=== uart_tx_arbiter_flat ===
<file path="src/rtl/uart_ctrl_pkg.sv">
// Shared types and sizing helpers for the UART transmit arbiter.
package uart_ctrl_pkg;

   typedef enum logic [2:0] {
      IDLE,
      LAUNCH,
      WAIT_START,
      WAIT_END,
      GAP
   } state_e;

   localparam int unsigned ERR_CNT_W = 8;
   localparam logic [ERR_CNT_W-1:0] ERR_CNT_MAX = '1;

   // Bits needed to hold values 0..max_val, never narrower than one bit.
   function automatic int unsigned cnt_width(input int unsigned max_val);
      return (max_val < 2) ? 1 : $clog2(max_val + 1);
   endfunction

endpackage

</file>
<file path="src/rtl/uart_tx_arbiter_if.sv">
// Requester, transmitter and status signals of the UART transmit arbiter.
interface uart_tx_arbiter_if #(
   parameter int unsigned N_REQ   = 4,
   parameter int unsigned D_WIDTH = 16
);
   localparam int unsigned IW = $clog2(N_REQ);

   logic [N_REQ-1:0]         req_valid;
   logic [N_REQ*D_WIDTH-1:0] req_data;
   logic [N_REQ-1:0]         req_ready;
   logic                     tx_ena;
   logic [D_WIDTH-1:0]       tx_data;
   logic                     tx_busy;
   logic [IW-1:0]            grant_id;
   logic                     grant_vld;
   logic                     frame_done;
   logic                     err_tmo;
   logic [7:0]               err_cnt;

   modport master (
      input  req_valid, req_data, tx_busy,
      output req_ready, tx_ena, tx_data, grant_id, grant_vld, frame_done, err_tmo, err_cnt
   );

   modport slave (
      output req_valid, req_data, tx_busy,
      input  req_ready, tx_ena, tx_data, grant_id, grant_vld, frame_done, err_tmo, err_cnt
   );

endinterface

</file>
<file path="src/rtl/uart_tx_arbiter_rr.sv">
// Round-robin pick: first requester above ptr, wrapping, wins.
module rr_arbiter #(
   parameter  int unsigned N  = 4,
   localparam int unsigned IW = $clog2(N)
) (
   input  logic [N-1:0]  req,
   input  logic [IW-1:0] ptr,
   output logic [N-1:0]  grant,
   output logic [IW-1:0] idx,
   output logic          any
);

   logic [IW-1:0] pos;

   always_comb begin
      grant = '0;
      idx   = '0;
      any   = 1'b0;
      pos   = '0;
      for (int unsigned k = 1; k <= N; k++) begin
         pos = IW'((32'(ptr) + k) % N);
         if (!any && req[pos]) begin
            any        = 1'b1;
            grant[pos] = 1'b1;
            idx        = pos;
         end
      end
   end

endmodule

</file>
<file path="src/rtl/uart_tx_arbiter.sv">
// Shares one UART transmitter among N_REQ word sources with round-robin grant,
// frame tracking on tx_busy, inter-frame gap and a busy watchdog.
module uart_tx_arbiter
   import uart_ctrl_pkg::*;
#(
   parameter int unsigned N_REQ      = 4,
   parameter int unsigned D_WIDTH    = 16,
   parameter int unsigned GAP_CYCLES = 2,
   parameter int unsigned TIMEOUT    = 64
) (
   input logic              clk,
   input logic              rst,
   uart_tx_arbiter_if.master bus
);

   localparam int unsigned IW    = $clog2(N_REQ);
   localparam int unsigned WD_W  = cnt_width(TIMEOUT);
   localparam int unsigned GAP_W = cnt_width(GAP_CYCLES);
   localparam state_e POST_FRAME = (GAP_CYCLES == 0) ? IDLE : GAP;

   state_e                 state_q, state_nxt;
   logic [N_REQ-1:0]       arb_grant;
   logic [IW-1:0]          arb_idx;
   logic                   arb_any;
   logic [IW-1:0]          rr_ptr_q;
   logic [D_WIDTH-1:0]     sel_word;
   logic [D_WIDTH-1:0]     tx_data_q;
   logic [IW-1:0]          grant_id_q;
   logic                   tx_ena_q, grant_vld_q, frame_done_q, err_tmo_q;
   logic [ERR_CNT_W-1:0]   err_cnt_q;
   logic [WD_W-1:0]        wd_q;
   logic [GAP_W-1:0]       gap_q;
   logic                   accept_c, done_c, fire_c, wd_clr_c, wd_inc_c;
   logic                   wd_limit_c, gap_last_c;
   logic [N_REQ-1:0]       ready_c;

   rr_arbiter #(.N(N_REQ)) u_rr (
      .req   (bus.req_valid),
      .ptr   (rr_ptr_q),
      .grant (arb_grant),
      .idx   (arb_idx),
      .any   (arb_any)
   );

   // Word of the requester the arbiter currently favours.
   always_comb begin
      sel_word = '0;
      for (int unsigned i = 0; i < N_REQ; i++) begin
         if (arb_grant[i]) sel_word = bus.req_data[i*D_WIDTH +: D_WIDTH];
      end
   end

   assign wd_limit_c = (wd_q == WD_W'(TIMEOUT - 1));
   assign gap_last_c = (gap_q == GAP_W'(GAP_CYCLES - 1));

   always_ff @(posedge clk) begin
      if (rst) state_q <= IDLE;
      else     state_q <= state_nxt;
   end

   always_comb begin
      state_nxt = state_q;
      ready_c   = '0;
      accept_c  = 1'b0;
      done_c    = 1'b0;
      fire_c    = 1'b0;
      wd_clr_c  = 1'b0;
      wd_inc_c  = 1'b0;
      unique case (state_q)
         IDLE: begin
            if (arb_any) begin
               ready_c   = arb_grant;
               accept_c  = 1'b1;
               state_nxt = LAUNCH;
            end
         end
         LAUNCH: begin
            wd_clr_c  = 1'b1;
            state_nxt = WAIT_START;
         end
         WAIT_START: begin
            if (bus.tx_busy) begin
               state_nxt = WAIT_END;
            end else if (wd_limit_c) begin
               fire_c    = 1'b1;
               state_nxt = POST_FRAME;
            end else begin
               wd_inc_c = 1'b1;
            end
         end
         WAIT_END: begin
            // A completed frame wins over a watchdog expiry in the same cycle.
            if (!bus.tx_busy) begin
               done_c    = 1'b1;
               state_nxt = POST_FRAME;
            end else if (wd_limit_c) begin
               fire_c    = 1'b1;
               state_nxt = POST_FRAME;
            end else begin
               wd_inc_c = 1'b1;
            end
         end
         GAP: begin
            if (gap_last_c) state_nxt = IDLE;
         end
         default: state_nxt = IDLE;
      endcase
   end

   // Datapath, counters and registered status outputs.
   always_ff @(posedge clk) begin
      if (rst) begin
         tx_ena_q     <= 1'b0;
         tx_data_q    <= '0;
         grant_id_q   <= '0;
         grant_vld_q  <= 1'b0;
         frame_done_q <= 1'b0;
         err_tmo_q    <= 1'b0;
         err_cnt_q    <= '0;
         rr_ptr_q     <= IW'(N_REQ - 1);
         wd_q         <= '0;
         gap_q        <= '0;
      end else begin
         tx_ena_q     <= accept_c;
         frame_done_q <= done_c;
         err_tmo_q    <= fire_c;
         grant_vld_q  <= (state_nxt == LAUNCH) || (state_nxt == WAIT_START) ||
                         (state_nxt == WAIT_END);
         if (accept_c) begin
            tx_data_q  <= sel_word;
            grant_id_q <= arb_idx;
            rr_ptr_q   <= arb_idx;
         end
         if (fire_c && (err_cnt_q != ERR_CNT_MAX)) err_cnt_q <= err_cnt_q + ERR_CNT_W'(1);
         if (wd_clr_c)      wd_q <= '0;
         else if (wd_inc_c) wd_q <= wd_q + WD_W'(1);
         gap_q <= (state_q == GAP) ? gap_q + GAP_W'(1) : '0;
      end
   end

   assign bus.req_ready  = ready_c;
   assign bus.tx_ena     = tx_ena_q;
   assign bus.tx_data    = tx_data_q;
   assign bus.grant_id   = grant_id_q;
   assign bus.grant_vld  = grant_vld_q;
   assign bus.frame_done = frame_done_q;
   assign bus.err_tmo    = err_tmo_q;
   assign bus.err_cnt    = err_cnt_q;

endmodule

</file>
<file path="src/flat_wrapper.sv">
// flat-port wrapper written by rule: the top's interface ports become plain ports
module uart_tx_arbiter_flat import uart_ctrl_pkg::*;
#(
   parameter int unsigned N_REQ      = 4,
   parameter int unsigned D_WIDTH    = 16,
   parameter int unsigned GAP_CYCLES = 2,
   parameter int unsigned TIMEOUT    = 64
)
  (clk, rst, bus_req_valid, bus_req_data, bus_tx_busy, bus_req_ready, bus_tx_ena, bus_tx_data, bus_grant_id, bus_grant_vld, bus_frame_done, bus_err_tmo, bus_err_cnt);
  uart_tx_arbiter_if #(.N_REQ(N_REQ), .D_WIDTH(D_WIDTH)) bus_i ();
  input logic clk;
  input logic rst;
  input wire logic [$bits(bus_i.req_valid)-1:0] bus_req_valid;
  input wire logic [$bits(bus_i.req_data)-1:0] bus_req_data;
  input wire logic [$bits(bus_i.tx_busy)-1:0] bus_tx_busy;
  output wire logic [$bits(bus_i.req_ready)-1:0] bus_req_ready;
  output wire logic [$bits(bus_i.tx_ena)-1:0] bus_tx_ena;
  output wire logic [$bits(bus_i.tx_data)-1:0] bus_tx_data;
  output wire logic [$bits(bus_i.grant_id)-1:0] bus_grant_id;
  output wire logic [$bits(bus_i.grant_vld)-1:0] bus_grant_vld;
  output wire logic [$bits(bus_i.frame_done)-1:0] bus_frame_done;
  output wire logic [$bits(bus_i.err_tmo)-1:0] bus_err_tmo;
  output wire logic [$bits(bus_i.err_cnt)-1:0] bus_err_cnt;
  assign bus_i.req_valid = bus_req_valid;
  assign bus_i.req_data = bus_req_data;
  assign bus_i.tx_busy = bus_tx_busy;
  assign bus_req_ready = bus_i.req_ready;
  assign bus_tx_ena = bus_i.tx_ena;
  assign bus_tx_data = bus_i.tx_data;
  assign bus_grant_id = bus_i.grant_id;
  assign bus_grant_vld = bus_i.grant_vld;
  assign bus_frame_done = bus_i.frame_done;
  assign bus_err_tmo = bus_i.err_tmo;
  assign bus_err_cnt = bus_i.err_cnt;
  uart_tx_arbiter #(.N_REQ(N_REQ), .D_WIDTH(D_WIDTH), .GAP_CYCLES(GAP_CYCLES), .TIMEOUT(TIMEOUT)) u_core (.clk(clk), .rst(rst), .bus(bus_i));
endmodule
</file>
<file path="config.mk">
export PLATFORM = sky130hd
export DESIGN_NAME = uart_tx_arbiter_flat
export DESIGN_NICKNAME = d
export VERILOG_FILES = /design/src/rtl/uart_ctrl_pkg.sv /design/src/rtl/uart_tx_arbiter_if.sv /design/src/rtl/uart_tx_arbiter_rr.sv /design/src/rtl/uart_tx_arbiter.sv /design/src/flat_wrapper.sv
export SDC_FILE = /design/constraint.sdc
export NUM_CORES = 1
export LEC_CHECK = 0
export CORE_MARGIN = 4
export CORE_UTILIZATION = 41
export CTS_CLUSTER_SIZE = 28
export DETAILED_ROUTE_END_ITERATION = 12
export PLACE_DENSITY_LB_ADDON = 0.08
export SLEW_MARGIN = 15
export SYNTH_ARGS = -nofsm -noshare
export SYNTH_HDL_FRONTEND = slang
export SYNTH_HIERARCHICAL = 1
export SYNTH_SLANG_ARGS = --single-unit
</file>
<file path="constraint.sdc">
create_clock -name clk -period 3.11 [get_ports clk]
set_input_delay 0.311 -clock clk [delete_from_list [all_inputs] [get_ports clk]]
set_output_delay 0.311 -clock clk [all_outputs]
set_load 0.005 [all_outputs]
</file>
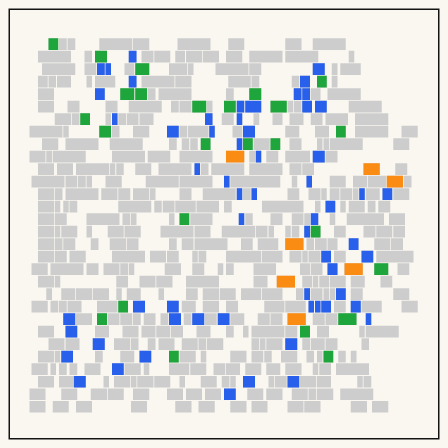
Fig. 1. Logic cells by family (uart_tx_arbiter_flat).
Key: orange = AND-OR and OR-AND gates [cells 7, most used a2111o_1]; blue = NAND gates [cells 60, most used nand3b_1]; green = AND and OR gates [cells 25, most used or3_1]

==> commit_impl_results.txt <==
Log flow metrics for this revision

* Area leader share: ~30%
- Crit. End Element: output port
- Global-route wire length before repair: 14.8 mm
* Leakage power figure: around 1.7 nW
- The layout report gives the multi-input gate share of total cell area as a little over two fifths.
* Total of flip-flops plus latches after synthesis: roughly 44
- The run finished with clean final reports.
* Endpoint required time on the critical path: roughly 2.8 ns
* Max Cap Viol: 0
- Logic gate share of total power: 55.1%
- Sequential cells consume a total of ~0.7 mW.
- The synthesized netlist contains around 48 unique library cells.
- In the final design database the tool counted 571 nets.
* First drt pass iteration count: 4
- Fraction of standard cell area that is sequential: ~20%
- Die extent in y: between 90 and 100 um
* Total clock network power: 0.459 mW
- Summed over all nets, wire length on met2 after detailed routing comes to around 4.4 mm.
* Via count of the first global-routing pass: about 3200
- Most frequent cells in the layout: sky130_fd_sc_hd__clkdlybuf4s50_1 (101), sky130_fd_sc_hd__dfxtp_1 (43), sky130_fd_sc_hd__a21oi_1 (35), sky130_fd_sc_hd__buf_4 (33), sky130_fd_sc_hd__inv_1 (30)
- Number of buffers created by CTS: 5
- Instance count of the mapped netlist: 379
- According to the cell report, the number of logic gates is approximately 270.
- In the final layout, flip-flops and latches occupy about 880 um2.
* Bufs and invs on worst path: 2
- For this design the total switching power over the nets is about 0.96 mW.
- The commonest cells after synthesis are sky130_fd_sc_hd__dfxtp_1 (44), sky130_fd_sc_hd__a21oi_1 (35), sky130_fd_sc_hd__inv_1 (30).
- Post-synthesis to final-layout area growth: 47.2%
- Shortest clock period the worst path allows after layout: 3.11 ns
- Detailed routing inserted a total of around 3300 vias.
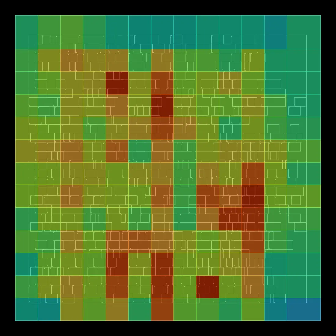
Fig. 2. Track usage over the die (uart_tx_arbiter_flat).
global routing usage summed across all routing layers: 20.8%
met2 track utilization from global routing: 34.3%
Most Crowded Layer GR: met2

==> metrics by stage <==
stage	hold WS (ns)	setup slack [ns]	power [mW]	cell area, um2	cells
global route	0.460	-0.102	2.78	4370	586
floorplan	0.399	0.0560	1.51	2970	379
CTS	0.430	0.0124	2.57	4340	583
global placement	0.406	0.0229	2.06	4190	573
finish	0.426	0.00369	2.58	4370	586
detailed placement	0.417	0.0230	2.08	4190	573
==> path summary, 6_finish.rpt <==
check	slack (ns)	cells after the start	to
max	0.004	7	bus_req_ready[1]
min	0.43	1	u_core/gap_q[0]
max reg2reg	0.28	10	u_core/bus.tx_data[7]
min reg2reg	0.43	1	u_core/gap_q[0]
==> worst register-to-register path: stages, from the launching register on <==
cell,delay [ns]
sky130_fd_sc_hd__dfxtp_2,0.38
sky130_fd_sc_hd__inv_1,0.12
sky130_fd_sc_hd__ha_4,0.33
sky130_fd_sc_hd__mux4_2,0.32
sky130_fd_sc_hd__buf_4,0.17
sky130_fd_sc_hd__a2111o_1,0.49
sky130_fd_sc_hd__buf_4,0.20
sky130_fd_sc_hd__nand3b_1,0.15
sky130_fd_sc_hd__a221oi_1,0.33
sky130_fd_sc_hd__a211oi_1,0.10
sky130_fd_sc_hd__nor3_1,0.17

=== pwm_peripheral ===
[src/rtl/pwm_peripheral.sv]
// pwm_peripheral: drives 16 chip outputs from the SPI register file settings.
// Each output is forced low, held high, or follows a shared 8-bit PWM level
// produced by a prescaled 8-bit period counter.
//
// Optional feature macro: PWM_SHADOW_EN
//   defined   - duty value is shadowed and only reloaded at the counter wrap,
//               so a period is never truncated or extended mid-way.
//   undefined - duty value feeds the comparator directly.
module pwm_peripheral #(
    parameter int CLK_DIV = 3000
) (
    input  logic        clk,
    input  logic        rst_n,
    input  logic [7:0]  en_reg_out_7_0,
    input  logic [7:0]  en_reg_out_15_8,
    input  logic [7:0]  en_reg_pwm_7_0,
    input  logic [7:0]  en_reg_pwm_15_8,
    input  logic [7:0]  pwm_duty_cycle,
    output logic [15:0] out,
    output logic        period_start
);

    localparam int            PW      = (CLK_DIV > 1) ? $clog2(CLK_DIV) : 1;
    localparam logic [PW-1:0] PRE_MAX = PW'(CLK_DIV - 1);

    logic [PW-1:0] pre_q, pre_d;
    logic [7:0]    count_q, count_d;
    logic [15:0]   out_q, out_d;
    logic          period_start_q, period_start_d;

    logic          tick;
    logic          wrap;
    logic [7:0]    duty_act;
    logic          pwm_level;
    logic [15:0]   en_out;
    logic [15:0]   en_pwm;

    assign en_out = {en_reg_out_15_8, en_reg_out_7_0};
    assign en_pwm = {en_reg_pwm_15_8, en_reg_pwm_7_0};

    assign tick = (pre_q == PRE_MAX);
    assign wrap = tick && (count_q == 8'hFF);

`ifdef PWM_SHADOW_EN
    logic [7:0] duty_q, duty_d;

    // Shadow duty: reload only as the counter wraps so each period is whole.
    always_comb begin
        duty_d = duty_q;
        if (wrap) begin
            duty_d = pwm_duty_cycle;
        end
    end

    // Shadow duty register.
    always_ff @(posedge clk or negedge rst_n) begin
        if (!rst_n) begin
            duty_q <= 8'h00;
        end else begin
            duty_q <= duty_d;
        end
    end

    assign duty_act = duty_q;
`else
    assign duty_act = pwm_duty_cycle;
`endif

    // 0xFF is treated as full-on so there is no low count at 255.
    assign pwm_level = (duty_act == 8'hFF) || (count_q < duty_act);

    // Next-state for prescaler, period counter, outputs and wrap pulse.
    always_comb begin
        pre_d          = pre_q + PW'(1);
        count_d        = count_q;
        if (tick) begin
            pre_d   = '0;
            count_d = count_q + 8'd1;
        end
        out_d          = en_out & (~en_pwm | {16{pwm_level}});
        period_start_d = wrap;
    end

    // State registers; reset clears outputs immediately.
    always_ff @(posedge clk or negedge rst_n) begin
        if (!rst_n) begin
            pre_q          <= '0;
            count_q        <= 8'h00;
            out_q          <= 16'h0000;
            period_start_q <= 1'b0;
        end else begin
            pre_q          <= pre_d;
            count_q        <= count_d;
            out_q          <= out_d;
            period_start_q <= period_start_d;
        end
    end

    assign out          = out_q;
    assign period_start = period_start_q;

endmodule

[config.mk]
export PLATFORM = sky130hd
export DESIGN_NAME = pwm_peripheral
export DESIGN_NICKNAME = d
export VERILOG_FILES = /design/src/rtl/pwm_peripheral.sv
export SDC_FILE = /design/constraint.sdc
export NUM_CORES = 1
export LEC_CHECK = 0
export CORE_UTILIZATION = 45
export DETAILED_ROUTE_END_ITERATION = 16
export PLACE_DENSITY = 0.77
export REMOVE_ABC_BUFFERS = 1
export SETUP_SLACK_MARGIN = 0.1
export SLEW_MARGIN = 10
export SYNTH_ARGS = -nofsm -noshare
export SYNTH_HDL_FRONTEND = slang
export SYNTH_SLANG_ARGS = --single-unit
[constraint.sdc]
create_clock -name clk -period 1.94 [get_ports clk]
set_input_delay 0.582 -clock clk [delete_from_list [all_inputs] [get_ports clk]]
set_output_delay 0.582 -clock clk [all_outputs]
set_load 0.02 [all_outputs]
==> commit_impl_results.txt <==
Log flow metrics for this revision

- The post-route utilization of the core is recorded as about 74%.
* Clock transition at path regs: ~0.080 ns
* Post-route clock period utilization: 93.5%
- Adders+Majority by Area: under 10%
- Total die size: a little over 0.004 mm2
- Pin placement for this block handled roughly 60 I/O pins.
- Sequential area share after synthesis: 52.7%
- Most frequent cells in the layout: sky130_fd_sc_hd__clkdlybuf4s50_1 (38), sky130_fd_sc_hd__dfrtp_1 (37), sky130_fd_sc_hd__a21boi_2 (15), sky130_fd_sc_hd__buf_4 (13), sky130_fd_sc_hd__dlymetal6s2s_1 (11)
* Number of pins with negative max-slew slack in the final report: 0
- Vias/cell: 5.19
- Violation tally from detailed-route iteration zero: approximately 74
* Cell total in the yosys stat output: approximately 150
* First drt pass iteration count: 4
* Peak supply drop: 0.482 mV
- DRC errors left: 0
- The main area contributors are sky130_fd_sc_hd__dfrtp_1 (53%), sky130_fd_sc_hd__a21boi_0 (6.8%), sky130_fd_sc_hd__ha_1 (6.4%).
* Power consumed by combinational cells: 0.203 mW
* Switching fraction of total power: about a quarter
- The filler cells instantiated in the layout total 239.
* Highest net fanout along the worst path: 1
* Switch Pwr: around 0.37 mW
- Worst reg2reg setup slack: ~0.17 ns
- Outcome: finished clean
- Synth area leader: sky130_fd_sc_hd__dfrtp_1
- Remaining max-slew budget at the tightest pin: between 40% and 50%
- RR Endpoint: count_q[1]
* Power density relative to cell area: about 560 mW/mm2
* Final non-filler cell area: roughly 0.0028 mm2
* Crit. End Element: output port
- Timing-limited maximum frequency: 551 MHz
- Looking at the cell usage after synthesis, the top flip-flop cell is sky130_fd_sc_hd__dfrtp_1.
- Summing every instance area after synthesis gives about 0.0018 mm2.
- Final hold slack: approximately 0.37 ns
* Antenna-violating nets left: 0
- Setup violations remaining at the end of the flow were counted as 0.
- Half-perimeter wire length after detailed placement: 2.89 mm
[cells by family after synthesis]
kind of cell | Yosys count
AOI/OAI and AO/OA | 29
buffers and inverters | 12
muxes | 2
and+or+nand+nor | 43
DFF | 37
adders and majority gates | 9
xor gates and xnor gates | 13
[worst max path at each step]
stage,start,endpoint,cells after the start
6_report,out[4],out[4],1
5_1_grt,pre_q[0],count_q[1],5
3_5_place_dp,pwm_duty_cycle[6],out[7],7
2_1_floorplan,pwm_duty_cycle[7],out[0],6
3_3_place_gp,pwm_duty_cycle[7],out[12],7
4_1_cts,pwm_duty_cycle[0],out[3],7
[final cells by class]
class	count	area share, %
Clock buffer	5	2.50
Clock inverter	3	0.818
Inverter	10	1.36
Multi-Input combinational cell	96	33.4
Sequential cell	37	33.6
Tap cell	48	2.18
Timing Repair Buffer	74	26.1
[timing repair]
action	CTS	global route
buffers inserted	3	2
pin swaps	11	8
setup endpoints to repair	17	34
resized	50	24
gates cloned	1	0
[layer usage]
metal	track usage, %	vias up	wire length [um]
li1	-	674	-
met1	23.0	679	1650
met2	35.3	58	1990
met3	10.4	6	376
met4	6.94	0	46
met5	0	-	0
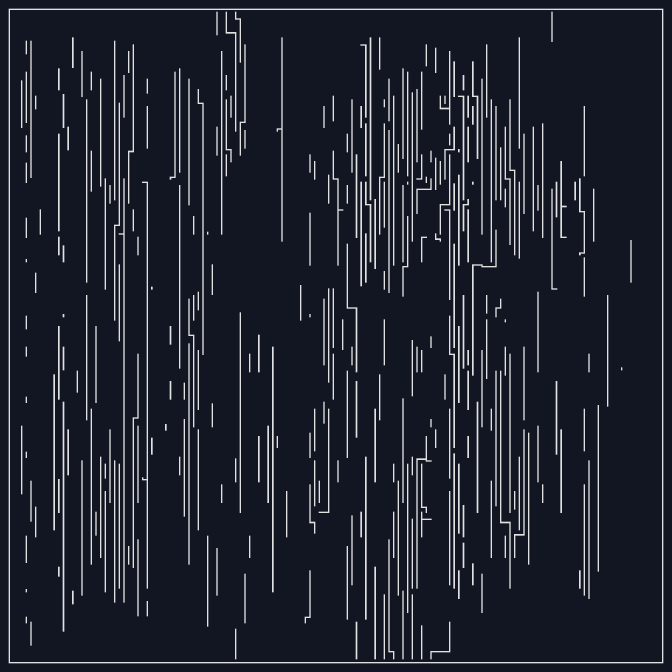
Fig. 3. Met2 routing (pwm_peripheral).
The layer holds 49% of the routed length. The longest straight run is 41.8 um. The layer carries 1990 um of wire.
Vias: 1417
met2 track utilization from global routing: 35.3%

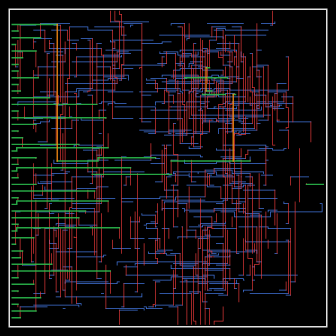
Fig. 4. Signal wires by layer (pwm_peripheral).
Key: blue = met1 [wire length 1650 um]; red = met2 [wire length 1990 um]; orange = met4 [wire length 46.2 um]; green = met3 [wire length 377 um]
routed wire length: 4.06 mm
global routing usage summed across all routing layers: 21.0%


=== full_adder_8bit ===
Fig. 5: full_adder_8bit, logic cells by family
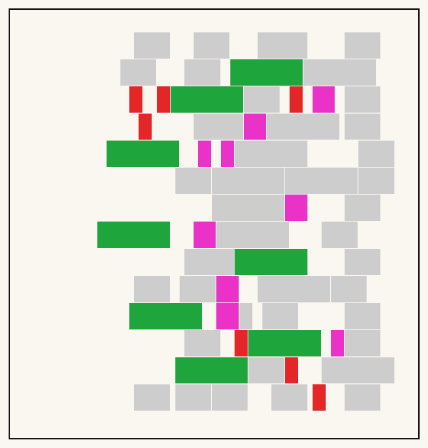
Fig. 6: full_adder_8bit, cell density map
8 x 9 tiles, from white (low) to dark blue (high), 0 to 100% covered.
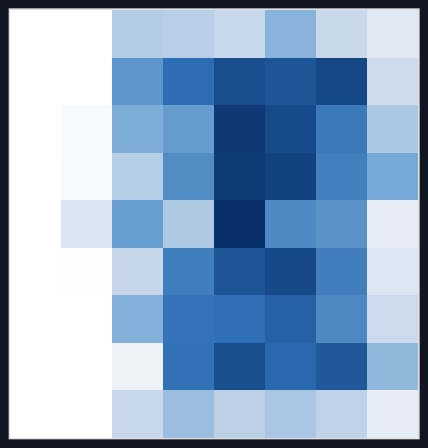
Fig. 7: full_adder_8bit, met2 routing
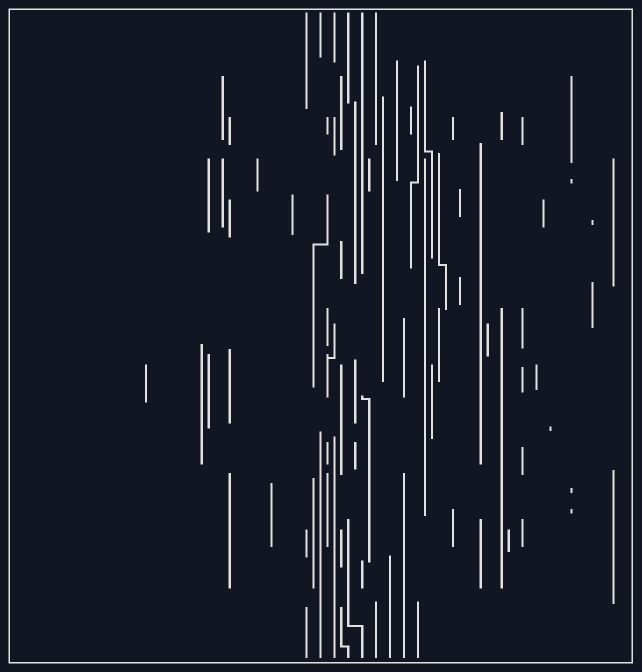
==> src/rtl/full_adder_8bit_pkg.sv <==
// Shared constants for the registered byte adder.
package full_adder_8bit_pkg;

    localparam int unsigned DEFAULT_WIDTH = 8;

endpackage : full_adder_8bit_pkg

==> src/rtl/full_adder_cell.sv <==
// Single-bit combinational full adder: one link of the ripple-carry chain.
module full_adder_cell (
    input  logic a,
    input  logic b,
    input  logic ci,
    output logic s,
    output logic co
);

    // Sum is the three-way parity; carry is the majority of the three inputs.
    always_comb begin
        s  = a ^ b ^ ci;
        co = (a & b) | (a & ci) | (b & ci);
    end

endmodule : full_adder_cell

==> src/rtl/full_adder_8bit.sv <==
// Registered WIDTH-bit ripple-carry adder: {Co,S} <= A + B + Cin, one-cycle latency.
module full_adder_8bit
    import full_adder_8bit_pkg::*;
#(
    parameter int unsigned WIDTH = DEFAULT_WIDTH
) (
    input  logic             clk,
    input  logic             rst,
    input  logic [WIDTH-1:0] A,
    input  logic [WIDTH-1:0] B,
    input  logic             Cin,
    output logic [WIDTH-1:0] S,
    output logic             Co
);

    logic [WIDTH:0]   carry;
    logic [WIDTH-1:0] sum;

    assign carry[0] = Cin;

    // Carry chain: each cell's carry-out feeds the next cell's carry-in.
    for (genvar i = 0; i < WIDTH; i++) begin : g_cell
        full_adder_cell u_cell (
            .a  (A[i]),
            .b  (B[i]),
            .ci (carry[i]),
            .s  (sum[i]),
            .co (carry[i+1])
        );
    end

    // Output register; synchronous reset discards any in-flight result.
    always_ff @(posedge clk) begin
        if (rst) begin
            S  <= '0;
            Co <= 1'b0;
        end else begin
            S  <= sum;
            Co <= carry[WIDTH];
        end
    end

endmodule : full_adder_8bit

==> config.mk <==
export PLATFORM = sky130hd
export DESIGN_NAME = full_adder_8bit
export DESIGN_NICKNAME = d
export VERILOG_FILES = /design/src/rtl/full_adder_8bit_pkg.sv /design/src/rtl/full_adder_cell.sv /design/src/rtl/full_adder_8bit.sv
export SDC_FILE = /design/constraint.sdc
export NUM_CORES = 1
export LEC_CHECK = 0
export CAP_MARGIN = 20
export CORE_AREA = 2 2 39 41
export CTS_BUF_LIST = sky130_fd_sc_hd__clkbuf_8
export DETAILED_ROUTE_END_ITERATION = 7
export DIE_AREA = 0 0 41 43
export PLACE_DENSITY = 0.72
export REMOVE_ABC_BUFFERS = 1
export SLEW_MARGIN = 20
export SYNTH_ARGS = -nofsm -noshare
export SYNTH_HDL_FRONTEND = slang
export SYNTH_SLANG_ARGS = --single-unit
export TNS_END_PERCENT = 20
==> constraint.sdc <==
create_clock -name clk -period 4.7 [get_ports clk]
set_input_delay 0.705 -clock clk [delete_from_list [all_inputs] [get_ports clk]]
set_output_delay 0.705 -clock clk [all_outputs]
set_load 0.01 [all_outputs]
==> commit_impl_results.txt <==
Log flow metrics for this revision

- Outcome: finished clean
- Setup crit start kind: input pin
- The startpoint identified for the worst hold timing path is Cin.
- Checking max transition, the worst relative margin is 78.4%.
* Shortest clock period the worst path allows after layout: just over 4 ns
- GR Util met1: between 15 and 20%
* Met3 track demand over resource: under 10%
* Transition time of the tightest slew-check pin: about 0.32 ns
- According to the floorplan log, the row count is 14.
- The timing report notes that buffer and inverter cells on the critical path total 4.
* Overall Power: between 0.2 and 0.25 mW
- The most numerous cell type found on the critical path is sky130_fd_sc_hd__fa_1.
- Instance count of the mapped netlist: 33
- Grouping stages by cell kind, the critical path spends the most delay in adder cells.
* Highest net fanout along the worst path: 1
* Number of nets in the layout: 92
- Number of instances in the placed design: between 70 and 80
- Global routing usage summed across all routing layers: between 10 and 15%
- Core region area: approximately 0.0014 mm2
- STA shows the worst min-delay path finishing at S[0].
* Cell-internal power: 0.182 mW
- Peak supply drop: about 0.11 mV
* Count of hold buffers inserted by post-cts repair: 0
- Most Crowded Layer GR: met2
* Total of flip-flops plus latches after synthesis: 9
- Count of input and output buffers: 27
* Share of power burned in the clock network: 36.2%
- The number of antenna diodes in the final layout is 0.
- OpenROAD reports that the post-layout worst path occupies between 80% and 90% of the period.
- Average cell area after synthesis: around 13 um2
- Cells fill between 50 and 60% of the core in the end.
- Leftover overflow at the end of global routing: 0
- Count of flip-flops with a built-in enable after synthesis: 0
* Routed length on met2: about 460 um
- Via count of the first global-routing pass: 322
* Clk sink count: 9
- Endpoints with negative setup slack in the final report add up to 0.
- Sorting the synthesized cells by area gives the leading types as sky130_fd_sc_hd__dfxtp_1 (43%), sky130_fd_sc_hd__fa_1 (39%), sky130_fd_sc_hd__nor2b_1 (9.0%).
About Fig. 5:
Key: magenta = NOR gates [cells 9, most used nor2b_1]; red = inverters [cells 7, most used inv_1]; green = adder and majority cells [cells 8, most used fa_1]
non-filler instance count after layout: 80
Commonest Layout Cell: sky130_fd_sc_hd__clkdlybuf4s50_1

About Fig. 6:
21% of the tiles are over 75% full. The fullest tile reaches 100%. The mean over all tiles is 41%. The densest ninth of the die: center.

About Fig. 7:
The layer carries 457 um of wire. The layer holds 53% of the routed length. The longest straight run is 23.5 um. 79 nets have wire on it.
met2 track utilization from global routing: 19.7%
routed wire length: 859 um

## layout make-up
| class | instances | area [um2] | area share, % |
|---|---|---|---|
| timing repair buffer | 27 | 270 | 36.0 |
| multi-input combinational | 17 | 209 | 27.8 |
| sequential | 9 | 180 | 24.0 |
| clock buffer | 3 | 41.3 | 5.50 |
| inverter | 7 | 26.3 | 3.50 |
| tap | 16 | 20.0 | 2.67 |
| clock inverter | 1 | 3.75 | 0.500 |
## power by group through the flow
stage	Clock (mW)	Sequential [mW]	Combinational, mW
2_1_floorplan	0	0.0947	0.0165
3_3_place_gp	0	0.0896	0.0597
3_5_place_dp	0	0.0899	0.0613
4_1_cts	0.0869	0.0885	0.0617
5_1_grt	0.0928	0.0893	0.0692
6_report	0.0843	0.0883	0.0602
## registers in the layout (all words and copies together) (netlist names)
name  flops
S         8
Co        1
## cell families (layout without fill, tap and decap cells)
kind of cell,count (synthesis),after routing,synth area share (%)
adders and majority gates,8,8,38.6
buffers and inverters,7,38,6.33
DFF,9,9,43.4
and+or+nand+nor,9,9,11.7
## layout by cell type, fill, tap and decap left out, drive strengths merged
cell type and n:
dfxtp 9, nor2b 6, nor2 3, inv 8, clkbuf 3, clkdlybuf4s50 27
fa 8

=== instr_encoder_flat ===
Fig. 8: instr_encoder_flat, signal wires by layer
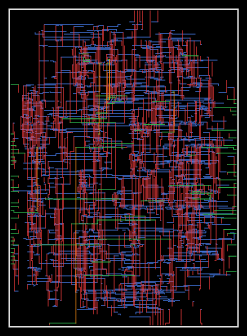
Fig. 9: instr_encoder_flat, cell density map
8 x 11 tiles, from white (low) to dark blue (high), 0 to 100% covered.
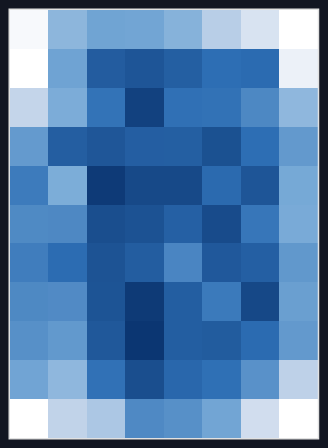
==> src/rtl/instr_encoder_if.sv <==
// ---------------------------------------------------------------------------
// instr_encoder_if
//   Groups the instruction-side handshake and the instruction-memory write
//   port of the instruction encoder into one bundle.
//
//   Signals:
//     load_base  : one-cycle pulse that restarts the encoder at base_addr
//     base_addr  : first instruction-memory address to write (AW bits)
//     in_valid   : instruction fields below are valid this cycle
//     in_ready   : encoder accepts the fields this cycle
//     opcode, op, rn, rd, rm, shift, cond, imm : instruction fields
//     mem_write  : registered write strobe to instruction memory
//     mem_addr   : registered write address (AW bits)
//     mem_din    : registered 16-bit encoded instruction word
//     err        : one-cycle pulse, an illegal instruction was rejected
//     err_sticky : a rejection happened since the last reset / load_base
//     done       : encoder has filled memory up to the last address
//
//   Modports:
//     master : the instruction producer / memory observer side
//     slave  : the encoder itself
// ---------------------------------------------------------------------------
interface instr_encoder_if #(
  parameter int AW = 8
);

  logic          load_base;
  logic [AW-1:0] base_addr;
  logic          in_valid;
  logic          in_ready;
  logic [2:0]    opcode;
  logic [1:0]    op;
  logic [2:0]    rn;
  logic [2:0]    rd;
  logic [2:0]    rm;
  logic [1:0]    shift;
  logic [2:0]    cond;
  logic [7:0]    imm;
  logic          mem_write;
  logic [AW-1:0] mem_addr;
  logic [15:0]   mem_din;
  logic          err;
  logic          err_sticky;
  logic          done;

  modport master (
    output load_base, base_addr, in_valid,
    output opcode, op, rn, rd, rm, shift, cond, imm,
    input  in_ready, mem_write, mem_addr, mem_din, err, err_sticky, done
  );

  modport slave (
    input  load_base, base_addr, in_valid,
    input  opcode, op, rn, rd, rm, shift, cond, imm,
    output in_ready, mem_write, mem_addr, mem_din, err, err_sticky, done
  );

endinterface

==> src/rtl/instr_encoder.sv <==
// ---------------------------------------------------------------------------
// instr_encoder
//   Accepts decoded instruction fields over a valid/ready handshake, packs
//   each legal instruction into a 16-bit word, buffers the words in a small
//   FIFO and writes them one per cycle into instruction memory at
//   consecutive addresses starting from a loadable base address. Illegal
//   instructions are consumed but dropped and flagged on err / err_sticky.
//   Once the write at the last address (all ones) has been issued the block
//   parks in DONE until the next load_base.
//
//   Parameters:
//     DEPTH : number of FIFO entries (power of two, >= 2)
//     AW    : instruction-memory address width
//
//   Ports:
//     clk   : sole clock, rising edge
//     reset : asynchronous reset, active low
//     bus   : instr_encoder_if slave modport (handshake, fields, memory port,
//             status)
// ---------------------------------------------------------------------------
module instr_encoder #(
  parameter int DEPTH = 4,
  parameter int AW    = 8
) (
  input  logic            clk,
  input  logic            reset,
  instr_encoder_if.slave  bus
);

  localparam int PW = (DEPTH > 1) ? $clog2(DEPTH) : 1;
  localparam int CW = PW + 1;
  localparam logic [CW-1:0] FULL_C = CW'(DEPTH);

  typedef enum logic [1:0] {
    IDLE,
    ACTIVE,
    DONE
  } state_e;

  state_e        state_q, state_d;

  logic [15:0]   fifo_q [DEPTH];
  logic [PW-1:0] head_q, head_d;
  logic [PW-1:0] tail_q, tail_d;
  logic [CW-1:0] count_q, count_d;

  logic [AW-1:0] wrAddr_q, wrAddr_d;
  logic          memWrite_q, memWrite_d;
  logic [AW-1:0] memAddr_q, memAddr_d;
  logic [15:0]   memDin_q, memDin_d;
  logic          err_q, err_d;
  logic          errSticky_q, errSticky_d;

  logic          legal;
  logic [15:0]   word;
  logic          inReady;
  logic          accept;
  logic          enqueue;
  logic          drain;
  logic          lastAddr;

  // Instruction packing. Every opcode/op pair is checked here; anything not
  // in the table, or a load/store whose immediate does not fit a signed
  // 5-bit offset, comes out with legal = 0 and is dropped after handshake.
  always_comb begin
    legal = 1'b1;
    word  = 16'h0000;
    case (bus.opcode)
      3'b110: begin
        if (bus.op == 2'b10) begin
          word = {3'b110, 2'b10, bus.rn, bus.imm};
        end else if (bus.op == 2'b00) begin
          word = {3'b110, 2'b00, 3'b000, bus.rd, bus.shift, bus.rm};
        end else begin
          legal = 1'b0;
        end
      end
      3'b101: begin
        word = {3'b101, bus.op, bus.rn, bus.rd, bus.shift, bus.rm};
      end
      3'b011, 3'b100: begin
        // the upper immediate bits must be copies of bit 4 (sign extension)
        word  = {bus.opcode, 2'b00, bus.rn, bus.rd, bus.imm[4:0]};
        legal = (bus.op == 2'b00) && (bus.imm[7:5] == {3{bus.imm[4]}});
      end
      3'b001: begin
        word  = {3'b001, 2'b00, bus.cond, bus.imm};
        legal = (bus.op == 2'b00);
      end
      3'b111: begin
        word = 16'hE000;
      end
      default: begin
        legal = 1'b0;
      end
    endcase
  end

  // Handshake and FIFO control. load_base wins over everything, so it both
  // blocks acceptance and suppresses the drain on its edge.
  always_comb begin
    inReady  = (state_q == ACTIVE) && (count_q < FULL_C) && !bus.load_base;
    accept   = bus.in_valid && inReady;
    enqueue  = accept && legal;
    drain    = (state_q == ACTIVE) && (count_q != '0) && !bus.load_base;
    lastAddr = &wrAddr_q;
  end

  // State machine next-state logic. The write at the all-ones address is the
  // final one; the machine then sits in DONE holding any leftover words.
  always_comb begin
    state_d = state_q;
    case (state_q)
      IDLE: begin
        if (bus.load_base) begin
          state_d = ACTIVE;
        end
      end
      ACTIVE: begin
        if (bus.load_base) begin
          state_d = ACTIVE;
        end else if (drain && lastAddr) begin
          state_d = DONE;
        end
      end
      DONE: begin
        if (bus.load_base) begin
          state_d = ACTIVE;
        end
      end
      default: begin
        state_d = IDLE;
      end
    endcase
  end

  // Datapath next-state: pointers, occupancy, memory port and error flags.
  // The address pointer saturates at all ones instead of wrapping, because
  // reaching it ends the run.
  always_comb begin
    head_d      = head_q;
    tail_d      = tail_q;
    count_d     = count_q;
    wrAddr_d    = wrAddr_q;
    memWrite_d  = 1'b0;
    memAddr_d   = memAddr_q;
    memDin_d    = memDin_q;
    err_d       = 1'b0;
    errSticky_d = errSticky_q;

    if (bus.load_base) begin
      head_d      = '0;
      tail_d      = '0;
      count_d     = '0;
      wrAddr_d    = bus.base_addr;
      errSticky_d = 1'b0;
    end else begin
      if (drain) begin
        memWrite_d = 1'b1;
        memAddr_d  = wrAddr_q;
        memDin_d   = fifo_q[head_q];
        head_d     = head_q + PW'(1);
        if (!lastAddr) begin
          wrAddr_d = wrAddr_q + AW'(1);
        end
      end
      if (enqueue) begin
        tail_d = tail_q + PW'(1);
      end
      if (accept && !legal) begin
        err_d       = 1'b1;
        errSticky_d = 1'b1;
      end
      case ({enqueue, drain})
        2'b10:   count_d = count_q + CW'(1);
        2'b01:   count_d = count_q - CW'(1);
        default: count_d = count_q;
      endcase
    end
  end

  // Control and output registers. Reset clears everything including the
  // pending write strobe, so nothing half-written leaks out afterwards.
  always_ff @(posedge clk or negedge reset) begin
    if (!reset) begin
      state_q     <= IDLE;
      head_q      <= '0;
      tail_q      <= '0;
      count_q     <= '0;
      wrAddr_q    <= '0;
      memWrite_q  <= 1'b0;
      memAddr_q   <= '0;
      memDin_q    <= '0;
      err_q       <= 1'b0;
      errSticky_q <= 1'b0;
    end else begin
      state_q     <= state_d;
      head_q      <= head_d;
      tail_q      <= tail_d;
      count_q     <= count_d;
      wrAddr_q    <= wrAddr_d;
      memWrite_q  <= memWrite_d;
      memAddr_q   <= memAddr_d;
      memDin_q    <= memDin_d;
      err_q       <= err_d;
      errSticky_q <= errSticky_d;
    end
  end

  // FIFO storage needs no reset: occupancy is tracked by count/head/tail,
  // and a word is only ever read after it has been written.
  always_ff @(posedge clk) begin
    if (enqueue) begin
      fifo_q[tail_q] <= word;
    end
  end

  assign bus.in_ready   = inReady;
  assign bus.mem_write  = memWrite_q;
  assign bus.mem_addr   = memAddr_q;
  assign bus.mem_din    = memDin_q;
  assign bus.err        = err_q;
  assign bus.err_sticky = errSticky_q;
  assign bus.done       = (state_q == DONE);

endmodule
==> src/flat_wrapper.sv <==
// flat-port wrapper written by rule: the top's interface ports become plain ports
module instr_encoder_flat 
#(
  parameter int DEPTH = 4,
  parameter int AW    = 8
)
  (clk, reset, bus_load_base, bus_base_addr, bus_in_valid, bus_opcode, bus_op, bus_rn, bus_rd, bus_rm, bus_shift, bus_cond, bus_imm, bus_in_ready, bus_mem_write, bus_mem_addr, bus_mem_din, bus_err, bus_err_sticky, bus_done);
  instr_encoder_if #(.AW(AW)) bus_i ();
  input  logic clk;
  input  logic reset;
  input wire logic [$bits(bus_i.load_base)-1:0] bus_load_base;
  input wire logic [$bits(bus_i.base_addr)-1:0] bus_base_addr;
  input wire logic [$bits(bus_i.in_valid)-1:0] bus_in_valid;
  input wire logic [$bits(bus_i.opcode)-1:0] bus_opcode;
  input wire logic [$bits(bus_i.op)-1:0] bus_op;
  input wire logic [$bits(bus_i.rn)-1:0] bus_rn;
  input wire logic [$bits(bus_i.rd)-1:0] bus_rd;
  input wire logic [$bits(bus_i.rm)-1:0] bus_rm;
  input wire logic [$bits(bus_i.shift)-1:0] bus_shift;
  input wire logic [$bits(bus_i.cond)-1:0] bus_cond;
  input wire logic [$bits(bus_i.imm)-1:0] bus_imm;
  output wire logic [$bits(bus_i.in_ready)-1:0] bus_in_ready;
  output wire logic [$bits(bus_i.mem_write)-1:0] bus_mem_write;
  output wire logic [$bits(bus_i.mem_addr)-1:0] bus_mem_addr;
  output wire logic [$bits(bus_i.mem_din)-1:0] bus_mem_din;
  output wire logic [$bits(bus_i.err)-1:0] bus_err;
  output wire logic [$bits(bus_i.err_sticky)-1:0] bus_err_sticky;
  output wire logic [$bits(bus_i.done)-1:0] bus_done;
  assign bus_i.load_base = bus_load_base;
  assign bus_i.base_addr = bus_base_addr;
  assign bus_i.in_valid = bus_in_valid;
  assign bus_i.opcode = bus_opcode;
  assign bus_i.op = bus_op;
  assign bus_i.rn = bus_rn;
  assign bus_i.rd = bus_rd;
  assign bus_i.rm = bus_rm;
  assign bus_i.shift = bus_shift;
  assign bus_i.cond = bus_cond;
  assign bus_i.imm = bus_imm;
  assign bus_in_ready = bus_i.in_ready;
  assign bus_mem_write = bus_i.mem_write;
  assign bus_mem_addr = bus_i.mem_addr;
  assign bus_mem_din = bus_i.mem_din;
  assign bus_err = bus_i.err;
  assign bus_err_sticky = bus_i.err_sticky;
  assign bus_done = bus_i.done;
  instr_encoder #(.DEPTH(DEPTH), .AW(AW)) u_core (.clk(clk), .reset(reset), .bus(bus_i));
endmodule
==> config.mk <==
export PLATFORM = sky130hd
export DESIGN_NAME = instr_encoder_flat
export DESIGN_NICKNAME = d
export VERILOG_FILES = /design/src/rtl/instr_encoder_if.sv /design/src/rtl/instr_encoder.sv /design/src/flat_wrapper.sv
export SDC_FILE = /design/constraint.sdc
export NUM_CORES = 1
export LEC_CHECK = 0
export ABC_AREA = 1
export CORE_ASPECT_RATIO = 1.4
export CORE_UTILIZATION = 54
export CTS_CLUSTER_DIAMETER = 80
export DETAILED_ROUTE_END_ITERATION = 10
export GPL_TIMING_DRIVEN = 1
export PLACE_DENSITY = 0.79
export SLEW_MARGIN = 30
export SYNTH_ARGS = -nofsm -noshare
export SYNTH_HDL_FRONTEND = slang
export SYNTH_SLANG_ARGS = --single-unit
==> constraint.sdc <==
create_clock -name clk -period 2.7 [get_ports clk]
set_input_delay 0.405 -clock clk [delete_from_list [all_inputs] [get_ports clk]]
set_output_delay 0.405 -clock clk [all_outputs]
set_load 0.05 [all_outputs]
==> commit_impl_results.txt <==
Log flow metrics for this revision

* Logic gate share of total power: about a third
* Outcome: finished clean
* Filler cell count in the final layout: between 600 and 700
- Synth area leader: sky130_fd_sc_hd__edfxtp_1
- In this run, flip-flops and latches consume 41.5% of the power.
- RR Endpoint: u_core.count_q[2]
* Clock Path Buffers: 2
- Utilization of the core after routing: between 70% and 80%
- Bufs and invs on worst path: 4
* Non-filler instance count after layout: between 600 and 700
- Routability-driven placement congestion ratio: a little over 0.8
- Sequential power for this build is 2.13 mW.
- The post-CTS hold buffer count recorded in the log is 0.
- Mux share: 0%
- Cell class contributing the biggest share of worst-path delay: simple AND/OR/NAND/NOR gates
* Post-synthesis to final-layout area growth: 24.9%
- Overall Power: a little over 5 mW
About Fig. 8:
Key: orange = met4 [wire length 156 um]; blue = met1 [wire length 4080 um]; red = met2 [wire length 5400 um]; green = met3 [wire length 493 um]

About Fig. 9:
40% of the tiles are over 75% full. 4.5% of the tiles are nearly empty. The densest ninth of the die: center. The fullest tile reaches 98%. The mean over all tiles is 63%.

-- registers in the layout, indices dropped and copies added (netlist names) --
register and count:
u_core.bus.err 1, u_core.bus.err_sticky 1, u_core.bus.mem_addr 8, u_core.bus.mem_din 16, u_core.bus.mem_write 1, u_core.count_q 3, u_core.fifo_q 64, u_core.head_q 2
u_core.state_q 2, u_core.tail_q 2, u_core.wrAddr_q 8
-- final cells by class --
cell class / count / area (um2) / share of cell area [%]
sequential: 108 / 3020 / 51.4
multi-input combinational: 300 / 1450 / 24.7
timing repair buffer: 80 / 826 / 14.0
clock buffer: 11 / 253 / 4.30
inverter: 44 / 165 / 2.81
tap: 102 / 128 / 2.17
clock inverter: 5 / 35.0 / 0.596
-- layer usage --
metal | vias to the layer above | routed length (um) | global-route usage (%) | part of all wire (%)
met5 | - | 0 | 0 | 0
met3 | 12 | 492 | 5.28 | 4.9
met1 | 1729 | 4080 | 28.1 | 40
met4 | 0 | 156 | 9.29 | 1.5
li1 | 1724 | - | - | -
met2 | 130 | 5400 | 42.9 | 53

=== mem_arbiter ===
Fig. 10: mem_arbiter, signal wires by layer
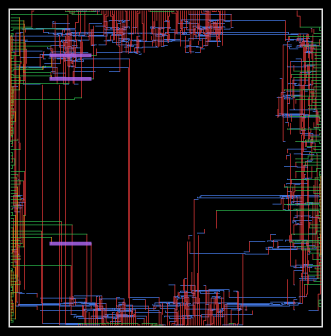
Fig. 11: mem_arbiter, cell density map
14 x 14 tiles, from white (low) to dark blue (high), 0 to 100% covered.
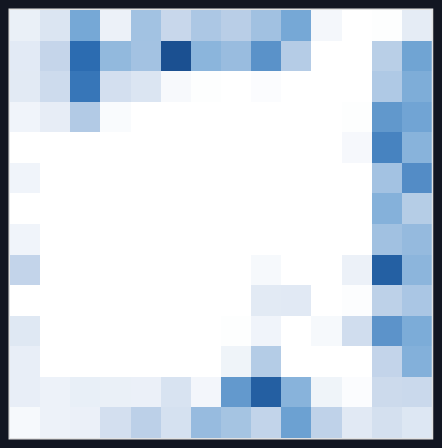
## src/rtl/mem_arb_pkg.sv

```systemverilog
// rtl/mem_arb_pkg.sv - shared state and owner types for the IFU/LSU memory arbiter
package mem_arb_pkg;

    typedef enum logic {
        ARB_IDLE,
        ARB_WAIT
    } arb_state_e;

    typedef enum logic {
        OWN_IFU,
        OWN_LSU
    } arb_owner_e;

endpackage

```

## src/rtl/mem_arb_pick.sv

```systemverilog
// rtl/mem_arb_pick.sv - 2-way request picker; MEM_ARB_RR_EN selects round-robin, else LSU priority
module mem_arb_pick
    import mem_arb_pkg::*;
(
    input  logic       i_ifu_valid,
    input  logic       i_lsu_valid,
    input  arb_owner_e i_last_grant,
    output arb_owner_e o_winner
);

`ifdef MEM_ARB_RR_EN
    // On conflict the side that did not win last time goes first.
    always_comb begin
        if (i_ifu_valid && i_lsu_valid) begin
            o_winner = (i_last_grant == OWN_LSU) ? OWN_IFU : OWN_LSU;
        end else if (i_lsu_valid) begin
            o_winner = OWN_LSU;
        end else begin
            o_winner = OWN_IFU;
        end
    end
`else
    logic w_unused_pick;
    assign w_unused_pick = ^{i_ifu_valid, i_last_grant};

    always_comb begin
        o_winner = i_lsu_valid ? OWN_LSU : OWN_IFU;
    end
`endif

endmodule

```

## src/rtl/mem_arbiter.sv

```systemverilog
// rtl/mem_arbiter.sv - single-port memory arbiter between IFU and LSU (MEM_ARB_RR_EN: round-robin)
module mem_arbiter
    import mem_arb_pkg::*;
#(
    parameter int XLEN    = 32,
    parameter int MEM_LAT = 1
) (
    input  logic                clk,
    input  logic                rst,
    input  logic                ifu_req_valid,
    output logic                ifu_req_ready,
    input  logic [XLEN-1:0]     ifu_req_addr,
    output logic                ifu_rsp_valid,
    output logic [XLEN-1:0]     ifu_rsp_rdata,
    input  logic                lsu_req_valid,
    output logic                lsu_req_ready,
    input  logic                lsu_req_write,
    input  logic [XLEN-1:0]     lsu_req_addr,
    input  logic [XLEN/8-1:0]   lsu_req_strobe,
    input  logic [XLEN-1:0]     lsu_req_wdata,
    input  logic [XLEN-1:0]     lsu_req_pc,
    output logic                lsu_rsp_valid,
    output logic [XLEN-1:0]     lsu_rsp_rdata,
    output logic                mem_valid,
    output logic                mem_write,
    output logic                mem_ifetch,
    output logic [XLEN-1:0]     mem_pc,
    output logic [XLEN-1:0]     mem_addr,
    output logic [XLEN/8-1:0]   mem_strobe,
    output logic [XLEN-1:0]     mem_wdata,
    input  logic [XLEN-1:0]     mem_rdata
);

    localparam int CW = $clog2(MEM_LAT + 1);
    localparam logic [CW-1:0] LAT_INIT = CW'(MEM_LAT - 1);

    arb_state_e     r_state;
    arb_state_e     w_state_nxt;
    arb_owner_e     r_owner;
    arb_owner_e     r_last_grant;
    arb_owner_e     w_winner;
    logic [CW-1:0]  r_lat_cnt;
    logic           w_any_req;
    logic           w_grant;
    logic           w_rsp;

    mem_arb_pick u_pick (
        .i_ifu_valid  (ifu_req_valid),
        .i_lsu_valid  (lsu_req_valid),
        .i_last_grant (r_last_grant),
        .o_winner     (w_winner)
    );

    // Outputs are qualified by !rst so a reset in the response cycle yields no pulse.
    assign w_any_req = ifu_req_valid || lsu_req_valid;
    assign w_grant   = !rst && (r_state == ARB_IDLE) && w_any_req;
    assign w_rsp     = !rst && (r_state == ARB_WAIT) && (r_lat_cnt == '0);

    always_ff @(posedge clk) begin
        if (rst) begin
            r_state <= ARB_IDLE;
        end else begin
            r_state <= w_state_nxt;
        end
    end

    always_comb begin
        w_state_nxt = r_state;
        case (r_state)
            ARB_IDLE: if (w_any_req) w_state_nxt = ARB_WAIT;
            ARB_WAIT: if (r_lat_cnt == '0) w_state_nxt = ARB_IDLE;
            default:  w_state_nxt = ARB_IDLE;
        endcase
    end

    always_ff @(posedge clk) begin
        if (rst) begin
            r_owner      <= OWN_IFU;
            r_lat_cnt    <= '0;
            r_last_grant <= OWN_LSU;
        end else if (w_grant) begin
            r_owner      <= w_winner;
            r_lat_cnt    <= LAT_INIT;
            r_last_grant <= w_winner;
        end else if ((r_state == ARB_WAIT) && (r_lat_cnt != '0)) begin
            r_lat_cnt    <= r_lat_cnt - 1'b1;
        end
    end

    always_comb begin
        ifu_req_ready = 1'b0;
        lsu_req_ready = 1'b0;
        ifu_rsp_valid = 1'b0;
        lsu_rsp_valid = 1'b0;
        mem_valid     = 1'b0;
        mem_write     = 1'b0;
        mem_ifetch    = 1'b0;
        mem_pc        = '0;
        mem_addr      = '0;
        mem_strobe    = '0;
        mem_wdata     = '0;
        if (w_grant) begin
            mem_valid = 1'b1;
            if (w_winner == OWN_IFU) begin
                ifu_req_ready = 1'b1;
                mem_ifetch    = 1'b1;
                mem_addr      = ifu_req_addr;
                mem_pc        = ifu_req_addr;
            end else begin
                lsu_req_ready = 1'b1;
                mem_write     = lsu_req_write;
                mem_addr      = lsu_req_addr;
                mem_strobe    = lsu_req_strobe;
                mem_wdata     = lsu_req_wdata;
                mem_pc        = lsu_req_pc;
            end
        end
        if (w_rsp) begin
            ifu_rsp_valid = (r_owner == OWN_IFU);
            lsu_rsp_valid = (r_owner == OWN_LSU);
        end
    end

    assign ifu_rsp_rdata = mem_rdata;
    assign lsu_rsp_rdata = mem_rdata;

endmodule

```

## config.mk

```make
export PLATFORM = sky130hd
export DESIGN_NAME = mem_arbiter
export DESIGN_NICKNAME = d
export VERILOG_FILES = /design/src/rtl/mem_arb_pkg.sv /design/src/rtl/mem_arb_pick.sv /design/src/rtl/mem_arbiter.sv
export SDC_FILE = /design/constraint.sdc
export NUM_CORES = 1
export LEC_CHECK = 0
export CAP_MARGIN = 20
export CORE_AREA = 2 2 133 135
export DETAILED_ROUTE_END_ITERATION = 6
export DIE_AREA = 0 0 135 137
export DONT_BUFFER_PORTS = 1
export HOLD_SLACK_MARGIN = 0.03
export PLACE_DENSITY_LB_ADDON = 0.3
export SYNTH_ARGS = -nofsm -noshare
export SYNTH_HDL_FRONTEND = slang
export SYNTH_SLANG_ARGS = --single-unit
```

## constraint.sdc

```tcl
create_clock -name clk -period 2 [get_ports clk]
set_input_delay 0.2 -clock clk [delete_from_list [all_inputs] [get_ports clk]]
set_output_delay 0.2 -clock clk [all_outputs]
set_load 0.05 [all_outputs]
```

==> commit_impl_results.txt <==
Log flow metrics for this revision

- Count of hold buffers inserted by post-cts repair: 0
* Placement-stage worst setup slack: around 0.46 ns
* Worst reg2reg setup slack: about 1.2 ns
- For reference, full adder, half adder and majority cells occupy 0% of the area reported after synthesis.
- Class of the tightest hold or removal check: input pin to register
* Outcome: finished clean
- TritonCTS clock tree: yes
- The core region is between 0.015 and 0.02 mm2.
- The worst register-to-register path has a depth of 2.
* Count of input and output buffers: 0
- Per the synthesis report, the number of distinct cell types is 23.
- The number of antenna violations at the first check in global routing came to 9.
- There are 3 flip-flops and latches.
- For this run, the detailed router's first-pass iteration total came to 4.
- The analysis attributes to net switching a power of approximately 0.66 mW.
- Share of power burned in the clock network: 24.3%
- Setup repair after global routing left no endpoint under its margin.
- Number of inserted diodes: 5
- Clock-cell share of area: under 10%
- Counting plain and timing-repair buffers in the layout gives approximately 76.
- Clock transition at path regs: approximately 0.030 ns
- Fraction of standard cell area that is sequential: around 2.0%
* Die extent in y: 137 um
- Total die size: 0.0185 mm2
Notes on Fig. 10 above:
Key: blue = met1 [wire length 2810 um]; green = met3 [wire length 1180 um]; orange = met4 [wire length 294 um]; red = met2 [wire length 4720 um]; purple = met5 [wire length 49.7 um]

Notes on Fig. 11 above:
The fullest tile reaches 87%. The emptiest ninth of the die: center. 51% of the tiles are nearly empty. 2.0% of the tiles are over 75% full. The mean over all tiles is 14%.

cell families (layout without fill, tap and decap cells):
logic type | count (synthesis) | in the layout
AND/OR/NAND/NOR | 147 | 147
buffers and inverters | 93 | 81
AND-OR/OR-AND | 66 | 66
flip-flops | 3 | 3
other | 0 | 5
registers in the layout, indices dropped and copies added (netlist names):
register   flops
r_lat_cnt      1
r_owner        1
r_state        1
worst reg2reg max path, cell delays in order (launching register included):
cell	delay, ns
sky130_fd_sc_hd__dfxtp_1	0.40
sky130_fd_sc_hd__nor2b_1	0.22
sky130_fd_sc_hd__nor3_1	0.07
cell usage in the layout, fill, tap and decap left out, drive strengths merged:
master  instances
nor3            3
dfxtp           3
nor3b           1
diode           5
nor2            3
buf            76
and3           38
inv             1
or2             1
and3b           1
and2            1
nor2b           2
clkbuf          4
o21ai           1
nand2b          1
a21oi          65
nand2          96
per-stage QoR:
| stage | util [%] | cells | cell area, um2 |
|---|---|---|---|
| floorplan | - | 309 | 2180 |
| global placement | 16.6 | 518 | 2840 |
| detailed placement | 16.6 | 518 | 2840 |
| CTS | 17.1 | 522 | 2920 |
| global route | 17.2 | 527 | 2930 |
| finish | 17.2 | 527 | 2930 |

=== add_share_sched ===
$ cat src/rtl/add_sched_pkg.sv
// Shared definitions for the add_share_sched block.
//   state_e   : scheduler FSM states
//   HEX_SEG   : hex digit -> active-low segment pattern (abcdefg on bits 6..0)
//   SEG_BLANK : all segments off
package add_sched_pkg;

  typedef enum logic [1:0] {
    IDLE    = 2'd0,
    ISSUE   = 2'd1,
    CAPTURE = 2'd2
  } state_e;

  localparam logic [6:0] SEG_BLANK = 7'b1111111;

  // Entry 0 is the least significant slot, so the list runs F down to 0.
  localparam logic [15:0][6:0] HEX_SEG = {
    7'b0111000,  // F
    7'b0110000,  // E
    7'b1000010,  // d
    7'b0110001,  // C
    7'b1100000,  // b
    7'b0001000,  // A
    7'b0000100,  // 9
    7'b0000000,  // 8
    7'b0001111,  // 7
    7'b0100000,  // 6
    7'b0100100,  // 5
    7'b1001100,  // 4
    7'b0000110,  // 3
    7'b0010010,  // 2
    7'b1001111,  // 1
    7'b0000001   // 0
  };

endpackage

$ cat src/rtl/hex_to_seg7.sv
// Combinational hex to 7-segment decoder.
//   hex : 4-bit value to show
//   seg : segments a..g on bits 6..0, active-low
module hex_to_seg7
  import add_sched_pkg::*;
(
  input  logic [3:0] hex,
  output logic [6:0] seg
);

  assign seg = HEX_SEG[hex];

endmodule

$ cat src/rtl/add_share_sched.sv
// Round-robin scheduler sharing one external 4-bit adder between NREQ
// requesters, plus a scanned 7-segment display of each requester's last sum.
//   req/req_a/req_b  : per-requester request level and packed operands
//   gnt              : one-hot pulse, operands taken
//   res_*            : one-cycle result strobe with id, sum, carry
//   add_a/add_b      : registered operands to the shared adder
//   add_sum/add_carry: combinational adder result
//   digit_en/seg/seg_dp : multiplexed display, one digit per requester
module add_share_sched
  import add_sched_pkg::*;
#(
  parameter int NREQ     = 4,
  parameter int SCAN_DIV = 16,
  localparam int IDW     = $clog2(NREQ),
  localparam int SCW     = $clog2(SCAN_DIV)
) (
  input  logic              clk,
  input  logic              rst_n,
  input  logic [NREQ-1:0]   req,
  input  logic [4*NREQ-1:0] req_a,
  input  logic [4*NREQ-1:0] req_b,
  output logic [NREQ-1:0]   gnt,
  output logic              res_valid,
  output logic [IDW-1:0]    res_id,
  output logic [3:0]        res_sum,
  output logic              res_carry,
  output logic [3:0]        add_a,
  output logic [3:0]        add_b,
  input  logic [3:0]        add_sum,
  input  logic              add_carry,
  output logic [NREQ-1:0]   digit_en,
  output logic [6:0]        seg,
  output logic              seg_dp
);

  state_e                 state_q, state_d;
  logic [IDW-1:0]         rr_ptr_q, rr_ptr_d;
  logic [IDW-1:0]         id_q, id_d;
  logic [3:0]             add_a_q, add_a_d, add_b_q, add_b_d;
  logic [3:0]             sum_q, sum_d;
  logic                   carry_q, carry_d;
  logic [NREQ-1:0][3:0]   last_sum_q, last_sum_d;
  logic [NREQ-1:0]        last_carry_q, last_carry_d;
  logic [SCW-1:0]         scan_cnt_q, scan_cnt_d;
  logic [IDW-1:0]         digit_q, digit_d;

  logic                   pick_vld;
  logic [IDW-1:0]         pick_id;

  // First requester at or after rr_ptr. Scanning from the far end down lets
  // the closest candidate overwrite the others.
  always_comb begin
    pick_vld = 1'b0;
    pick_id  = '0;
    for (int k = NREQ - 1; k >= 0; k--) begin
      int idx;
      idx = int'(rr_ptr_q) + k;
      if (idx >= NREQ) idx = idx - NREQ;
      if (req[idx]) begin
        pick_vld = 1'b1;
        pick_id  = IDW'(idx);
      end
    end
  end

  always_comb begin
    state_d      = state_q;
    rr_ptr_d     = rr_ptr_q;
    id_d         = id_q;
    add_a_d      = add_a_q;
    add_b_d      = add_b_q;
    sum_d        = sum_q;
    carry_d      = carry_q;
    last_sum_d   = last_sum_q;
    last_carry_d = last_carry_q;
    unique case (state_q)
      IDLE: begin
        if (pick_vld) begin
          id_d    = pick_id;
          add_a_d = req_a[4*pick_id +: 4];
          add_b_d = req_b[4*pick_id +: 4];
          state_d = ISSUE;
        end
      end
      ISSUE: begin
        rr_ptr_d = (id_q == IDW'(NREQ - 1)) ? '0 : id_q + 1'b1;
        sum_d    = add_sum;
        carry_d  = add_carry;
        state_d  = CAPTURE;
      end
      CAPTURE: begin
        last_sum_d[id_q]   = sum_q;
        last_carry_d[id_q] = carry_q;
        state_d            = IDLE;
      end
      default: state_d = IDLE;
    endcase
  end

  // Display scan, free-running.
  always_comb begin
    scan_cnt_d = scan_cnt_q + 1'b1;
    digit_d    = digit_q;
    if (scan_cnt_q == SCW'(SCAN_DIV - 1)) begin
      scan_cnt_d = '0;
      digit_d    = (digit_q == IDW'(NREQ - 1)) ? '0 : digit_q + 1'b1;
    end
  end

  always_ff @(posedge clk or negedge rst_n) begin
    if (!rst_n) begin
      state_q      <= IDLE;
      rr_ptr_q     <= '0;
      id_q         <= '0;
      add_a_q      <= '0;
      add_b_q      <= '0;
      sum_q        <= '0;
      carry_q      <= 1'b0;
      last_sum_q   <= '0;
      last_carry_q <= '0;
      scan_cnt_q   <= '0;
      digit_q      <= '0;
    end else begin
      state_q      <= state_d;
      rr_ptr_q     <= rr_ptr_d;
      id_q         <= id_d;
      add_a_q      <= add_a_d;
      add_b_q      <= add_b_d;
      sum_q        <= sum_d;
      carry_q      <= carry_d;
      last_sum_q   <= last_sum_d;
      last_carry_q <= last_carry_d;
      scan_cnt_q   <= scan_cnt_d;
      digit_q      <= digit_d;
    end
  end

  // Strobes decode straight off the state register so reset clears them
  // without waiting for a clock.
  always_comb begin
    gnt = '0;
    if (state_q == ISSUE) gnt[id_q] = 1'b1;
    digit_en = '0;
    digit_en[digit_q] = 1'b1;
  end

  assign res_valid = (state_q == CAPTURE);
  assign res_id    = id_q;
  assign res_sum   = sum_q;
  assign res_carry = carry_q;
  assign add_a     = add_a_q;
  assign add_b     = add_b_q;
  assign seg_dp    = ~last_carry_q[digit_q];

  hex_to_seg7 u_hex (
    .hex (last_sum_q[digit_q]),
    .seg (seg)
  );

endmodule

$ cat config.mk
export PLATFORM = sky130hd
export DESIGN_NAME = add_share_sched
export DESIGN_NICKNAME = d
export VERILOG_FILES = /design/src/rtl/add_sched_pkg.sv /design/src/rtl/hex_to_seg7.sv /design/src/rtl/add_share_sched.sv
export SDC_FILE = /design/constraint.sdc
export NUM_CORES = 1
export LEC_CHECK = 0
export ABC_AREA = 1
export CAP_MARGIN = 20
export CORE_ASPECT_RATIO = 0.8
export CORE_MARGIN = 1
export CORE_UTILIZATION = 35
export CTS_BUF_LIST = sky130_fd_sc_hd__clkbuf_4
export CTS_CLUSTER_DIAMETER = 200
export CTS_CLUSTER_SIZE = 8
export DETAILED_ROUTE_END_ITERATION = 8
export GPL_ROUTABILITY_DRIVEN = 0
export PLACE_DENSITY = 0.69
export SETUP_SLACK_MARGIN = 0.4
export SLEW_MARGIN = 20
export SYNTH_ARGS = -nofsm -noshare
export SYNTH_HDL_FRONTEND = slang
export SYNTH_HIERARCHICAL = 1
export SYNTH_SLANG_ARGS = --single-unit
$ cat constraint.sdc
create_clock -name clk -period 3.33 [get_ports clk]
set_clock_uncertainty 0.05 [all_clocks]
set_input_delay 0.999 -clock clk [delete_from_list [all_inputs] [get_ports clk]]
set_output_delay 0.999 -clock clk [all_outputs]
set_load 0.005 [all_outputs]
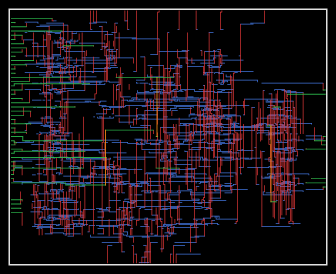
Fig. 12. Signal wires by layer (add_share_sched).
Key: orange = met4 [wire length 61.2 um]; green = met3 [wire length 434 um]; blue = met1 [wire length 2910 um]; red = met2 [wire length 3290 um]
routed wire length: 6.69 mm
Vias: 2603

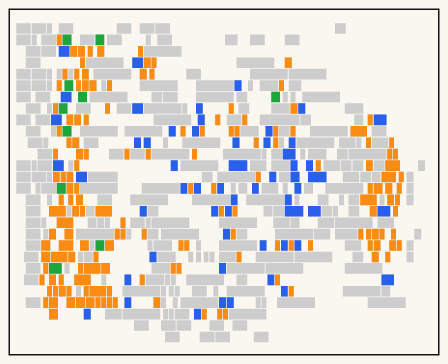
Fig. 13. Logic cells by family (add_share_sched).
Key: orange = NAND gates [cells 152, most used nand2_1]; green = AND and OR gates [cells 10, most used or2_0]; blue = inverting AOI/OAI gates [cells 56, most used o21ai_0]

logic make-up (layout without fill, tap and decap cells):
group                    Yosys count  count (layout)  share of synthesized area (%)
AND/OR/NAND/NOR                  185             185                           31.3
buffers and inverters             61             159                           9.58
AND-OR/OR-AND                     57              57                           11.3
flip-flops                        45              45                           40.3
adder cells (fa/ha/maj)           16              16                           7.17
XOR/XNOR                           1               1                          0.314
where the power goes:
group | total [mW] | switching (mW) | internal [mW] | leakage, nW
sequential | 0.929 | 0.165 | 0.764 | 0.558
clock | 0.270 | 0.161 | 0.109 | 0.0368
combinational | 2.00 | 1.10 | 0.903 | 1.37
total | 3.20 | 1.43 | 1.78 | 1.96
state kept, by name, indices dropped and copies added (netlist names):
signal and cells:
res_id 2, add_b 4, res_sum 4, rr_ptr_q 2, add_a 4, scan_cnt_q 4
last_carry_q 4, state_q 2, last_sum_q 16, digit_q 2, res_carry 1
stage by stage:
step,area [um2],utilization (%),instances
3_3_place_gp,3650,48.3,542
2_1_floorplan,2790,-,365
3_5_place_dp,3650,48.3,542
4_1_cts,3950,52.1,566
5_1_grt,4020,53.2,568
6_report,4020,53.2,568
==> commit_impl_results.txt <==
Log flow metrics for this revision

- Along the critical path, the tally of buffer and inverter instances is 6.
- The worst register-to-register path depth is 8.
- Number of antenna violations at the first check in global routing: 0
- Pin count of the biggest net entering global routing: between 40 and 50
* Clk sink count: ~45
* CP Depth: 12
- Warnings reported by Yosys during synthesis add up to 6.
* Number of instances resized during post-cts repair: approximately 78
- Commonest Layout Cell: sky130_fd_sc_hd__nand2_1
- STA classifies the critical path startpoint as a register.
- Leakage power figure: just under 2 nW
- The layout report lists the multi-input gate area as 0.00156 mm2.
* Outcome: finished clean
- For this run, design rule violations remaining after detail routing come to 0.
- In the synthesized netlist the async set-or-reset flop fraction comes to 100%.

=== flow_sequencer ===
Fig. 14: flow_sequencer, signal wires by layer
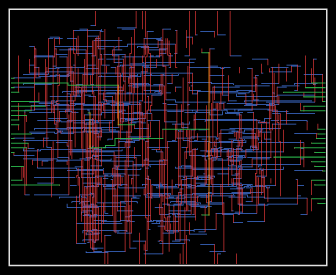
Fig. 15: flow_sequencer, track usage over the die
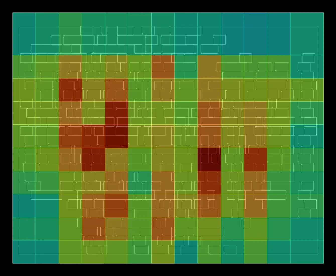
==> config.mk <==
export PLATFORM = sky130hd
export DESIGN_NAME = flow_sequencer
export DESIGN_NICKNAME = d
export VERILOG_FILES = /design/src/rtl/flow_pkg.sv /design/src/rtl/flow_decode.sv /design/src/rtl/flow_sequencer.sv
export SDC_FILE = /design/constraint.sdc
export NUM_CORES = 1
export LEC_CHECK = 0
export CELL_PAD_IN_SITES_DETAIL_PLACEMENT = 1
export CELL_PAD_IN_SITES_GLOBAL_PLACEMENT = 1
export CORE_ASPECT_RATIO = 0.8
export CORE_MARGIN = 1.5
export CORE_UTILIZATION = 32
export DETAILED_ROUTE_END_ITERATION = 12
export PLACE_DENSITY = 0.87
export SYNTH_ARGS = -nofsm -noshare
export SYNTH_HDL_FRONTEND = slang
export SYNTH_SLANG_ARGS = --single-unit
==> constraint.sdc <==
create_clock -name clk -period 1.7 [get_ports clk]
set_input_delay 0.17 -clock clk [delete_from_list [all_inputs] [get_ports clk]]
set_output_delay 0.17 -clock clk [all_outputs]
set_load 0.02 [all_outputs]
==> src/rtl/flow_pkg.sv <==
`default_nettype none
// +------------------------------------------------------------------+
// | flow_pkg : opcodes, SR bit indices, FSM and decode types          |
// | Revision : 1.0                                                   |
// +------------------------------------------------------------------+
package flow_pkg;

   localparam logic [4:0] OP_TRAP     = 5'h00;
   localparam logic [4:0] OP_NOP      = 5'h01;
   localparam logic [4:0] OP_JMP      = 5'h02;
   localparam logic [4:0] OP_JZ       = 5'h03;
   localparam logic [4:0] OP_JS       = 5'h04;
   localparam logic [4:0] OP_JZS      = 5'h05;
   localparam logic [4:0] OP_LDSR     = 5'h06;
   localparam logic [4:0] OP_XSR      = 5'h07;
   localparam logic [4:0] OP_ALU_BASE = 5'h08;

   localparam int SR_Z = 0;
   localparam int SR_S = 1;
   localparam int SR_C = 2;

   typedef enum logic [1:0] {
      ST_IDLE  = 2'd0,
      ST_FETCH = 2'd1,
      ST_EXEC  = 2'd2,
      ST_TRAP  = 2'd3
   } state_t;

   typedef enum logic [1:0] {
      JC_ALWAYS = 2'd0,
      JC_ZERO   = 2'd1,
      JC_SIGN   = 2'd2,
      JC_ZS     = 2'd3
   } jump_cond_t;

   typedef struct packed {
      logic       is_alu;
      logic       is_jump;
      jump_cond_t jump_cond;
      logic       is_sr_op;
      logic       sr_xor;
      logic       is_trap;
   } decode_t;

   function automatic logic is_alu_op(input logic [4:0] op);
      return op >= OP_ALU_BASE;
   endfunction

endpackage
`default_nettype wire

==> src/rtl/flow_decode.sv <==
`default_nettype none
// +------------------------------------------------------------------+
// | flow_decode : combinational opcode -> instruction class decode   |
// | Revision    : 1.0                                                |
// +------------------------------------------------------------------+
module flow_decode
   import flow_pkg::*;
(
   input  logic [4:0] opcode,
   output decode_t    dec
);

   always_comb begin
      dec           = '0;
      dec.jump_cond = JC_ALWAYS;
      dec.is_alu    = is_alu_op(opcode);
      dec.is_trap   = (opcode == OP_TRAP);
      case (opcode)
         OP_JMP:  dec.is_jump = 1'b1;
         OP_JZ:   begin dec.is_jump = 1'b1; dec.jump_cond = JC_ZERO; end
         OP_JS:   begin dec.is_jump = 1'b1; dec.jump_cond = JC_SIGN; end
         OP_JZS:  begin dec.is_jump = 1'b1; dec.jump_cond = JC_ZS;   end
         OP_LDSR: dec.is_sr_op = 1'b1;
         OP_XSR:  begin dec.is_sr_op = 1'b1; dec.sr_xor = 1'b1; end
         default: ;
      endcase
   end

endmodule
`default_nettype wire

==> src/rtl/flow_sequencer.sv <==
`default_nettype none
// +------------------------------------------------------------------+
// | flow_sequencer : fetch/decode/issue sequencer with status reg    |
// | Revision       : 1.0                                             |
// +------------------------------------------------------------------+
module flow_sequencer
   import flow_pkg::*;
#(
   parameter int               ADDR_W   = 10,
   parameter logic [ADDR_W-1:0] RESET_PC = '0
) (
   input  logic              clk,
   input  logic              rst,
   input  logic              run,
   input  logic              trap_clr,
   output logic              imem_req,
   output logic [ADDR_W-1:0] imem_addr,
   input  logic              imem_valid,
   input  logic [19:0]       imem_data,
   output logic              alu_valid,
   output logic [4:0]        alu_op,
   output logic              alu_mode,
   input  logic              alu_zero,
   input  logic              alu_sign,
   input  logic              alu_carry,
   output logic [2:0]        sr,
   output logic [ADDR_W-1:0] pc,
   output logic              retire,
   output logic              trap
);

   state_t            state_q, state_d;
   logic [ADDR_W-1:0] pc_q, pc_d, pc_inc, target;
   logic [19:0]       ir_q, ir_d;
   logic [2:0]        sr_q, sr_d;
   logic              imem_req_q, imem_req_d;
   logic              alu_valid_q, alu_valid_d;
   logic              retire_q, retire_d;
   logic              trap_q, trap_d;
   logic              taken;
   decode_t           dec;
   logic              unused_ir;

   // Decoding ir_d lets the registered outputs for EXEC be computed while
   // the instruction word is still arriving; in EXEC ir_d equals ir_q.
   assign ir_d = (state_q == ST_FETCH && imem_valid) ? imem_data : ir_q;

   flow_decode u_decode (
      .opcode (ir_d[19:15]),
      .dec    (dec)
   );

   assign pc_inc    = pc_q + ADDR_W'(1);
   assign target    = ir_q[ADDR_W-1:0];
   assign unused_ir = ^ir_q;

   always_comb begin
      taken = 1'b1;
      case (dec.jump_cond)
         JC_ZERO: taken = sr_q[SR_Z];
         JC_SIGN: taken = sr_q[SR_S];
         JC_ZS:   taken = sr_q[SR_Z] | sr_q[SR_S];
         default: taken = 1'b1;
      endcase
   end

   always_comb begin
      state_d = state_q;
      pc_d    = pc_q;
      sr_d    = sr_q;
      case (state_q)
         ST_IDLE:  if (run) state_d = ST_FETCH;
         ST_FETCH: if (imem_valid) state_d = ST_EXEC;
         ST_EXEC: begin
            state_d = run ? ST_FETCH : ST_IDLE;
            pc_d    = pc_inc;
            if (dec.is_trap) begin
               state_d = ST_TRAP;
               pc_d    = pc_q;
            end else if (dec.is_alu) begin
               sr_d = {alu_carry, alu_sign, alu_zero};
            end else if (dec.is_jump) begin
               if (taken) pc_d = target;
            end else if (dec.is_sr_op) begin
               sr_d = dec.sr_xor ? (sr_q ^ ir_q[2:0]) : ir_q[2:0];
            end
         end
         ST_TRAP: begin
            if (trap_clr) begin
               state_d = ST_IDLE;
               pc_d    = pc_inc;
            end
         end
         default: state_d = ST_IDLE;
      endcase
      imem_req_d  = (state_d == ST_FETCH);
      retire_d    = (state_d == ST_EXEC) && !dec.is_trap;
      alu_valid_d = (state_d == ST_EXEC) && dec.is_alu;
      trap_d      = (state_d == ST_TRAP);
   end

   always_ff @(posedge clk or posedge rst) begin
      if (rst) begin
         state_q     <= ST_IDLE;
         pc_q        <= RESET_PC;
         ir_q        <= '0;
         sr_q        <= '0;
         imem_req_q  <= 1'b0;
         alu_valid_q <= 1'b0;
         retire_q    <= 1'b0;
         trap_q      <= 1'b0;
      end else begin
         state_q     <= state_d;
         pc_q        <= pc_d;
         ir_q        <= ir_d;
         sr_q        <= sr_d;
         imem_req_q  <= imem_req_d;
         alu_valid_q <= alu_valid_d;
         retire_q    <= retire_d;
         trap_q      <= trap_d;
      end
   end

   assign imem_req  = imem_req_q;
   assign imem_addr = pc_q;
   assign alu_valid = alu_valid_q;
   assign alu_op    = ir_q[19:15];
   assign alu_mode  = ir_q[14];
   assign sr        = sr_q;
   assign pc        = pc_q;
   assign retire    = retire_q;
   assign trap      = trap_q;

endmodule
`default_nettype wire

==> commit_impl_results.txt <==
Log flow metrics for this revision

- In the detailed route, the total length drawn on met2 is roughly 3.2 mm.
- Crit path setup slack, layout: -0.150 ns
- Share of power burned in the clock network: about 14%
* Endpoints failing setup: 12
- Violation tally from detailed-route iteration zero: 38
- RR Endpoint: imem_addr[6]
- Switch Pwr: about 2.7 mW
* Number of pins with negative max-slew slack in the final report: 0
* Violated checks: negative setup slack
- The run finished, with violations left.
- Yosys mapped a number of flops with a built-in enable equal to 0.
- Cell internal power was estimated by the tool at 3.74 mW.
- Once placement finished, the instance area stood at 0.00279 mm2.
- The analysis reports a worst IR drop on VDD of around 0.94 mV.
- In the Yosys stats the netlist draws on roughly 47 distinct library cells.
* DRC errors left: 0
- Dominant power group: combinational cells
- The die is around 75 um tall.
- After clock tree synthesis, the clock-pin slew on the worst setup and hold paths is around 0.08 ns.
- Count of sequential standard cells: 35
* Count of hold buffers inserted by post-cts repair: 0
- Per the timing report, the most critical flop-to-flop path originates at ir_q[18].
- Summed over all sequential cells, the power is 1.66 mW.
- The completed layout was analyzed and its total power is around 6.4 mW.
* Combinational Gates: 147
- Max H-tree Level: 2
- Buffers added to address setup during post-CTS repair amount to 4.
* Via count of the first global-routing pass: about 2000
* Worst reg2reg setup slack: -0.15 ns
- Summed over all nets, wire length on met3 after detailed routing comes to about 250 um.
- Entering global routing, the biggest net connects 36 pins.
- Critical setup path kind: register to register
- Cell area after synthesis: 0.00206 mm2
- Cell with the most instances after synthesis: sky130_fd_sc_hd__dfrtp_1
- Main area contributors: sky130_fd_sc_hd__dfrtp_1 (42%), sky130_fd_sc_hd__mux2_2 (7.1%), sky130_fd_sc_hd__buf_4 (6.2%)
* Total of flip-flops plus latches after synthesis: 35
- Grouping stages by cell kind, the critical path spends the most delay in simple AND/OR/NAND/NOR gates.
- After floorplanning, the core was sized to cover 0.00607 mm2.
- Routed wire length: a little over 6 mm
* Global-route wire length before repair: around 9.6 mm
* Stage-log warning count: 33
* Total die size: ~0.0069 mm2
## Picture notes: Fig. 14
Key: orange = met4 [wire length 69.4 um]; blue = met1 [wire length 2680 um]; green = met3 [wire length 251 um]; red = met2 [wire length 3190 um]

## Picture notes: Fig. 15
met2 track utilization from global routing: 32.8%
Routed WL per cell: 16.7 um

==> metrics by stage <==
stage,setup TNS (ns),hold WS [ns],std cells
floorplan,-0.660,0.309,210
global placement,-3.09,0.491,354
detailed placement,-4.12,0.501,354
CTS,-1.19,0.296,367
global route,-2.01,0.337,370
finish,-1.18,0.280,370
==> how the worst max path moves through the flow <==
stage                          start            to  cells after the start  slack (ns)
after floorplan             ir_q[16]  imem_addr[0]                      6       -0.14
after global placement    imem_valid  imem_addr[4]                      7       -0.27
after detailed placement  imem_valid  imem_addr[4]                      7       -0.34
after CTS                   ir_q[18]  imem_addr[9]                      6       -0.15
after global routing        ir_q[18]  imem_addr[2]                      6       -0.21
final                       ir_q[18]  imem_addr[6]                      6       -0.15
==> cells by family after synthesis <==
logic type	count (synthesis)	share of synthesized area, %
compound gates	42	15.3
xor+xnor	2	0.850
fa+ha+maj	1	0.607
buf+inv	29	9.28
flops	35	42.5
mux	19	10.4
simple gates	82	21.1
==> tightest hold or removal path: stages <==
cell and delay [ns]:
sky130_fd_sc_hd__clkdlybuf4s50_1 0.40, sky130_fd_sc_hd__inv_1 0.06, sky130_fd_sc_hd__buf_4 0.39

=== masked_dom_mul ===
## config.mk

```make
export PLATFORM = sky130hd
export DESIGN_NAME = masked_dom_mul
export DESIGN_NICKNAME = d
export VERILOG_FILES = /design/src/rtl/masked_dom_mul_pkg.sv /design/src/rtl/masked_dom_mul_generic_mul.sv /design/src/rtl/masked_dom_mul.sv
export SDC_FILE = /design/constraint.sdc
export NUM_CORES = 1
export LEC_CHECK = 0
export CAP_MARGIN = 30
export CORE_AREA = 2 2 39 41
export CTS_BUF_LIST = sky130_fd_sc_hd__clkbuf_4 sky130_fd_sc_hd__clkbuf_8
export DETAILED_ROUTE_END_ITERATION = 8
export DIE_AREA = 0 0 41 43
export GPL_TIMING_DRIVEN = 0
export MAX_ROUTING_LAYER = met4
export PLACE_DENSITY = 0.86
export SYNTH_ARGS = -nofsm -noshare
export SYNTH_HDL_FRONTEND = slang
export SYNTH_SLANG_ARGS = --single-unit
```

## constraint.sdc

```tcl
create_clock -name in_clock -period 0.9 [get_ports in_clock]
set_input_delay 0.09 -clock in_clock [delete_from_list [all_inputs] [get_ports in_clock]]
set_output_delay 0.09 -clock in_clock [all_outputs]
set_load 0.03 [all_outputs]
```

## src/rtl/masked_dom_mul_pkg.sv

```systemverilog
// Shared definitions for the DOM-masked GF(2^n) multiplier: share limits,
// randomness bookkeeping and the field reduction polynomials.
package masked_dom_mul_pkg;

    localparam int MIN_SHARES = 2;
    localparam int MAX_SHARES = 4;

    // Two-share packed words, share index outermost.
    typedef logic [1:0][0:0] shared_bv1_t;
    typedef logic [1:0][1:0] shared_bv2_t;
    typedef logic [1:0][3:0] shared_bv4_t;

    // Number of fresh random words one DOM-indep multiplication consumes.
    function automatic int num_dom_rand(input int d);
        return (d * (d - 1)) / 2;
    endfunction

    // Lexicographic index of pair (i,j), i<j, among all share pairs of n shares.
    function automatic int dom_rand_idx(input int i, input int j, input int n);
        return i * n - (i * (i + 1)) / 2 + (j - i - 1);
    endfunction

    // Low-order bits of the reduction polynomial: x^2+x+1 for GF(4), x^4+x+1 for GF(16).
    function automatic logic [3:0] gf_poly_low(input int w);
        case (w)
            1:       return 4'b0001;
            2:       return 4'b0011;
            default: return 4'b0011;
        endcase
    endfunction

endpackage

```

## src/rtl/masked_dom_mul_generic_mul.sv

```systemverilog
// Combinational GF(2^BIT_WIDTH) multiplier in polynomial basis
// (GF(2): AND, GF(4): x^2+x+1, GF(16): x^4+x+1).
module generic_mul
    import masked_dom_mul_pkg::*;
#(
    parameter int BIT_WIDTH = 2
) (
    input  logic [BIT_WIDTH-1:0] in_a,
    input  logic [BIT_WIDTH-1:0] in_b,
    output logic [BIT_WIDTH-1:0] out_c
);

    localparam logic [BIT_WIDTH-1:0] POLY = BIT_WIDTH'(gf_poly_low(BIT_WIDTH));

    if (!(BIT_WIDTH == 1 || BIT_WIDTH == 2 || BIT_WIDTH == 4)) begin : g_illegal_width
        $error("generic_mul: BIT_WIDTH must be 1, 2 or 4");
    end

    logic [BIT_WIDTH-1:0] acc;
    logic [BIT_WIDTH-1:0] sh;

    // Shift-and-add: sh walks through a*x^i, reduced modulo the field polynomial.
    always_comb begin
        acc = '0;
        sh  = in_a;
        for (int i = 0; i < BIT_WIDTH; i++) begin
            if (in_b[i]) begin
                acc = acc ^ sh;
            end
            sh = (sh << 1) ^ (sh[BIT_WIDTH-1] ? POLY : '0);
        end
        out_c = acc;
    end

endmodule

```

## src/rtl/masked_dom_mul.sv

```systemverilog
// Registered DOM-indep masked GF(2^BIT_WIDTH) multiplier: all share-pair products
// are refreshed and registered per domain before any cross-domain compression.
module masked_dom_mul
    import masked_dom_mul_pkg::*;
#(
    parameter int BIT_WIDTH  = 2,
    parameter int NUM_SHARES = 2,
    parameter int NUM_RAND   = num_dom_rand(NUM_SHARES)
) (
    input  logic                             in_clock,
    input  logic                             in_reset,
    input  logic                             in_valid,
    input  logic [NUM_SHARES*BIT_WIDTH-1:0]  in_a,
    input  logic [NUM_SHARES*BIT_WIDTH-1:0]  in_b,
    input  logic [NUM_RAND*BIT_WIDTH-1:0]    in_random,
    output logic                             out_valid,
    output logic [NUM_SHARES*BIT_WIDTH-1:0]  out_c
);

    if (NUM_SHARES < MIN_SHARES || NUM_SHARES > MAX_SHARES) begin : g_illegal_shares
        $error("masked_dom_mul: NUM_SHARES must be in 2..4");
    end

    if (NUM_RAND != num_dom_rand(NUM_SHARES)) begin : g_illegal_rand
        $error("masked_dom_mul: NUM_RAND is derived from NUM_SHARES and must not be overridden");
    end

    logic [BIT_WIDTH-1:0] prod   [NUM_SHARES][NUM_SHARES];
    logic [BIT_WIDTH-1:0] term_d [NUM_SHARES][NUM_SHARES];
    logic [BIT_WIDTH-1:0] term_q [NUM_SHARES][NUM_SHARES];
    logic                 valid_q;

    // term[i][j] lives in domain i; cross terms of pair (i,j) share one fresh mask r_k.
    for (genvar gi = 0; gi < NUM_SHARES; gi++) begin : g_row
        for (genvar gj = 0; gj < NUM_SHARES; gj++) begin : g_col
            generic_mul #(
                .BIT_WIDTH (BIT_WIDTH)
            ) u_mul (
                .in_a  (in_a[gi*BIT_WIDTH +: BIT_WIDTH]),
                .in_b  (in_b[gj*BIT_WIDTH +: BIT_WIDTH]),
                .out_c (prod[gi][gj])
            );

            if (gi == gj) begin : g_inner
                assign term_d[gi][gj] = prod[gi][gj];
            end else begin : g_cross
                localparam int K = (gi < gj) ? dom_rand_idx(gi, gj, NUM_SHARES)
                                             : dom_rand_idx(gj, gi, NUM_SHARES);
                assign term_d[gi][gj] = prod[gi][gj] ^ in_random[K*BIT_WIDTH +: BIT_WIDTH];
            end
        end
    end

    always_ff @(posedge in_clock or posedge in_reset) begin
        if (in_reset) begin
            valid_q <= 1'b0;
            for (int i = 0; i < NUM_SHARES; i++) begin
                for (int j = 0; j < NUM_SHARES; j++) begin
                    term_q[i][j] <= '0;
                end
            end
        end else begin
            valid_q <= in_valid;
            if (in_valid) begin
                for (int i = 0; i < NUM_SHARES; i++) begin
                    for (int j = 0; j < NUM_SHARES; j++) begin
                        term_q[i][j] <= term_d[i][j];
                    end
                end
            end
        end
    end

    // Compression sees registered terms only, so product glitches never reach out_c.
    always_comb begin
        out_c = '0;
        for (int i = 0; i < NUM_SHARES; i++) begin
            for (int j = 0; j < NUM_SHARES; j++) begin
                out_c[i*BIT_WIDTH +: BIT_WIDTH] = out_c[i*BIT_WIDTH +: BIT_WIDTH] ^ term_q[i][j];
            end
        end
    end

    assign out_valid = valid_q;

endmodule
```

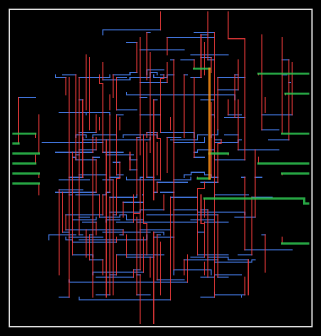
Fig. 16. Signal wires by layer (masked_dom_mul).
Key: orange = met4 [wire length 15.0 um]; green = met3 [wire length 65.5 um]; blue = met1 [wire length 539 um]; red = met2 [wire length 809 um]

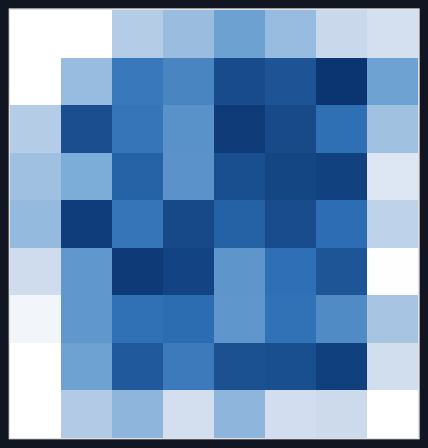
Fig. 17. Cell density map (masked_dom_mul).
8 x 9 tiles, from white (low) to dark blue (high), 0 to 100% covered.
The fullest tile reaches 98%. 32% of the tiles are over 75% full. The densest ninth of the die: center.
pre-placement core utilization: 43.9%
utilization of the core after routing: 71.3%

==> commit_impl_results.txt <==
Log flow metrics for this revision

* Outcome: finished, violations left
* Violated checks: negative setup slack
- Routed WL per cell: 13.9 um
- The longest incremental delay of any stage on the critical path is reported as just over 0.4 ns.
* Crit. End Element: output port
* Commonest Layout Cell: sky130_fd_sc_hd__buf_6
* Violation tally from detailed-route iteration zero: 4
* Overall Power: 1.55 mW
* Die span in x: 41 um
- Remaining max-slew budget at the tightest pin: between 70% and 80%
- Logic gate share of total power: between 40% and 50%
* Number of instances in the placed design: 92
* Crit path setup slack, layout: -0.179 ns
- Synthesized Nets: just over 70
* Final non-filler cell area: slightly below 0.001 mm2
- First drt pass iteration count: 2
- Register share of total power: about 34%
* Total clock network power: 0.344 mW
* Placement-stage worst setup slack: -0.894 ns
- Endpoints failing setup: 8
* Largest clock skew in the final design: 0 ns
* Yosys Warn Count: 0
* Clk sink count: 9
* Routed wire length: roughly 1.4 mm
- Leaving out fill and tap cells, the most frequent cells in the layout are sky130_fd_sc_hd__buf_6 (10), sky130_fd_sc_hd__nand2_1 (9), sky130_fd_sc_hd__dfrtp_1 (9), sky130_fd_sc_hd__xnor2_1 (8), sky130_fd_sc_hd__buf_4 (7).
- Stage-log warning count: 29
- At the end of routability-driven placement, the weighted congestion stood at 0.730.
* Combined area of the multi-input logic cells: between 400 and 500 um2
* Instance count of the mapped netlist: slightly below 60
* Antenna-violating nets left: 0
[per-layer routing]
layer | global-route usage (%) | vias up | wire length, um | part of all wire [%]
li1 | - | 258 | - | -
met1 | 21.7 | 264 | 539 | 38
met2 | 34.4 | 16 | 809 | 57
met5 | - | - | 0 | 0
met4 | 10.7 | 0 | 14 | 0.98
met3 | 2.09 | 3 | 65 | 4.6
[registers in the layout (all words and copies together) (netlist names)]
name	cells
out_valid	1
term_q	8
[timing repair]
item,in CTS,in global routing
pin swaps,7,6
setup endpoints to repair,13,7
gates resized,90,6
buffers inserted,3,4
[area by class of cell]
| type | count | share of cell area (%) |
|---|---|---|
| inverter | 1 | 0.380 |
| buffer | 1 | 1.14 |
| tap | 16 | 2.03 |
| multi-input combinational | 48 | 46.5 |
| clock buffer | 4 | 3.04 |
| sequential | 9 | 22.8 |
| timing repair buffer | 24 | 24.1 |
[cell families after synthesis]
family          Yosys count  share of synthesized area (%)
mux                       8                           17.3
flops                     9                           37.1
compound gates            8                           10.7
simple gates             20                           16.3
buf+inv                   2                           1.24
xor+xnor                 12                           17.3

=== regfile_mp ===
## src/rtl/regfile_mp_pkg.sv

```systemverilog
// regfile_mp_pkg
//   Definitions shared by the multi-port register file and its clear sequencer:
//   - clrState_t : clear-sequencer FSM encoding (IDLE=0, CLEAR=1)
//   - addrWidth(): address width helper used to derive AW from DEPTH
//   - ZERO_BIT   : the fill value used to build all-zero words of any width
package regfile_mp_pkg;

  typedef enum logic {
    IDLE  = 1'b0,
    CLEAR = 1'b1
  } clrState_t;

  // Address bits needed to index `depth` entries; at least one bit.
  function automatic int addrWidth(input int depth);
    return (depth <= 2) ? 1 : $clog2(depth);
  endfunction

  localparam logic ZERO_BIT = 1'b0;

endpackage

```

## src/rtl/regfile_clear_seq.sv

```systemverilog
// regfile_clear_seq
//   Hardware clear sequencer. One clrStart pulse in IDLE starts a sweep that
//   zeroes one entry per cycle, from entry 0 up to entry DEPTH-1, then returns
//   to IDLE. clrStart is ignored while a sweep is running.
// Ports:
//   clk, rst      clock, asynchronous active-low reset
//   clrStart      single-cycle request to start a sweep
//   clrBusy       high for exactly DEPTH cycles while sweeping
//   clrWe         clear strobe for the storage array
//   clrAddr       entry to clear this cycle
//   state         current FSM state (debug / observation)
module regfile_clear_seq
  import regfile_mp_pkg::*;
#(
  parameter int DEPTH = 8,
  parameter int AW    = addrWidth(DEPTH)
) (
  input  logic          clk,
  input  logic          rst,
  input  logic          clrStart,
  output logic          clrBusy,
  output logic          clrWe,
  output logic [AW-1:0] clrAddr,
  output clrState_t     state
);

  clrState_t     stateNext;
  logic [AW-1:0] cnt;
  logic [AW-1:0] cntNext;

  always_ff @(posedge clk or negedge rst) begin
    if (!rst) begin
      state <= IDLE;
      cnt   <= '0;
    end else begin
      state <= stateNext;
      cnt   <= cntNext;
    end
  end

  // The counter is AW bits wide and DEPTH is a power of two, so the increment
  // after the last entry wraps it back to 0 on the way out of CLEAR.
  always_comb begin
    stateNext = state;
    cntNext   = cnt;
    unique case (state)
      IDLE: begin
        cntNext = '0;
        if (clrStart) stateNext = CLEAR;
      end
      CLEAR: begin
        cntNext = cnt + 1'b1;
        if (cnt == AW'(DEPTH - 1)) stateNext = IDLE;
      end
      default: stateNext = IDLE;
    endcase
  end

  assign clrBusy = (state == CLEAR);
  assign clrWe   = (state == CLEAR);
  assign clrAddr = cnt;

endmodule

```

## src/rtl/regfile_mp.sv

```systemverilog
// regfile_mp
//   Parametrised register file with two write ports, two combinational read
//   ports, write-conflict / dropped-write flags and a hardware clear sweep.
//   Holds FIR coefficients and partial sums between control unit and MAC.
// Parameters:
//   WIDTH     data bits per entry
//   DEPTH     number of entries (power of two, >= 2)
//   AW        address width, derived from DEPTH
//   ZERO_REG  1: entry 0 reads zero and ignores writes
// Ports:
//   clk, rst                         clock, asynchronous active-low reset
//   wr_en0/wr_addr0/wr_data0         write port 0
//   wr_en1/wr_addr1/wr_data1         write port 1 (wins on same address)
//   rd_addr0/rd_data0, rd_addr1/rd_data1   combinational read ports
//   clr_start / clr_busy             clear request / sweep in progress
//   wr_conflict                      pulse: both ports wrote one address
//   wr_dropped                       pulse: a write was discarded during clear
// Handshake: there is no back-pressure. A write is accepted on the rising edge
//   whenever its enable is high in IDLE; while clr_busy is high every write is
//   discarded and reported through wr_dropped one cycle later.
// Optional feature (macro REGFILE_MP_BYPASS_EN): reads forward the data of an
//   accepted write to the same address in the same cycle (port 1 first).
module regfile_mp
  import regfile_mp_pkg::*;
#(
  parameter int WIDTH    = 8,
  parameter int DEPTH    = 8,
  parameter int AW       = addrWidth(DEPTH),
  parameter int ZERO_REG = 1
) (
  input  logic             clk,
  input  logic             rst,
  input  logic             wr_en0,
  input  logic [AW-1:0]    wr_addr0,
  input  logic [WIDTH-1:0] wr_data0,
  input  logic             wr_en1,
  input  logic [AW-1:0]    wr_addr1,
  input  logic [WIDTH-1:0] wr_data1,
  input  logic [AW-1:0]    rd_addr0,
  input  logic [AW-1:0]    rd_addr1,
  output logic [WIDTH-1:0] rd_data0,
  output logic [WIDTH-1:0] rd_data1,
  input  logic             clr_start,
  output logic             clr_busy,
  output logic             wr_conflict,
  output logic             wr_dropped
);

  localparam logic [WIDTH-1:0] ZERO_WORD = {WIDTH{ZERO_BIT}};

  logic [WIDTH-1:0] mem [DEPTH];

  logic          clrWe;
  logic [AW-1:0] clrAddr;
  clrState_t     clrState;
  logic          writesOpen;
  logic          acc0;
  logic          acc1;

  regfile_clear_seq #(
    .DEPTH (DEPTH),
    .AW    (AW)
  ) u_clear_seq (
    .clk      (clk),
    .rst      (rst),
    .clrStart (clr_start),
    .clrBusy  (clr_busy),
    .clrWe    (clrWe),
    .clrAddr  (clrAddr),
    .state    (clrState)
  );

  // A write is accepted only in IDLE and never to a hard-wired zero entry;
  // zero-entry writes are discarded silently, so they raise no flags either.
  assign writesOpen = (clrState == IDLE);
  assign acc0 = wr_en0 && writesOpen && !((ZERO_REG != 0) && (wr_addr0 == '0));
  assign acc1 = wr_en1 && writesOpen && !((ZERO_REG != 0) && (wr_addr1 == '0));

  // Priority per entry: clear sweep, then port 1, then port 0.
  always_ff @(posedge clk or negedge rst) begin
    if (!rst) begin
      for (int i = 0; i < DEPTH; i++) mem[i] <= ZERO_WORD;
    end else begin
      for (int i = 0; i < DEPTH; i++) begin
        if (clrWe && (clrAddr == AW'(i))) begin
          mem[i] <= ZERO_WORD;
        end else if (acc1 && (wr_addr1 == AW'(i))) begin
          mem[i] <= wr_data1;
        end else if (acc0 && (wr_addr0 == AW'(i))) begin
          mem[i] <= wr_data0;
        end
      end
    end
  end

  always_ff @(posedge clk or negedge rst) begin
    if (!rst) begin
      wr_conflict <= 1'b0;
      wr_dropped  <= 1'b0;
    end else begin
      wr_conflict <= acc0 && acc1 && (wr_addr0 == wr_addr1);
      wr_dropped  <= clr_busy && (wr_en0 || wr_en1);
    end
  end

  always_comb begin
    rd_data0 = mem[rd_addr0];
    if ((ZERO_REG != 0) && (rd_addr0 == '0)) rd_data0 = ZERO_WORD;
`ifdef REGFILE_MP_BYPASS_EN
    if (acc1 && (wr_addr1 == rd_addr0)) begin
      rd_data0 = wr_data1;
    end else if (acc0 && (wr_addr0 == rd_addr0)) begin
      rd_data0 = wr_data0;
    end
`endif
  end

  always_comb begin
    rd_data1 = mem[rd_addr1];
    if ((ZERO_REG != 0) && (rd_addr1 == '0)) rd_data1 = ZERO_WORD;
`ifdef REGFILE_MP_BYPASS_EN
    if (acc1 && (wr_addr1 == rd_addr1)) begin
      rd_data1 = wr_data1;
    end else if (acc0 && (wr_addr0 == rd_addr1)) begin
      rd_data1 = wr_data0;
    end
`endif
  end

endmodule

```

## config.mk

```make
export PLATFORM = sky130hd
export DESIGN_NAME = regfile_mp
export DESIGN_NICKNAME = d
export VERILOG_FILES = /design/src/rtl/regfile_mp_pkg.sv /design/src/rtl/regfile_clear_seq.sv /design/src/rtl/regfile_mp.sv
export SDC_FILE = /design/constraint.sdc
export NUM_CORES = 1
export LEC_CHECK = 0
export CAP_MARGIN = 20
export CORE_MARGIN = 2
export CORE_UTILIZATION = 35
export CTS_CLUSTER_SIZE = 16
export DETAILED_ROUTE_END_ITERATION = 10
export PLACE_DENSITY = 0.59
export REMOVE_ABC_BUFFERS = 1
export SYNTH_ARGS = -nofsm -noshare
export SYNTH_HDL_FRONTEND = slang
export SYNTH_SLANG_ARGS = --single-unit
```

## constraint.sdc

```tcl
create_clock -name clk -period 2 [get_ports clk]
set_input_delay 0.3 -clock clk [delete_from_list [all_inputs] [get_ports clk]]
set_output_delay 0.3 -clock clk [all_outputs]
set_load 0.02 [all_outputs]
```

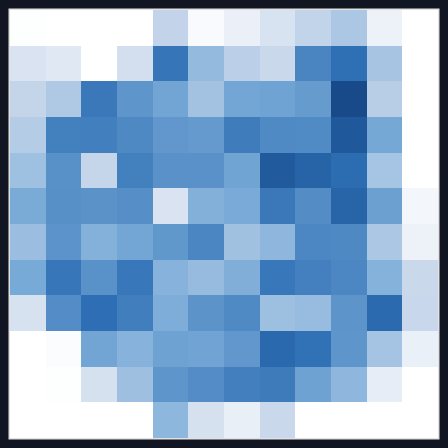
Fig. 18. Cell density map (regfile_mp).
12 x 12 tiles, from white (low) to dark blue (high), 0 to 100% covered.
The fullest tile reaches 90%. The mean over all tiles is 41%. 5.6% of the tiles are over 75% full. The emptiest ninth of the die: south-west. 16% of the tiles are nearly empty.

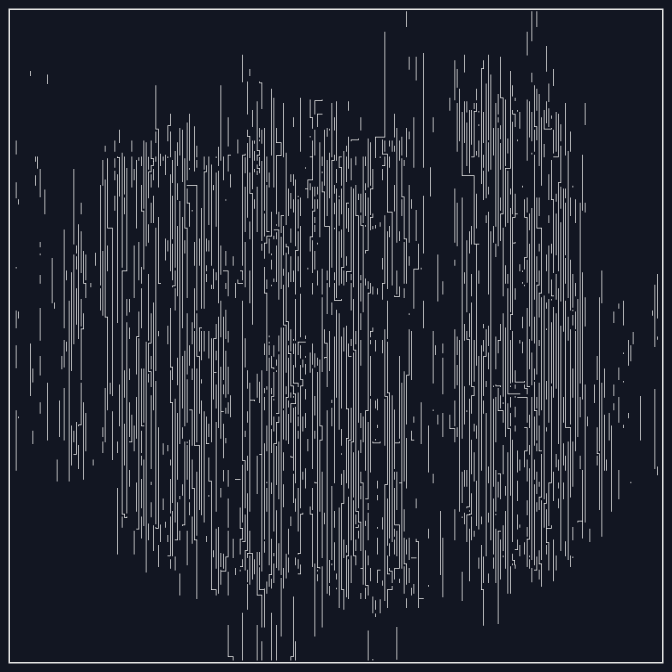
Fig. 19. Met2 routing (regfile_mp).
The layer carries 8600 um of wire. The longest straight run is 58.8 um. The layer holds 43% of the routed length. 542 nets have wire on it. The wires run mostly vertical.

==> commit_impl_results.txt <==
Log flow metrics for this revision

- For reference, the final report shows the max-slew violation count at 0.
* Max H-tree Level: 3
- Clock root cell: sky130_fd_sc_hd__clkbuf_16
* Violation tally from detailed-route iteration zero: about 730
- Post-synthesis xor/xnor area fraction: 0.345%
* Number of antenna violations at the first check in global routing: 0
* Nonclk buf count: approximately 110
* Count of pins on the block boundary: about 52
- The first detailed-routing pass ran for 6 iterations.
- After layout, the minimum clock period comes to roughly 2.0 ns.
- The commonest register cell is sky130_fd_sc_hd__dfrtp_1.
- Vias/cell: ~6.4
* Unrepaired setup endpoints after global routing: no
- Highest net fanout along the worst path: 4
- Per the layout area report, the combinational fraction of cell area is around 48%.
* Register share of total power: between 30% and 40%
- Entering global routing, the biggest net connects 71 pins.
* Tapcells: 184
- Outcome: finished clean
* Insertion delay to the later sink of the worst-skew pair: ~0.35 ns
- Global-route wire length before repair: 30.6 mm
- The report lists the number of cells resized after CTS as between 100 and 150.
* Area leader share: 34.5%
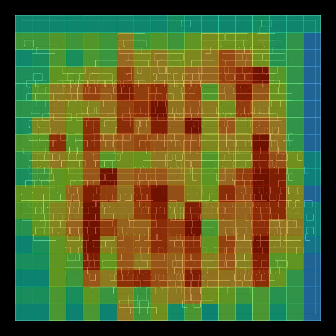
Fig. 20. Track usage over the die (regfile_mp).
Most Crowded Layer GR: met2
global routing usage summed across all routing layers: 25.6%
Routed WL per cell: 24.0 um
GR Util met1: 35.5%
utilization of the core after routing: 45.8%

## power by group through the flow
stage	Sequential (mW)	Clock, mW	Combinational, mW
6_report	2.50	1.64	2.72
2_1_floorplan	2.24	0	1.49
3_5_place_dp	2.48	0	2.62
4_1_cts	2.46	1.67	2.68
5_1_grt	2.55	1.72	2.93
3_3_place_gp	2.46	0	2.58
## critical path, stage by stage
cell	delay, ns
sky130_fd_sc_hd__clkdlybuf4s15_2	0.23
sky130_fd_sc_hd__bufbuf_16	0.28
sky130_fd_sc_hd__mux4_2	0.50
sky130_fd_sc_hd__nand2_1	0.11
sky130_fd_sc_hd__a22oi_1	0.07
sky130_fd_sc_hd__buf_2	0.18
## layer usage
| metal | share of wire, % | global-route usage [%] | routed length, um |
|---|---|---|---|
| met2 | 43 | 37.4 | 8600 |
| met3 | 8.3 | 6.62 | 1650 |
| met4 | 4.1 | 11.8 | 806 |
| met5 | 0 | 0 | 0 |
| met1 | 44 | 35.5 | 8830 |
## logic make-up (layout without fill, tap and decap cells)
kind of cell               count (synthesis)  in the layout
AOI/OAI and AO/OA                        203            203
buffers and inverters                     70            134
and+or+nand+nor                          187            187
muxes                                     41             41
adders and majority gates                  6              6
DFF                                       70             70
xor gates and xnor gates                   2              2

=== axi_llc_way_router ===
Fig. 21: axi_llc_way_router, cell density map
11 x 11 tiles, from white (low) to dark blue (high), 0 to 100% covered.
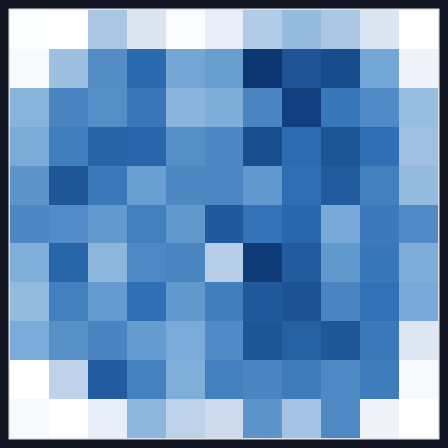
Fig. 22: axi_llc_way_router, track usage over the die
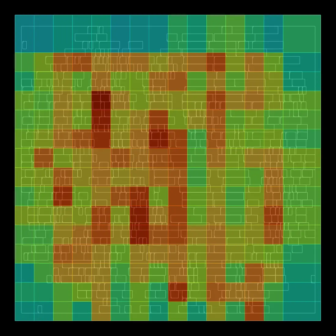
==> config.mk <==
export PLATFORM = sky130hd
export DESIGN_NAME = axi_llc_way_router
export DESIGN_NICKNAME = d
export VERILOG_FILES = /design/src/rtl/axi_llc_pkg.sv /design/src/rtl/axi_llc_order_fifo.sv /design/src/rtl/axi_llc_way_router.sv
export SDC_FILE = /design/constraint.sdc
export NUM_CORES = 1
export LEC_CHECK = 0
export CAP_MARGIN = 15
export CORE_MARGIN = 2
export CORE_UTILIZATION = 50
export DETAILED_ROUTE_END_ITERATION = 6
export PLACE_DENSITY = 0.75
export SYNTH_ARGS = -nofsm -noshare
export SYNTH_HDL_FRONTEND = slang
export SYNTH_HIERARCHICAL = 1
export SYNTH_SLANG_ARGS = --single-unit
==> constraint.sdc <==
create_clock -name clk_i -period 15.1 [get_ports clk_i]
set_input_delay 1.51 -clock clk_i [delete_from_list [all_inputs] [get_ports clk_i]]
set_output_delay 1.51 -clock clk_i [all_outputs]
set_load 0.01 [all_outputs]
==> src/rtl/axi_llc_pkg.sv <==
// Shared helpers for the LLC way router: unit-tag sizing and one-hot way index checks.
package axi_llc_pkg;

    // Upper bound on set associativity; selections are zero-extended to this width.
    localparam int unsigned MaxNumWays = 64;

    typedef logic [MaxNumWays-1:0] way_ind_t;

    function automatic int unsigned unit_tag_w(input int unsigned num_units);
        return (num_units > 1) ? $clog2(num_units) : 1;
    endfunction

    function automatic logic way_ind_legal(input way_ind_t ind);
        return $onehot(ind);
    endfunction

endpackage

==> src/rtl/axi_llc_order_fifo.sv <==
// Non-fall-through ordering FIFO of one-hot way indices; push and pop may coincide even when full.
module axi_llc_order_fifo #(
    parameter int unsigned Depth = 5,
    parameter int unsigned Width = 4
) (
    input  logic             clk_i,
    input  logic             rst_i,
    input  logic             push_i,
    input  logic [Width-1:0] data_i,
    input  logic             pop_i,
    output logic [Width-1:0] data_o,
    output logic             full_o,
    output logic             empty_o
);

    localparam int unsigned PtrW = (Depth > 1) ? $clog2(Depth) : 1;
    localparam int unsigned CntW = $clog2(Depth + 1);

    logic [Width-1:0] mem_q [Depth];
    logic [PtrW-1:0]  wr_ptr_q, wr_ptr_d, rd_ptr_q, rd_ptr_d;
    logic [CntW-1:0]  cnt_q, cnt_d;
    logic             do_push, do_pop;

    assign full_o  = (cnt_q == CntW'(Depth));
    assign empty_o = (cnt_q == '0);
    assign data_o  = mem_q[rd_ptr_q];

    always_comb begin
        do_pop   = pop_i & ~empty_o;
        do_push  = push_i & (~full_o | do_pop);
        wr_ptr_d = wr_ptr_q;
        rd_ptr_d = rd_ptr_q;
        cnt_d    = cnt_q;
        if (do_push) begin
            wr_ptr_d = (wr_ptr_q == PtrW'(Depth - 1)) ? '0 : wr_ptr_q + 1'b1;
        end
        if (do_pop) begin
            rd_ptr_d = (rd_ptr_q == PtrW'(Depth - 1)) ? '0 : rd_ptr_q + 1'b1;
        end
        if (do_push && !do_pop) begin
            cnt_d = cnt_q + 1'b1;
        end else if (!do_push && do_pop) begin
            cnt_d = cnt_q - 1'b1;
        end
    end

    always_ff @(posedge clk_i) begin
        if (rst_i) begin
            wr_ptr_q <= '0;
            rd_ptr_q <= '0;
            cnt_q    <= '0;
        end else begin
            wr_ptr_q <= wr_ptr_d;
            rd_ptr_q <= rd_ptr_d;
            cnt_q    <= cnt_d;
        end
    end

    always_ff @(posedge clk_i) begin
        if (do_push) begin
            mem_q[wr_ptr_q] <= data_i;
        end
    end

endmodule

==> src/rtl/axi_llc_way_router.sv <==
// Routes LLC unit requests to one-hot selected ways (round-robin with lock-in per way)
// and returns way responses to read-capable units in each unit's issue order.
module axi_llc_way_router
    import axi_llc_pkg::*;
#(
    parameter int unsigned          NumUnits   = 4,
    parameter int unsigned          NumWays    = 4,
    parameter logic [NumUnits-1:0]  ReadMask   = 4'b1001,
    parameter int unsigned          OrderDepth = 5,
    parameter type                  req_t      = logic,
    parameter type                  rsp_t      = logic
) (
    input  logic                                          clk_i,
    input  logic                                          rst_i,
    input  req_t [NumUnits-1:0]                           unit_req_i,
    input  logic [NumUnits-1:0][NumWays-1:0]              unit_sel_i,
    input  logic [NumUnits-1:0]                           unit_req_valid_i,
    output logic [NumUnits-1:0]                           unit_req_ready_o,
    output req_t [NumWays-1:0]                            way_req_o,
    output logic [NumWays-1:0][unit_tag_w(NumUnits)-1:0]  way_req_unit_o,
    output logic [NumWays-1:0]                            way_req_valid_o,
    input  logic [NumWays-1:0]                            way_req_ready_i,
    input  rsp_t [NumWays-1:0]                            way_rsp_i,
    input  logic [NumWays-1:0][unit_tag_w(NumUnits)-1:0]  way_rsp_unit_i,
    input  logic [NumWays-1:0]                            way_rsp_valid_i,
    output logic [NumWays-1:0]                            way_rsp_ready_o,
    output rsp_t [NumUnits-1:0]                           unit_rsp_o,
    output logic [NumUnits-1:0]                           unit_rsp_valid_o,
    input  logic [NumUnits-1:0]                           unit_rsp_ready_i,
    output logic                                          busy_o,
    output logic                                          err_sel_o
);

    localparam int unsigned UnitW = unit_tag_w(NumUnits);

    logic [NumUnits-1:0]              sel_legal, sel_illegal, elig, push_leg, rsp_pop;
    logic [NumUnits-1:0]              fifo_full, fifo_empty;
    logic [NumUnits-1:0][NumWays-1:0] fifo_head, rsp_match;
    logic [NumWays-1:0][UnitW-1:0]    gnt;
    logic [NumWays-1:0]               way_hs, rsp_proto_err;
    logic                             err_q, err_d;

    // A full ordering FIFO hides the unit from arbitration so a way never sees an unacceptable request.
    always_comb begin
        sel_legal   = '0;
        sel_illegal = '0;
        elig        = '0;
        for (int unsigned u = 0; u < NumUnits; u++) begin
            sel_legal[u]   = way_ind_legal(way_ind_t'(unit_sel_i[u]));
            sel_illegal[u] = unit_req_valid_i[u] & ~sel_legal[u];
            elig[u]        = unit_req_valid_i[u] & sel_legal[u] & ~(ReadMask[u] & fifo_full[u]);
        end
    end

    for (genvar w = 0; w < NumWays; w++) begin : g_way
        logic [NumUnits-1:0] cand;
        logic [UnitW-1:0]    ptr_q, ptr_d, lock_unit_q, lock_unit_d, rr_pick;
        logic                lock_q, lock_d, rr_found;
        int unsigned         idx;

        always_comb begin
            cand = '0;
            for (int unsigned u = 0; u < NumUnits; u++) begin
                cand[u] = elig[u] & unit_sel_i[u][w];
            end
        end

        always_comb begin
            rr_found = 1'b0;
            rr_pick  = '0;
            idx      = 0;
            for (int unsigned i = 0; i < NumUnits; i++) begin
                idx = (32'(ptr_q) + i) % NumUnits;
                if (!rr_found && cand[idx]) begin
                    rr_found = 1'b1;
                    rr_pick  = UnitW'(idx);
                end
            end
        end

        assign gnt[w]             = lock_q ? lock_unit_q : rr_pick;
        assign way_req_valid_o[w] = ~rst_i & (lock_q ? cand[lock_unit_q] : rr_found);
        assign way_hs[w]          = way_req_valid_o[w] & way_req_ready_i[w];
        assign way_req_o[w]       = unit_req_i[gnt[w]];
        assign way_req_unit_o[w]  = gnt[w];

        always_comb begin
            ptr_d       = ptr_q;
            lock_d      = lock_q;
            lock_unit_d = lock_unit_q;
            if (way_hs[w]) begin
                lock_d = 1'b0;
                ptr_d  = (gnt[w] == UnitW'(NumUnits - 1)) ? '0 : gnt[w] + 1'b1;
            end else if (way_req_valid_o[w]) begin
                lock_d      = 1'b1;
                lock_unit_d = gnt[w];
            end
        end

        always_ff @(posedge clk_i) begin
            if (rst_i) begin
                ptr_q       <= '0;
                lock_q      <= 1'b0;
                lock_unit_q <= '0;
            end else begin
                ptr_q       <= ptr_d;
                lock_q      <= lock_d;
                lock_unit_q <= lock_unit_d;
            end
        end
    end

    always_comb begin
        push_leg = '0;
        for (int unsigned u = 0; u < NumUnits; u++) begin
            for (int unsigned w = 0; w < NumWays; w++) begin
                if (way_hs[w] && gnt[w] == UnitW'(u)) begin
                    push_leg[u] = 1'b1;
                end
            end
        end
    end

    assign unit_req_ready_o = rst_i ? '0 : (push_leg | sel_illegal);

    assign err_d     = |sel_illegal;
    assign err_sel_o = err_q & ~rst_i;

    always_ff @(posedge clk_i) begin
        if (rst_i) begin
            err_q <= 1'b0;
        end else begin
            err_q <= err_d;
        end
    end

    for (genvar u = 0; u < NumUnits; u++) begin : g_unit
        if (ReadMask[u]) begin : g_fifo
            axi_llc_order_fifo #(
                .Depth (OrderDepth),
                .Width (NumWays)
            ) i_order_fifo (
                .clk_i   (clk_i),
                .rst_i   (rst_i),
                .push_i  (push_leg[u]),
                .data_i  (unit_sel_i[u]),
                .pop_i   (rsp_pop[u]),
                .data_o  (fifo_head[u]),
                .full_o  (fifo_full[u]),
                .empty_o (fifo_empty[u])
            );
        end else begin : g_nofifo
            assign fifo_head[u]  = '0;
            assign fifo_full[u]  = 1'b0;
            assign fifo_empty[u] = 1'b1;
        end
    end

    always_comb begin
        rsp_match = '0;
        for (int unsigned u = 0; u < NumUnits; u++) begin
            for (int unsigned w = 0; w < NumWays; w++) begin
                rsp_match[u][w] = ReadMask[u] & ~fifo_empty[u] & fifo_head[u][w] &
                                  way_rsp_valid_i[w] & (way_rsp_unit_i[w] == UnitW'(u));
            end
        end
    end

    always_comb begin
        unit_rsp_o       = '0;
        unit_rsp_valid_o = '0;
        way_rsp_ready_o  = '0;
        for (int unsigned u = 0; u < NumUnits; u++) begin
            for (int unsigned w = 0; w < NumWays; w++) begin
                if (rsp_match[u][w]) begin
                    unit_rsp_o[u]       = way_rsp_i[w];
                    unit_rsp_valid_o[u] = 1'b1;
                    way_rsp_ready_o[w]  = unit_rsp_ready_i[u];
                end
            end
        end
        if (rst_i) begin
            unit_rsp_valid_o = '0;
            way_rsp_ready_o  = '0;
        end
    end

    assign rsp_pop = unit_rsp_valid_o & unit_rsp_ready_i;
    assign busy_o  = ~rst_i & ~(&fifo_empty);

    // A valid response must name a read unit whose ordering FIFO holds an entry.
    always_comb begin
        rsp_proto_err = '0;
        for (int unsigned w = 0; w < NumWays; w++) begin
            rsp_proto_err[w] = way_rsp_valid_i[w];
            for (int unsigned u = 0; u < NumUnits; u++) begin
                if (way_rsp_unit_i[w] == UnitW'(u) && ReadMask[u] && !fifo_empty[u]) begin
                    rsp_proto_err[w] = 1'b0;
                end
            end
        end
    end

    a_rsp_protocol: assert property (@(posedge clk_i) disable iff (rst_i) rsp_proto_err == '0);

endmodule

==> commit_impl_results.txt <==
Log flow metrics for this revision

- Clock tree buffers and inverters occupy between 4 and 5% of the routed design's cell area.
- For this run, the post-layout net count is 721.
- The run finished with clean final reports.
- The worst setup path is launched from an input pin.
* Most frequent cells in the layout: sky130_fd_sc_hd__clkdlybuf4s50_1 (76), sky130_fd_sc_hd__inv_1 (55), sky130_fd_sc_hd__dfxtp_1 (45), sky130_fd_sc_hd__nor2_1 (41), sky130_fd_sc_hd__edfxtp_1 (40)
- First drt pass iteration count: 5
- Looking at the cell usage after synthesis, the top flip-flop cell is sky130_fd_sc_hd__dfxtp_1.
* Core region area: between 0.01 and 0.015 mm2
* Commonest cells in the synthesized netlist: sky130_fd_sc_hd__inv_1 (55), sky130_fd_sc_hd__dfxtp_1 (45), sky130_fd_sc_hd__nor2_1 (41)
- Endpoints with negative setup slack in the final report add up to 0.
- For the final database, setup skew stands at 0.00736 ns.
* Routed wire length: 13.8 mm
- Unrepaired setup endpoints after global routing: no
- After synthesis, the largest family of logic cells by area is simple AND/OR/NAND/NOR gates.
* Global-route wire length before repair: 22.0 mm
- Via count of the first global-routing pass: approximately 4500
* Setup crit start: unit_sel_i[13]
* Wire length on met1: 6.01 mm
* Combinational fraction of the cell area: between 40 and 50%
- Clock-pin slew was measured on the worst setup and hold paths at 0.06 ns.
- The DRC violation total left in the routed layout is recorded as 0.
- Origin of the worst min-delay path: g_unit[3].g_fifo.i_order_fifo/rd_ptr_q[2]
- In this run the power density over the cells is around 95 mW/mm2.
- Of the cells placed in the final design, the portion with a size suffix greater than 1 is 8.65%.
* Timing-limited maximum frequency: 122 MHz
- The cell type that accounts for the most area after synthesis is sky130_fd_sc_hd__edfxtp_1.
* Endpoint required time on the critical path: approximately 14 ns
- The stat command in Yosys gives a chip area of roughly 0.0056 mm2.
- WP data arrival: roughly 6.7 ns
* Crit path setup slack, layout: between 6 and 7 ns
- The class occupying the most area after layout is reported as logic gates.
- Simple-Gate Area Share: between 10% and 20%
- The min-delay analysis places its worst path in the category register to register.
- Traced cell by cell, the critical path runs through clkdlybuf4s50_1 > inv_1 > fa_1 > inv_1 > ha_1 > ha_1 > nor4b_4 > a32o_1 > a311oi_1 > o31ai_2 > inv_1 > ha_1 > a222oi_1 > a31oi_1 > clkdlybuf4s50_1.
- Nonclk buf count: just under 80
* Total of flip-flops plus latches after synthesis: ~85
- Per the post-route antenna check, the number of violating nets is 0.
- The H-tree generated during clock tree synthesis spans 3 levels.
- Transition time of the tightest slew-check pin: just under 1 ns
* Shortest clock period the worst path allows after layout: approximately 8 ns
- Clk sink count: 85
- Crit. End Element: output port
- Mux share: under 10%
* Final Hold Fails: 0
Notes on Fig. 21 above:
19% of the tiles are over 75% full. The fullest tile reaches 97%. The mean over all tiles is 55%. 5.0% of the tiles are nearly empty.
pre-placement core utilization: 51.5%
utilization of the core after routing: 62.2%

Notes on Fig. 22 above:
Most Crowded Layer GR: met2
global routing usage summed across all routing layers: 23.6%
met3 track demand over resource: 6.23%
Routed WL per cell: 17.8 um
met2 track utilization from global routing: 39.5%

[critical path: cells and delay by family]
kind	cells	cell delay (ns)
buffers and inverters	5	1.61
AND-OR/OR-AND	5	1.51
AND/OR/NAND/NOR	1	0.76
adder cells (fa/ha/maj)	4	1.25
[path summary, 6_finish.rpt]
kind | to | slack (ns)
max | unit_req_ready_o[1] | 6.93
min | g_unit[3].g_fifo.i_order_fifo/rd_ptr_q[2] | 0.51
max reg2reg | g_unit[3].g_fifo.i_order_fifo/cnt_q[2] | 10.48
min reg2reg | g_unit[3].g_fifo.i_order_fifo/rd_ptr_q[2] | 0.51
[state kept, by name, summed over array words and instances, names as in the netlist, named ones only]
name and cells:
g_way.ptr_q 8, g_unit.g_fifo.i_order_fifo/rd_ptr_q 6, g_unit.g_fifo.i_order_fifo/wr_ptr_q 6, g_way.lock_unit_q 8
g_way.lock_q 4, err_q 1, g_unit.g_fifo.i_order_fifo/cnt_q 6, g_unit.g_fifo.i_order_fifo/mem_q 40
[where the power goes]
part	switching [mW]	total [mW]	internal (mW)
combinational	0.0891	0.162	0.0733
sequential	0.0125	0.264	0.251
clock	0.0890	0.221	0.132
total	0.191	0.647	0.457

=== cfs_rx_ctrl ===
Fig. 23: cfs_rx_ctrl, met2 routing
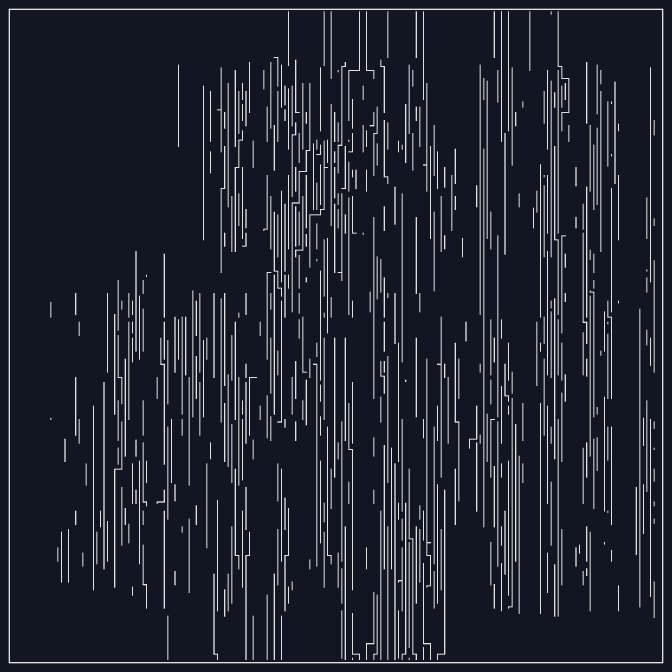
Fig. 24: cfs_rx_ctrl, logic cells by family
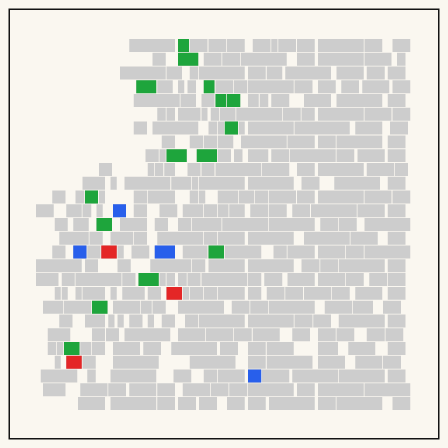
==> src/rtl/cfs_rx_ctrl.sv <==
// cfs_rx_ctrl: receive end of the MD interface.
// Accepts unaligned transfers from the MD RX master and checks each transfer's
// offset/size for legality. Legal transfers are packed as {size, offset, data}
// and pushed into the RX FIFO, then acknowledged with md_rx_ready. Illegal
// transfers are dropped and acknowledged with md_rx_ready + md_rx_err. Each
// drop also bumps a saturating 8-bit counter and pulses irq_drop.
//
// Ports:
//   clk, reset_n                 clock (rising edge), async active-low reset
//   md_rx_valid/data/offset/size MD transfer request (sampled only in IDLE)
//   md_rx_ready, md_rx_err       one-cycle end-of-transfer response
//   push_valid, push_data        RX FIFO push request, packed word
//   push_ready                   RX FIFO accepts the word
//   cnt_drop, cnt_drop_clr       saturating drop counter and its sync clear
//   irq_drop                     one-cycle pulse per dropped transfer
// All outputs come straight from flops.
module cfs_rx_ctrl #(
  parameter  int unsigned ALGN_DATA_WIDTH   = 32,
  localparam int unsigned ALGN_OFFSET_WIDTH = (ALGN_DATA_WIDTH <= 8) ? 1 : $clog2(ALGN_DATA_WIDTH / 8),
  localparam int unsigned ALGN_SIZE_WIDTH   = $clog2(ALGN_DATA_WIDTH / 8) + 1,
  localparam int unsigned FIFO_DATA_WIDTH   = ALGN_DATA_WIDTH + ALGN_OFFSET_WIDTH + ALGN_SIZE_WIDTH
) (
  input  logic                         clk,
  input  logic                         reset_n,
  input  logic                         md_rx_valid,
  input  logic [ALGN_DATA_WIDTH-1:0]   md_rx_data,
  input  logic [ALGN_OFFSET_WIDTH-1:0] md_rx_offset,
  input  logic [ALGN_SIZE_WIDTH-1:0]   md_rx_size,
  output logic                         md_rx_ready,
  output logic                         md_rx_err,
  output logic                         push_valid,
  output logic [FIFO_DATA_WIDTH-1:0]   push_data,
  input  logic                         push_ready,
  output logic [7:0]                   cnt_drop,
  input  logic                         cnt_drop_clr,
  output logic                         irq_drop
);

  localparam int unsigned BYTES = ALGN_DATA_WIDTH / 8;
  // SIZE_WIDTH >= OFFSET_WIDTH always, so one extra bit over the size field
  // holds offset+size and BYTES+offset without wrapping.
  localparam int unsigned MW    = ALGN_SIZE_WIDTH + 1;

  typedef enum logic [1:0] {
    IDLE,
    PUSH,
    RESP_OK,
    RESP_ERR
  } state_t;

  state_t                       state_q, state_d;
  logic                         ready_q, ready_d;
  logic                         err_q, err_d;
  logic                         irq_q, irq_d;
  logic                         push_valid_q, push_valid_d;
  logic [FIFO_DATA_WIDTH-1:0]   push_data_q, push_data_d;
  logic [7:0]                   cnt_q, cnt_d;

  logic [MW-1:0]                end_sum;
  logic [MW-1:0]                base;
  logic [MW-1:0]                divisor;
  logic [MW-1:0]                rem;
  logic                         legal;

  // Legality check. The divisor is forced to 1 when size is 0 so the modulo
  // never divides by zero; size==0 is rejected separately anyway.
  always_comb begin
    end_sum = MW'(md_rx_offset) + MW'(md_rx_size);
    base    = MW'(BYTES) + MW'(md_rx_offset);
    divisor = (md_rx_size == '0) ? MW'(1) : MW'(md_rx_size);
    rem     = base % divisor;
    legal   = (md_rx_size != '0) && (end_sum <= MW'(BYTES)) && (rem == '0);
  end

  always_comb begin
    state_d     = state_q;
    push_data_d = push_data_q;
    cnt_d       = cnt_q;

    unique case (state_q)
      IDLE: begin
        if (md_rx_valid) begin
          if (legal) begin
            state_d     = PUSH;
            push_data_d = {md_rx_size, md_rx_offset, md_rx_data};
          end else begin
            state_d = RESP_ERR;
          end
        end
      end
      PUSH: begin
        if (push_ready) state_d = RESP_OK;
      end
      RESP_OK:  state_d = IDLE;
      RESP_ERR: state_d = IDLE;
      default:  state_d = IDLE;
    endcase

    // Counter moves on the same edge that enters RESP_ERR, so the new value
    // becomes visible together with the irq_drop pulse.
    if (state_d == RESP_ERR) begin
      if (cnt_drop_clr)         cnt_d = 8'd1;
      else if (cnt_q != '1)     cnt_d = cnt_q + 8'd1;
    end else if (cnt_drop_clr) begin
      cnt_d = '0;
    end

    // Outputs are registered versions of the next-state decode.
    push_valid_d = (state_d == PUSH);
    ready_d      = (state_d == RESP_OK) || (state_d == RESP_ERR);
    err_d        = (state_d == RESP_ERR);
    irq_d        = (state_d == RESP_ERR);
  end

  always_ff @(posedge clk or negedge reset_n) begin
    if (!reset_n) begin
      state_q      <= IDLE;
      ready_q      <= 1'b0;
      err_q        <= 1'b0;
      irq_q        <= 1'b0;
      push_valid_q <= 1'b0;
      push_data_q  <= '0;
      cnt_q        <= '0;
    end else begin
      state_q      <= state_d;
      ready_q      <= ready_d;
      err_q        <= err_d;
      irq_q        <= irq_d;
      push_valid_q <= push_valid_d;
      push_data_q  <= push_data_d;
      cnt_q        <= cnt_d;
    end
  end

  assign md_rx_ready = ready_q;
  assign md_rx_err   = err_q;
  assign irq_drop    = irq_q;
  assign push_valid  = push_valid_q;
  assign push_data   = push_data_q;
  assign cnt_drop    = cnt_q;

endmodule

==> config.mk <==
export PLATFORM = sky130hd
export DESIGN_NAME = cfs_rx_ctrl
export DESIGN_NICKNAME = d
export VERILOG_FILES = /design/src/rtl/cfs_rx_ctrl.sv
export SDC_FILE = /design/constraint.sdc
export NUM_CORES = 1
export LEC_CHECK = 0
export ABC_CLOCK_PERIOD_IN_PS = 2400
export CORE_MARGIN = 5
export CORE_UTILIZATION = 47
export CTS_BUF_LIST = sky130_fd_sc_hd__clkbuf_4
export DETAILED_ROUTE_END_ITERATION = 12
export HOLD_SLACK_MARGIN = 0.12
export PLACE_DENSITY = 0.79
export SKIP_CTS_REPAIR_TIMING = 1
export SLEW_MARGIN = 20
export SYNTH_ARGS = -nofsm -noshare
export SYNTH_HDL_FRONTEND = slang
export SYNTH_SLANG_ARGS = --single-unit
==> constraint.sdc <==
create_clock -name clk -period 2.4 [get_ports clk]
set_clock_uncertainty 0.15 [all_clocks]
set_input_delay 0.36 -clock clk [delete_from_list [all_inputs] [get_ports clk]]
set_output_delay 0.36 -clock clk [all_outputs]
set_load 0.01 [all_outputs]
==> commit_impl_results.txt <==
Log flow metrics for this revision

- For the worst reg-to-reg path, the startpoint reported by OpenROAD is md_rx_ready.
- Across all checked pins, the minimum headroom to the slew limit is between 50% and 60%.
- Global routing used approximately 4.0% of the available met3 tracks.
- Crit path to: push_data[15]
* Logic inverters: 14
- Origin of the worst min-delay path: md_rx_size[0]
- Violated checks: negative setup slack
- For this design, the slowest cell found on the critical path is sky130_fd_sc_hd__or4_4.
- Combinational fraction of the cell area: approximately a third
- Placement-stage worst setup slack: -2.05 ns
- In this run, CTS created clock tree buffers numbering 5.
- By startpoint and endpoint, the worst setup path is classified as input pin to register.
* Crit path setup slack, layout: -1.43 ns
- In the Yosys stats the netlist draws on ~46 distinct library cells.
* Outcome: finished, violations left
- The last timing report of the flow puts the setup violation total at 48.
- Die span in x: 84.5 um
- Number of instances in the placed design: ~380
- By instance count after routing, the leading logic cell type is sky130_fd_sc_hd__clkdlybuf4s50_1.
* Count of sequential standard cells: slightly below 50
- The wire-length estimate of the detail-placed layout is a little under 5 mm.
## Picture notes: Fig. 23
The wires run mostly vertical. The layer carries 3740 um of wire. The layer holds 48% of the routed length. The longest straight run is 49.0 um. 361 nets have wire on it.

## Picture notes: Fig. 24
Key: red = XOR/XNOR gates [cells 3, most used xor2_1]; blue = AND-OR and OR-AND gates [cells 4, most used o21a_1]; green = AND and OR gates [cells 15, most used or4_4]

[flip-flops by register name, indices dropped and copies added (netlist names)]
| signal | flops |
|---|---|
| irq_drop | 1 |
| cnt_drop | 8 |
| push_data | 37 |
| push_valid | 1 |
| md_rx_ready | 1 |
| state_q | 1 |
[where the power goes]
part	total [mW]	switching (mW)	internal, mW
combinational	2.03	0.721	1.31
clock	0.481	0.265	0.216
sequential	1.40	0.242	1.16
total	3.92	1.23	2.69
[worst max-delay path: cells and delay by family]
| family | cells | cell delay (ns) |
|---|---|---|
| multiplexers | 1 | 0.30 |
| buffers and inverters | 3 | 0.33 |
| AND/OR/NAND/NOR | 8 | 1.75 |
| adder cells (fa/ha/maj) | 2 | 0.65 |
| AND-OR/OR-AND | 4 | 0.53 |
[logic make-up after synthesis]
kind of cell | count (synthesis) | share of synthesized area, %
buffers and inverters | 23 | 5.99
XOR/XNOR | 3 | 1.01
multiplexers | 39 | 21.0
AND/OR/NAND/NOR | 40 | 9.44
AND-OR/OR-AND | 34 | 9.06
flip-flops | 49 | 47.0
adder cells (fa/ha/maj) | 12 | 6.33
other | 1 | 0.144

=== freq_divider ===
### config.mk
export PLATFORM = sky130hd
export DESIGN_NAME = freq_divider
export DESIGN_NICKNAME = d
export VERILOG_FILES = /design/src/rtl/freq_divider.sv
export SDC_FILE = /design/constraint.sdc
export NUM_CORES = 1
export LEC_CHECK = 0
export ABC_AREA = 1
export CAP_MARGIN = 10
export CELL_PAD_IN_SITES_DETAIL_PLACEMENT = 0
export CELL_PAD_IN_SITES_GLOBAL_PLACEMENT = 1
export CORE_MARGIN = 2
export CORE_UTILIZATION = 47
export CTS_BUF_LIST = sky130_fd_sc_hd__clkbuf_2
export CTS_CLUSTER_SIZE = 14
export DETAILED_ROUTE_END_ITERATION = 10
export DONT_BUFFER_PORTS = 1
export PLACE_DENSITY = 0.83
export SETUP_SLACK_MARGIN = 0.15
export SYNTH_ARGS = -nofsm -noshare
export SYNTH_HDL_FRONTEND = slang
export SYNTH_SLANG_ARGS = --single-unit
### constraint.sdc
create_clock -name clk -period 1.5 [get_ports clk]
set_clock_uncertainty 0.05 [all_clocks]
set_input_delay 0.3 -clock clk [delete_from_list [all_inputs] [get_ports clk]]
set_output_delay 0.3 -clock clk [all_outputs]
set_load 0.05 [all_outputs]
### src/rtl/freq_divider.sv
// Clock-enable generator: emits a one-cycle strobe on pulse_out every
// INPUT_FREQ/OUTPUT_FREQ cycles of clk (truncated ratio, no fractional carry).
module freq_divider #(
  parameter int INPUT_FREQ  = 27_000_000,
  parameter int OUTPUT_FREQ = 1_000
) (
  input  logic clk,
  input  logic n_reset,
  output logic pulse_out
);

  // Guarded so a bad OUTPUT_FREQ reaches the fatal check below instead of a divide-by-zero.
  localparam int DIVIDER = (OUTPUT_FREQ > 0) ? (INPUT_FREQ / OUTPUT_FREQ) : 1;
  localparam int CNT_W   = (DIVIDER > 1) ? $clog2(DIVIDER) : 1;
  localparam logic [CNT_W-1:0] TERMINAL = CNT_W'(DIVIDER - 1);

  if (INPUT_FREQ <= 0) begin : g_chk_input_freq
    $fatal(1, "freq_divider: INPUT_FREQ must be positive");
  end

  if (OUTPUT_FREQ <= 0) begin : g_chk_output_freq
    $fatal(1, "freq_divider: OUTPUT_FREQ must be positive");
  end

  if (OUTPUT_FREQ > INPUT_FREQ) begin : g_chk_ratio
    $fatal(1, "freq_divider: OUTPUT_FREQ must not exceed INPUT_FREQ");
  end

  logic [CNT_W-1:0] counter;

  // Counter only ever walks 0..DIVIDER-1, so no overflow path is needed.
  always_ff @(posedge clk or negedge n_reset) begin
    if (!n_reset) begin
      counter   <= '0;
      pulse_out <= 1'b0;
    end else if (counter == TERMINAL) begin
      counter   <= '0;
      pulse_out <= 1'b1;
    end else begin
      counter   <= counter + CNT_W'(1);
      pulse_out <= 1'b0;
    end
  end

endmodule

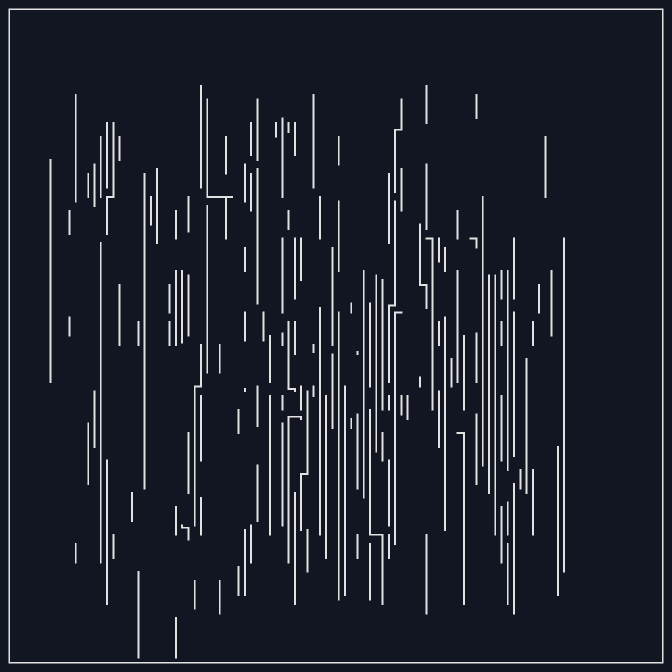
Fig. 25. Met2 routing (freq_divider).
The layer holds 46% of the routed length. 106 nets have wire on it. The longest straight run is 24.5 um. The layer carries 881 um of wire. The wires run mostly vertical.
routed wire length: 1.92 mm
met2 track utilization from global routing: 32.0%
Vias: 753

==> commit_impl_results.txt <==
Log flow metrics for this revision

- First drt pass iteration count: 4
- According to the timing report, the critical path is launched from counter[1].
- Placement-stage worst setup slack: between 0.07 and 0.08 ns
- Count of buffers added by post-CTS timing repair for setup: 1
* Antenna-violating nets left: 0
- Note that the worst hold path type here is input pin to async pin.
* Outcome: finished clean
- At floorplan, the net count of the design was reported as 123.
- Per the skew report, the later register of the worst-skew pair sees a clock latency of about 0.3 ns.
* Crit path to: counter[10]
* Combinational fraction of the cell area: 46.4%
* Average cell area after synthesis: between 7 and 8 um2
* Number of nets in the layout: ~130
- Power consumed by combinational cells: 0.0100 mW
- Instance count of the mapped netlist: between 100 and 150
- Non-filler instance count after layout: 153
## critical path, delay by kind of cell (launching register included)
family                   cells  cell delay (ns)
AND-OR/OR-AND                1             0.14
adder cells (fa/ha/maj)      1             0.19
buffers and inverters        1             0.06
flip-flops                   1             0.44
AND/OR/NAND/NOR              4             0.38
## layer usage
layer	wire [um]	GRT usage (%)	part of all wire (%)	vias up
li1	-	-	-	383
met1	914	29.8	48	355
met2	881	32.0	46	11
met3	91	3.40	4.7	4
met4	34	9.73	1.8	0
met5	0	0	0	-
## cells in the mapped netlist (all sizes together)
master   n  area [um2]
xnor2    1        8.76
nand2   30         125
inv     16        60.1
ha       1        12.5
nor2    36         155
nor3     2        15.0
dfrtp   16         400
xor2     6        52.6
o21bai   2        15.0
nand3    5        30.0
nand4    5        31.3
## logic make-up (layout without fill, tap and decap cells)
| family | after synthesis | in the layout | synth area share, % |
|---|---|---|---|
| buffers and inverters | 16 | 24 | 6.63 |
| xor gates and xnor gates | 7 | 7 | 6.77 |
| adders and majority gates | 1 | 1 | 1.38 |
| and+or+nand+nor | 78 | 78 | 39.4 |
| AOI/OAI and AO/OA | 2 | 2 | 1.66 |
| DFF | 16 | 16 | 44.2 |

=== life_engine ===
<file path="src/rtl/life_engine.sv">
// Game of Life generation engine: displayed board plus shadow bank, one cell
// evaluated per clock, whole generation committed in a single cycle.
module life_engine #(
   parameter int unsigned BIT_WIDTH      = 3,
   parameter int unsigned BIT_HEIGHT     = 3,
   parameter int unsigned FRAMES_PER_GEN = 60,
   localparam int unsigned AW            = BIT_WIDTH + BIT_HEIGHT,
   localparam int unsigned SIZE          = 1 << AW,
   parameter logic [SIZE-1:0] INIT_PATTERN = 64'h0000_0000_0000_0008
) (
   input  logic            clk,
   input  logic            rst_n,
   input  logic            frame_tick,
   input  logic            run,
   input  logic            step,
   input  logic            load_en,
   input  logic [SIZE-1:0] load_data,
   input  logic [AW-1:0]   rd_addr,
   output logic            rd_cell,
   output logic            busy,
   output logic            gen_done,
   output logic [15:0]     gen_count
);

   localparam int unsigned WIDTH  = 1 << BIT_WIDTH;
   localparam int unsigned HEIGHT = 1 << BIT_HEIGHT;
   localparam int unsigned FCW    = (FRAMES_PER_GEN > 1) ? $clog2(FRAMES_PER_GEN) : 1;

   typedef enum logic [1:0] {
      IDLE    = 2'd0,
      COMPUTE = 2'd1,
      COMMIT  = 2'd2
   } state_t;

   state_t                state, state_nx;
   logic [SIZE-1:0]       cur, nxt;
   logic [FCW-1:0]        fcnt;
   logic [AW-1:0]         idx;
   logic                  start_c;
   logic [3:0]            nbr_c;
   logic                  new_cell_c;
   logic [BIT_HEIGHT-1:0] row_c;
   logic [BIT_WIDTH-1:0]  col_c;

   assign rd_cell = cur[rd_addr];
   assign row_c   = idx[AW-1:BIT_WIDTH];
   assign col_c   = idx[BIT_WIDTH-1:0];

   // Live-neighbour count of cell idx; off-board positions count as dead.
   always_comb begin
      int r;
      int c;
      r     = 0;
      c     = 0;
      nbr_c = '0;
      for (int dr = -1; dr <= 1; dr++) begin
         for (int dc = -1; dc <= 1; dc++) begin
            r = int'(row_c) + dr;
            c = int'(col_c) + dc;
            if ((dr != 0 || dc != 0) && r >= 0 && r < int'(HEIGHT) &&
                c >= 0 && c < int'(WIDTH))
               nbr_c = nbr_c + 4'(cur[AW'(r * int'(WIDTH) + c)]);
         end
      end
      new_cell_c = cur[idx] ? (nbr_c == 4'd2 || nbr_c == 4'd3) : (nbr_c == 4'd3);
   end

   always_ff @(posedge clk or negedge rst_n) begin
      if (!rst_n) state <= IDLE;
      else        state <= state_nx;
   end

   // Next state; a load in the same cycle as a start suppresses the generation.
   always_comb begin
      state_nx = state;
      start_c  = step | (run & frame_tick & (fcnt == FCW'(FRAMES_PER_GEN - 1)));
      case (state)
         IDLE:    if (!load_en && start_c) state_nx = COMPUTE;
         COMPUTE: if (idx == AW'(SIZE - 1)) state_nx = COMMIT;
         COMMIT:  state_nx = IDLE;
         default: state_nx = IDLE;
      endcase
   end

   always_ff @(posedge clk or negedge rst_n) begin
      if (!rst_n) begin
         cur       <= INIT_PATTERN;
         nxt       <= '0;
         fcnt      <= '0;
         idx       <= '0;
         busy      <= 1'b0;
         gen_done  <= 1'b0;
         gen_count <= '0;
      end else begin
         busy     <= (state_nx != IDLE);
         gen_done <= (state == COMMIT);
         case (state)
            IDLE: begin
               if (load_en) begin
                  cur  <= load_data;
                  fcnt <= '0;
               end else if (start_c) begin
                  fcnt <= '0;
                  idx  <= '0;
               end else if (run && frame_tick) begin
                  fcnt <= fcnt + FCW'(1);
               end
            end
            COMPUTE: begin
               nxt[idx] <= new_cell_c;
               idx      <= idx + AW'(1);
            end
            COMMIT: begin
               cur       <= nxt;
               gen_count <= gen_count + 16'd1;
            end
            default: ;
         endcase
      end
   end

endmodule

</file>
<file path="config.mk">
export PLATFORM = sky130hd
export DESIGN_NAME = life_engine
export DESIGN_NICKNAME = d
export VERILOG_FILES = /design/src/rtl/life_engine.sv
export SDC_FILE = /design/constraint.sdc
export NUM_CORES = 1
export LEC_CHECK = 0
export ABC_AREA = 0
export CORE_MARGIN = 4
export CORE_UTILIZATION = 40
export DETAILED_ROUTE_END_ITERATION = 7
export SYNTH_ARGS = -nofsm -noshare
export SYNTH_HDL_FRONTEND = slang
export SYNTH_SLANG_ARGS = --single-unit
</file>
<file path="constraint.sdc">
create_clock -name clk -period 24.9 [get_ports clk]
set_input_delay 4.98 -clock clk [delete_from_list [all_inputs] [get_ports clk]]
set_output_delay 4.98 -clock clk [all_outputs]
set_load 0.1 [all_outputs]
</file>
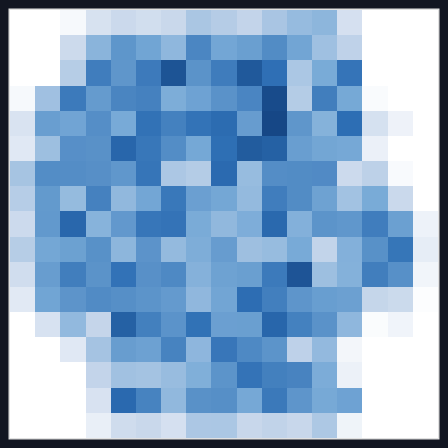
Fig. 26. Cell density map (life_engine).
17 x 17 tiles, from white (low) to dark blue (high), 0 to 100% covered.
The mean over all tiles is 41%. 5.9% of the tiles are over 75% full. 17% of the tiles are nearly empty.
utilization of the core after routing: 47.1%
core region area: 0.0269 mm2
pre-placement core utilization: 40.4%

==> commit_impl_results.txt <==
Log flow metrics for this revision

- Outcome: finished clean
- Endpoints failing setup: 0
- Counting the fill cells in the layout gives about 2600.
- Registers take ~0.004 mm2.
- The violation tally recorded at the end of detailed-routing iteration 0 is 1097.
- For this run, the chip area from Yosys synthesis comes to ~0.011 mm2.
- Setup crit start kind: input pin
- Number of nets in the layout: roughly 1300
* Logic inverters: 15
- Share of final-layout standard cells stronger than drive strength 1: ~12%
* Global-route wire length before repair: about 57 mm
* Clock root cell: sky130_fd_sc_hd__clkbuf_16
* Clock transition at path regs: about 0.07 ns
- Count of input and output buffers: approximately 94
* Final Hold Fails: 0
- Mux share: approximately 17%
- Number of buffers created by CTS: 17
- The synthesized netlist devotes ~16% of its cell area to simple gates.
- First drt pass iteration count: 5
- Commonest Layout Cell: sky130_fd_sc_hd__o21ai_0
- Cell total in the yosys stat output: 1156
- Checking hold timing, the worst path is listed with class register to register.
* Yosys Warn Count: 0
- The global router reports that the layer with the highest usage is met2.
- The clock passes through at most 2 buffers.
- Of the total synthesized cell area, the portion taken by XOR and XNOR cells is under 10%.
- The critical path is of the input pin to output port type.
- For met3 alone, demand over resource in global routing was 5.47%.
- Count of hold buffers inserted by post-cts repair: 0
* Average cell area after synthesis: about 9.4 um2
- Met2 track utilization from global routing: between 30 and 40%
- Ranked by total cell area, the synthesized netlist is headed by sky130_fd_sc_hd__dfrtp_1 (37%), sky130_fd_sc_hd__mux4_2 (11%), sky130_fd_sc_hd__o21ai_0 (7.7%).
- Count of flip-flops with a built-in enable after synthesis: 0
- After layout, the worst path uses a little under three fifths of the clock period.
- For this floorplan the total number of well-tap instances is 341.
* Compound Share, Synth: 19.2%
- Per the synth stats, the flop cell with the highest instance count is sky130_fd_sc_hd__dfrtp_1.
- Setup repair after global routing left no endpoint under its margin.
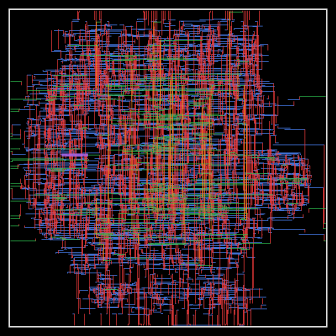
Fig. 27. Signal wires by layer (life_engine).
Key: red = met2 [wire length 16600 um]; green = met3 [wire length 3170 um]; blue = met1 [wire length 15500 um]; orange = met4 [wire length 1250 um]; purple = met5 [wire length 12.9 um]
routed wire length: 36.6 mm
global routing usage summed across all routing layers: 24.2%
Vias: 9814
Routed WL per cell: 23.6 um

-- layer usage --
| metal | vias to the layer above | routed length [um] |
|---|---|---|
| li1 | 4356 | - |
| met4 | 2 | 1250 |
| met2 | 462 | 16600 |
| met1 | 4921 | 15500 |
| met3 | 73 | 3170 |
| met5 | - | 12 |
-- metrics by stage --
| stage | std cells | hold slack [ns] | utilization, % | instance area (um2) | worst slack, ns |
|---|---|---|---|---|---|
| 4_1_cts | 1549 | 0.478 | 47.1 | 12700 | 11.11 |
| 2_1_floorplan | 1156 | 0.449 | - | 10900 | 12.25 |
| 6_report | 1549 | 0.477 | 47.1 | 12700 | 11.16 |
| 3_5_place_dp | 1517 | 0.463 | 44.8 | 12000 | 11.10 |
| 5_1_grt | 1549 | 0.512 | 47.1 | 12700 | 11.02 |
| 3_3_place_gp | 1517 | 0.463 | 44.8 | 12000 | 11.17 |
-- worst max-delay path, stage by stage --
cell                              delay, ns
sky130_fd_sc_hd__clkdlybuf4s50_1       1.16
sky130_fd_sc_hd__mux4_2                0.61
sky130_fd_sc_hd__mux4_2                0.50
sky130_fd_sc_hd__mux4_2                0.51
sky130_fd_sc_hd__clkdlybuf4s50_1       0.99

=== store_buffer_flat ===
Fig. 28: store_buffer_flat, cell density map
21 x 25 tiles, from white (low) to dark blue (high), 0 to 100% covered.
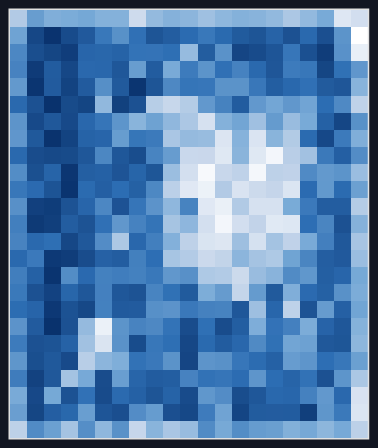
Fig. 29: store_buffer_flat, signal wires by layer
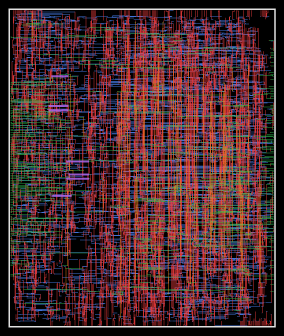
Fig. 30: store_buffer_flat, track usage over the die
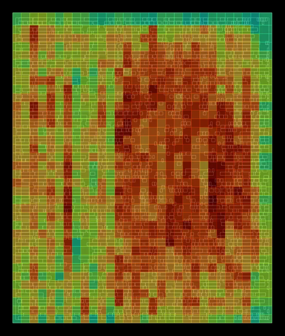
## config.mk

```make
export PLATFORM = sky130hd
export DESIGN_NAME = store_buffer_flat
export DESIGN_NICKNAME = d
export VERILOG_FILES = /design/src/rtl/store_buffer_if.sv /design/src/rtl/store_buffer.sv /design/src/flat_wrapper.sv
export SDC_FILE = /design/constraint.sdc
export NUM_CORES = 1
export LEC_CHECK = 0
export CORE_ASPECT_RATIO = 1.2
export CORE_MARGIN = 2
export CORE_UTILIZATION = 55
export CTS_BUF_LIST = sky130_fd_sc_hd__clkbuf_4 sky130_fd_sc_hd__clkbuf_8
export CTS_CLUSTER_DIAMETER = 40
export DETAILED_ROUTE_END_ITERATION = 7
export PLACE_DENSITY = 0.78
export SYNTH_ARGS = -nofsm -noshare
export SYNTH_HDL_FRONTEND = slang
export SYNTH_SLANG_ARGS = --single-unit
```

## constraint.sdc

```tcl
create_clock -name CLK -period 5.9 [get_ports CLK]
set_clock_uncertainty 0.05 [all_clocks]
set_input_delay 1.18 -clock CLK [delete_from_list [all_inputs] [get_ports CLK]]
set_output_delay 1.18 -clock CLK [all_outputs]
set_load 0.005 [all_outputs]
```

## src/rtl/store_buffer_if.sv

```systemverilog
// Store-buffer bus: MEM-stage store/load requests on one side, DATA_MEM write port on the other.
interface store_buffer_if #(
  parameter int unsigned AW = 64,
  parameter int unsigned DW = 64
);
  logic          st_valid;
  logic [AW-1:0] st_addr;
  logic [DW-1:0] st_data;
  logic          st_ready;
  logic          ld_req;
  logic [AW-1:0] ld_addr;
  logic          ld_hit;
  logic [DW-1:0] ld_data;
  logic          ld_stall;
  logic          flush;
  logic          empty;
  logic          mem_write;
  logic [AW-1:0] mem_addr;
  logic [DW-1:0] mem_wdata;

  modport master (
    output st_valid, st_addr, st_data, ld_req, ld_addr, flush,
    input  st_ready, ld_hit, ld_data, ld_stall, empty, mem_write, mem_addr, mem_wdata
  );

  modport slave (
    input  st_valid, st_addr, st_data, ld_req, ld_addr, flush,
    output st_ready, ld_hit, ld_data, ld_stall, empty, mem_write, mem_addr, mem_wdata
  );
endinterface

```

## src/rtl/store_buffer.sv

```systemverilog
// Circular store queue draining into DATA_MEM when loads leave the port idle.
// Define STB_FORWARD_EN to forward pending store data to loads instead of stalling them.
module store_buffer #(
  parameter int unsigned DEPTH = 4,
  parameter int unsigned AW    = 64,
  parameter int unsigned DW    = 64
) (
  input  logic           CLK,
  input  logic           RESET,
  store_buffer_if.slave  bus
);

  localparam int unsigned PW = $clog2(DEPTH);
  localparam int unsigned CW = PW + 1;

  logic [AW-1:0] addr_q [DEPTH];
  logic [DW-1:0] data_q [DEPTH];
  logic [PW-1:0] head_q, tail_q;
  logic [CW-1:0] count_q;
  logic          flush_pend_q;

  logic          empty_int;
  logic          any_match;
  logic [DW-1:0] match_data;
  logic [PW-1:0] idx;
  logic          hit, stall, drain, push, ready;

  assign empty_int = (count_q == '0);

  // Walk oldest to youngest so the last match seen is the youngest one.
  always_comb begin
    any_match  = 1'b0;
    match_data = '0;
    idx        = '0;
    for (int unsigned k = 0; k < DEPTH; k++) begin
      idx = head_q + PW'(k);
      if ((CW'(k) < count_q) && (addr_q[idx] == bus.ld_addr)) begin
        any_match  = 1'b1;
        match_data = data_q[idx];
      end
    end
  end

`ifdef STB_FORWARD_EN
  assign hit   = !RESET && bus.ld_req && any_match;
  assign stall = 1'b0;
  assign drain = !RESET && !empty_int && !bus.ld_req;
`else
  assign hit   = 1'b0;
  assign stall = !RESET && bus.ld_req && any_match;
  // A stalled load keeps ld_req high, so the drain must ignore it or it would deadlock.
  assign drain = !RESET && !empty_int && (!bus.ld_req || stall);
`endif

  assign ready = !RESET && (count_q < CW'(DEPTH)) && !flush_pend_q && !bus.flush;
  assign push  = bus.st_valid && ready;

  assign bus.st_ready  = ready;
  assign bus.ld_hit    = hit;
  assign bus.ld_data   = hit ? match_data : '0;
  assign bus.ld_stall  = stall;
  assign bus.empty     = RESET || empty_int;
  assign bus.mem_write = drain;
  assign bus.mem_addr  = addr_q[head_q];
  assign bus.mem_wdata = data_q[head_q];

  always_ff @(posedge CLK) begin
    if (RESET) begin
      head_q       <= '0;
      tail_q       <= '0;
      count_q      <= '0;
      flush_pend_q <= 1'b0;
    end else begin
      if (push)  tail_q <= tail_q + PW'(1);
      if (drain) head_q <= head_q + PW'(1);
      count_q      <= count_q + CW'(push) - CW'(drain);
      flush_pend_q <= empty_int ? 1'b0 : (flush_pend_q | bus.flush);
    end
  end

  // Entry storage carries no reset; validity comes from the pointers and count.
  always_ff @(posedge CLK) begin
    if (push) begin
      addr_q[tail_q] <= bus.st_addr;
      data_q[tail_q] <= bus.st_data;
    end
  end

endmodule

```

## src/flat_wrapper.sv

```systemverilog
// flat-port wrapper written by rule: the top's interface ports become plain ports
module store_buffer_flat 
#(
  parameter int unsigned DEPTH = 4,
  parameter int unsigned AW    = 64,
  parameter int unsigned DW    = 64
)
  (CLK, RESET, bus_st_valid, bus_st_addr, bus_st_data, bus_ld_req, bus_ld_addr, bus_flush, bus_st_ready, bus_ld_hit, bus_ld_data, bus_ld_stall, bus_empty, bus_mem_write, bus_mem_addr, bus_mem_wdata);
  store_buffer_if #(.AW(AW), .DW(DW)) bus_i ();
  input  logic CLK;
  input  logic RESET;
  input wire logic [$bits(bus_i.st_valid)-1:0] bus_st_valid;
  input wire logic [$bits(bus_i.st_addr)-1:0] bus_st_addr;
  input wire logic [$bits(bus_i.st_data)-1:0] bus_st_data;
  input wire logic [$bits(bus_i.ld_req)-1:0] bus_ld_req;
  input wire logic [$bits(bus_i.ld_addr)-1:0] bus_ld_addr;
  input wire logic [$bits(bus_i.flush)-1:0] bus_flush;
  output wire logic [$bits(bus_i.st_ready)-1:0] bus_st_ready;
  output wire logic [$bits(bus_i.ld_hit)-1:0] bus_ld_hit;
  output wire logic [$bits(bus_i.ld_data)-1:0] bus_ld_data;
  output wire logic [$bits(bus_i.ld_stall)-1:0] bus_ld_stall;
  output wire logic [$bits(bus_i.empty)-1:0] bus_empty;
  output wire logic [$bits(bus_i.mem_write)-1:0] bus_mem_write;
  output wire logic [$bits(bus_i.mem_addr)-1:0] bus_mem_addr;
  output wire logic [$bits(bus_i.mem_wdata)-1:0] bus_mem_wdata;
  assign bus_i.st_valid = bus_st_valid;
  assign bus_i.st_addr = bus_st_addr;
  assign bus_i.st_data = bus_st_data;
  assign bus_i.ld_req = bus_ld_req;
  assign bus_i.ld_addr = bus_ld_addr;
  assign bus_i.flush = bus_flush;
  assign bus_st_ready = bus_i.st_ready;
  assign bus_ld_hit = bus_i.ld_hit;
  assign bus_ld_data = bus_i.ld_data;
  assign bus_ld_stall = bus_i.ld_stall;
  assign bus_empty = bus_i.empty;
  assign bus_mem_write = bus_i.mem_write;
  assign bus_mem_addr = bus_i.mem_addr;
  assign bus_mem_wdata = bus_i.mem_wdata;
  store_buffer #(.DEPTH(DEPTH), .AW(AW), .DW(DW)) u_core (.CLK(CLK), .RESET(RESET), .bus(bus_i));
endmodule
```

==> commit_impl_results.txt <==
Log flow metrics for this revision

- After global routing the overflow that remains totals 0.
* Setup crit start: bus_ld_addr[33]
* Post-synthesis to final-layout area growth: 21.9%
- The floorplan has ~90 rows.
* Clock transition at path regs: 0.06 ns
* Insertion delay to the later sink of the worst-skew pair: roughly 0.7 ns
* Remaining max-slew budget at the tightest pin: around 17%
- The smallest clock period supported by the final layout is computed as between 5 and 6 ns.
- Global-route wire length before repair: 127 mm
- Per the synthesis report, the simple-gate share of the synthesized area is ~3.2%.
* Max Cap Viol: 0
* Total of flip-flops plus latches after synthesis: 522
* DRC errors left: 0
* Clock root cell: sky130_fd_sc_hd__clkbuf_8
- Counting instances, the worst hold path has a depth of 2.
* Cell with the most instances after synthesis: sky130_fd_sc_hd__edfxtp_1
* Violation tally from detailed-route iteration zero: roughly 1600
- Data buffer area share: a little over an eighth
- The die covers 0.0529 mm2.
- After synthesis, the chip area reported by Yosys is ~0.028 mm2.
* Outcome: finished clean
- Number of instances resized during post-cts repair: 8
* Pre-placement core utilization: roughly 56%
* Instance count of the mapped netlist: 1686
- The number of sequential cells reported for the layout is about 520.
* Critical-path top delay cell: sky130_fd_sc_hd__clkdlybuf4s50_1
* Class of the tightest hold or removal check: register to register
- The synth_stat.txt file lists the number of cells as about 1700.
About Fig. 28:
0.20% of the tiles are nearly empty. The mean over all tiles is 63%. The emptiest ninth of the die: center. 39% of the tiles are over 75% full.

About Fig. 29:
Key: purple = met5 [wire length 101 um]; blue = met1 [wire length 32.1 mm]; red = met2 [wire length 44.5 mm]; orange = met4 [wire length 4910 um]; green = met3 [wire length 7750 um]
Vias: 18140
Routed WL per cell: 31.6 um
routed wire length: 89.4 mm

About Fig. 30:
met2 track utilization from global routing: 57.0%
Most Crowded Layer GR: met2
global routing usage summed across all routing layers: 34.0%
met3 track demand over resource: 8.38%
GR Util met1: 40.9%

==> power breakdown <==
group | switching [mW] | internal [mW] | leakage, nW
combinational | 1.26 | 1.24 | 5.35
clock | 1.40 | 1.72 | 0.878
sequential | 0.0526 | 4.17 | 4.70
total | 2.71 | 7.13 | 10.9
==> state kept, by name, indices dropped and copies added (netlist names), named ones only <==
name                 count
u_core.addr_q          256
u_core.head_q            2
u_core.flush_pend_q      1
u_core.tail_q            2
u_core.data_q          256
u_core.count_q           3
==> cell families (layout without fill, tap and decap cells) <==
family                     after synthesis  after routing
other                                    1             65
DFF                                    522            522
buffers and inverters                  218            652
adders and majority gates                9              9
xor gates and xnor gates               199            199
muxes                                  427            427
and+or+nand+nor                        162            162
AOI/OAI and AO/OA                      148            148
==> metrics by stage <==
stage / utilization, % / TNS, ns
floorplan: - / 0
global placement: 64.3 / -1.68
detailed placement: 64.3 / -0.647
CTS: 67.9 / 0
global route: 68.1 / 0
finish: 68.1 / 0
==> per-layer routing <==
metal	up-vias	part of all wire, %	track usage, %	wire (um)
li1	7631	-	-	-
met1	9313	36	40.9	32100
met2	978	50	57.0	44500
met3	204	8.7	8.38	7750
met4	14	5.5	18.1	4910
met5	-	0.11	0	101

=== instruction_prefetch ===
Fig. 31: instruction_prefetch, met2 routing
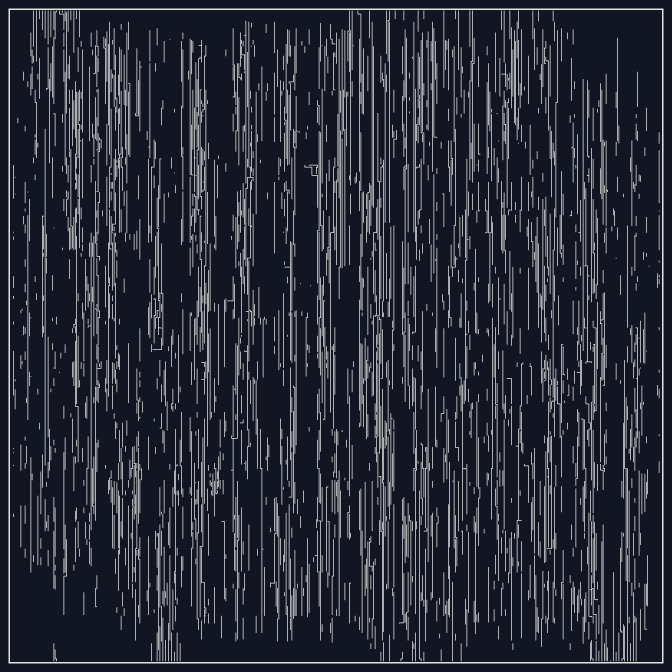
Fig. 32: instruction_prefetch, signal wires by layer
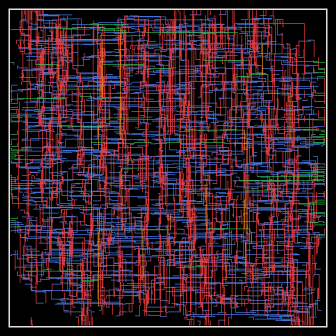
--- src/rtl/fetch_pkg.sv ---
// Shared constants for the instruction prefetch unit.
// Defaults for width, reset PC and the NOP filler word.
package fetch_pkg;

    localparam int XLEN_DEFAULT = 32;
    localparam logic [31:0] NOP = 32'h0000_0013;
    localparam logic [31:0] RESET_PC_DEFAULT = 32'h0000_0000;

endpackage

--- src/rtl/fetch_fifo.sv ---
// Synchronous FIFO with flush and occupancy count.
// Head word is presented combinationally from the read pointer.
module fetch_fifo #(
    parameter int WIDTH = 32,
    parameter int DEPTH = 4
) (
    input  logic                       clk,
    input  logic                       rst,
    input  logic                       flush,
    input  logic                       push,
    input  logic [WIDTH-1:0]           wdata,
    input  logic                       pop,
    output logic [WIDTH-1:0]           rdata,
    output logic [$clog2(DEPTH):0]     count
);

    localparam int AW = $clog2(DEPTH);
    localparam int CW = AW + 1;

    logic [WIDTH-1:0] mem [DEPTH];
    logic [AW-1:0]    wr_ptr;
    logic [AW-1:0]    rd_ptr;
    logic             do_push;
    logic             do_pop;

    assign do_pop  = pop && (count != '0);
    // A full queue still accepts a write when the head leaves in the same edge
    assign do_push = push && ((count != CW'(DEPTH)) || do_pop);

    always_ff @(posedge clk or negedge rst) begin
        if (!rst) begin
            wr_ptr <= '0;
            rd_ptr <= '0;
            count  <= '0;
        end else if (flush) begin
            wr_ptr <= '0;
            rd_ptr <= '0;
            count  <= '0;
        end else begin
            if (do_push) wr_ptr <= wr_ptr + AW'(1);
            if (do_pop)  rd_ptr <= rd_ptr + AW'(1);
            count <= count + CW'(do_push) - CW'(do_pop);
        end
    end

    always_ff @(posedge clk) begin
        if (do_push && !flush) mem[wr_ptr] <= wdata;
    end

    assign rdata = mem[rd_ptr];

endmodule

--- src/rtl/instruction_prefetch.sv ---
// Credit-limited instruction prefetch queue with redirect and drop.
// FETCH_MISALIGN_CHECK_EN adds fetch_misaligned and halts on odd targets.
module instruction_prefetch
    import fetch_pkg::*;
#(
    parameter int              XLEN     = XLEN_DEFAULT,
    parameter int              DEPTH    = 4,
    parameter logic [XLEN-1:0] RESET_PC = XLEN'(RESET_PC_DEFAULT)
) (
    input  logic            clk,
    input  logic            rst,
    input  logic            pc_src,
    input  logic [XLEN-1:0] branch_target,
    input  logic            stall,
    output logic            imem_req,
    output logic [XLEN-1:0] imem_addr,
    input  logic            imem_rvalid,
    input  logic [XLEN-1:0] imem_rdata,
`ifdef FETCH_MISALIGN_CHECK_EN
    output logic            fetch_misaligned,
`endif
    output logic            valid_out,
    output logic [XLEN-1:0] Instruction,
    output logic [XLEN-1:0] pc_out
);

    localparam int CW = $clog2(DEPTH) + 1;

    logic [XLEN-1:0]   fetch_pc;
    logic [XLEN-1:0]   target;
    logic [CW-1:0]     drop_cnt;
    logic [CW-1:0]     tag_count;
    logic [CW-1:0]     q_count;
    logic [CW:0]       credit;
    logic              halted;
    logic              push;
    logic              pop;
    logic [XLEN-1:0]   rsp_pc;
    logic [2*XLEN-1:0] head;

    assign target = {branch_target[XLEN-1:2], 2'b00};
    assign credit = {1'b0, q_count} + {1'b0, tag_count};

    assign imem_req  = rst && !pc_src && !halted && (credit < (CW+1)'(DEPTH));
    assign imem_addr = fetch_pc;

    assign push = imem_rvalid && (drop_cnt == '0) && !pc_src && !halted;
    assign pop  = valid_out && !stall && !pc_src;

    always_ff @(posedge clk or negedge rst) begin
        if (!rst) begin
            fetch_pc <= RESET_PC;
            drop_cnt <= '0;
        end else if (pc_src) begin
            fetch_pc <= target;
            // Every tag still in flight after this edge belongs to the old path
            drop_cnt <= tag_count - CW'(imem_rvalid);
        end else begin
            if (imem_req) fetch_pc <= fetch_pc + XLEN'(4);
            if (imem_rvalid && (drop_cnt != '0))
                drop_cnt <= drop_cnt - CW'(1);
        end
    end

`ifdef FETCH_MISALIGN_CHECK_EN
    always_ff @(posedge clk or negedge rst) begin
        if (!rst)        halted <= 1'b0;
        else if (pc_src) halted <= (branch_target[1:0] != 2'b00);
    end
    assign fetch_misaligned = halted;
`else
    logic unused_low;
    assign halted     = 1'b0;
    assign unused_low = ^branch_target[1:0];
`endif

    fetch_fifo #(
        .WIDTH (XLEN),
        .DEPTH (DEPTH)
    ) u_tag_q (
        .clk   (clk),
        .rst   (rst),
        .flush (1'b0),
        .push  (imem_req),
        .wdata (fetch_pc),
        .pop   (imem_rvalid),
        .rdata (rsp_pc),
        .count (tag_count)
    );

    fetch_fifo #(
        .WIDTH (2*XLEN),
        .DEPTH (DEPTH)
    ) u_instr_q (
        .clk   (clk),
        .rst   (rst),
        .flush (pc_src),
        .push  (push),
        .wdata ({rsp_pc, imem_rdata}),
        .pop   (pop),
        .rdata (head),
        .count (q_count)
    );

    assign valid_out   = (q_count != '0);
    assign Instruction = valid_out ? head[XLEN-1:0] : XLEN'(NOP);
    assign pc_out      = valid_out ? head[2*XLEN-1:XLEN] : RESET_PC;

endmodule

--- config.mk ---
export PLATFORM = sky130hd
export DESIGN_NAME = instruction_prefetch
export DESIGN_NICKNAME = d
export VERILOG_FILES = /design/src/rtl/fetch_pkg.sv /design/src/rtl/fetch_fifo.sv /design/src/rtl/instruction_prefetch.sv
export SDC_FILE = /design/constraint.sdc
export NUM_CORES = 1
export LEC_CHECK = 0
export CELL_PAD_IN_SITES_DETAIL_PLACEMENT = 2
export CELL_PAD_IN_SITES_GLOBAL_PLACEMENT = 2
export CORE_MARGIN = 2
export CORE_UTILIZATION = 39
export DETAILED_ROUTE_END_ITERATION = 8
export PLACE_DENSITY_LB_ADDON = 0.05
export SETUP_SLACK_MARGIN = 0.05
export SLEW_MARGIN = 30
export SYNTH_ARGS = -nofsm -noshare
export SYNTH_HDL_FRONTEND = slang
export SYNTH_SLANG_ARGS = --single-unit
--- constraint.sdc ---
create_clock -name clk -period 3 [get_ports clk]
set_input_delay 0.6 -clock clk [delete_from_list [all_inputs] [get_ports clk]]
set_output_delay 0.6 -clock clk [all_outputs]
set_load 0.02 [all_outputs]
==> commit_impl_results.txt <==
Log flow metrics for this revision

* Outcome: finished clean
* Met2 track utilization from global routing: 32.2%
- After synthesis, the cell types taking the most area are sky130_fd_sc_hd__edfxtp_1 (67%), sky130_fd_sc_hd__mux4_2 (13%), sky130_fd_sc_hd__dfrtp_1 (7.2%).
- The via count of the first global-routing pass is ~9500.
* Final non-filler cell area: roughly 0.021 mm2
* Endpoint with the worst hold slack: imem_addr[3]
- The tool warning count for the run is 37.
- Across the VDD grid, the largest voltage drop is 0.435 mV.
* Count of sequential standard cells: roughly 420
- Largest register by flop count: u_instr_q.mem
- Violation tally from detailed-route iteration zero: around 360
* Data buffer area share: ~11%
* Seq power: between 7 and 8 mW
- The type recorded for the worst min-delay path is input pin to register.
- The critical path contains buffers and inverters numbering 4 combined.
- The clock drives between 400 and 500 sinks.
- Logic gate share of total power: between 20% and 30%
About Fig. 31:
The layer holds 51% of the routed length. The layer carries 20.3 mm of wire.

About Fig. 32:
Key: green = met3 [wire length 1460 um]; orange = met4 [wire length 744 um]; blue = met1 [wire length 17600 um]; red = met2 [wire length 20.3 mm]

## metal layers
metal | part of all wire, % | routed length [um]
met1 | 44 | 17600
met2 | 51 | 20300
met3 | 3.6 | 1460
met4 | 1.9 | 744
met5 | 0 | 0
## repair_timing
item / in CTS / in global routing
setup buffers: 8 / 2
endpoints found under the hold margin: 3 / 0
hold buffers: 1 / 0
setup endpoints to repair: 64 / 47
gates cloned: 3 / 2
pin swaps: 2 / 0
resized: 209 / 65
## worst reg2reg max path, stage by stage (launching register included)
cell	delay [ns]
sky130_fd_sc_hd__dfrtp_1	0.46
sky130_fd_sc_hd__ha_1	0.36
sky130_fd_sc_hd__or4b_4	0.57
sky130_fd_sc_hd__nor4_2	0.26
sky130_fd_sc_hd__buf_4	0.24
sky130_fd_sc_hd__nand3_1	0.17
sky130_fd_sc_hd__or4_1	0.43
sky130_fd_sc_hd__nand3_1	0.10

=== cursor_move_ctrl ===
--- src/rtl/cursor_move_ctrl.sv ---
// Cursor position owner for the 8x8 board. Turns held direction keys into single
// moves with auto-repeat, and sequences an erase/draw request pair to the
// cell-draw engine for every move.
module cursor_move_ctrl #(
  parameter int unsigned REPEAT_DELAY = 25000000,
  parameter int unsigned REPEAT_RATE  = 5000000,
  parameter int unsigned COORD_MAX    = 7
) (
  input  logic       clk,
  input  logic       resetn,
  input  logic       key_right,
  input  logic       key_left,
  input  logic       key_up,
  input  logic       key_down,
  input  logic       lock,
  input  logic       draw_ready,
  output logic       draw_req,
  output logic [2:0] draw_x,
  output logic [2:0] draw_y,
  output logic       draw_erase,
  output logic [2:0] cur_x,
  output logic [2:0] cur_y,
  output logic       busy
);

  localparam int unsigned CntW = (REPEAT_DELAY > 1) ? $clog2(REPEAT_DELAY) : 1;

  localparam logic [CntW-1:0] DelayLoad = CntW'(REPEAT_DELAY - 1);
  localparam logic [CntW-1:0] RateLoad  = CntW'(REPEAT_RATE - 1);
  localparam logic [2:0]      CoordMax  = 3'(COORD_MAX);

  localparam logic [2:0] StInit  = 3'd0;
  localparam logic [2:0] StIdle  = 3'd1;
  localparam logic [2:0] StErase = 3'd2;
  localparam logic [2:0] StDraw  = 3'd3;
  localparam logic [2:0] StHold  = 3'd4;

  logic [2:0]      state_q, state_d;
  logic [2:0]      cur_x_q, cur_x_d, cur_y_q, cur_y_d;
  logic [2:0]      old_x_q, old_x_d, old_y_q, old_y_d;
  logic [CntW-1:0] cnt_q, cnt_d;
  logic            rpt_q, rpt_d;
  logic            req_q, req_d;
  logic [2:0]      dx_q, dx_d, dy_q, dy_d;
  logic            erase_q, erase_d;

  logic            xfer;
  logic            any_key;
  logic            mv_ok;
  logic [2:0]      nx, ny;

  assign xfer    = req_q & draw_ready;
  assign any_key = key_right | key_left | key_up | key_down;

  // Pick one direction (right > left > up > down) and check it stays on the board.
  always_comb begin
    mv_ok = 1'b0;
    nx    = cur_x_q;
    ny    = cur_y_q;
    if (key_right) begin
      mv_ok = (cur_x_q < CoordMax);
      nx    = cur_x_q + 3'd1;
    end else if (key_left) begin
      mv_ok = (cur_x_q != 3'd0);
      nx    = cur_x_q - 3'd1;
    end else if (key_up) begin
      mv_ok = (cur_y_q != 3'd0);
      ny    = cur_y_q - 3'd1;
    end else if (key_down) begin
      mv_ok = (cur_y_q < CoordMax);
      ny    = cur_y_q + 3'd1;
    end
  end

  // Move sequencing, cursor update and auto-repeat timing.
  always_comb begin
    state_d = state_q;
    cur_x_d = cur_x_q;
    cur_y_d = cur_y_q;
    old_x_d = old_x_q;
    old_y_d = old_y_q;
    cnt_d   = cnt_q;
    rpt_d   = rpt_q;
    case (state_q)
      StInit: begin
        if (xfer) state_d = StIdle;
      end
      StIdle: begin
        if (!lock && any_key) begin
          cnt_d = rpt_q ? RateLoad : DelayLoad;
          if (mv_ok) begin
            old_x_d = cur_x_q;
            old_y_d = cur_y_q;
            cur_x_d = nx;
            cur_y_d = ny;
            state_d = StErase;
          end else begin
            // Blocked at the edge: still pace retries with the repeat timer.
            state_d = StHold;
          end
        end
      end
      StErase: begin
        if (xfer) state_d = StDraw;
      end
      StDraw: begin
        if (xfer) state_d = StHold;
      end
      StHold: begin
        if (!any_key) begin
          rpt_d   = 1'b0;
          state_d = StIdle;
        end else if (lock) begin
          state_d = StIdle;
        end else if (cnt_q == '0) begin
          rpt_d   = 1'b1;
          state_d = StIdle;
        end else begin
          cnt_d = cnt_q - 1'b1;
        end
      end
      default: state_d = StInit;
    endcase
  end

  // Request registers follow the state being entered, so they hold steady while stalled.
  always_comb begin
    req_d   = 1'b0;
    dx_d    = dx_q;
    dy_d    = dy_q;
    erase_d = erase_q;
    case (state_d)
      StInit: begin
        req_d   = 1'b1;
        dx_d    = 3'd0;
        dy_d    = 3'd0;
        erase_d = 1'b0;
      end
      StErase: begin
        req_d   = 1'b1;
        dx_d    = old_x_d;
        dy_d    = old_y_d;
        erase_d = 1'b1;
      end
      StDraw: begin
        req_d   = 1'b1;
        dx_d    = cur_x_d;
        dy_d    = cur_y_d;
        erase_d = 1'b0;
      end
      default: ;
    endcase
  end

  // State and output registers with synchronous active-low reset.
  always_ff @(posedge clk) begin
    if (!resetn) begin
      state_q <= StInit;
      cur_x_q <= 3'd0;
      cur_y_q <= 3'd0;
      old_x_q <= 3'd0;
      old_y_q <= 3'd0;
      cnt_q   <= '0;
      rpt_q   <= 1'b0;
      req_q   <= 1'b0;
      dx_q    <= 3'd0;
      dy_q    <= 3'd0;
      erase_q <= 1'b0;
    end else begin
      state_q <= state_d;
      cur_x_q <= cur_x_d;
      cur_y_q <= cur_y_d;
      old_x_q <= old_x_d;
      old_y_q <= old_y_d;
      cnt_q   <= cnt_d;
      rpt_q   <= rpt_d;
      req_q   <= req_d;
      dx_q    <= dx_d;
      dy_q    <= dy_d;
      erase_q <= erase_d;
    end
  end

  assign draw_req   = req_q;
  assign draw_x     = dx_q;
  assign draw_y     = dy_q;
  assign draw_erase = erase_q;
  assign cur_x      = cur_x_q;
  assign cur_y      = cur_y_q;
  assign busy       = (state_q == StInit) || (state_q == StErase) || (state_q == StDraw);

endmodule

--- config.mk ---
export PLATFORM = sky130hd
export DESIGN_NAME = cursor_move_ctrl
export DESIGN_NICKNAME = d
export VERILOG_FILES = /design/src/rtl/cursor_move_ctrl.sv
export SDC_FILE = /design/constraint.sdc
export NUM_CORES = 1
export LEC_CHECK = 0
export CAP_MARGIN = 20
export CORE_MARGIN = 2
export CORE_UTILIZATION = 40
export DETAILED_ROUTE_END_ITERATION = 6
export HOLD_SLACK_MARGIN = 0.06
export PLACE_DENSITY = 0.58
export SLEW_MARGIN = 20
export SYNTH_ARGS = -nofsm -noshare
export SYNTH_HDL_FRONTEND = slang
export SYNTH_SLANG_ARGS = --single-unit
export TNS_END_PERCENT = 1
--- constraint.sdc ---
create_clock -name clk -period 3.1 [get_ports clk]
set_input_delay 0.62 -clock clk [delete_from_list [all_inputs] [get_ports clk]]
set_output_delay 0.62 -clock clk [all_outputs]
set_load 0.005 [all_outputs]
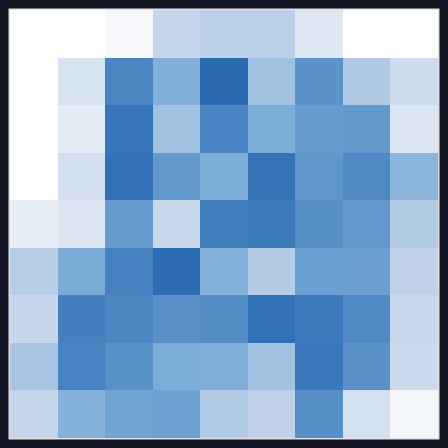
Fig. 33. Cell density map (cursor_move_ctrl).
9 x 9 tiles, from white (low) to dark blue (high), 0 to 100% covered.
The fullest tile reaches 77%. The mean over all tiles is 42%. 2.5% of the tiles are over 75% full. 8.6% of the tiles are nearly empty. The emptiest ninth of the die: north-west. The densest ninth of the die: center.

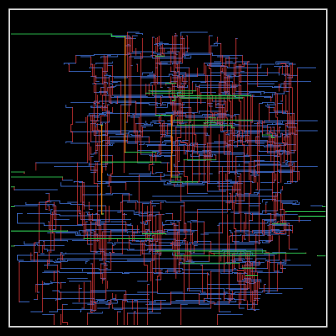
Fig. 34. Signal wires by layer (cursor_move_ctrl).
Key: orange = met4 [wire length 73.4 um]; red = met2 [wire length 3010 um]; blue = met1 [wire length 3610 um]; green = met3 [wire length 383 um]
Vias: 2550
routed wire length: 7.07 mm
Routed WL per cell: 16.3 um
global routing usage summed across all routing layers: 19.7%

==> commit_impl_results.txt <==
Log flow metrics for this revision

- Pre-placement core utilization: between 40% and 50%
- The worst path in the final design needs a cycle of approximately 2.7 ns, including I/O delays and setup.
- From the final report, the count of setup violators was given as 0.
- The power report shows net switching accounting for around 36% of the total.
- The power report puts the leakage power at between 1 and 1.5 nW.
* Average cell area after synthesis: 8.68 um2
* Cell row count: 30
- The routed wirelength on the met1 layer is recorded as roughly 3.6 mm.
- STA classifies the critical path endpoint as a register.
- The synthesis log from Yosys contains 0 warnings.
- Non-filler instance count after layout: 435
- Total die size: about 0.0076 mm2
* Number of buffers created by CTS: 5
* Outcome: finished clean
* Clk sink count: between 40 and 50
* Critical-path top delay cell: sky130_fd_sc_hd__nor4_1
- Max Cap Viol: 0
* Antenna-violating nets left: 0
* Half-perimeter wire length after detailed placement: ~5.1 mm
- Number of pins with negative max-slew slack in the final report: 0
* TritonCTS clock tree: yes
==> worst max-delay path, delay by kind of cell <==
kind	cells	cell delay, ns
AOI/OAI and AO/OA	3	0.51
and+or+nand+nor	2	0.89
muxes	1	0.25
buffers and inverters	2	0.65
==> final cells by class <==
type	count	area [um2]
Fill cell	662	3480
Multi-Input combinational cell	243	1680
Sequential cell	49	981
Timing Repair Buffer	43	378
Tap cell	80	100
Clock buffer	5	68.8
Inverter	12	45.0
Clock inverter	3	25.0
==> sequential cells by signal, indices dropped and copies added (netlist names) <==
name,cells
cur_x,3
draw_erase,1
draw_y,3
cur_y,3
rpt_q,1
state_q,3
cnt_q,25
old_x_q,3
draw_req,1
old_y_q,3
draw_x,3
==> path summary, 6_finish.rpt <==
path,start,to,slack (ns),cells past startpoint
min,old_x_q[2],old_x_q[2],0.47,2
max reg2reg,cnt_q[0],cnt_q[24],0.45,8
min reg2reg,old_x_q[2],old_x_q[2],0.47,2
max,key_up,draw_x[0],0.40,8
==> cells by family after synthesis <==
group           count (synthesis)  share of synthesized area [%]
mux                            10                           3.93
xor+xnor                       11                           3.48
buf+inv                        27                           4.06
compound gates                102                           26.6
fa+ha+maj                       7                           3.16
flops                          49                           35.4
simple gates                  113                           23.4

=== vcfg_controller ===
Fig. 35: vcfg_controller, logic cells by family
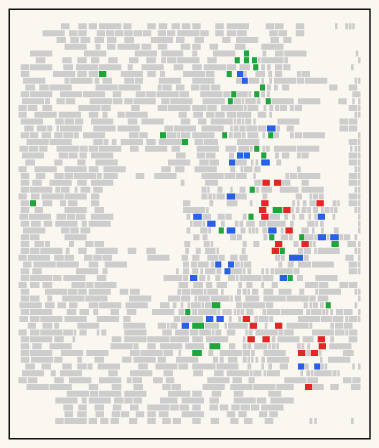
Fig. 36: vcfg_controller, track usage over the die
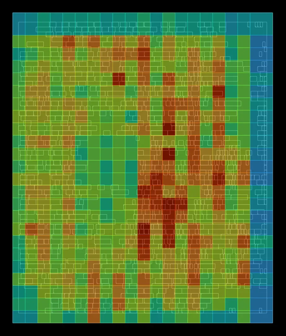
Fig. 37: vcfg_controller, met2 routing
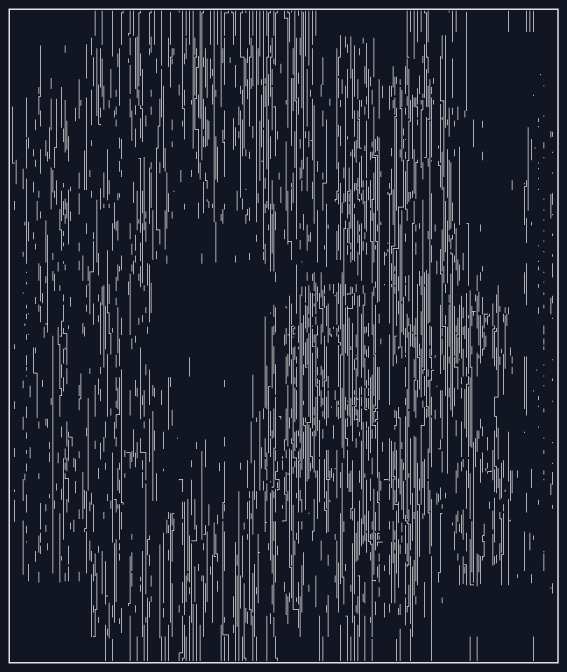
File: config.mk
export PLATFORM = sky130hd
export DESIGN_NAME = vcfg_controller
export DESIGN_NICKNAME = d
export VERILOG_FILES = /design/src/rtl/vcfg_controller_pkg.sv /design/src/rtl/vcfg_inflight_cnt.sv /design/src/rtl/vcfg_controller.sv
export SDC_FILE = /design/constraint.sdc
export NUM_CORES = 1
export LEC_CHECK = 0
export CAP_MARGIN = 0
export CORE_ASPECT_RATIO = 1.2
export CORE_MARGIN = 3
export CORE_UTILIZATION = 45
export CTS_CLUSTER_SIZE = 24
export DETAILED_ROUTE_END_ITERATION = 8
export PLACE_DENSITY = 0.71
export SYNTH_ARGS = -nofsm -noshare
export SYNTH_HDL_FRONTEND = slang
export SYNTH_SLANG_ARGS = --single-unit
File: constraint.sdc
create_clock -name clk_i -period 5.4 [get_ports clk_i]
set_input_delay 1.08 -clock clk_i [delete_from_list [all_inputs] [get_ports clk_i]]
set_output_delay 1.08 -clock clk_i [all_outputs]
set_load 0.02 [all_outputs]
File: src/rtl/vcfg_controller_pkg.sv
// Shared types and helpers for the vector configuration controller:
// vtype layout, config instruction fields, VLMAX and vtype legality.
package vcfg_controller_pkg;

  localparam int unsigned RISCV_MAX_VLEN = 65536;
  localparam logic [6:0]  OPC_V          = 7'h57;
  localparam logic [2:0]  OPCFG          = 3'b111;

  typedef enum logic [1:0] {IDLE, CALC, DRAIN, RESP} vcfg_state_e;

  typedef enum logic [2:0] {
    EW8, EW16, EW32, EW64, EW128, EW256, EW512, EW1024
  } vsew_e;

  typedef enum logic [2:0] {
    LMUL_1, LMUL_2, LMUL_4, LMUL_8, LMUL_RSVD, LMUL_1_8, LMUL_1_4, LMUL_1_2
  } vlmul_e;

  localparam logic [2:0] VLUT_OFF  = 3'd0;
  localparam logic [2:0] VLUT_CB4  = 3'd1;
  localparam logic [2:0] VLUT_CB8  = 3'd2;
  localparam logic [2:0] VLUT_CB16 = 3'd3;

  // Tail policy is fixed agnostic in this unit, so bit 6 carries vma and
  // bit 7 carries vlut_pack (only writable through vsetvl).
  typedef struct packed {
    logic       vill;
    logic [2:0] vlut;
    logic       vlut_pack;
    logic       vma;
    vsew_e      vsew;
    vlmul_e     vlmul;
  } vtype_t;

  localparam vtype_t      VTYPE_VILL     = vtype_t'(12'h800);
  localparam int unsigned VTYPE_PACK_BIT = 7;
  localparam int unsigned ZIMM10_W       = 10;
  localparam int unsigned ZIMM11_W       = 11;

  // kind: 0x = vsetvli (kind[0] is zimm11 msb), 11 = vsetivli, 10 = vsetvl
  typedef struct packed {
    logic [1:0]          kind;
    logic [ZIMM10_W-1:0] zimm10;
    logic [4:0]          rs1;
    logic [2:0]          func3;
    logic [4:0]          rd;
    logic [6:0]          opcode;
  } rvv_instruction_t;

  localparam logic [1:0] KIND_VSETIVLI = 2'b11;
  localparam logic [1:0] KIND_VSETVL   = 2'b10;

  function automatic int unsigned vlmax(input vsew_e vsew, input vlmul_e vlmul,
                                        input int unsigned vlen);
    int unsigned base;
    base = vlen >> (32'd3 + 32'(vsew));
    case (vlmul)
      LMUL_2:   return base << 1;
      LMUL_4:   return base << 2;
      LMUL_8:   return base << 3;
      LMUL_1_2: return base >> 1;
      LMUL_1_4: return base >> 2;
      LMUL_1_8: return base >> 3;
      default:  return base;
    endcase
  endfunction

  function automatic logic vtype_illegal(input vsew_e vsew, input vlmul_e vlmul,
                                         input int unsigned elen);
    int unsigned sew;
    int unsigned lim;
    sew = 32'd8 << vsew;
    lim = elen;
    case (vlmul)
      LMUL_RSVD: return 1'b1;
      LMUL_1_2:  lim = elen >> 1;
      LMUL_1_4:  lim = elen >> 2;
      LMUL_1_8:  lim = elen >> 3;
      default:   lim = elen;
    endcase
    return sew > lim;
  endfunction

endpackage

File: src/rtl/vcfg_inflight_cnt.sv
// Up/down count of vector ops issued to the lanes but not yet completed.
module vcfg_inflight_cnt #(
  parameter  int unsigned MaxInflight = 16,
  localparam int unsigned CNT_W       = $clog2(MaxInflight + 1)
) (
  input  logic             clk_i,
  input  logic             rst_ni,
  input  logic             issue_i,
  input  logic             done_i,
  output logic [CNT_W-1:0] cnt_o
);

  logic [CNT_W-1:0] cnt_q;

  always_ff @(posedge clk_i or negedge rst_ni) begin
    if (!rst_ni) begin
      cnt_q <= '0;
    end else begin
      case ({issue_i, done_i})
        2'b10:   cnt_q <= cnt_q + CNT_W'(1);
        2'b01:   cnt_q <= cnt_q - CNT_W'(1);
        default: cnt_q <= cnt_q;
      endcase
    end
  end

  assign cnt_o = cnt_q;

  no_overflow: assert property (@(posedge clk_i) disable iff (!rst_ni)
    !(issue_i && cnt_q == CNT_W'(MaxInflight)));
  no_underflow: assert property (@(posedge clk_i) disable iff (!rst_ni)
    !(done_i && cnt_q == '0));

endmodule

File: src/rtl/vcfg_controller.sv
// Executes vsetvli/vsetivli/vsetvl: computes vtype/vl, holds the architectural
// copies and stalls the commit while a LUT reconfiguration waits for drain.
module vcfg_controller
  import vcfg_controller_pkg::*;
#(
  parameter  int unsigned VLEN        = 4096,
  parameter  int unsigned ELEN        = 64,
  parameter  int unsigned MaxInflight = 16,
  localparam int unsigned VL_W        = $clog2(VLEN) + 1
) (
  input  logic            clk_i,
  input  logic            rst_ni,
  input  logic            cfg_req_valid_i,
  output logic            cfg_req_ready_o,
  input  logic [31:0]     cfg_instr_i,
  input  logic [63:0]     cfg_rs1_i,
  input  logic [63:0]     cfg_rs2_i,
  output logic            cfg_resp_valid_o,
  input  logic            cfg_resp_ready_i,
  output logic [63:0]     cfg_resp_rd_o,
  input  logic            op_issue_i,
  input  logic            op_done_i,
  output logic [11:0]     vtype_o,
  output logic [VL_W-1:0] vl_o,
  output logic            vstart_clr_o,
  output logic            busy_o
);

  localparam int unsigned CNT_W = $clog2(MaxInflight + 1);

  vcfg_state_e      state_q, state_d;
  rvv_instruction_t req_instr;
  logic [1:0]       kind_q;
  logic [9:0]       zimm_q;
  logic [4:0]       rs1_idx_q;
  logic             rd_x0_q;
  logic [63:0]      rs1_q, rs2_q;
  vtype_t           vtype_q, req_vt, new_vtype;
  logic [VL_W-1:0]  vl_q, new_vl, new_vlmax, cur_vlmax;
  logic [11:0]      vt_bits;
  logic [63:0]      avl;
  logic             accept, is_vsetivli, is_vsetvl, rs1_x0, keep_vl;
  logic             rsvd_nz, illegal, lut_change, commit;
  logic [CNT_W-1:0] inflight;

  vcfg_inflight_cnt #(.MaxInflight(MaxInflight)) u_inflight (
    .clk_i   (clk_i),
    .rst_ni  (rst_ni),
    .issue_i (op_issue_i),
    .done_i  (op_done_i),
    .cnt_o   (inflight)
  );

  assign req_instr = rvv_instruction_t'(cfg_instr_i);
  assign accept    = cfg_req_valid_i && (state_q == IDLE);

  always_ff @(posedge clk_i or negedge rst_ni) begin
    if (!rst_ni) begin
      kind_q    <= '0;
      zimm_q    <= '0;
      rs1_idx_q <= '0;
      rd_x0_q   <= 1'b0;
      rs1_q     <= '0;
      rs2_q     <= '0;
    end else if (accept) begin
      kind_q    <= req_instr.kind;
      zimm_q    <= req_instr.zimm10;
      rs1_idx_q <= req_instr.rs1;
      rd_x0_q   <= (req_instr.rd == 5'd0);
      rs1_q     <= cfg_rs1_i;
      rs2_q     <= cfg_rs2_i;
    end
  end

  // Evaluated from the held request every cycle so DRAIN reuses the same result.
  always_comb begin
    is_vsetivli = (kind_q == KIND_VSETIVLI);
    is_vsetvl   = (kind_q == KIND_VSETVL);
    rsvd_nz     = 1'b0;
    if (is_vsetvl) begin
      vt_bits = rs2_q[11:0];
      rsvd_nz = |rs2_q[63:12];
    end else begin
      vt_bits = {1'b0, (is_vsetivli ? 1'b0 : kind_q[0]), zimm_q};
      vt_bits[VTYPE_PACK_BIT] = 1'b0;
    end
    req_vt    = vtype_t'(vt_bits);
    rs1_x0    = !is_vsetivli && (rs1_idx_q == 5'd0);
    keep_vl   = rs1_x0 && rd_x0_q;
    avl       = is_vsetivli ? 64'(rs1_idx_q) : rs1_q;
    new_vlmax = VL_W'(vlmax(req_vt.vsew, req_vt.vlmul, VLEN));
    cur_vlmax = VL_W'(vlmax(vtype_q.vsew, vtype_q.vlmul, VLEN));
    illegal   = vtype_illegal(req_vt.vsew, req_vt.vlmul, ELEN) || req_vt.vill ||
                rsvd_nz || (keep_vl && (new_vlmax != cur_vlmax));

    if (illegal)                   new_vl = '0;
    else if (keep_vl)              new_vl = vl_q;
    else if (rs1_x0)               new_vl = new_vlmax;
    else if (avl > 64'(new_vlmax)) new_vl = new_vlmax;
    else                           new_vl = avl[VL_W-1:0];

    new_vtype  = illegal ? VTYPE_VILL : req_vt;
    lut_change = (new_vtype.vlut != vtype_q.vlut) ||
                 (new_vtype.vlut_pack != vtype_q.vlut_pack);
  end

  always_comb begin
    state_d = state_q;
    commit  = 1'b0;
    case (state_q)
      IDLE:  if (cfg_req_valid_i) state_d = CALC;
      CALC: begin
        if (lut_change && (inflight != '0)) begin
          state_d = DRAIN;
        end else begin
          commit  = 1'b1;
          state_d = RESP;
        end
      end
      DRAIN: begin
        if (inflight == '0) begin
          commit  = 1'b1;
          state_d = RESP;
        end
      end
      RESP:    if (cfg_resp_ready_i) state_d = IDLE;
      default: state_d = IDLE;
    endcase
  end

  always_ff @(posedge clk_i or negedge rst_ni) begin
    if (!rst_ni) begin
      state_q <= IDLE;
      vtype_q <= VTYPE_VILL;
      vl_q    <= '0;
    end else begin
      state_q <= state_d;
      if (commit) begin
        vtype_q <= new_vtype;
        vl_q    <= new_vl;
      end
    end
  end

  assign cfg_req_ready_o  = (state_q == IDLE);
  assign cfg_resp_valid_o = (state_q == RESP);
  assign cfg_resp_rd_o    = 64'(vl_q);
  assign vtype_o          = vtype_q;
  assign vl_o             = vl_q;
  assign vstart_clr_o     = commit;
  assign busy_o           = (state_q != IDLE);

  cfg_instr_is_opcfg: assert property (@(posedge clk_i) disable iff (!rst_ni)
    cfg_req_valid_i |-> (req_instr.func3 == OPCFG && req_instr.opcode == OPC_V));

endmodule

==> commit_impl_results.txt <==
Log flow metrics for this revision

- The flow ran to the end, and the final reports show no timing, DRC or antenna violations.
- The setup path with the least slack is of type register to output port.
- Count of flip-flops with a built-in enable after synthesis: 0
* Highest net fanout along the worst path: 11
- The core region is around 0.022 mm2.
- Yosys chip area: between 0.01 and 0.015 mm2
* Sum of negative setup slack: 0 ns
* Data buffer area share: between 15 and 20%
- There are between 150 and 200 flip-flops and latches.
- Post-route clock period utilization: 96.9%
- The cell area that synthesis handed to floorplanning was 0.0102 mm2.
- Clock Path Buffers: 2
* Average cell area after synthesis: between 10 and 15 um2
* Count of buffers added by post-CTS timing repair for setup: 2
- The biggest slice of the area belongs to logic gates.
- Shortest clock period the worst path allows after layout: approximately 5.2 ns
- Looking at the power breakdown, sequential logic takes roughly 31% of the total.
- Per the GRT congestion report, total overflow comes to 0.
* Non-filler instance count after layout: around 1400
- The tool warning count for the run is around 46.
* Crit path setup slack, layout: ~0.17 ns
- The script computed a power per unit cell area of just over 600 mW/mm2.
* Transition time of the tightest slew-check pin: ~0.84 ns
Notes on Fig. 35 above:
Key: red = XOR/XNOR gates [cells 21, most used xnor2_1]; green = AND and OR gates [cells 34, most used and2_1]; blue = AND-OR and OR-AND gates [cells 26, most used o21a_1]

Notes on Fig. 36 above:
utilization of the core after routing: 58.3%
met3 track demand over resource: 5.31%
Routed WL per cell: 17.2 um
GR Util met1: 23.7%

Notes on Fig. 37 above:
1132 nets have wire on it. The longest straight run is 62.2 um. The layer holds 50% of the routed length. The layer carries 11900 um of wire.

## final timing paths
check | to | slack, ns | cells after the start
worst max-delay path | vstart_clr_o | 0.17 | 15
worst min-delay path | u_inflight.cnt_o[4] | 0.47 | 1
worst max register to register | vl_o[10] | 0.58 | 16
worst min register to register | u_inflight.cnt_o[4] | 0.47 | 1
max in group asynchronous | kind_q[0] | 3.78 | 2
min in group asynchronous | u_inflight.cnt_o[1] | 0.64 | 1
## cells by family after synthesis
kind of cell    share of synthesized area [%]
simple gates                             11.6
mux                                      20.1
flops                                    43.4
compound gates                           11.4
buf+inv                                  8.10
fa+ha+maj                                3.62
xor+xnor                                 1.80
other cells                            0.0367
## metal layers
| metal | up-vias | GRT usage [%] | wire length, um |
|---|---|---|---|
| li1 | 3570 | - | - |
| met1 | 3663 | 23.7 | 9830 |
| met2 | 232 | 32.6 | 11900 |
| met3 | 30 | 5.31 | 1400 |
| met4 | 2 | 6.35 | 498 |
| met5 | - | 0 | 13 |
## sequential cells by signal (all words and copies together) (netlist names)
signal	count
zimm_q	9
rs1_idx_q	5
state_q	2
vl_o	13
rs1_q	64
rs2_q	64
vtype_o	12
kind_q	2
rd_x0_q	1
u_inflight.cnt_o	5

=== hex_display_ctrl_flat ===
Fig. 38: hex_display_ctrl_flat, signal wires by layer
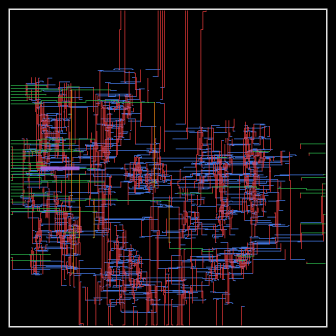
Fig. 39: hex_display_ctrl_flat, track usage over the die
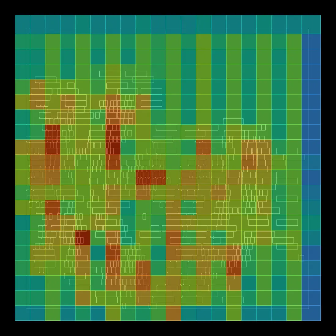
===== src/rtl/hex_display_ctrl_if.sv =====
`default_nettype none
// ---------------------------------------------------------------------------
// hex_display_ctrl_if
// Control/display bundle between game logic (master) and the
// 7-segment driver (slave).
// Revision: 1.0 - initial release
// ---------------------------------------------------------------------------
interface hex_display_ctrl_if #(
  parameter int NUM_DIGITS = 6
);

  // Control side: written by the game/control logic.
  logic                      load;
  logic [4*NUM_DIGITS-1:0]   value;
  logic                      clr;
  logic                      lz_en;
  logic [NUM_DIGITS-1:0]     blink_mask;
  logic                      lamp_test;

  // Display side: produced by the driver and routed to the HEX pins.
  logic [7*NUM_DIGITS-1:0]   hex_out;
  logic                      blink_phase;

  modport master (
    output load,
    output value,
    output clr,
    output lz_en,
    output blink_mask,
    output lamp_test,
    input  hex_out,
    input  blink_phase
  );

  modport slave (
    input  load,
    input  value,
    input  clr,
    input  lz_en,
    input  blink_mask,
    input  lamp_test,
    output hex_out,
    output blink_phase
  );

endinterface
`default_nettype wire


===== src/rtl/hex_display_ctrl.sv =====
`default_nettype none
// ---------------------------------------------------------------------------
// hex_display_ctrl
// Registered driver for NUM_DIGITS active-low 7-segment digits with a
// loadable display register, leading-zero suppression, per-digit blink
// at a divided rate, synchronous clear and lamp test.
// Segment order per digit is gfedcba, 0 = segment lit.
// Revision: 1.0 - initial release
// ---------------------------------------------------------------------------
module hex_display_ctrl #(
  parameter int NUM_DIGITS = 6,
  parameter int BLINK_DIV  = 25000000
) (
  input  wire logic              clk,
  input  wire logic              rst,
  hex_display_ctrl_if.slave      hex_if
);

  // A BLINK_DIV of 1 would collapse the counter to zero bits; keep at least one.
  localparam int              CNT_W   = (BLINK_DIV > 1) ? $clog2(BLINK_DIV) : 1;
  localparam logic [CNT_W-1:0] CNT_MAX = CNT_W'(BLINK_DIV - 1);
  localparam int              VAL_W   = 4 * NUM_DIGITS;
  localparam int              HEX_W   = 7 * NUM_DIGITS;

  // Display register: one nibble per digit, 0xF shows as blank.
  logic [VAL_W-1:0]      disp_q;
  logic [VAL_W-1:0]      disp_d;

  // Free-running blink divider and the phase it produces.
  logic [CNT_W-1:0]      cnt_q;
  logic [CNT_W-1:0]      cnt_d;
  logic                  phase_q;
  logic                  phase_d;

  // Registered segment outputs.
  logic [HEX_W-1:0]      hex_q;
  logic [HEX_W-1:0]      hex_d;

  // Per-digit leading-zero blank flags.
  logic [NUM_DIGITS-1:0] lz_sup;

  // Team glyph map; every 4-bit code has a defined pattern.
  function automatic logic [6:0] glyph(input logic [3:0] code);
    logic [6:0] seg;
    case (code)
      4'h0:    seg = 7'b1000000;
      4'h1:    seg = 7'b1111001;
      4'h2:    seg = 7'b0100100;
      4'h3:    seg = 7'b0110000;
      4'h4:    seg = 7'b0011001;
      4'h5:    seg = 7'b0010010;
      4'h6:    seg = 7'b0000010;
      4'h7:    seg = 7'b1111000;
      4'h8:    seg = 7'b0000000;
      4'h9:    seg = 7'b0010000;
      4'hA:    seg = 7'b0001000;
      4'hB:    seg = 7'b0000011;
      4'hC:    seg = 7'b1110111;
      4'hD:    seg = 7'b0100001;
      4'hE:    seg = 7'b0000110;
      default: seg = 7'b1111111;
    endcase
    return seg;
  endfunction

  // Display register next value: clear beats load, otherwise hold.
  always_comb begin
    disp_d = disp_q;
    if (hex_if.clr) begin
      disp_d = '1;
    end else if (hex_if.load) begin
      disp_d = hex_if.value;
    end
  end

  // Blink divider: wraps at BLINK_DIV-1 and flips the phase on the wrap edge.
  always_comb begin
    cnt_d   = cnt_q + CNT_W'(1);
    phase_d = phase_q;
    if (cnt_q == CNT_MAX) begin
      cnt_d   = '0;
      phase_d = ~phase_q;
    end
  end

  // Leading-zero scan from the top digit down over the registered value;
  // any nonzero nibble (including 0xF) ends the run, digit 0 is always shown.
  always_comb begin
    logic run;
    run    = hex_if.lz_en;
    lz_sup = '0;
    for (int i = NUM_DIGITS - 1; i >= 1; i--) begin
      run       = run && (disp_q[4*i +: 4] == 4'h0);
      lz_sup[i] = run;
    end
  end

  // Per-digit segment selection in priority order:
  // lamp test, blink blank, leading-zero blank, glyph.
  for (genvar gi = 0; gi < NUM_DIGITS; gi++) begin : g_digit
    logic [3:0] nib;
    logic [6:0] seg_d;

    assign nib = disp_q[4*gi +: 4];

    // Select the segment pattern for this digit.
    always_comb begin
      seg_d = glyph(nib);
      if (hex_if.lamp_test) begin
        seg_d = 7'b0000000;
      end else if (phase_q && hex_if.blink_mask[gi]) begin
        seg_d = 7'b1111111;
      end else if (lz_sup[gi]) begin
        seg_d = 7'b1111111;
      end
    end

    assign hex_d[7*gi +: 7] = seg_d;
  end

  // Display register; reset leaves every digit blank.
  always_ff @(posedge clk or posedge rst) begin
    if (rst) begin
      disp_q <= '1;
    end else begin
      disp_q <= disp_d;
    end
  end

  // Blink divider and phase; unaffected by load, clr or mask.
  always_ff @(posedge clk or posedge rst) begin
    if (rst) begin
      cnt_q   <= '0;
      phase_q <= 1'b0;
    end else begin
      cnt_q   <= cnt_d;
      phase_q <= phase_d;
    end
  end

  // Output register, giving one cycle from register/phase/controls to pins.
  always_ff @(posedge clk or posedge rst) begin
    if (rst) begin
      hex_q <= '1;
    end else begin
      hex_q <= hex_d;
    end
  end

  assign hex_if.hex_out     = hex_q;
  assign hex_if.blink_phase = phase_q;

endmodule
`default_nettype wire


===== src/flat_wrapper.sv =====
// flat-port wrapper written by rule: the top's interface ports become plain ports
module hex_display_ctrl_flat 
#(
  parameter int NUM_DIGITS = 6,
  parameter int BLINK_DIV  = 25000000
)
  (clk, rst, hex_if_load, hex_if_value, hex_if_clr, hex_if_lz_en, hex_if_blink_mask, hex_if_lamp_test, hex_if_hex_out, hex_if_blink_phase);
  hex_display_ctrl_if #(.NUM_DIGITS(NUM_DIGITS)) hex_if_i ();
  input  wire logic clk;
  input  wire logic rst;
  input wire logic [$bits(hex_if_i.load)-1:0] hex_if_load;
  input wire logic [$bits(hex_if_i.value)-1:0] hex_if_value;
  input wire logic [$bits(hex_if_i.clr)-1:0] hex_if_clr;
  input wire logic [$bits(hex_if_i.lz_en)-1:0] hex_if_lz_en;
  input wire logic [$bits(hex_if_i.blink_mask)-1:0] hex_if_blink_mask;
  input wire logic [$bits(hex_if_i.lamp_test)-1:0] hex_if_lamp_test;
  output wire logic [$bits(hex_if_i.hex_out)-1:0] hex_if_hex_out;
  output wire logic [$bits(hex_if_i.blink_phase)-1:0] hex_if_blink_phase;
  assign hex_if_i.load = hex_if_load;
  assign hex_if_i.value = hex_if_value;
  assign hex_if_i.clr = hex_if_clr;
  assign hex_if_i.lz_en = hex_if_lz_en;
  assign hex_if_i.blink_mask = hex_if_blink_mask;
  assign hex_if_i.lamp_test = hex_if_lamp_test;
  assign hex_if_hex_out = hex_if_i.hex_out;
  assign hex_if_blink_phase = hex_if_i.blink_phase;
  hex_display_ctrl #(.NUM_DIGITS(NUM_DIGITS), .BLINK_DIV(BLINK_DIV)) u_core (.clk(clk), .rst(rst), .hex_if(hex_if_i));
endmodule

===== config.mk =====
export PLATFORM = sky130hd
export DESIGN_NAME = hex_display_ctrl_flat
export DESIGN_NICKNAME = d
export VERILOG_FILES = /design/src/rtl/hex_display_ctrl_if.sv /design/src/rtl/hex_display_ctrl.sv /design/src/flat_wrapper.sv
export SDC_FILE = /design/constraint.sdc
export NUM_CORES = 1
export LEC_CHECK = 0
export CORE_MARGIN = 5
export CORE_UTILIZATION = 30
export DETAILED_ROUTE_END_ITERATION = 8
export DONT_BUFFER_PORTS = 1
export GPL_ROUTABILITY_DRIVEN = 0
export PLACE_DENSITY = 0.56
export SLEW_MARGIN = 20
export SYNTH_ARGS = -nofsm -noshare
export SYNTH_HDL_FRONTEND = slang
export SYNTH_SLANG_ARGS = --single-unit

===== constraint.sdc =====
create_clock -name clk -period 3.5 [get_ports clk]
set_clock_uncertainty 0.05 [all_clocks]
set_input_delay 0.525 -clock clk [delete_from_list [all_inputs] [get_ports clk]]
set_output_delay 0.525 -clock clk [all_outputs]
set_load 0.005 [all_outputs]

==> commit_impl_results.txt <==
Log flow metrics for this revision

- The flow ran to the end, and the final reports show no timing, DRC or antenna violations.
- Crit. End Element: register
- In the power breakdown, the biggest contributor is sequential cells.
- The initial utilization of the core area, before any placement, comes to a little under a third.
* Shortest clock period the worst path allows after layout: between 2 and 3 ns
* CP Depth: 6
- Final Hold Fails: 0
- Looking at the setup timing report, the critical path kind is register to register.
* Data buffer area share: less than 1%
* Core region area: approximately 0.017 mm2
- The number of nets in the synthesized netlist is between 500 and 600.
- Adders+Majority by Area: 8.92%
- Count of input and output buffers: 0
- Based on the critical path, the design can be clocked at up to 394 MHz.
- Post-synthesis xor/xnor area fraction: 3.12%
* Antenna-violating nets left: 0
- Tracing the worst setup path back leads to its startpoint at u_core.disp_q[16].
- Number of nets in the layout: around 600
* Number of antenna violations at the first check in global routing: 1
- Clock transition at path regs: ~0.060 ns
* Logic depth of the worst register-to-register path: 6
- Total clock network power: approximately 1.1 mW
- Global-route wire length before repair: roughly 19 mm
* Clock root cell: sky130_fd_sc_hd__clkbuf_16
- Max H-tree Level: 3
- The wire-length estimate of the detail-placed layout is ~8.4 mm.
- Filler cell count in the final layout: about 1700
* Area leader share: ~34%
- The area taken by sequential standard cells is reported as 0.00238 mm2.
* Total die size: 0.0195 mm2
- Met2 track utilization from global routing: 20.6%
* Die span in x: 140 um
- Timing analysis after detailed placement gives a worst setup slack of between 1 and 1.5 ns.
- Clock Path Buffers: 2
- In this run the core area contains between 40 and 50 standard-cell rows.
- Bufs and invs on worst path: 1
## Picture notes: Fig. 38
Key: orange = met4 [wire length 173 um]; blue = met1 [wire length 4900 um]; purple = met5 [wire length 15.6 um]; red = met2 [wire length 5650 um]; green = met3 [wire length 912 um]
global routing usage summed across all routing layers: 12.2%
Vias: 3726
routed wire length: 11.7 mm
Routed WL per cell: 15.8 um

## Picture notes: Fig. 39
met3 track demand over resource: 5.66%
utilization of the core after routing: 33.7%
GR Util met1: 13.9%
Most Crowded Layer GR: met2

-- worst reg2reg max path: stages, from the launching register on --
cell and delay (ns):
sky130_fd_sc_hd__dfstp_2 0.40, sky130_fd_sc_hd__inv_1 0.16, sky130_fd_sc_hd__ha_1 0.19, sky130_fd_sc_hd__or3b_2 0.47, sky130_fd_sc_hd__nor4_1 0.57, sky130_fd_sc_hd__a32oi_1 0.39, sky130_fd_sc_hd__a21oi_1 0.24
-- metrics by stage --
stage               utilization [%]  power, mW  hold slack (ns)  instance area (um2)  instances
detailed placement             31.7       1.53            0.430                 5240        721
global route                   33.7       2.69            0.144                 5570        737
CTS                            33.7       2.61            0.146                 5570        737
floorplan                         -       1.47            0.405                 5050        527
finish                         33.7       2.56            0.165                 5570        737
global placement               31.7       1.53            0.417                 5240        721
-- registers in the layout (all words and copies together) (netlist names) --
| name | cells |
|---|---|
| u_core.hex_if.blink_phase | 1 |
| u_core.hex_if.hex_out | 42 |
| u_core.disp_q | 24 |
| u_core.cnt_q | 25 |

=== pc_fetch ===
Fig. 40: pc_fetch, track usage over the die
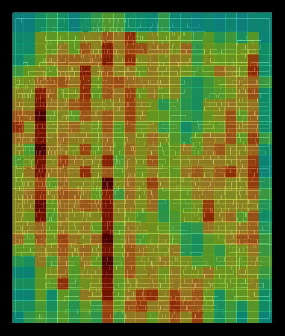
Fig. 41: pc_fetch, cell density map
16 x 19 tiles, from white (low) to dark blue (high), 0 to 100% covered.
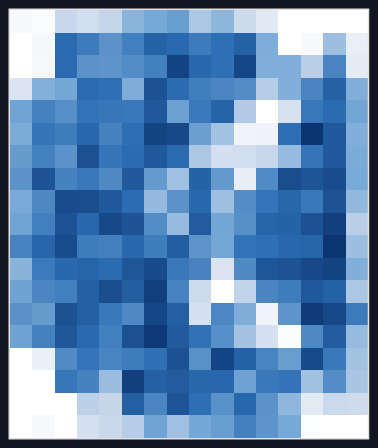
## config.mk

```make
export PLATFORM = sky130hd
export DESIGN_NAME = pc_fetch
export DESIGN_NICKNAME = d
export VERILOG_FILES = /design/src/rtl/fetch_pkg.sv /design/src/rtl/ibuf_fifo.sv /design/src/rtl/pc_fetch.sv
export SDC_FILE = /design/constraint.sdc
export NUM_CORES = 1
export LEC_CHECK = 0
export CORE_ASPECT_RATIO = 1.2
export CORE_MARGIN = 1.5
export CORE_UTILIZATION = 50
export DETAILED_ROUTE_END_ITERATION = 10
export DONT_BUFFER_PORTS = 1
export PLACE_DENSITY = 0.71
export SYNTH_ARGS = -nofsm -noshare
export SYNTH_HDL_FRONTEND = slang
export SYNTH_SLANG_ARGS = --single-unit
```

## constraint.sdc

```tcl
create_clock -name CLK -period 2.6 [get_ports CLK]
set_input_delay 0.52 -clock CLK [delete_from_list [all_inputs] [get_ports CLK]]
set_output_delay 0.52 -clock CLK [all_outputs]
set_load 0.1 [all_outputs]
```

## src/rtl/fetch_pkg.sv

```systemverilog
// Shared types and constants for the instruction-fetch front end.
package fetch_pkg;

   typedef enum logic [1:0] {
      F_IDLE    = 2'd0,
      F_REQ     = 2'd1,
      F_WAIT    = 2'd2,
      F_DISCARD = 2'd3
   } fetch_state_t;

   localparam int PC_W       = 32;
   localparam int INST_W     = 32;
   localparam int INST_BYTES = INST_W / 8;

   typedef struct packed {
      logic [PC_W-1:0]   pc;
      logic [INST_W-1:0] inst;
   } ibuf_entry_t;

endpackage

```

## src/rtl/ibuf_fifo.sv

```systemverilog
// Instruction buffer: small synchronous FIFO of {pc, inst} with flush.
// Entries are reset so the head reads zero out of reset.
module ibuf_fifo #(
   parameter int DEPTH = 4,
   parameter int AW    = 32,
   parameter int DW    = 32
) (
   input  logic                     clk,
   input  logic                     rst_n,
   input  logic                     push_i,
   input  logic                     pop_i,
   input  logic                     flush_i,
   input  logic [AW-1:0]            push_pc_i,
   input  logic [DW-1:0]            push_inst_i,
   output logic [AW-1:0]            head_pc_o,
   output logic [DW-1:0]            head_inst_o,
   output logic [$clog2(DEPTH):0]   count_o
);

   localparam int PW = $clog2(DEPTH);
   localparam logic [PW:0] FULL = (PW+1)'(DEPTH);

   logic [AW-1:0] pc_q   [DEPTH];
   logic [DW-1:0] inst_q [DEPTH];
   logic [PW-1:0] rd_ptr_q, rd_ptr_d;
   logic [PW-1:0] wr_ptr_q, wr_ptr_d;
   logic [PW:0]   count_q, count_d;
   logic          do_push, do_pop;
   logic [DEPTH-1:0] wr_sel;

   // Flush wins over both push and pop.
   assign do_pop  = pop_i & (count_q != '0) & ~flush_i;
   assign do_push = push_i & ~flush_i & ((count_q != FULL) | do_pop);

   for (genvar gi = 0; gi < DEPTH; gi++) begin : g_sel
      assign wr_sel[gi] = do_push && (wr_ptr_q == PW'(gi));
   end

   always_comb begin
      rd_ptr_d = rd_ptr_q;
      wr_ptr_d = wr_ptr_q;
      count_d  = count_q;
      if (flush_i) begin
         rd_ptr_d = '0;
         wr_ptr_d = '0;
         count_d  = '0;
      end else begin
         if (do_push) wr_ptr_d = wr_ptr_q + 1'b1;
         if (do_pop)  rd_ptr_d = rd_ptr_q + 1'b1;
         case ({do_push, do_pop})
            2'b10:   count_d = count_q + 1'b1;
            2'b01:   count_d = count_q - 1'b1;
            default: count_d = count_q;
         endcase
      end
   end

   always_ff @(posedge clk or negedge rst_n) begin
      if (!rst_n) begin
         rd_ptr_q <= '0;
         wr_ptr_q <= '0;
         count_q  <= '0;
      end else begin
         rd_ptr_q <= rd_ptr_d;
         wr_ptr_q <= wr_ptr_d;
         count_q  <= count_d;
      end
   end

   always_ff @(posedge clk or negedge rst_n) begin
      if (!rst_n) begin
         for (int i = 0; i < DEPTH; i++) begin
            pc_q[i]   <= '0;
            inst_q[i] <= '0;
         end
      end else begin
         for (int i = 0; i < DEPTH; i++) begin
            if (wr_sel[i]) begin
               pc_q[i]   <= push_pc_i;
               inst_q[i] <= push_inst_i;
            end
         end
      end
   end

   assign head_pc_o   = pc_q[rd_ptr_q];
   assign head_inst_o = inst_q[rd_ptr_q];
   assign count_o     = count_q;

   a_no_overflow: assert property (@(posedge clk) disable iff (!rst_n)
      !(push_i && !flush_i && !pop_i && count_q == FULL));

endmodule

```

## src/rtl/pc_fetch.sv

```systemverilog
// Fetch front end: PC generation, single-outstanding SRAM request FSM with
// redirect/discard handling, and an instruction buffer toward decode.
module pc_fetch
   import fetch_pkg::*;
#(
   parameter int                ADDR_W     = 32,
   parameter int                DATA_W     = 32,
   parameter logic [ADDR_W-1:0] RESET_VEC  = ADDR_W'(32'h0000_0000),
   parameter int                IBUF_DEPTH = 4
) (
   input  logic              CLK,
   input  logic              RST,
   input  logic              EXC_FLAG,
   input  logic [ADDR_W-1:0] EXC_VEC,
   input  logic              BRANCH_FLAG,
   input  logic [ADDR_W-1:0] BRANCH_TAR_ADDR,
   output logic              MEM_CE,
   output logic [ADDR_W-1:0] MEM_ADDR,
   input  logic              MEM_RDY,
   input  logic              MEM_RVALID,
   input  logic [DATA_W-1:0] MEM_RDATA,
   output logic              INST_VALID,
   output logic [DATA_W-1:0] INST,
   output logic [ADDR_W-1:0] INST_PC,
   input  logic              INST_READY
);

   localparam int STEP  = DATA_W / 8;
   localparam int CNT_W = $clog2(IBUF_DEPTH) + 1;
   localparam logic [ADDR_W-1:0] ALIGN_MASK = ~(ADDR_W'(STEP - 1));
   localparam logic [CNT_W-1:0]  FULL       = CNT_W'(IBUF_DEPTH);

   fetch_state_t      state_q;
   logic [ADDR_W-1:0] fetch_pc_q;
   logic [ADDR_W-1:0] req_pc_q;
   logic [CNT_W-1:0]  count;
   logic              redirect;
   logic [ADDR_W-1:0] redirect_tgt;
   logic              accept;
   logic              push;
   logic              pop;

   // Exception has priority over branch.
   assign redirect     = EXC_FLAG | BRANCH_FLAG;
   assign redirect_tgt = (EXC_FLAG ? EXC_VEC : BRANCH_TAR_ADDR) & ALIGN_MASK;

   // Issue only with a free slot, so the single outstanding response always fits.
   assign MEM_CE     = (state_q == F_REQ) && (count < FULL);
   assign MEM_ADDR   = fetch_pc_q;
   assign accept     = MEM_CE & MEM_RDY;
   assign push       = (state_q == F_WAIT) & MEM_RVALID & ~redirect;
   assign INST_VALID = (count != '0);
   assign pop        = INST_VALID & INST_READY;

   always_ff @(posedge CLK or negedge RST) begin
      if (!RST) begin
         state_q    <= F_IDLE;
         fetch_pc_q <= RESET_VEC;
         req_pc_q   <= RESET_VEC;
      end else begin
         case (state_q)
            F_IDLE: state_q <= F_REQ;
            F_REQ: begin
               if (accept) begin
                  req_pc_q <= fetch_pc_q;
                  // A request accepted alongside a redirect is already stale.
                  state_q  <= redirect ? F_DISCARD : F_WAIT;
               end
            end
            F_WAIT: begin
               if (MEM_RVALID)    state_q <= F_REQ;
               else if (redirect) state_q <= F_DISCARD;
            end
            F_DISCARD: begin
               if (MEM_RVALID) state_q <= F_REQ;
            end
            default: state_q <= F_IDLE;
         endcase

         if (redirect)    fetch_pc_q <= redirect_tgt;
         else if (accept) fetch_pc_q <= fetch_pc_q + ADDR_W'(STEP);
      end
   end

   ibuf_fifo #(
      .DEPTH (IBUF_DEPTH),
      .AW    (ADDR_W),
      .DW    (DATA_W)
   ) u_ibuf (
      .clk         (CLK),
      .rst_n       (RST),
      .push_i      (push),
      .pop_i       (pop),
      .flush_i     (redirect),
      .push_pc_i   (req_pc_q),
      .push_inst_i (MEM_RDATA),
      .head_pc_o   (INST_PC),
      .head_inst_o (INST),
      .count_o     (count)
   );

   a_addr_hold: assert property (@(posedge CLK) disable iff (!RST)
      (MEM_CE && !MEM_RDY && !redirect) |=> $stable(MEM_ADDR));

endmodule

```

==> commit_impl_results.txt <==
Log flow metrics for this revision

- Die extent in y: ~190 um
- Logic inverters: 13
- Across all stage logs, warnings added up to approximately 40.
- Violated checks: negative hold slack
- Footprint of the flip-flops and latches: about 0.008 mm2
- Cell total in the yosys stat output: roughly 1000
- Looking at area per cell type in the netlist, the leader is sky130_fd_sc_hd__dfrtp_1.
* Via count of the first global-routing pass: ~9600
* Routed wire length: between 30 and 40 mm
- In the finished design, the share of the clock period the worst path needs comes to 98.2%.
- Power density relative to cell area: ~980 mW/mm2
- Non-filler instance count after layout: 1552
- Routability-driven placement finished with a final weighted congestion of 0.872.
- Multi-input gates account for a little over a third of the area.
- Hold-check failures listed in the final report amount to roughly 320.
* Outcome: finished, violations left
* Count of input and output buffers: 0
- After synthesis, the largest family of logic cells by area is multiplexers.
* Endpoint required time on the critical path: ~2.1 ns
- In the floorplan report the effective utilization is between 50% and 60%.
- Commonest Layout Cell: sky130_fd_sc_hd__dfrtp_1
- Sequential area share after synthesis: a little over half
- Peak supply drop: approximately 0.74 mV
* Nonclk buf count: 129
- Final hold slack: -0.287 ns
- Per the synthesis report, the number of distinct cell types is around 53.
- The final max-slew violation count recorded for this run is 0.
Notes on Fig. 40 above:
met2 track utilization from global routing: 38.6%
Most Crowded Layer GR: met2
Routed WL per cell: 21.9 um
global routing usage summed across all routing layers: 22.2%

Notes on Fig. 41 above:
The fullest tile reaches 98%. 31% of the tiles are over 75% full. The mean over all tiles is 57%.
utilization of the core after routing: 62.0%
core region area: 0.0289 mm2

==> final timing paths <==
check | start | endpoint | slack [ns] | cells after the start
min reg2reg | u_ibuf.pc_q[58] | u_ibuf.pc_q[58] | 0.50 | 1
max | u_ibuf.rd_ptr_q[0] | INST_PC[25] | 0.05 | 4
max in group asynchronous | RST | u_ibuf.pc_q[40] | 2.07 | 0
max reg2reg | state_q[1] | MEM_ADDR[29] | 0.27 | 9
min in group CLK | BRANCH_FLAG | MEM_ADDR[17] | 0.12 | 1
min | RST | u_ibuf.inst_q[115] | -0.29 | 0
==> cells by family after synthesis <==
group	Yosys count
AND-OR/OR-AND	71
other	1
flip-flops	317
adder cells (fa/ha/maj)	9
buffers and inverters	76
multiplexers	317
XOR/XNOR	28
AND/OR/NAND/NOR	219
==> critical path: stages (launching register included) <==
cell	delay, ns
sky130_fd_sc_hd__dfrtp_4	0.44
sky130_fd_sc_hd__buf_12	0.15
sky130_fd_sc_hd__clkbuf_16	0.18
sky130_fd_sc_hd__mux4_2	0.55
sky130_fd_sc_hd__buf_12	0.19
==> where the power goes <==
part	switching (mW)	internal [mW]
clock	1.95	2.99
combinational	4.20	2.30
sequential	0.515	5.57
total	6.67	10.9

=== axi4_mem_slave_flat ===
Fig. 42: axi4_mem_slave_flat, signal wires by layer
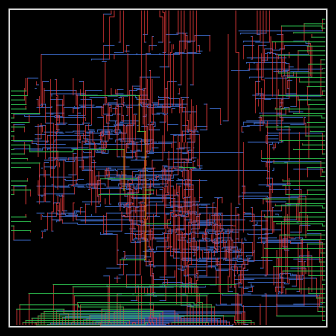
Fig. 43: axi4_mem_slave_flat, cell density map
10 x 10 tiles, from white (low) to dark blue (high), 0 to 100% covered.
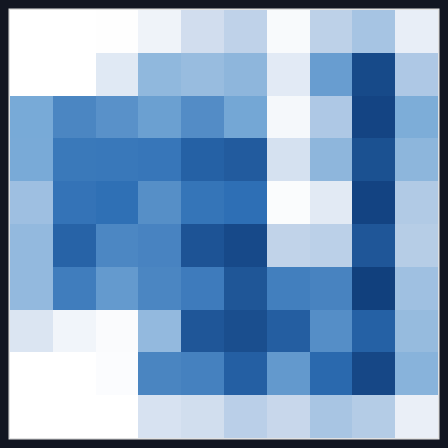
File: src/rtl/axi4_pkg.sv
// Shared AXI4 response codes and slave FSM states.
package axi4_pkg;

  localparam logic [1:0] RESP_OKAY   = 2'b00;
  localparam logic [1:0] RESP_SLVERR = 2'b10;

  typedef enum logic [2:0] {
    IDLE,
    WR_DATA,
    WR_RESP,
    RD_ISSUE,
    RD_DATA
  } state_e;

endpackage

File: src/rtl/axi4_mem_slave_if.sv
// AXI4 subset (full-width INCR only) between a master and axi4_mem_slave.
interface axi4_mem_slave_if #(
  parameter int unsigned ADDR_WIDTH = 12,
  parameter int unsigned DATA_WIDTH = 32
);

  logic [ADDR_WIDTH-1:0] awaddr;
  logic [7:0]            awlen;
  logic                  awvalid;
  logic                  awready;
  logic [DATA_WIDTH-1:0] wdata;
  logic                  wlast;
  logic                  wvalid;
  logic                  wready;
  logic [1:0]            bresp;
  logic                  bvalid;
  logic                  bready;
  logic [ADDR_WIDTH-1:0] araddr;
  logic [7:0]            arlen;
  logic                  arvalid;
  logic                  arready;
  logic [DATA_WIDTH-1:0] rdata;
  logic [1:0]            rresp;
  logic                  rlast;
  logic                  rvalid;
  logic                  rready;

  modport slave (
    input  awaddr, awlen, awvalid, output awready,
    input  wdata, wlast, wvalid,   output wready,
    output bresp, bvalid,          input  bready,
    input  araddr, arlen, arvalid, output arready,
    output rdata, rresp, rlast, rvalid,
    input  rready
  );

  modport master (
    output awaddr, awlen, awvalid, input  awready,
    output wdata, wlast, wvalid,   input  wready,
    input  bresp, bvalid,          output bready,
    output araddr, arlen, arvalid, input  arready,
    input  rdata, rresp, rlast, rvalid,
    output rready
  );

endinterface

File: src/rtl/axi4_mem_slave.sv
// AXI4 slave front-end for a single-port synchronous memory (1-cycle read latency).
// One transaction at a time, round-robin between read and write.
module axi4_mem_slave
  import axi4_pkg::*;
#(
  parameter int unsigned DATA_WIDTH     = 32,
  parameter int unsigned ADDR_WIDTH     = 12,
  parameter int unsigned MEM_ADDR_WIDTH = 10,
  parameter int unsigned DEPTH          = 1024
) (
  input  logic                      clk,
  input  logic                      rst_n,
  axi4_mem_slave_if.slave           axi,
  output logic                      mem_en,
  output logic                      mem_we,
  output logic [MEM_ADDR_WIDTH-1:0] mem_addr,
  output logic [DATA_WIDTH-1:0]     mem_wdata,
  input  logic [DATA_WIDTH-1:0]     mem_rdata
);

  localparam int unsigned WORD_W = ADDR_WIDTH - 2;
  // Wide enough for start word + 255 beats without wrapping.
  localparam int unsigned BEAT_W = WORD_W + 9;

  state_e              state_q, state_d;
  logic                prio_wr_q;
  logic [WORD_W-1:0]   start_word_q;
  logic                misalign_q;
  logic [7:0]          len_q;
  logic [7:0]          beat_q;
  logic                err_q;

  logic [BEAT_W-1:0]   beat_word;
  logic                beat_legal;
  logic                last_beat;
  logic                grant_wr;
  logic                grant_rd;

  // Untruncated beat address, legality and arbitration.
  always_comb begin
    beat_word  = BEAT_W'(start_word_q) + BEAT_W'(beat_q);
    beat_legal = !misalign_q && (beat_word < BEAT_W'(DEPTH));
    last_beat  = (beat_q == len_q);
    grant_wr   = axi.awvalid && (!axi.arvalid || prio_wr_q);
    grant_rd   = axi.arvalid && !grant_wr;
  end

  // State register.
  always_ff @(posedge clk or negedge rst_n) begin
    if (!rst_n) state_q <= IDLE;
    else        state_q <= state_d;
  end

  // Next-state and handshake/memory strobes.
  always_comb begin
    state_d     = state_q;
    axi.awready = 1'b0;
    axi.arready = 1'b0;
    axi.wready  = 1'b0;
    axi.bvalid  = 1'b0;
    axi.bresp   = RESP_OKAY;
    axi.rvalid  = 1'b0;
    axi.rlast   = 1'b0;
    axi.rresp   = RESP_OKAY;
    axi.rdata   = '0;
    mem_en      = 1'b0;
    mem_we      = 1'b0;
    mem_addr    = MEM_ADDR_WIDTH'(beat_word);
    mem_wdata   = axi.wdata;
    case (state_q)
      IDLE: begin
        if (grant_wr) begin
          axi.awready = 1'b1;
          state_d     = WR_DATA;
        end else if (grant_rd) begin
          axi.arready = 1'b1;
          state_d     = RD_ISSUE;
        end
      end
      WR_DATA: begin
        axi.wready = 1'b1;
        if (axi.wvalid) begin
          mem_en = beat_legal;
          mem_we = beat_legal;
          if (last_beat) state_d = WR_RESP;
        end
      end
      WR_RESP: begin
        axi.bvalid = 1'b1;
        axi.bresp  = err_q ? RESP_SLVERR : RESP_OKAY;
        if (axi.bready) state_d = IDLE;
      end
      RD_ISSUE: begin
        mem_en  = beat_legal;
        state_d = RD_DATA;
      end
      RD_DATA: begin
        axi.rvalid = 1'b1;
        axi.rlast  = last_beat;
        axi.rresp  = beat_legal ? RESP_OKAY : RESP_SLVERR;
        axi.rdata  = beat_legal ? mem_rdata : '0;
        if (axi.rready) state_d = last_beat ? IDLE : RD_ISSUE;
      end
      default: state_d = IDLE;
    endcase
  end

  // Burst context: start word, length, beat counter, error flag, priority pointer.
  always_ff @(posedge clk or negedge rst_n) begin
    if (!rst_n) begin
      prio_wr_q    <= 1'b1;
      start_word_q <= '0;
      misalign_q   <= 1'b0;
      len_q        <= '0;
      beat_q       <= '0;
      err_q        <= 1'b0;
    end else begin
      case (state_q)
        IDLE: begin
          if (grant_wr) begin
            start_word_q <= axi.awaddr[ADDR_WIDTH-1:2];
            misalign_q   <= |axi.awaddr[1:0];
            len_q        <= axi.awlen;
            beat_q       <= '0;
            err_q        <= 1'b0;
            prio_wr_q    <= 1'b0;
          end else if (grant_rd) begin
            start_word_q <= axi.araddr[ADDR_WIDTH-1:2];
            misalign_q   <= |axi.araddr[1:0];
            len_q        <= axi.arlen;
            beat_q       <= '0;
            err_q        <= 1'b0;
            prio_wr_q    <= 1'b1;
          end
        end
        WR_DATA: begin
          if (axi.wvalid) begin
            beat_q <= beat_q + 8'd1;
            if (!beat_legal || (axi.wlast != last_beat)) err_q <= 1'b1;
          end
        end
        WR_RESP: begin
          if (axi.bready) err_q <= 1'b0;
        end
        RD_DATA: begin
          if (axi.rready && !last_beat) beat_q <= beat_q + 8'd1;
        end
        default: ;
      endcase
    end
  end

endmodule

File: src/flat_wrapper.sv
// flat-port wrapper written by rule: the top's interface ports become plain ports
module axi4_mem_slave_flat import axi4_pkg::*;
#(
  parameter int unsigned DATA_WIDTH     = 32,
  parameter int unsigned ADDR_WIDTH     = 12,
  parameter int unsigned MEM_ADDR_WIDTH = 10,
  parameter int unsigned DEPTH          = 1024
)
  (clk, rst_n, mem_en, mem_we, mem_addr, mem_wdata, mem_rdata, axi_awaddr, axi_awlen, axi_awvalid, axi_awready, axi_wdata, axi_wlast, axi_wvalid, axi_wready, axi_bresp, axi_bvalid, axi_bready, axi_araddr, axi_arlen, axi_arvalid, axi_arready, axi_rdata, axi_rresp, axi_rlast, axi_rvalid, axi_rready);
  axi4_mem_slave_if #(.ADDR_WIDTH(ADDR_WIDTH), .DATA_WIDTH(DATA_WIDTH)) axi_i ();
  input  logic clk;
  input  logic rst_n;
  output logic mem_en;
  output logic mem_we;
  output logic [MEM_ADDR_WIDTH-1:0] mem_addr;
  output logic [DATA_WIDTH-1:0] mem_wdata;
  input  logic [DATA_WIDTH-1:0] mem_rdata;
  input wire logic [$bits(axi_i.awaddr)-1:0] axi_awaddr;
  input wire logic [$bits(axi_i.awlen)-1:0] axi_awlen;
  input wire logic [$bits(axi_i.awvalid)-1:0] axi_awvalid;
  output wire logic [$bits(axi_i.awready)-1:0] axi_awready;
  input wire logic [$bits(axi_i.wdata)-1:0] axi_wdata;
  input wire logic [$bits(axi_i.wlast)-1:0] axi_wlast;
  input wire logic [$bits(axi_i.wvalid)-1:0] axi_wvalid;
  output wire logic [$bits(axi_i.wready)-1:0] axi_wready;
  output wire logic [$bits(axi_i.bresp)-1:0] axi_bresp;
  output wire logic [$bits(axi_i.bvalid)-1:0] axi_bvalid;
  input wire logic [$bits(axi_i.bready)-1:0] axi_bready;
  input wire logic [$bits(axi_i.araddr)-1:0] axi_araddr;
  input wire logic [$bits(axi_i.arlen)-1:0] axi_arlen;
  input wire logic [$bits(axi_i.arvalid)-1:0] axi_arvalid;
  output wire logic [$bits(axi_i.arready)-1:0] axi_arready;
  output wire logic [$bits(axi_i.rdata)-1:0] axi_rdata;
  output wire logic [$bits(axi_i.rresp)-1:0] axi_rresp;
  output wire logic [$bits(axi_i.rlast)-1:0] axi_rlast;
  output wire logic [$bits(axi_i.rvalid)-1:0] axi_rvalid;
  input wire logic [$bits(axi_i.rready)-1:0] axi_rready;
  assign axi_i.awaddr = axi_awaddr;
  assign axi_i.awlen = axi_awlen;
  assign axi_i.awvalid = axi_awvalid;
  assign axi_awready = axi_i.awready;
  assign axi_i.wdata = axi_wdata;
  assign axi_i.wlast = axi_wlast;
  assign axi_i.wvalid = axi_wvalid;
  assign axi_wready = axi_i.wready;
  assign axi_bresp = axi_i.bresp;
  assign axi_bvalid = axi_i.bvalid;
  assign axi_i.bready = axi_bready;
  assign axi_i.araddr = axi_araddr;
  assign axi_i.arlen = axi_arlen;
  assign axi_i.arvalid = axi_arvalid;
  assign axi_arready = axi_i.arready;
  assign axi_rdata = axi_i.rdata;
  assign axi_rresp = axi_i.rresp;
  assign axi_rlast = axi_i.rlast;
  assign axi_rvalid = axi_i.rvalid;
  assign axi_i.rready = axi_rready;
  axi4_mem_slave #(.DATA_WIDTH(DATA_WIDTH), .ADDR_WIDTH(ADDR_WIDTH), .MEM_ADDR_WIDTH(MEM_ADDR_WIDTH), .DEPTH(DEPTH)) u_core (.clk(clk), .rst_n(rst_n), .axi(axi_i), .mem_en(mem_en), .mem_we(mem_we), .mem_addr(mem_addr), .mem_wdata(mem_wdata), .mem_rdata(mem_rdata));
endmodule
File: config.mk
export PLATFORM = sky130hd
export DESIGN_NAME = axi4_mem_slave_flat
export DESIGN_NICKNAME = d
export VERILOG_FILES = /design/src/rtl/axi4_pkg.sv /design/src/rtl/axi4_mem_slave_if.sv /design/src/rtl/axi4_mem_slave.sv /design/src/flat_wrapper.sv
export SDC_FILE = /design/constraint.sdc
export NUM_CORES = 1
export LEC_CHECK = 0
export CAP_MARGIN = 20
export CORE_MARGIN = 4
export CORE_UTILIZATION = 34
export CTS_BUF_LIST = sky130_fd_sc_hd__clkbuf_16
export CTS_CLUSTER_DIAMETER = 80
export CTS_CLUSTER_SIZE = 28
export DETAILED_ROUTE_END_ITERATION = 12
export PLACE_DENSITY = 0.91
export REMOVE_ABC_BUFFERS = 1
export SLEW_MARGIN = 20
export SYNTH_ARGS = -nofsm -noshare
export SYNTH_HDL_FRONTEND = slang
export SYNTH_SLANG_ARGS = --single-unit
File: constraint.sdc
create_clock -name clk -period 3.6 [get_ports clk]
set_clock_uncertainty 0.2 [all_clocks]
set_input_delay 0.36 -clock clk [delete_from_list [all_inputs] [get_ports clk]]
set_output_delay 0.36 -clock clk [all_outputs]
set_load 0.05 [all_outputs]
==> commit_impl_results.txt <==
Log flow metrics for this revision

* Critical setup path kind: register to output port
- Endpoints failing setup: 0
- Largest registers: u_core.start_word_q: 10 flops, u_core.beat_q: 8 flops, u_core.len_q: 8 flops
- Summed over all nets, wire length on met2 after detailed routing comes to between 4 and 5 mm.
* Crit. End Element: output port
* Cell row count: 31
* Placement-stage worst setup slack: around 0.41 ns
- Data buffer area share: 40.0%
* Outcome: finished clean
- In the final routed layout, each cell accounts on average for about 18 um.
- Detailed routing inserted a total of approximately 2600 vias.
- Total die size: between 0.009 and 0.01 mm2
- Clk sink count: 32
- Cell Chain, Critical Path: ha_1 > inv_1 > fa_1 > nand2b_1 > a21oi_1 > a211oi_1 > xnor2_1 > clkdlybuf4s50_1
- In this run the worst hold path is classified as input pin to async pin.
- According to the floorplan report, the die width is about 96 um.
* Combinational fraction of the cell area: between 30% and 40%
* RR Endpoint: u_core.err_q
- Vias/cell: between 5 and 6
* CP max stage delay: 0.83 ns
* Stage-log warning count: 25
- Routed wire length: ~9 mm
* Instance area after placement: 0.00413 mm2
- STA classifies the critical path startpoint as a register.
- Instance count of the mapped netlist: approximately 310
* Pre-placement core utilization: a little over a third
* Cell total in the yosys stat output: ~310
- The leakage component of the power was reported as 1.97 nW.
- Together, buffers and inverters on the worst path number 2.
- Number of antenna violations at the first check in global routing: 0
* Average cell area after synthesis: between 8 and 9 um2
- Core region area: between 0.007 and 0.008 mm2
- No sink is reached through more buffers than the 2 on the longest clock path.
About Fig. 42:
Key: orange = met4 [wire length 61.9 um]; green = met3 [wire length 1420 um]; blue = met1 [wire length 3530 um]; red = met2 [wire length 4160 um]

About Fig. 43:
The mean over all tiles is 46%. 11% of the tiles are nearly empty. 19% of the tiles are over 75% full.

## synth_stat cells, types with 8 or more instances
cell type	number	area, um2
sky130_fd_sc_hd__mux2i_1	19	190
sky130_fd_sc_hd__xnor2_1	15	131
sky130_fd_sc_hd__and3_1	36	225
sky130_fd_sc_hd__nand2_1	33	124
sky130_fd_sc_hd__o21ai_0	30	150
sky130_fd_sc_hd__buf_4	34	255
sky130_fd_sc_hd__a21oi_1	11	55.1
sky130_fd_sc_hd__clkbuf_1	11	41.3
sky130_fd_sc_hd__nor3_1	8	40.0
sky130_fd_sc_hd__nor2_1	10	37.5
sky130_fd_sc_hd__dfrtp_1	31	776
sky130_fd_sc_hd__inv_1	11	41.3
sky130_fd_sc_hd__ha_1	9	113
## where the power goes
group | switching (mW) | internal [mW]
logic | 1.14 | 0.750
registers | 0.146 | 0.511
clock network | 0.151 | 0.251
## cells by family after synthesis
logic type | Yosys count | synth area share (%)
simple gates | 106 | 21.6
compound gates | 66 | 15.4
buf+inv | 60 | 14.0
flops | 32 | 30.7
mux | 19 | 7.29
xor+xnor | 17 | 5.71
fa+ha+maj | 10 | 5.08
other cells | 1 | 0.144

=== button_conditioner ===
## config.mk

```make
export PLATFORM = sky130hd
export DESIGN_NAME = button_conditioner
export DESIGN_NICKNAME = d
export VERILOG_FILES = /design/src/rtl/button_conditioner.sv
export SDC_FILE = /design/constraint.sdc
export NUM_CORES = 1
export LEC_CHECK = 0
export CORE_MARGIN = 2
export CORE_UTILIZATION = 62
export DETAILED_ROUTE_END_ITERATION = 12
export PLACE_DENSITY = 0.8
export SLEW_MARGIN = 20
export SYNTH_ARGS = -nofsm -noshare
export SYNTH_HDL_FRONTEND = slang
export SYNTH_SLANG_ARGS = --single-unit
```

## constraint.sdc

```tcl
create_clock -name clk_2M5 -period 4.4 [get_ports clk_2M5]
set_input_delay 0.88 -clock clk_2M5 [delete_from_list [all_inputs] [get_ports clk_2M5]]
set_output_delay 0.88 -clock clk_2M5 [all_outputs]
set_load 0.1 [all_outputs]
```

## src/rtl/button_conditioner.sv

```systemverilog
// Front-panel button conditioner: per-channel 2-flop sync, debounce, and press pulse.
// Define BUTTON_AUTOREPEAT_EN to build hold-to-repeat (DELAY/REPEAT); otherwise IDLE/HELD only.
module button_conditioner #(
  parameter int NBTN            = 4,
  parameter int ACTIVE_LOW      = 1,
  parameter int CNT_WIDTH       = 22,
  parameter int DEBOUNCE_CYCLES = 25000,
  parameter int REPEAT_DELAY    = 1250000,
  parameter int REPEAT_PERIOD   = 250000
) (
  input  logic            clk_2M5,
  input  logic            reset,
  input  logic [NBTN-1:0] btn_raw,
  output logic [NBTN-1:0] btn_pulse,
  output logic [NBTN-1:0] btn_level
);

  // state   | meaning
  // IDLE    | debounced level released, waiting for an accepted press
  // HELD    | pressed, single pulse already issued (no auto-repeat build)
  // DELAY   | pressed, counting towards the first repeat pulse
  // REPEAT  | pressed, issuing a pulse every REPEAT_PERIOD cycles
  localparam logic [1:0] ST_IDLE = 2'd0;
`ifdef BUTTON_AUTOREPEAT_EN
  localparam logic [1:0] ST_DELAY  = 2'd1;
  localparam logic [1:0] ST_REPEAT = 2'd2;
  localparam logic [CNT_WIDTH-1:0] RD_LAST = CNT_WIDTH'(REPEAT_DELAY - 1);
  localparam logic [CNT_WIDTH-1:0] RP_LAST = CNT_WIDTH'(REPEAT_PERIOD - 1);
`else
  localparam logic [1:0] ST_HELD = 2'd1;
`endif
  localparam logic [CNT_WIDTH-1:0] DB_LAST = CNT_WIDTH'(DEBOUNCE_CYCLES - 1);

  if (DEBOUNCE_CYCLES < 1 || longint'(DEBOUNCE_CYCLES) >= (longint'(1) << CNT_WIDTH) ||
      REPEAT_DELAY < 1 || longint'(REPEAT_DELAY) > (longint'(1) << CNT_WIDTH) ||
      REPEAT_PERIOD < 1 || longint'(REPEAT_PERIOD) > (longint'(1) << CNT_WIDTH)) begin : g_param_check
    $error("button_conditioner: counter parameters out of range for CNT_WIDTH");
  end

  logic [NBTN-1:0] pressed_raw;
  logic [NBTN-1:0] sync_meta;
  logic [NBTN-1:0] sync;

  assign pressed_raw = (ACTIVE_LOW != 0) ? ~btn_raw : btn_raw;

  always_ff @(posedge clk_2M5 or posedge reset) begin
    if (reset) begin
      sync_meta <= '0;
      sync      <= '0;
    end else begin
      sync_meta <= pressed_raw;
      sync      <= sync_meta;
    end
  end

  for (genvar i = 0; i < NBTN; i++) begin : g_ch
    logic [CNT_WIDTH-1:0] dcnt;
    logic                 level_q;
    logic                 accept;
    logic                 press;
    logic                 rel;
    logic [1:0]           state;
    logic [1:0]           state_nxt;
    logic                 pulse_q;
    logic                 pulse_nxt;
`ifdef BUTTON_AUTOREPEAT_EN
    logic [CNT_WIDTH-1:0] rcnt;
    logic [CNT_WIDTH-1:0] rcnt_nxt;
`endif

    // Any cycle where sync agrees with the accepted level restarts the count.
    assign accept = (sync[i] != level_q) && (dcnt == DB_LAST);
    assign press  = accept & sync[i];
    assign rel    = accept & ~sync[i];

    always_ff @(posedge clk_2M5 or posedge reset) begin
      if (reset) begin
        dcnt    <= '0;
        level_q <= 1'b0;
      end else if (sync[i] == level_q) begin
        dcnt <= '0;
      end else if (dcnt == DB_LAST) begin
        level_q <= sync[i];
        dcnt    <= '0;
      end else begin
        dcnt <= dcnt + CNT_WIDTH'(1);
      end
    end

    always_ff @(posedge clk_2M5 or posedge reset) begin
      if (reset) begin
        state   <= ST_IDLE;
        pulse_q <= 1'b0;
`ifdef BUTTON_AUTOREPEAT_EN
        rcnt    <= '0;
`endif
      end else begin
        state   <= state_nxt;
        pulse_q <= pulse_nxt;
`ifdef BUTTON_AUTOREPEAT_EN
        rcnt    <= rcnt_nxt;
`endif
      end
    end

`ifdef BUTTON_AUTOREPEAT_EN
    always_comb begin
      state_nxt = state;
      rcnt_nxt  = rcnt;
      case (state)
        ST_IDLE: begin
          if (press) begin
            state_nxt = ST_DELAY;
            rcnt_nxt  = '0;
          end
        end
        ST_DELAY: begin
          if (rel) begin
            state_nxt = ST_IDLE;
            rcnt_nxt  = '0;
          end else if (rcnt == RD_LAST) begin
            state_nxt = ST_REPEAT;
            rcnt_nxt  = '0;
          end else if (rcnt < RD_LAST) begin
            rcnt_nxt = rcnt + CNT_WIDTH'(1);
          end
        end
        ST_REPEAT: begin
          if (rel) begin
            state_nxt = ST_IDLE;
            rcnt_nxt  = '0;
          end else if (rcnt == RP_LAST) begin
            rcnt_nxt = '0;
          end else if (rcnt < RP_LAST) begin
            rcnt_nxt = rcnt + CNT_WIDTH'(1);
          end
        end
        default: begin
          state_nxt = ST_IDLE;
          rcnt_nxt  = '0;
        end
      endcase
    end

    // Release wins over a repeat pulse landing on the same cycle.
    always_comb begin
      pulse_nxt = 1'b0;
      case (state)
        ST_IDLE:   pulse_nxt = press;
        ST_DELAY:  pulse_nxt = !rel && (rcnt == RD_LAST);
        ST_REPEAT: pulse_nxt = !rel && (rcnt == RP_LAST);
        default:   pulse_nxt = 1'b0;
      endcase
    end
`else
    always_comb begin
      state_nxt = state;
      case (state)
        ST_IDLE: if (press) state_nxt = ST_HELD;
        ST_HELD: if (rel) state_nxt = ST_IDLE;
        default: state_nxt = ST_IDLE;
      endcase
    end

    always_comb begin
      pulse_nxt = 1'b0;
      case (state)
        ST_IDLE: pulse_nxt = press;
        default: pulse_nxt = 1'b0;
      endcase
    end
`endif

    assign btn_level[i] = level_q;
    assign btn_pulse[i] = pulse_q;
  end

endmodule

```

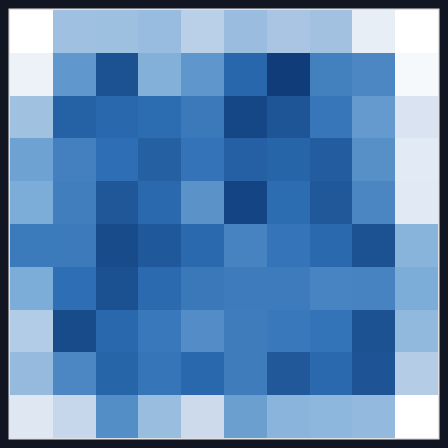
Fig. 44. Cell density map (button_conditioner).
10 x 10 tiles, from white (low) to dark blue (high), 0 to 100% covered.
The fullest tile reaches 95%. 3.0% of the tiles are nearly empty. The mean over all tiles is 60%. The emptiest ninth of the die: north-east. 32% of the tiles are over 75% full.
core region area: 0.00830 mm2
pre-placement core utilization: 64.4%
utilization of the core after routing: 68.8%

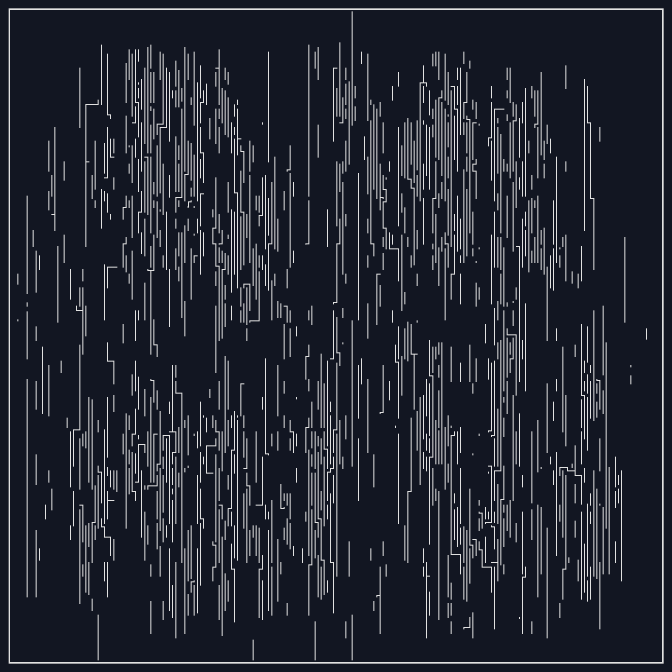
Fig. 45. Met2 routing (button_conditioner).
490 nets have wire on it. The layer carries 4930 um of wire. The layer holds 49% of the routed length.

power by group:
part / total, mW / leakage [nW] / switching, mW / internal (mW)
sequential: 1.02 / 1.48 / 0.0155 / 1.00
combinational: 0.0644 / 0.656 / 0.0438 / 0.0207
clock: 0.546 / 0.0791 / 0.336 / 0.210
total: 1.63 / 2.22 / 0.395 / 1.24
sequential cells by signal, summed over array words and instances, names as in the netlist:
| signal | count |
|---|---|
| g_ch.dcnt | 88 |
| g_ch.level_q | 4 |
| g_ch.pulse_q | 4 |
| g_ch.state | 4 |
| sync | 4 |
| sync_meta | 4 |
cell usage in the layout (no fill, tap or decap), drive strengths merged, types with 6 or more instances in the layout:
cell / Yosys / routed
nor2: 60 / 60
nor4: 18 / 18
xnor2: 33 / 33
inv: 18 / 19
xor2: 17 / 17
clkdlybuf4s50: 0 / 13
dfrtp: 108 / 108
or3: 19 / 19
clkbuf: 13 / 10
nand3: 33 / 33
nand4: 20 / 20
and4: 7 / 7
o31ai: 22 / 22
nor3: 12 / 12
ha: 8 / 8
buf: 10 / 6
nand2: 34 / 34
or4: 26 / 26
a21oi: 34 / 34
o21ai: 24 / 24
and3: 11 / 11
==> commit_impl_results.txt <==
Log flow metrics for this revision

* Share of final-layout standard cells stronger than drive strength 1: under 10%
- Looking at the post-CTS report, the setup buffer insertion count equals 0.
* Simple-Gate Area Share: 25.9%
- Cell with the most instances after synthesis: sky130_fd_sc_hd__dfrtp_1
* Most Crowded Layer GR: met2
* Combinational fraction of the cell area: a little over two fifths
- Outcome: finished clean
- Pins over their slew limit in the final report were tallied at 0.
- Vias: about 4100
* Highest net fanout along the worst path: 4
- Remaining max-slew budget at the tightest pin: between 30% and 40%
* Number of inserted diodes: 0
- The script logs the mean routed wire length per placed instance as 15.2 um.
- Filler cell count in the final layout: 648
- Critical setup path kind: register to output port
* Highest metal layer used by the detailed router: met4
* Insertion delay to the later sink of the worst-skew pair: about 0.37 ns
- Traced cell by cell, the critical path runs through clkdlybuf4s50_1.
- In the synthesized netlist, mux cells make up less than 1% of the area.
* Yosys chip area: 0.00535 mm2
- Bufs and invs on worst path: 1
* Max H-tree Level: 3
- Sequential area share after synthesis: between 50 and 60%
- Final non-filler cell area: approximately 0.0057 mm2
- The worst setup path is launched from a register.
- According to the I/O placement log, the pin count is 14.

=== regfile_write_arbiter ===
**config.mk**
```make
export PLATFORM = sky130hd
export DESIGN_NAME = regfile_write_arbiter
export DESIGN_NICKNAME = d
export VERILOG_FILES = /design/src/rtl/rf_arb_pkg.sv /design/src/rtl/rf_rr_grant.sv /design/src/rtl/regfile_write_arbiter.sv
export SDC_FILE = /design/constraint.sdc
export NUM_CORES = 1
export LEC_CHECK = 0
export CORE_MARGIN = 4
export CORE_UTILIZATION = 30
export CTS_CLUSTER_SIZE = 25
export DETAILED_ROUTE_END_ITERATION = 10
export GPL_TIMING_DRIVEN = 0
export PLACE_DENSITY = 0.67
export SYNTH_ARGS = -nofsm -noshare
export SYNTH_HDL_FRONTEND = slang
export SYNTH_SLANG_ARGS = --single-unit
export TNS_END_PERCENT = 20
```
**constraint.sdc**
```tcl
create_clock -name clk -period 3.76 [get_ports clk]
set_clock_uncertainty 0.1 [all_clocks]
set_input_delay 0.752 -clock clk [delete_from_list [all_inputs] [get_ports clk]]
set_output_delay 0.752 -clock clk [all_outputs]
set_load 0.005 [all_outputs]
```
**src/rtl/rf_arb_pkg.sv**
```systemverilog
// rtl/rf_arb_pkg.sv - shared types and helpers for the register-file write arbiter
// Purpose: default widths, register-file address/data types, writeback request
//          record, arbiter FSM state encoding and a round-robin index wrap helper.
// Ports:   none (package).
package rf_arb_pkg;

  localparam int RF_ADDR_W = 5;
  localparam int RF_DATA_W = 32;

  typedef logic [RF_ADDR_W-1:0] rf_addr_t;
  typedef logic [RF_DATA_W-1:0] rf_data_t;

  typedef struct packed {
    rf_addr_t addr;
    rf_data_t data;
  } wb_req_t;

  typedef enum logic [1:0] {
    ARB_IDLE  = 2'd0,
    ARB_ISSUE = 2'd1,
    ARB_HELD  = 2'd2
  } arb_state_e;

  // Wraps a search position that may run one lap past the last requester.
  function automatic int rr_wrap(input int idx, input int n);
    return (idx >= n) ? idx - n : idx;
  endfunction

endpackage

```
**src/rtl/rf_rr_grant.sv**
```systemverilog
// rtl/rf_rr_grant.sv - round-robin one-hot grant with priority pointer
// Purpose: picks at most one valid requester per cycle, searching from the
//          priority pointer upward; pointer moves to (grant+1) mod NUM_REQ on a grant.
// Ports:   clk, rst       clock, asynchronous active-high reset
//          enable         grants allowed this cycle
//          valid          per-requester pending flag
//          grant          one-hot grant (only ever set where valid is set)
//          any_grant      a grant was issued this cycle
//          grant_idx      binary index of the granted requester
module rf_rr_grant
  import rf_arb_pkg::*;
#(
  parameter int NUM_REQ = 3,
  parameter int PTR_W   = (NUM_REQ > 1) ? $clog2(NUM_REQ) : 1
) (
  input  logic               clk,
  input  logic               rst,
  input  logic               enable,
  input  logic [NUM_REQ-1:0] valid,
  output logic [NUM_REQ-1:0] grant,
  output logic               any_grant,
  output logic [PTR_W-1:0]   grant_idx
);

  logic [PTR_W-1:0] ptr;
  logic [PTR_W-1:0] idx_p;

  always_comb begin
    grant     = '0;
    any_grant = 1'b0;
    grant_idx = '0;
    idx_p     = '0;
    for (int i = 0; i < NUM_REQ; i++) begin
      idx_p = PTR_W'(rr_wrap(int'(ptr) + i, NUM_REQ));
      if (enable && !any_grant && valid[idx_p]) begin
        grant[idx_p] = 1'b1;
        any_grant    = 1'b1;
        grant_idx    = idx_p;
      end
    end
  end

  // ptr holds the first index to search, so the last winner gets lowest priority.
  always_ff @(posedge clk or posedge rst) begin
    if (rst) begin
      ptr <= '0;
    end else if (any_grant) begin
      ptr <= (grant_idx == PTR_W'(NUM_REQ - 1)) ? '0 : grant_idx + 1'b1;
    end
  end

endmodule

```
**src/rtl/regfile_write_arbiter.sv**
```systemverilog
// rtl/regfile_write_arbiter.sv - round-robin arbiter for the register-file write port plus busy scoreboard
// Purpose: shares one RegisterFile write port among NUM_REQ writeback sources with
//          valid/ready handshakes, and tracks per-register busy bits for RAW checks.
//          Optional macro RF_ARB_FORWARD_EN adds write-port forwarding hits to decode.
// Ports:   clk, rst                      clock, asynchronous active-high reset
//          req_valid/req_addr/req_data   writeback requests
//          req_ready                     one-hot grant (combinational)
//          rf_hold                       stall the write port
//          registerWrite/writeAddress/writeData  RegisterFile write port
//          reserve_valid/reserve_addr    decode destination claim
//          rsAddress/rtAddress           decode source lookups
//          rs_busy/rt_busy               busy status of the sources (combinational)
//          rs_fwd_hit/rt_fwd_hit/fwd_data  forwarding (RF_ARB_FORWARD_EN only)
module regfile_write_arbiter
  import rf_arb_pkg::*;
#(
  parameter int NUM_REQ = 3,
  parameter int ADDR_W  = RF_ADDR_W,
  parameter int DATA_W  = RF_DATA_W
) (
  input  logic                           clk,
  input  logic                           rst,
  input  logic [NUM_REQ-1:0]             req_valid,
  input  logic [NUM_REQ-1:0][ADDR_W-1:0] req_addr,
  input  logic [NUM_REQ-1:0][DATA_W-1:0] req_data,
  output logic [NUM_REQ-1:0]             req_ready,
  input  logic                           rf_hold,
  output logic                           registerWrite,
  output logic [ADDR_W-1:0]              writeAddress,
  output logic [DATA_W-1:0]              writeData,
  input  logic                           reserve_valid,
  input  logic [ADDR_W-1:0]              reserve_addr,
  input  logic [ADDR_W-1:0]              rsAddress,
  input  logic [ADDR_W-1:0]              rtAddress,
  output logic                           rs_busy,
  output logic                           rt_busy
`ifdef RF_ARB_FORWARD_EN
  ,
  output logic                           rs_fwd_hit,
  output logic                           rt_fwd_hit,
  output logic [1:0][DATA_W-1:0]         fwd_data
`endif
);

  localparam int NUM_REGS = 1 << ADDR_W;
  localparam int PTR_W    = (NUM_REQ > 1) ? $clog2(NUM_REQ) : 1;

  arb_state_e          state, state_next;
  logic                grant_en;
  logic                any_grant;
  logic [PTR_W-1:0]    grant_idx;
  logic [ADDR_W-1:0]   sel_addr;
  logic [DATA_W-1:0]   sel_data;
  logic                accept;
  logic [NUM_REGS-1:0] busy, set_vec, clr_vec;

  // No grants during reset, while the port is stalled, or while an entry waits in HELD.
  assign grant_en = !rst && !rf_hold && (state != ARB_HELD);

  rf_rr_grant #(
    .NUM_REQ (NUM_REQ),
    .PTR_W   (PTR_W)
  ) u_rr (
    .clk       (clk),
    .rst       (rst),
    .enable    (grant_en),
    .valid     (req_valid),
    .grant     (req_ready),
    .any_grant (any_grant),
    .grant_idx (grant_idx)
  );

  assign sel_addr = req_addr[grant_idx];
  assign sel_data = req_data[grant_idx];
  // Writes to register 0 complete the handshake but never become an entry.
  assign accept   = any_grant && (sel_addr != '0);

  always_ff @(posedge clk or posedge rst) begin
    if (rst) begin
      state <= ARB_IDLE;
    end else begin
      state <= state_next;
    end
  end

  always_comb begin
    state_next = state;
    case (state)
      ARB_IDLE, ARB_ISSUE: begin
        if (state == ARB_ISSUE && rf_hold) begin
          state_next = ARB_HELD;
        end else if (accept) begin
          state_next = ARB_ISSUE;
        end else begin
          state_next = ARB_IDLE;
        end
      end
      ARB_HELD: state_next = rf_hold ? ARB_HELD : ARB_ISSUE;
      default:  state_next = ARB_IDLE;
    endcase
  end

  // A stall arriving in ISSUE suppresses that cycle's write; the entry is
  // retried from HELD so exactly one pulse reaches the register file.
  always_comb begin
    registerWrite = (state == ARB_ISSUE) && !rf_hold;
  end

  always_ff @(posedge clk or posedge rst) begin
    if (rst) begin
      writeAddress <= '0;
      writeData    <= '0;
    end else if (accept) begin
      writeAddress <= sel_addr;
      writeData    <= sel_data;
    end
  end

  always_comb begin
    set_vec = reserve_valid ? (NUM_REGS'(1) << reserve_addr) : '0;
    clr_vec = registerWrite ? (NUM_REGS'(1) << writeAddress) : '0;
  end

  // Set is applied after clear so a same-cycle reserve keeps the register busy.
  always_ff @(posedge clk or posedge rst) begin
    if (rst) begin
      busy <= '0;
    end else begin
      busy <= ((busy & ~clr_vec) | set_vec) & ~NUM_REGS'(1);
    end
  end

`ifdef RF_ARB_FORWARD_EN
  always_comb begin
    rs_fwd_hit  = registerWrite && (writeAddress == rsAddress) && (rsAddress != '0);
    rt_fwd_hit  = registerWrite && (writeAddress == rtAddress) && (rtAddress != '0);
    fwd_data[0] = writeData;
    fwd_data[1] = writeData;
    rs_busy     = busy[rsAddress] && !rs_fwd_hit;
    rt_busy     = busy[rtAddress] && !rt_fwd_hit;
  end
`else
  always_comb begin
    rs_busy = busy[rsAddress];
    rt_busy = busy[rtAddress];
  end
`endif

endmodule

```
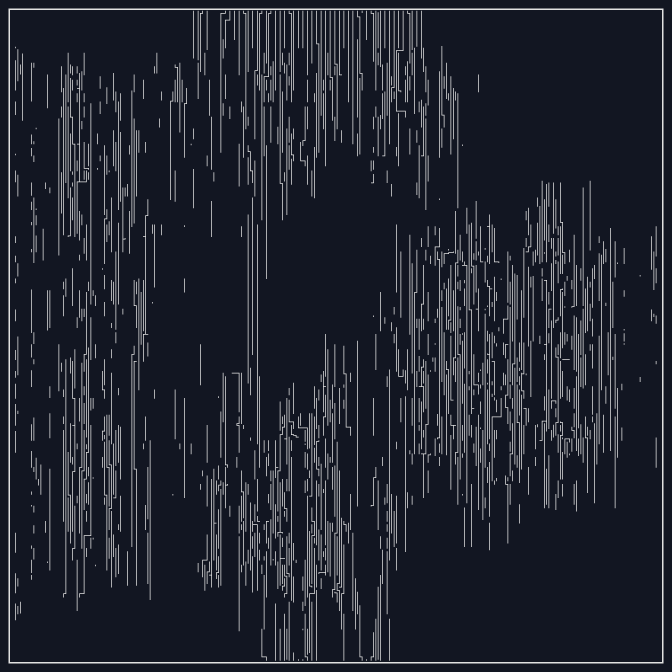
Fig. 46. Met2 routing (regfile_write_arbiter).
The wires run mostly vertical. The layer holds 48% of the routed length. 681 nets have wire on it. The longest straight run is 47.9 um. The layer carries 7300 um of wire.

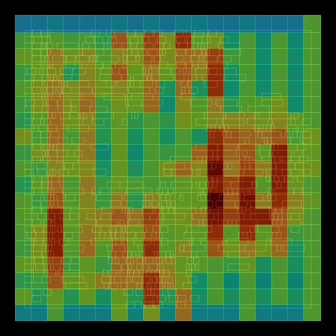
Fig. 47. Track usage over the die (regfile_write_arbiter).
GR Util met1: 21.3%
Routed WL per cell: 18.1 um

==> cells by family after synthesis <==
group | Yosys count | share of synthesized area, %
simple gates | 145 | 14.3
buf+inv | 35 | 4.18
compound gates | 147 | 20.2
fa+ha+maj | 4 | 1.09
mux | 61 | 21.0
flops | 72 | 39.3
==> cell usage in the layout, fill, tap and decap left out, drive strengths merged, types with 4 or more instances in the layout <==
cell type / count
a211oi: 6
a21oi: 11
a22oi: 33
a31oi: 4
buf: 10
clkbuf: 27
clkdlybuf4s50: 169
dfrtp: 72
ha: 4
inv: 10
mux2: 38
mux2i: 5
mux4: 18
nand2: 82
nand2b: 8
nand3: 18
nor2: 14
nor2b: 7
o21ai: 75
or3: 5
==> through the flow <==
step | setup TNS [ns] | utilization [%] | setup WS [ns]
2_1_floorplan | 0 | - | 0.472
3_3_place_gp | -23.33 | 44.2 | -0.459
3_5_place_dp | -12.82 | 44.2 | -0.415
4_1_cts | 0 | 46.6 | 0.000189
5_1_grt | -0.189 | 46.8 | -0.0885
6_report | 0 | 46.8 | 0.0296
==> flip-flops by register name, indices dropped and copies added, names as in the netlist <==
register / cells
writeAddress: 5
writeData: 32
busy: 31
state: 2
u_rr.ptr: 2
==> commit_impl_results.txt <==
Log flow metrics for this revision

- Clock tree buffer count of the final layout: 13
- The root buffer cell chosen for the clock tree is sky130_fd_sc_hd__clkbuf_16.
- Routed length on met2: approximately 7.3 mm
- The run finished with clean final reports.
- Number of nets in the layout: slightly below 800
* Die extent in y: around 130 um
- Unrepaired setup endpoints after global routing: yes
* TritonCTS clock tree: yes
- Worst reg2reg setup slack: between 0.2 and 0.3 ns
- The number of nets handed over by synthesis was 601.
- In this run, power in combinational logic comes to approximately 2.3 mW.
- FF-to-FF Start: u_rr.ptr[1]
- Origin of the worst min-delay path: writeData[1]
- Seq power: 1.39 mW
- Sorting the synthesis cell report by count puts at the top sky130_fd_sc_hd__nand2_1.
- Synth area leader: sky130_fd_sc_hd__dfrtp_1


==> gallery <==
Track usage over the die.
(a)
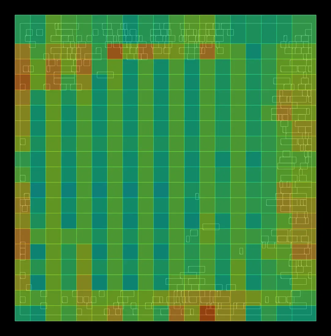
(b)
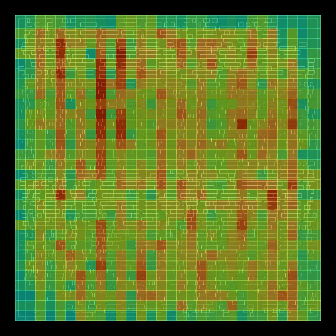
(c)
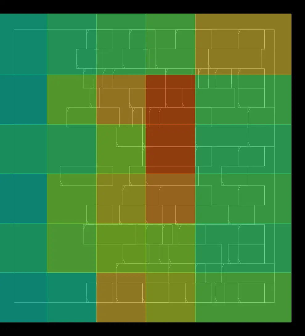
(d)
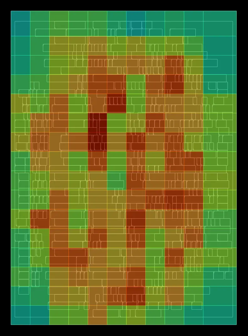
(e)
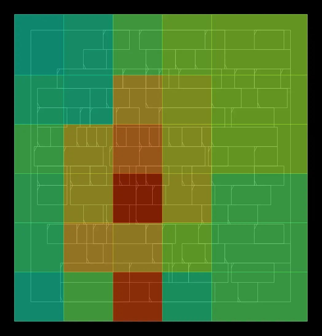
(f)
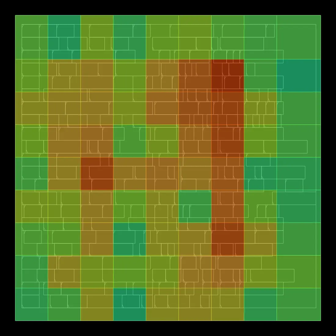
full_adder_8bit -> (c)
pwm_peripheral -> (f)
instruction_prefetch -> (b)
instr_encoder_flat -> (d)
masked_dom_mul -> (e)
mem_arbiter -> (a)


==> gallery <==
Track usage over the die.
panel A
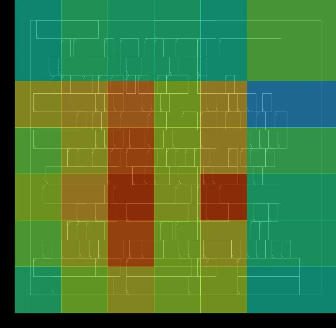
panel B
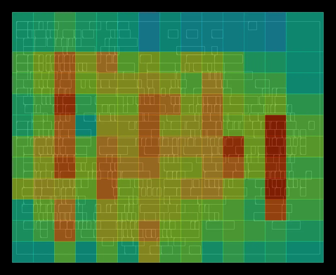
panel C
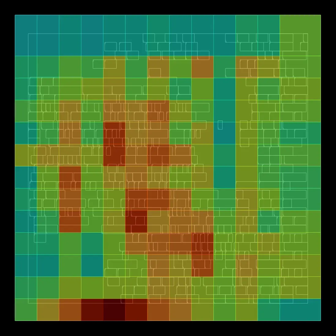
panel D
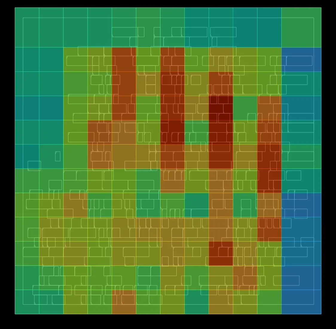
panel E
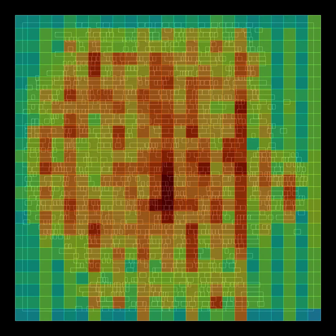
panel F
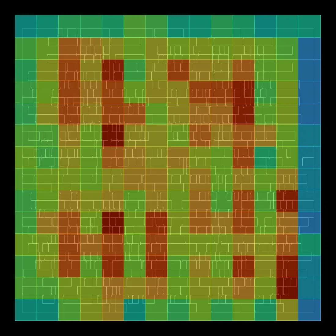
Of these, most wire per cell: panel E
Of these, highest utilization: panel F
axi4_mem_slave_flat -> panel C
life_engine -> panel E
freq_divider -> panel A
add_share_sched -> panel B
cursor_move_ctrl -> panel D
button_conditioner -> panel F

No activity file was given, so power comes from the tool's default toggle rates.
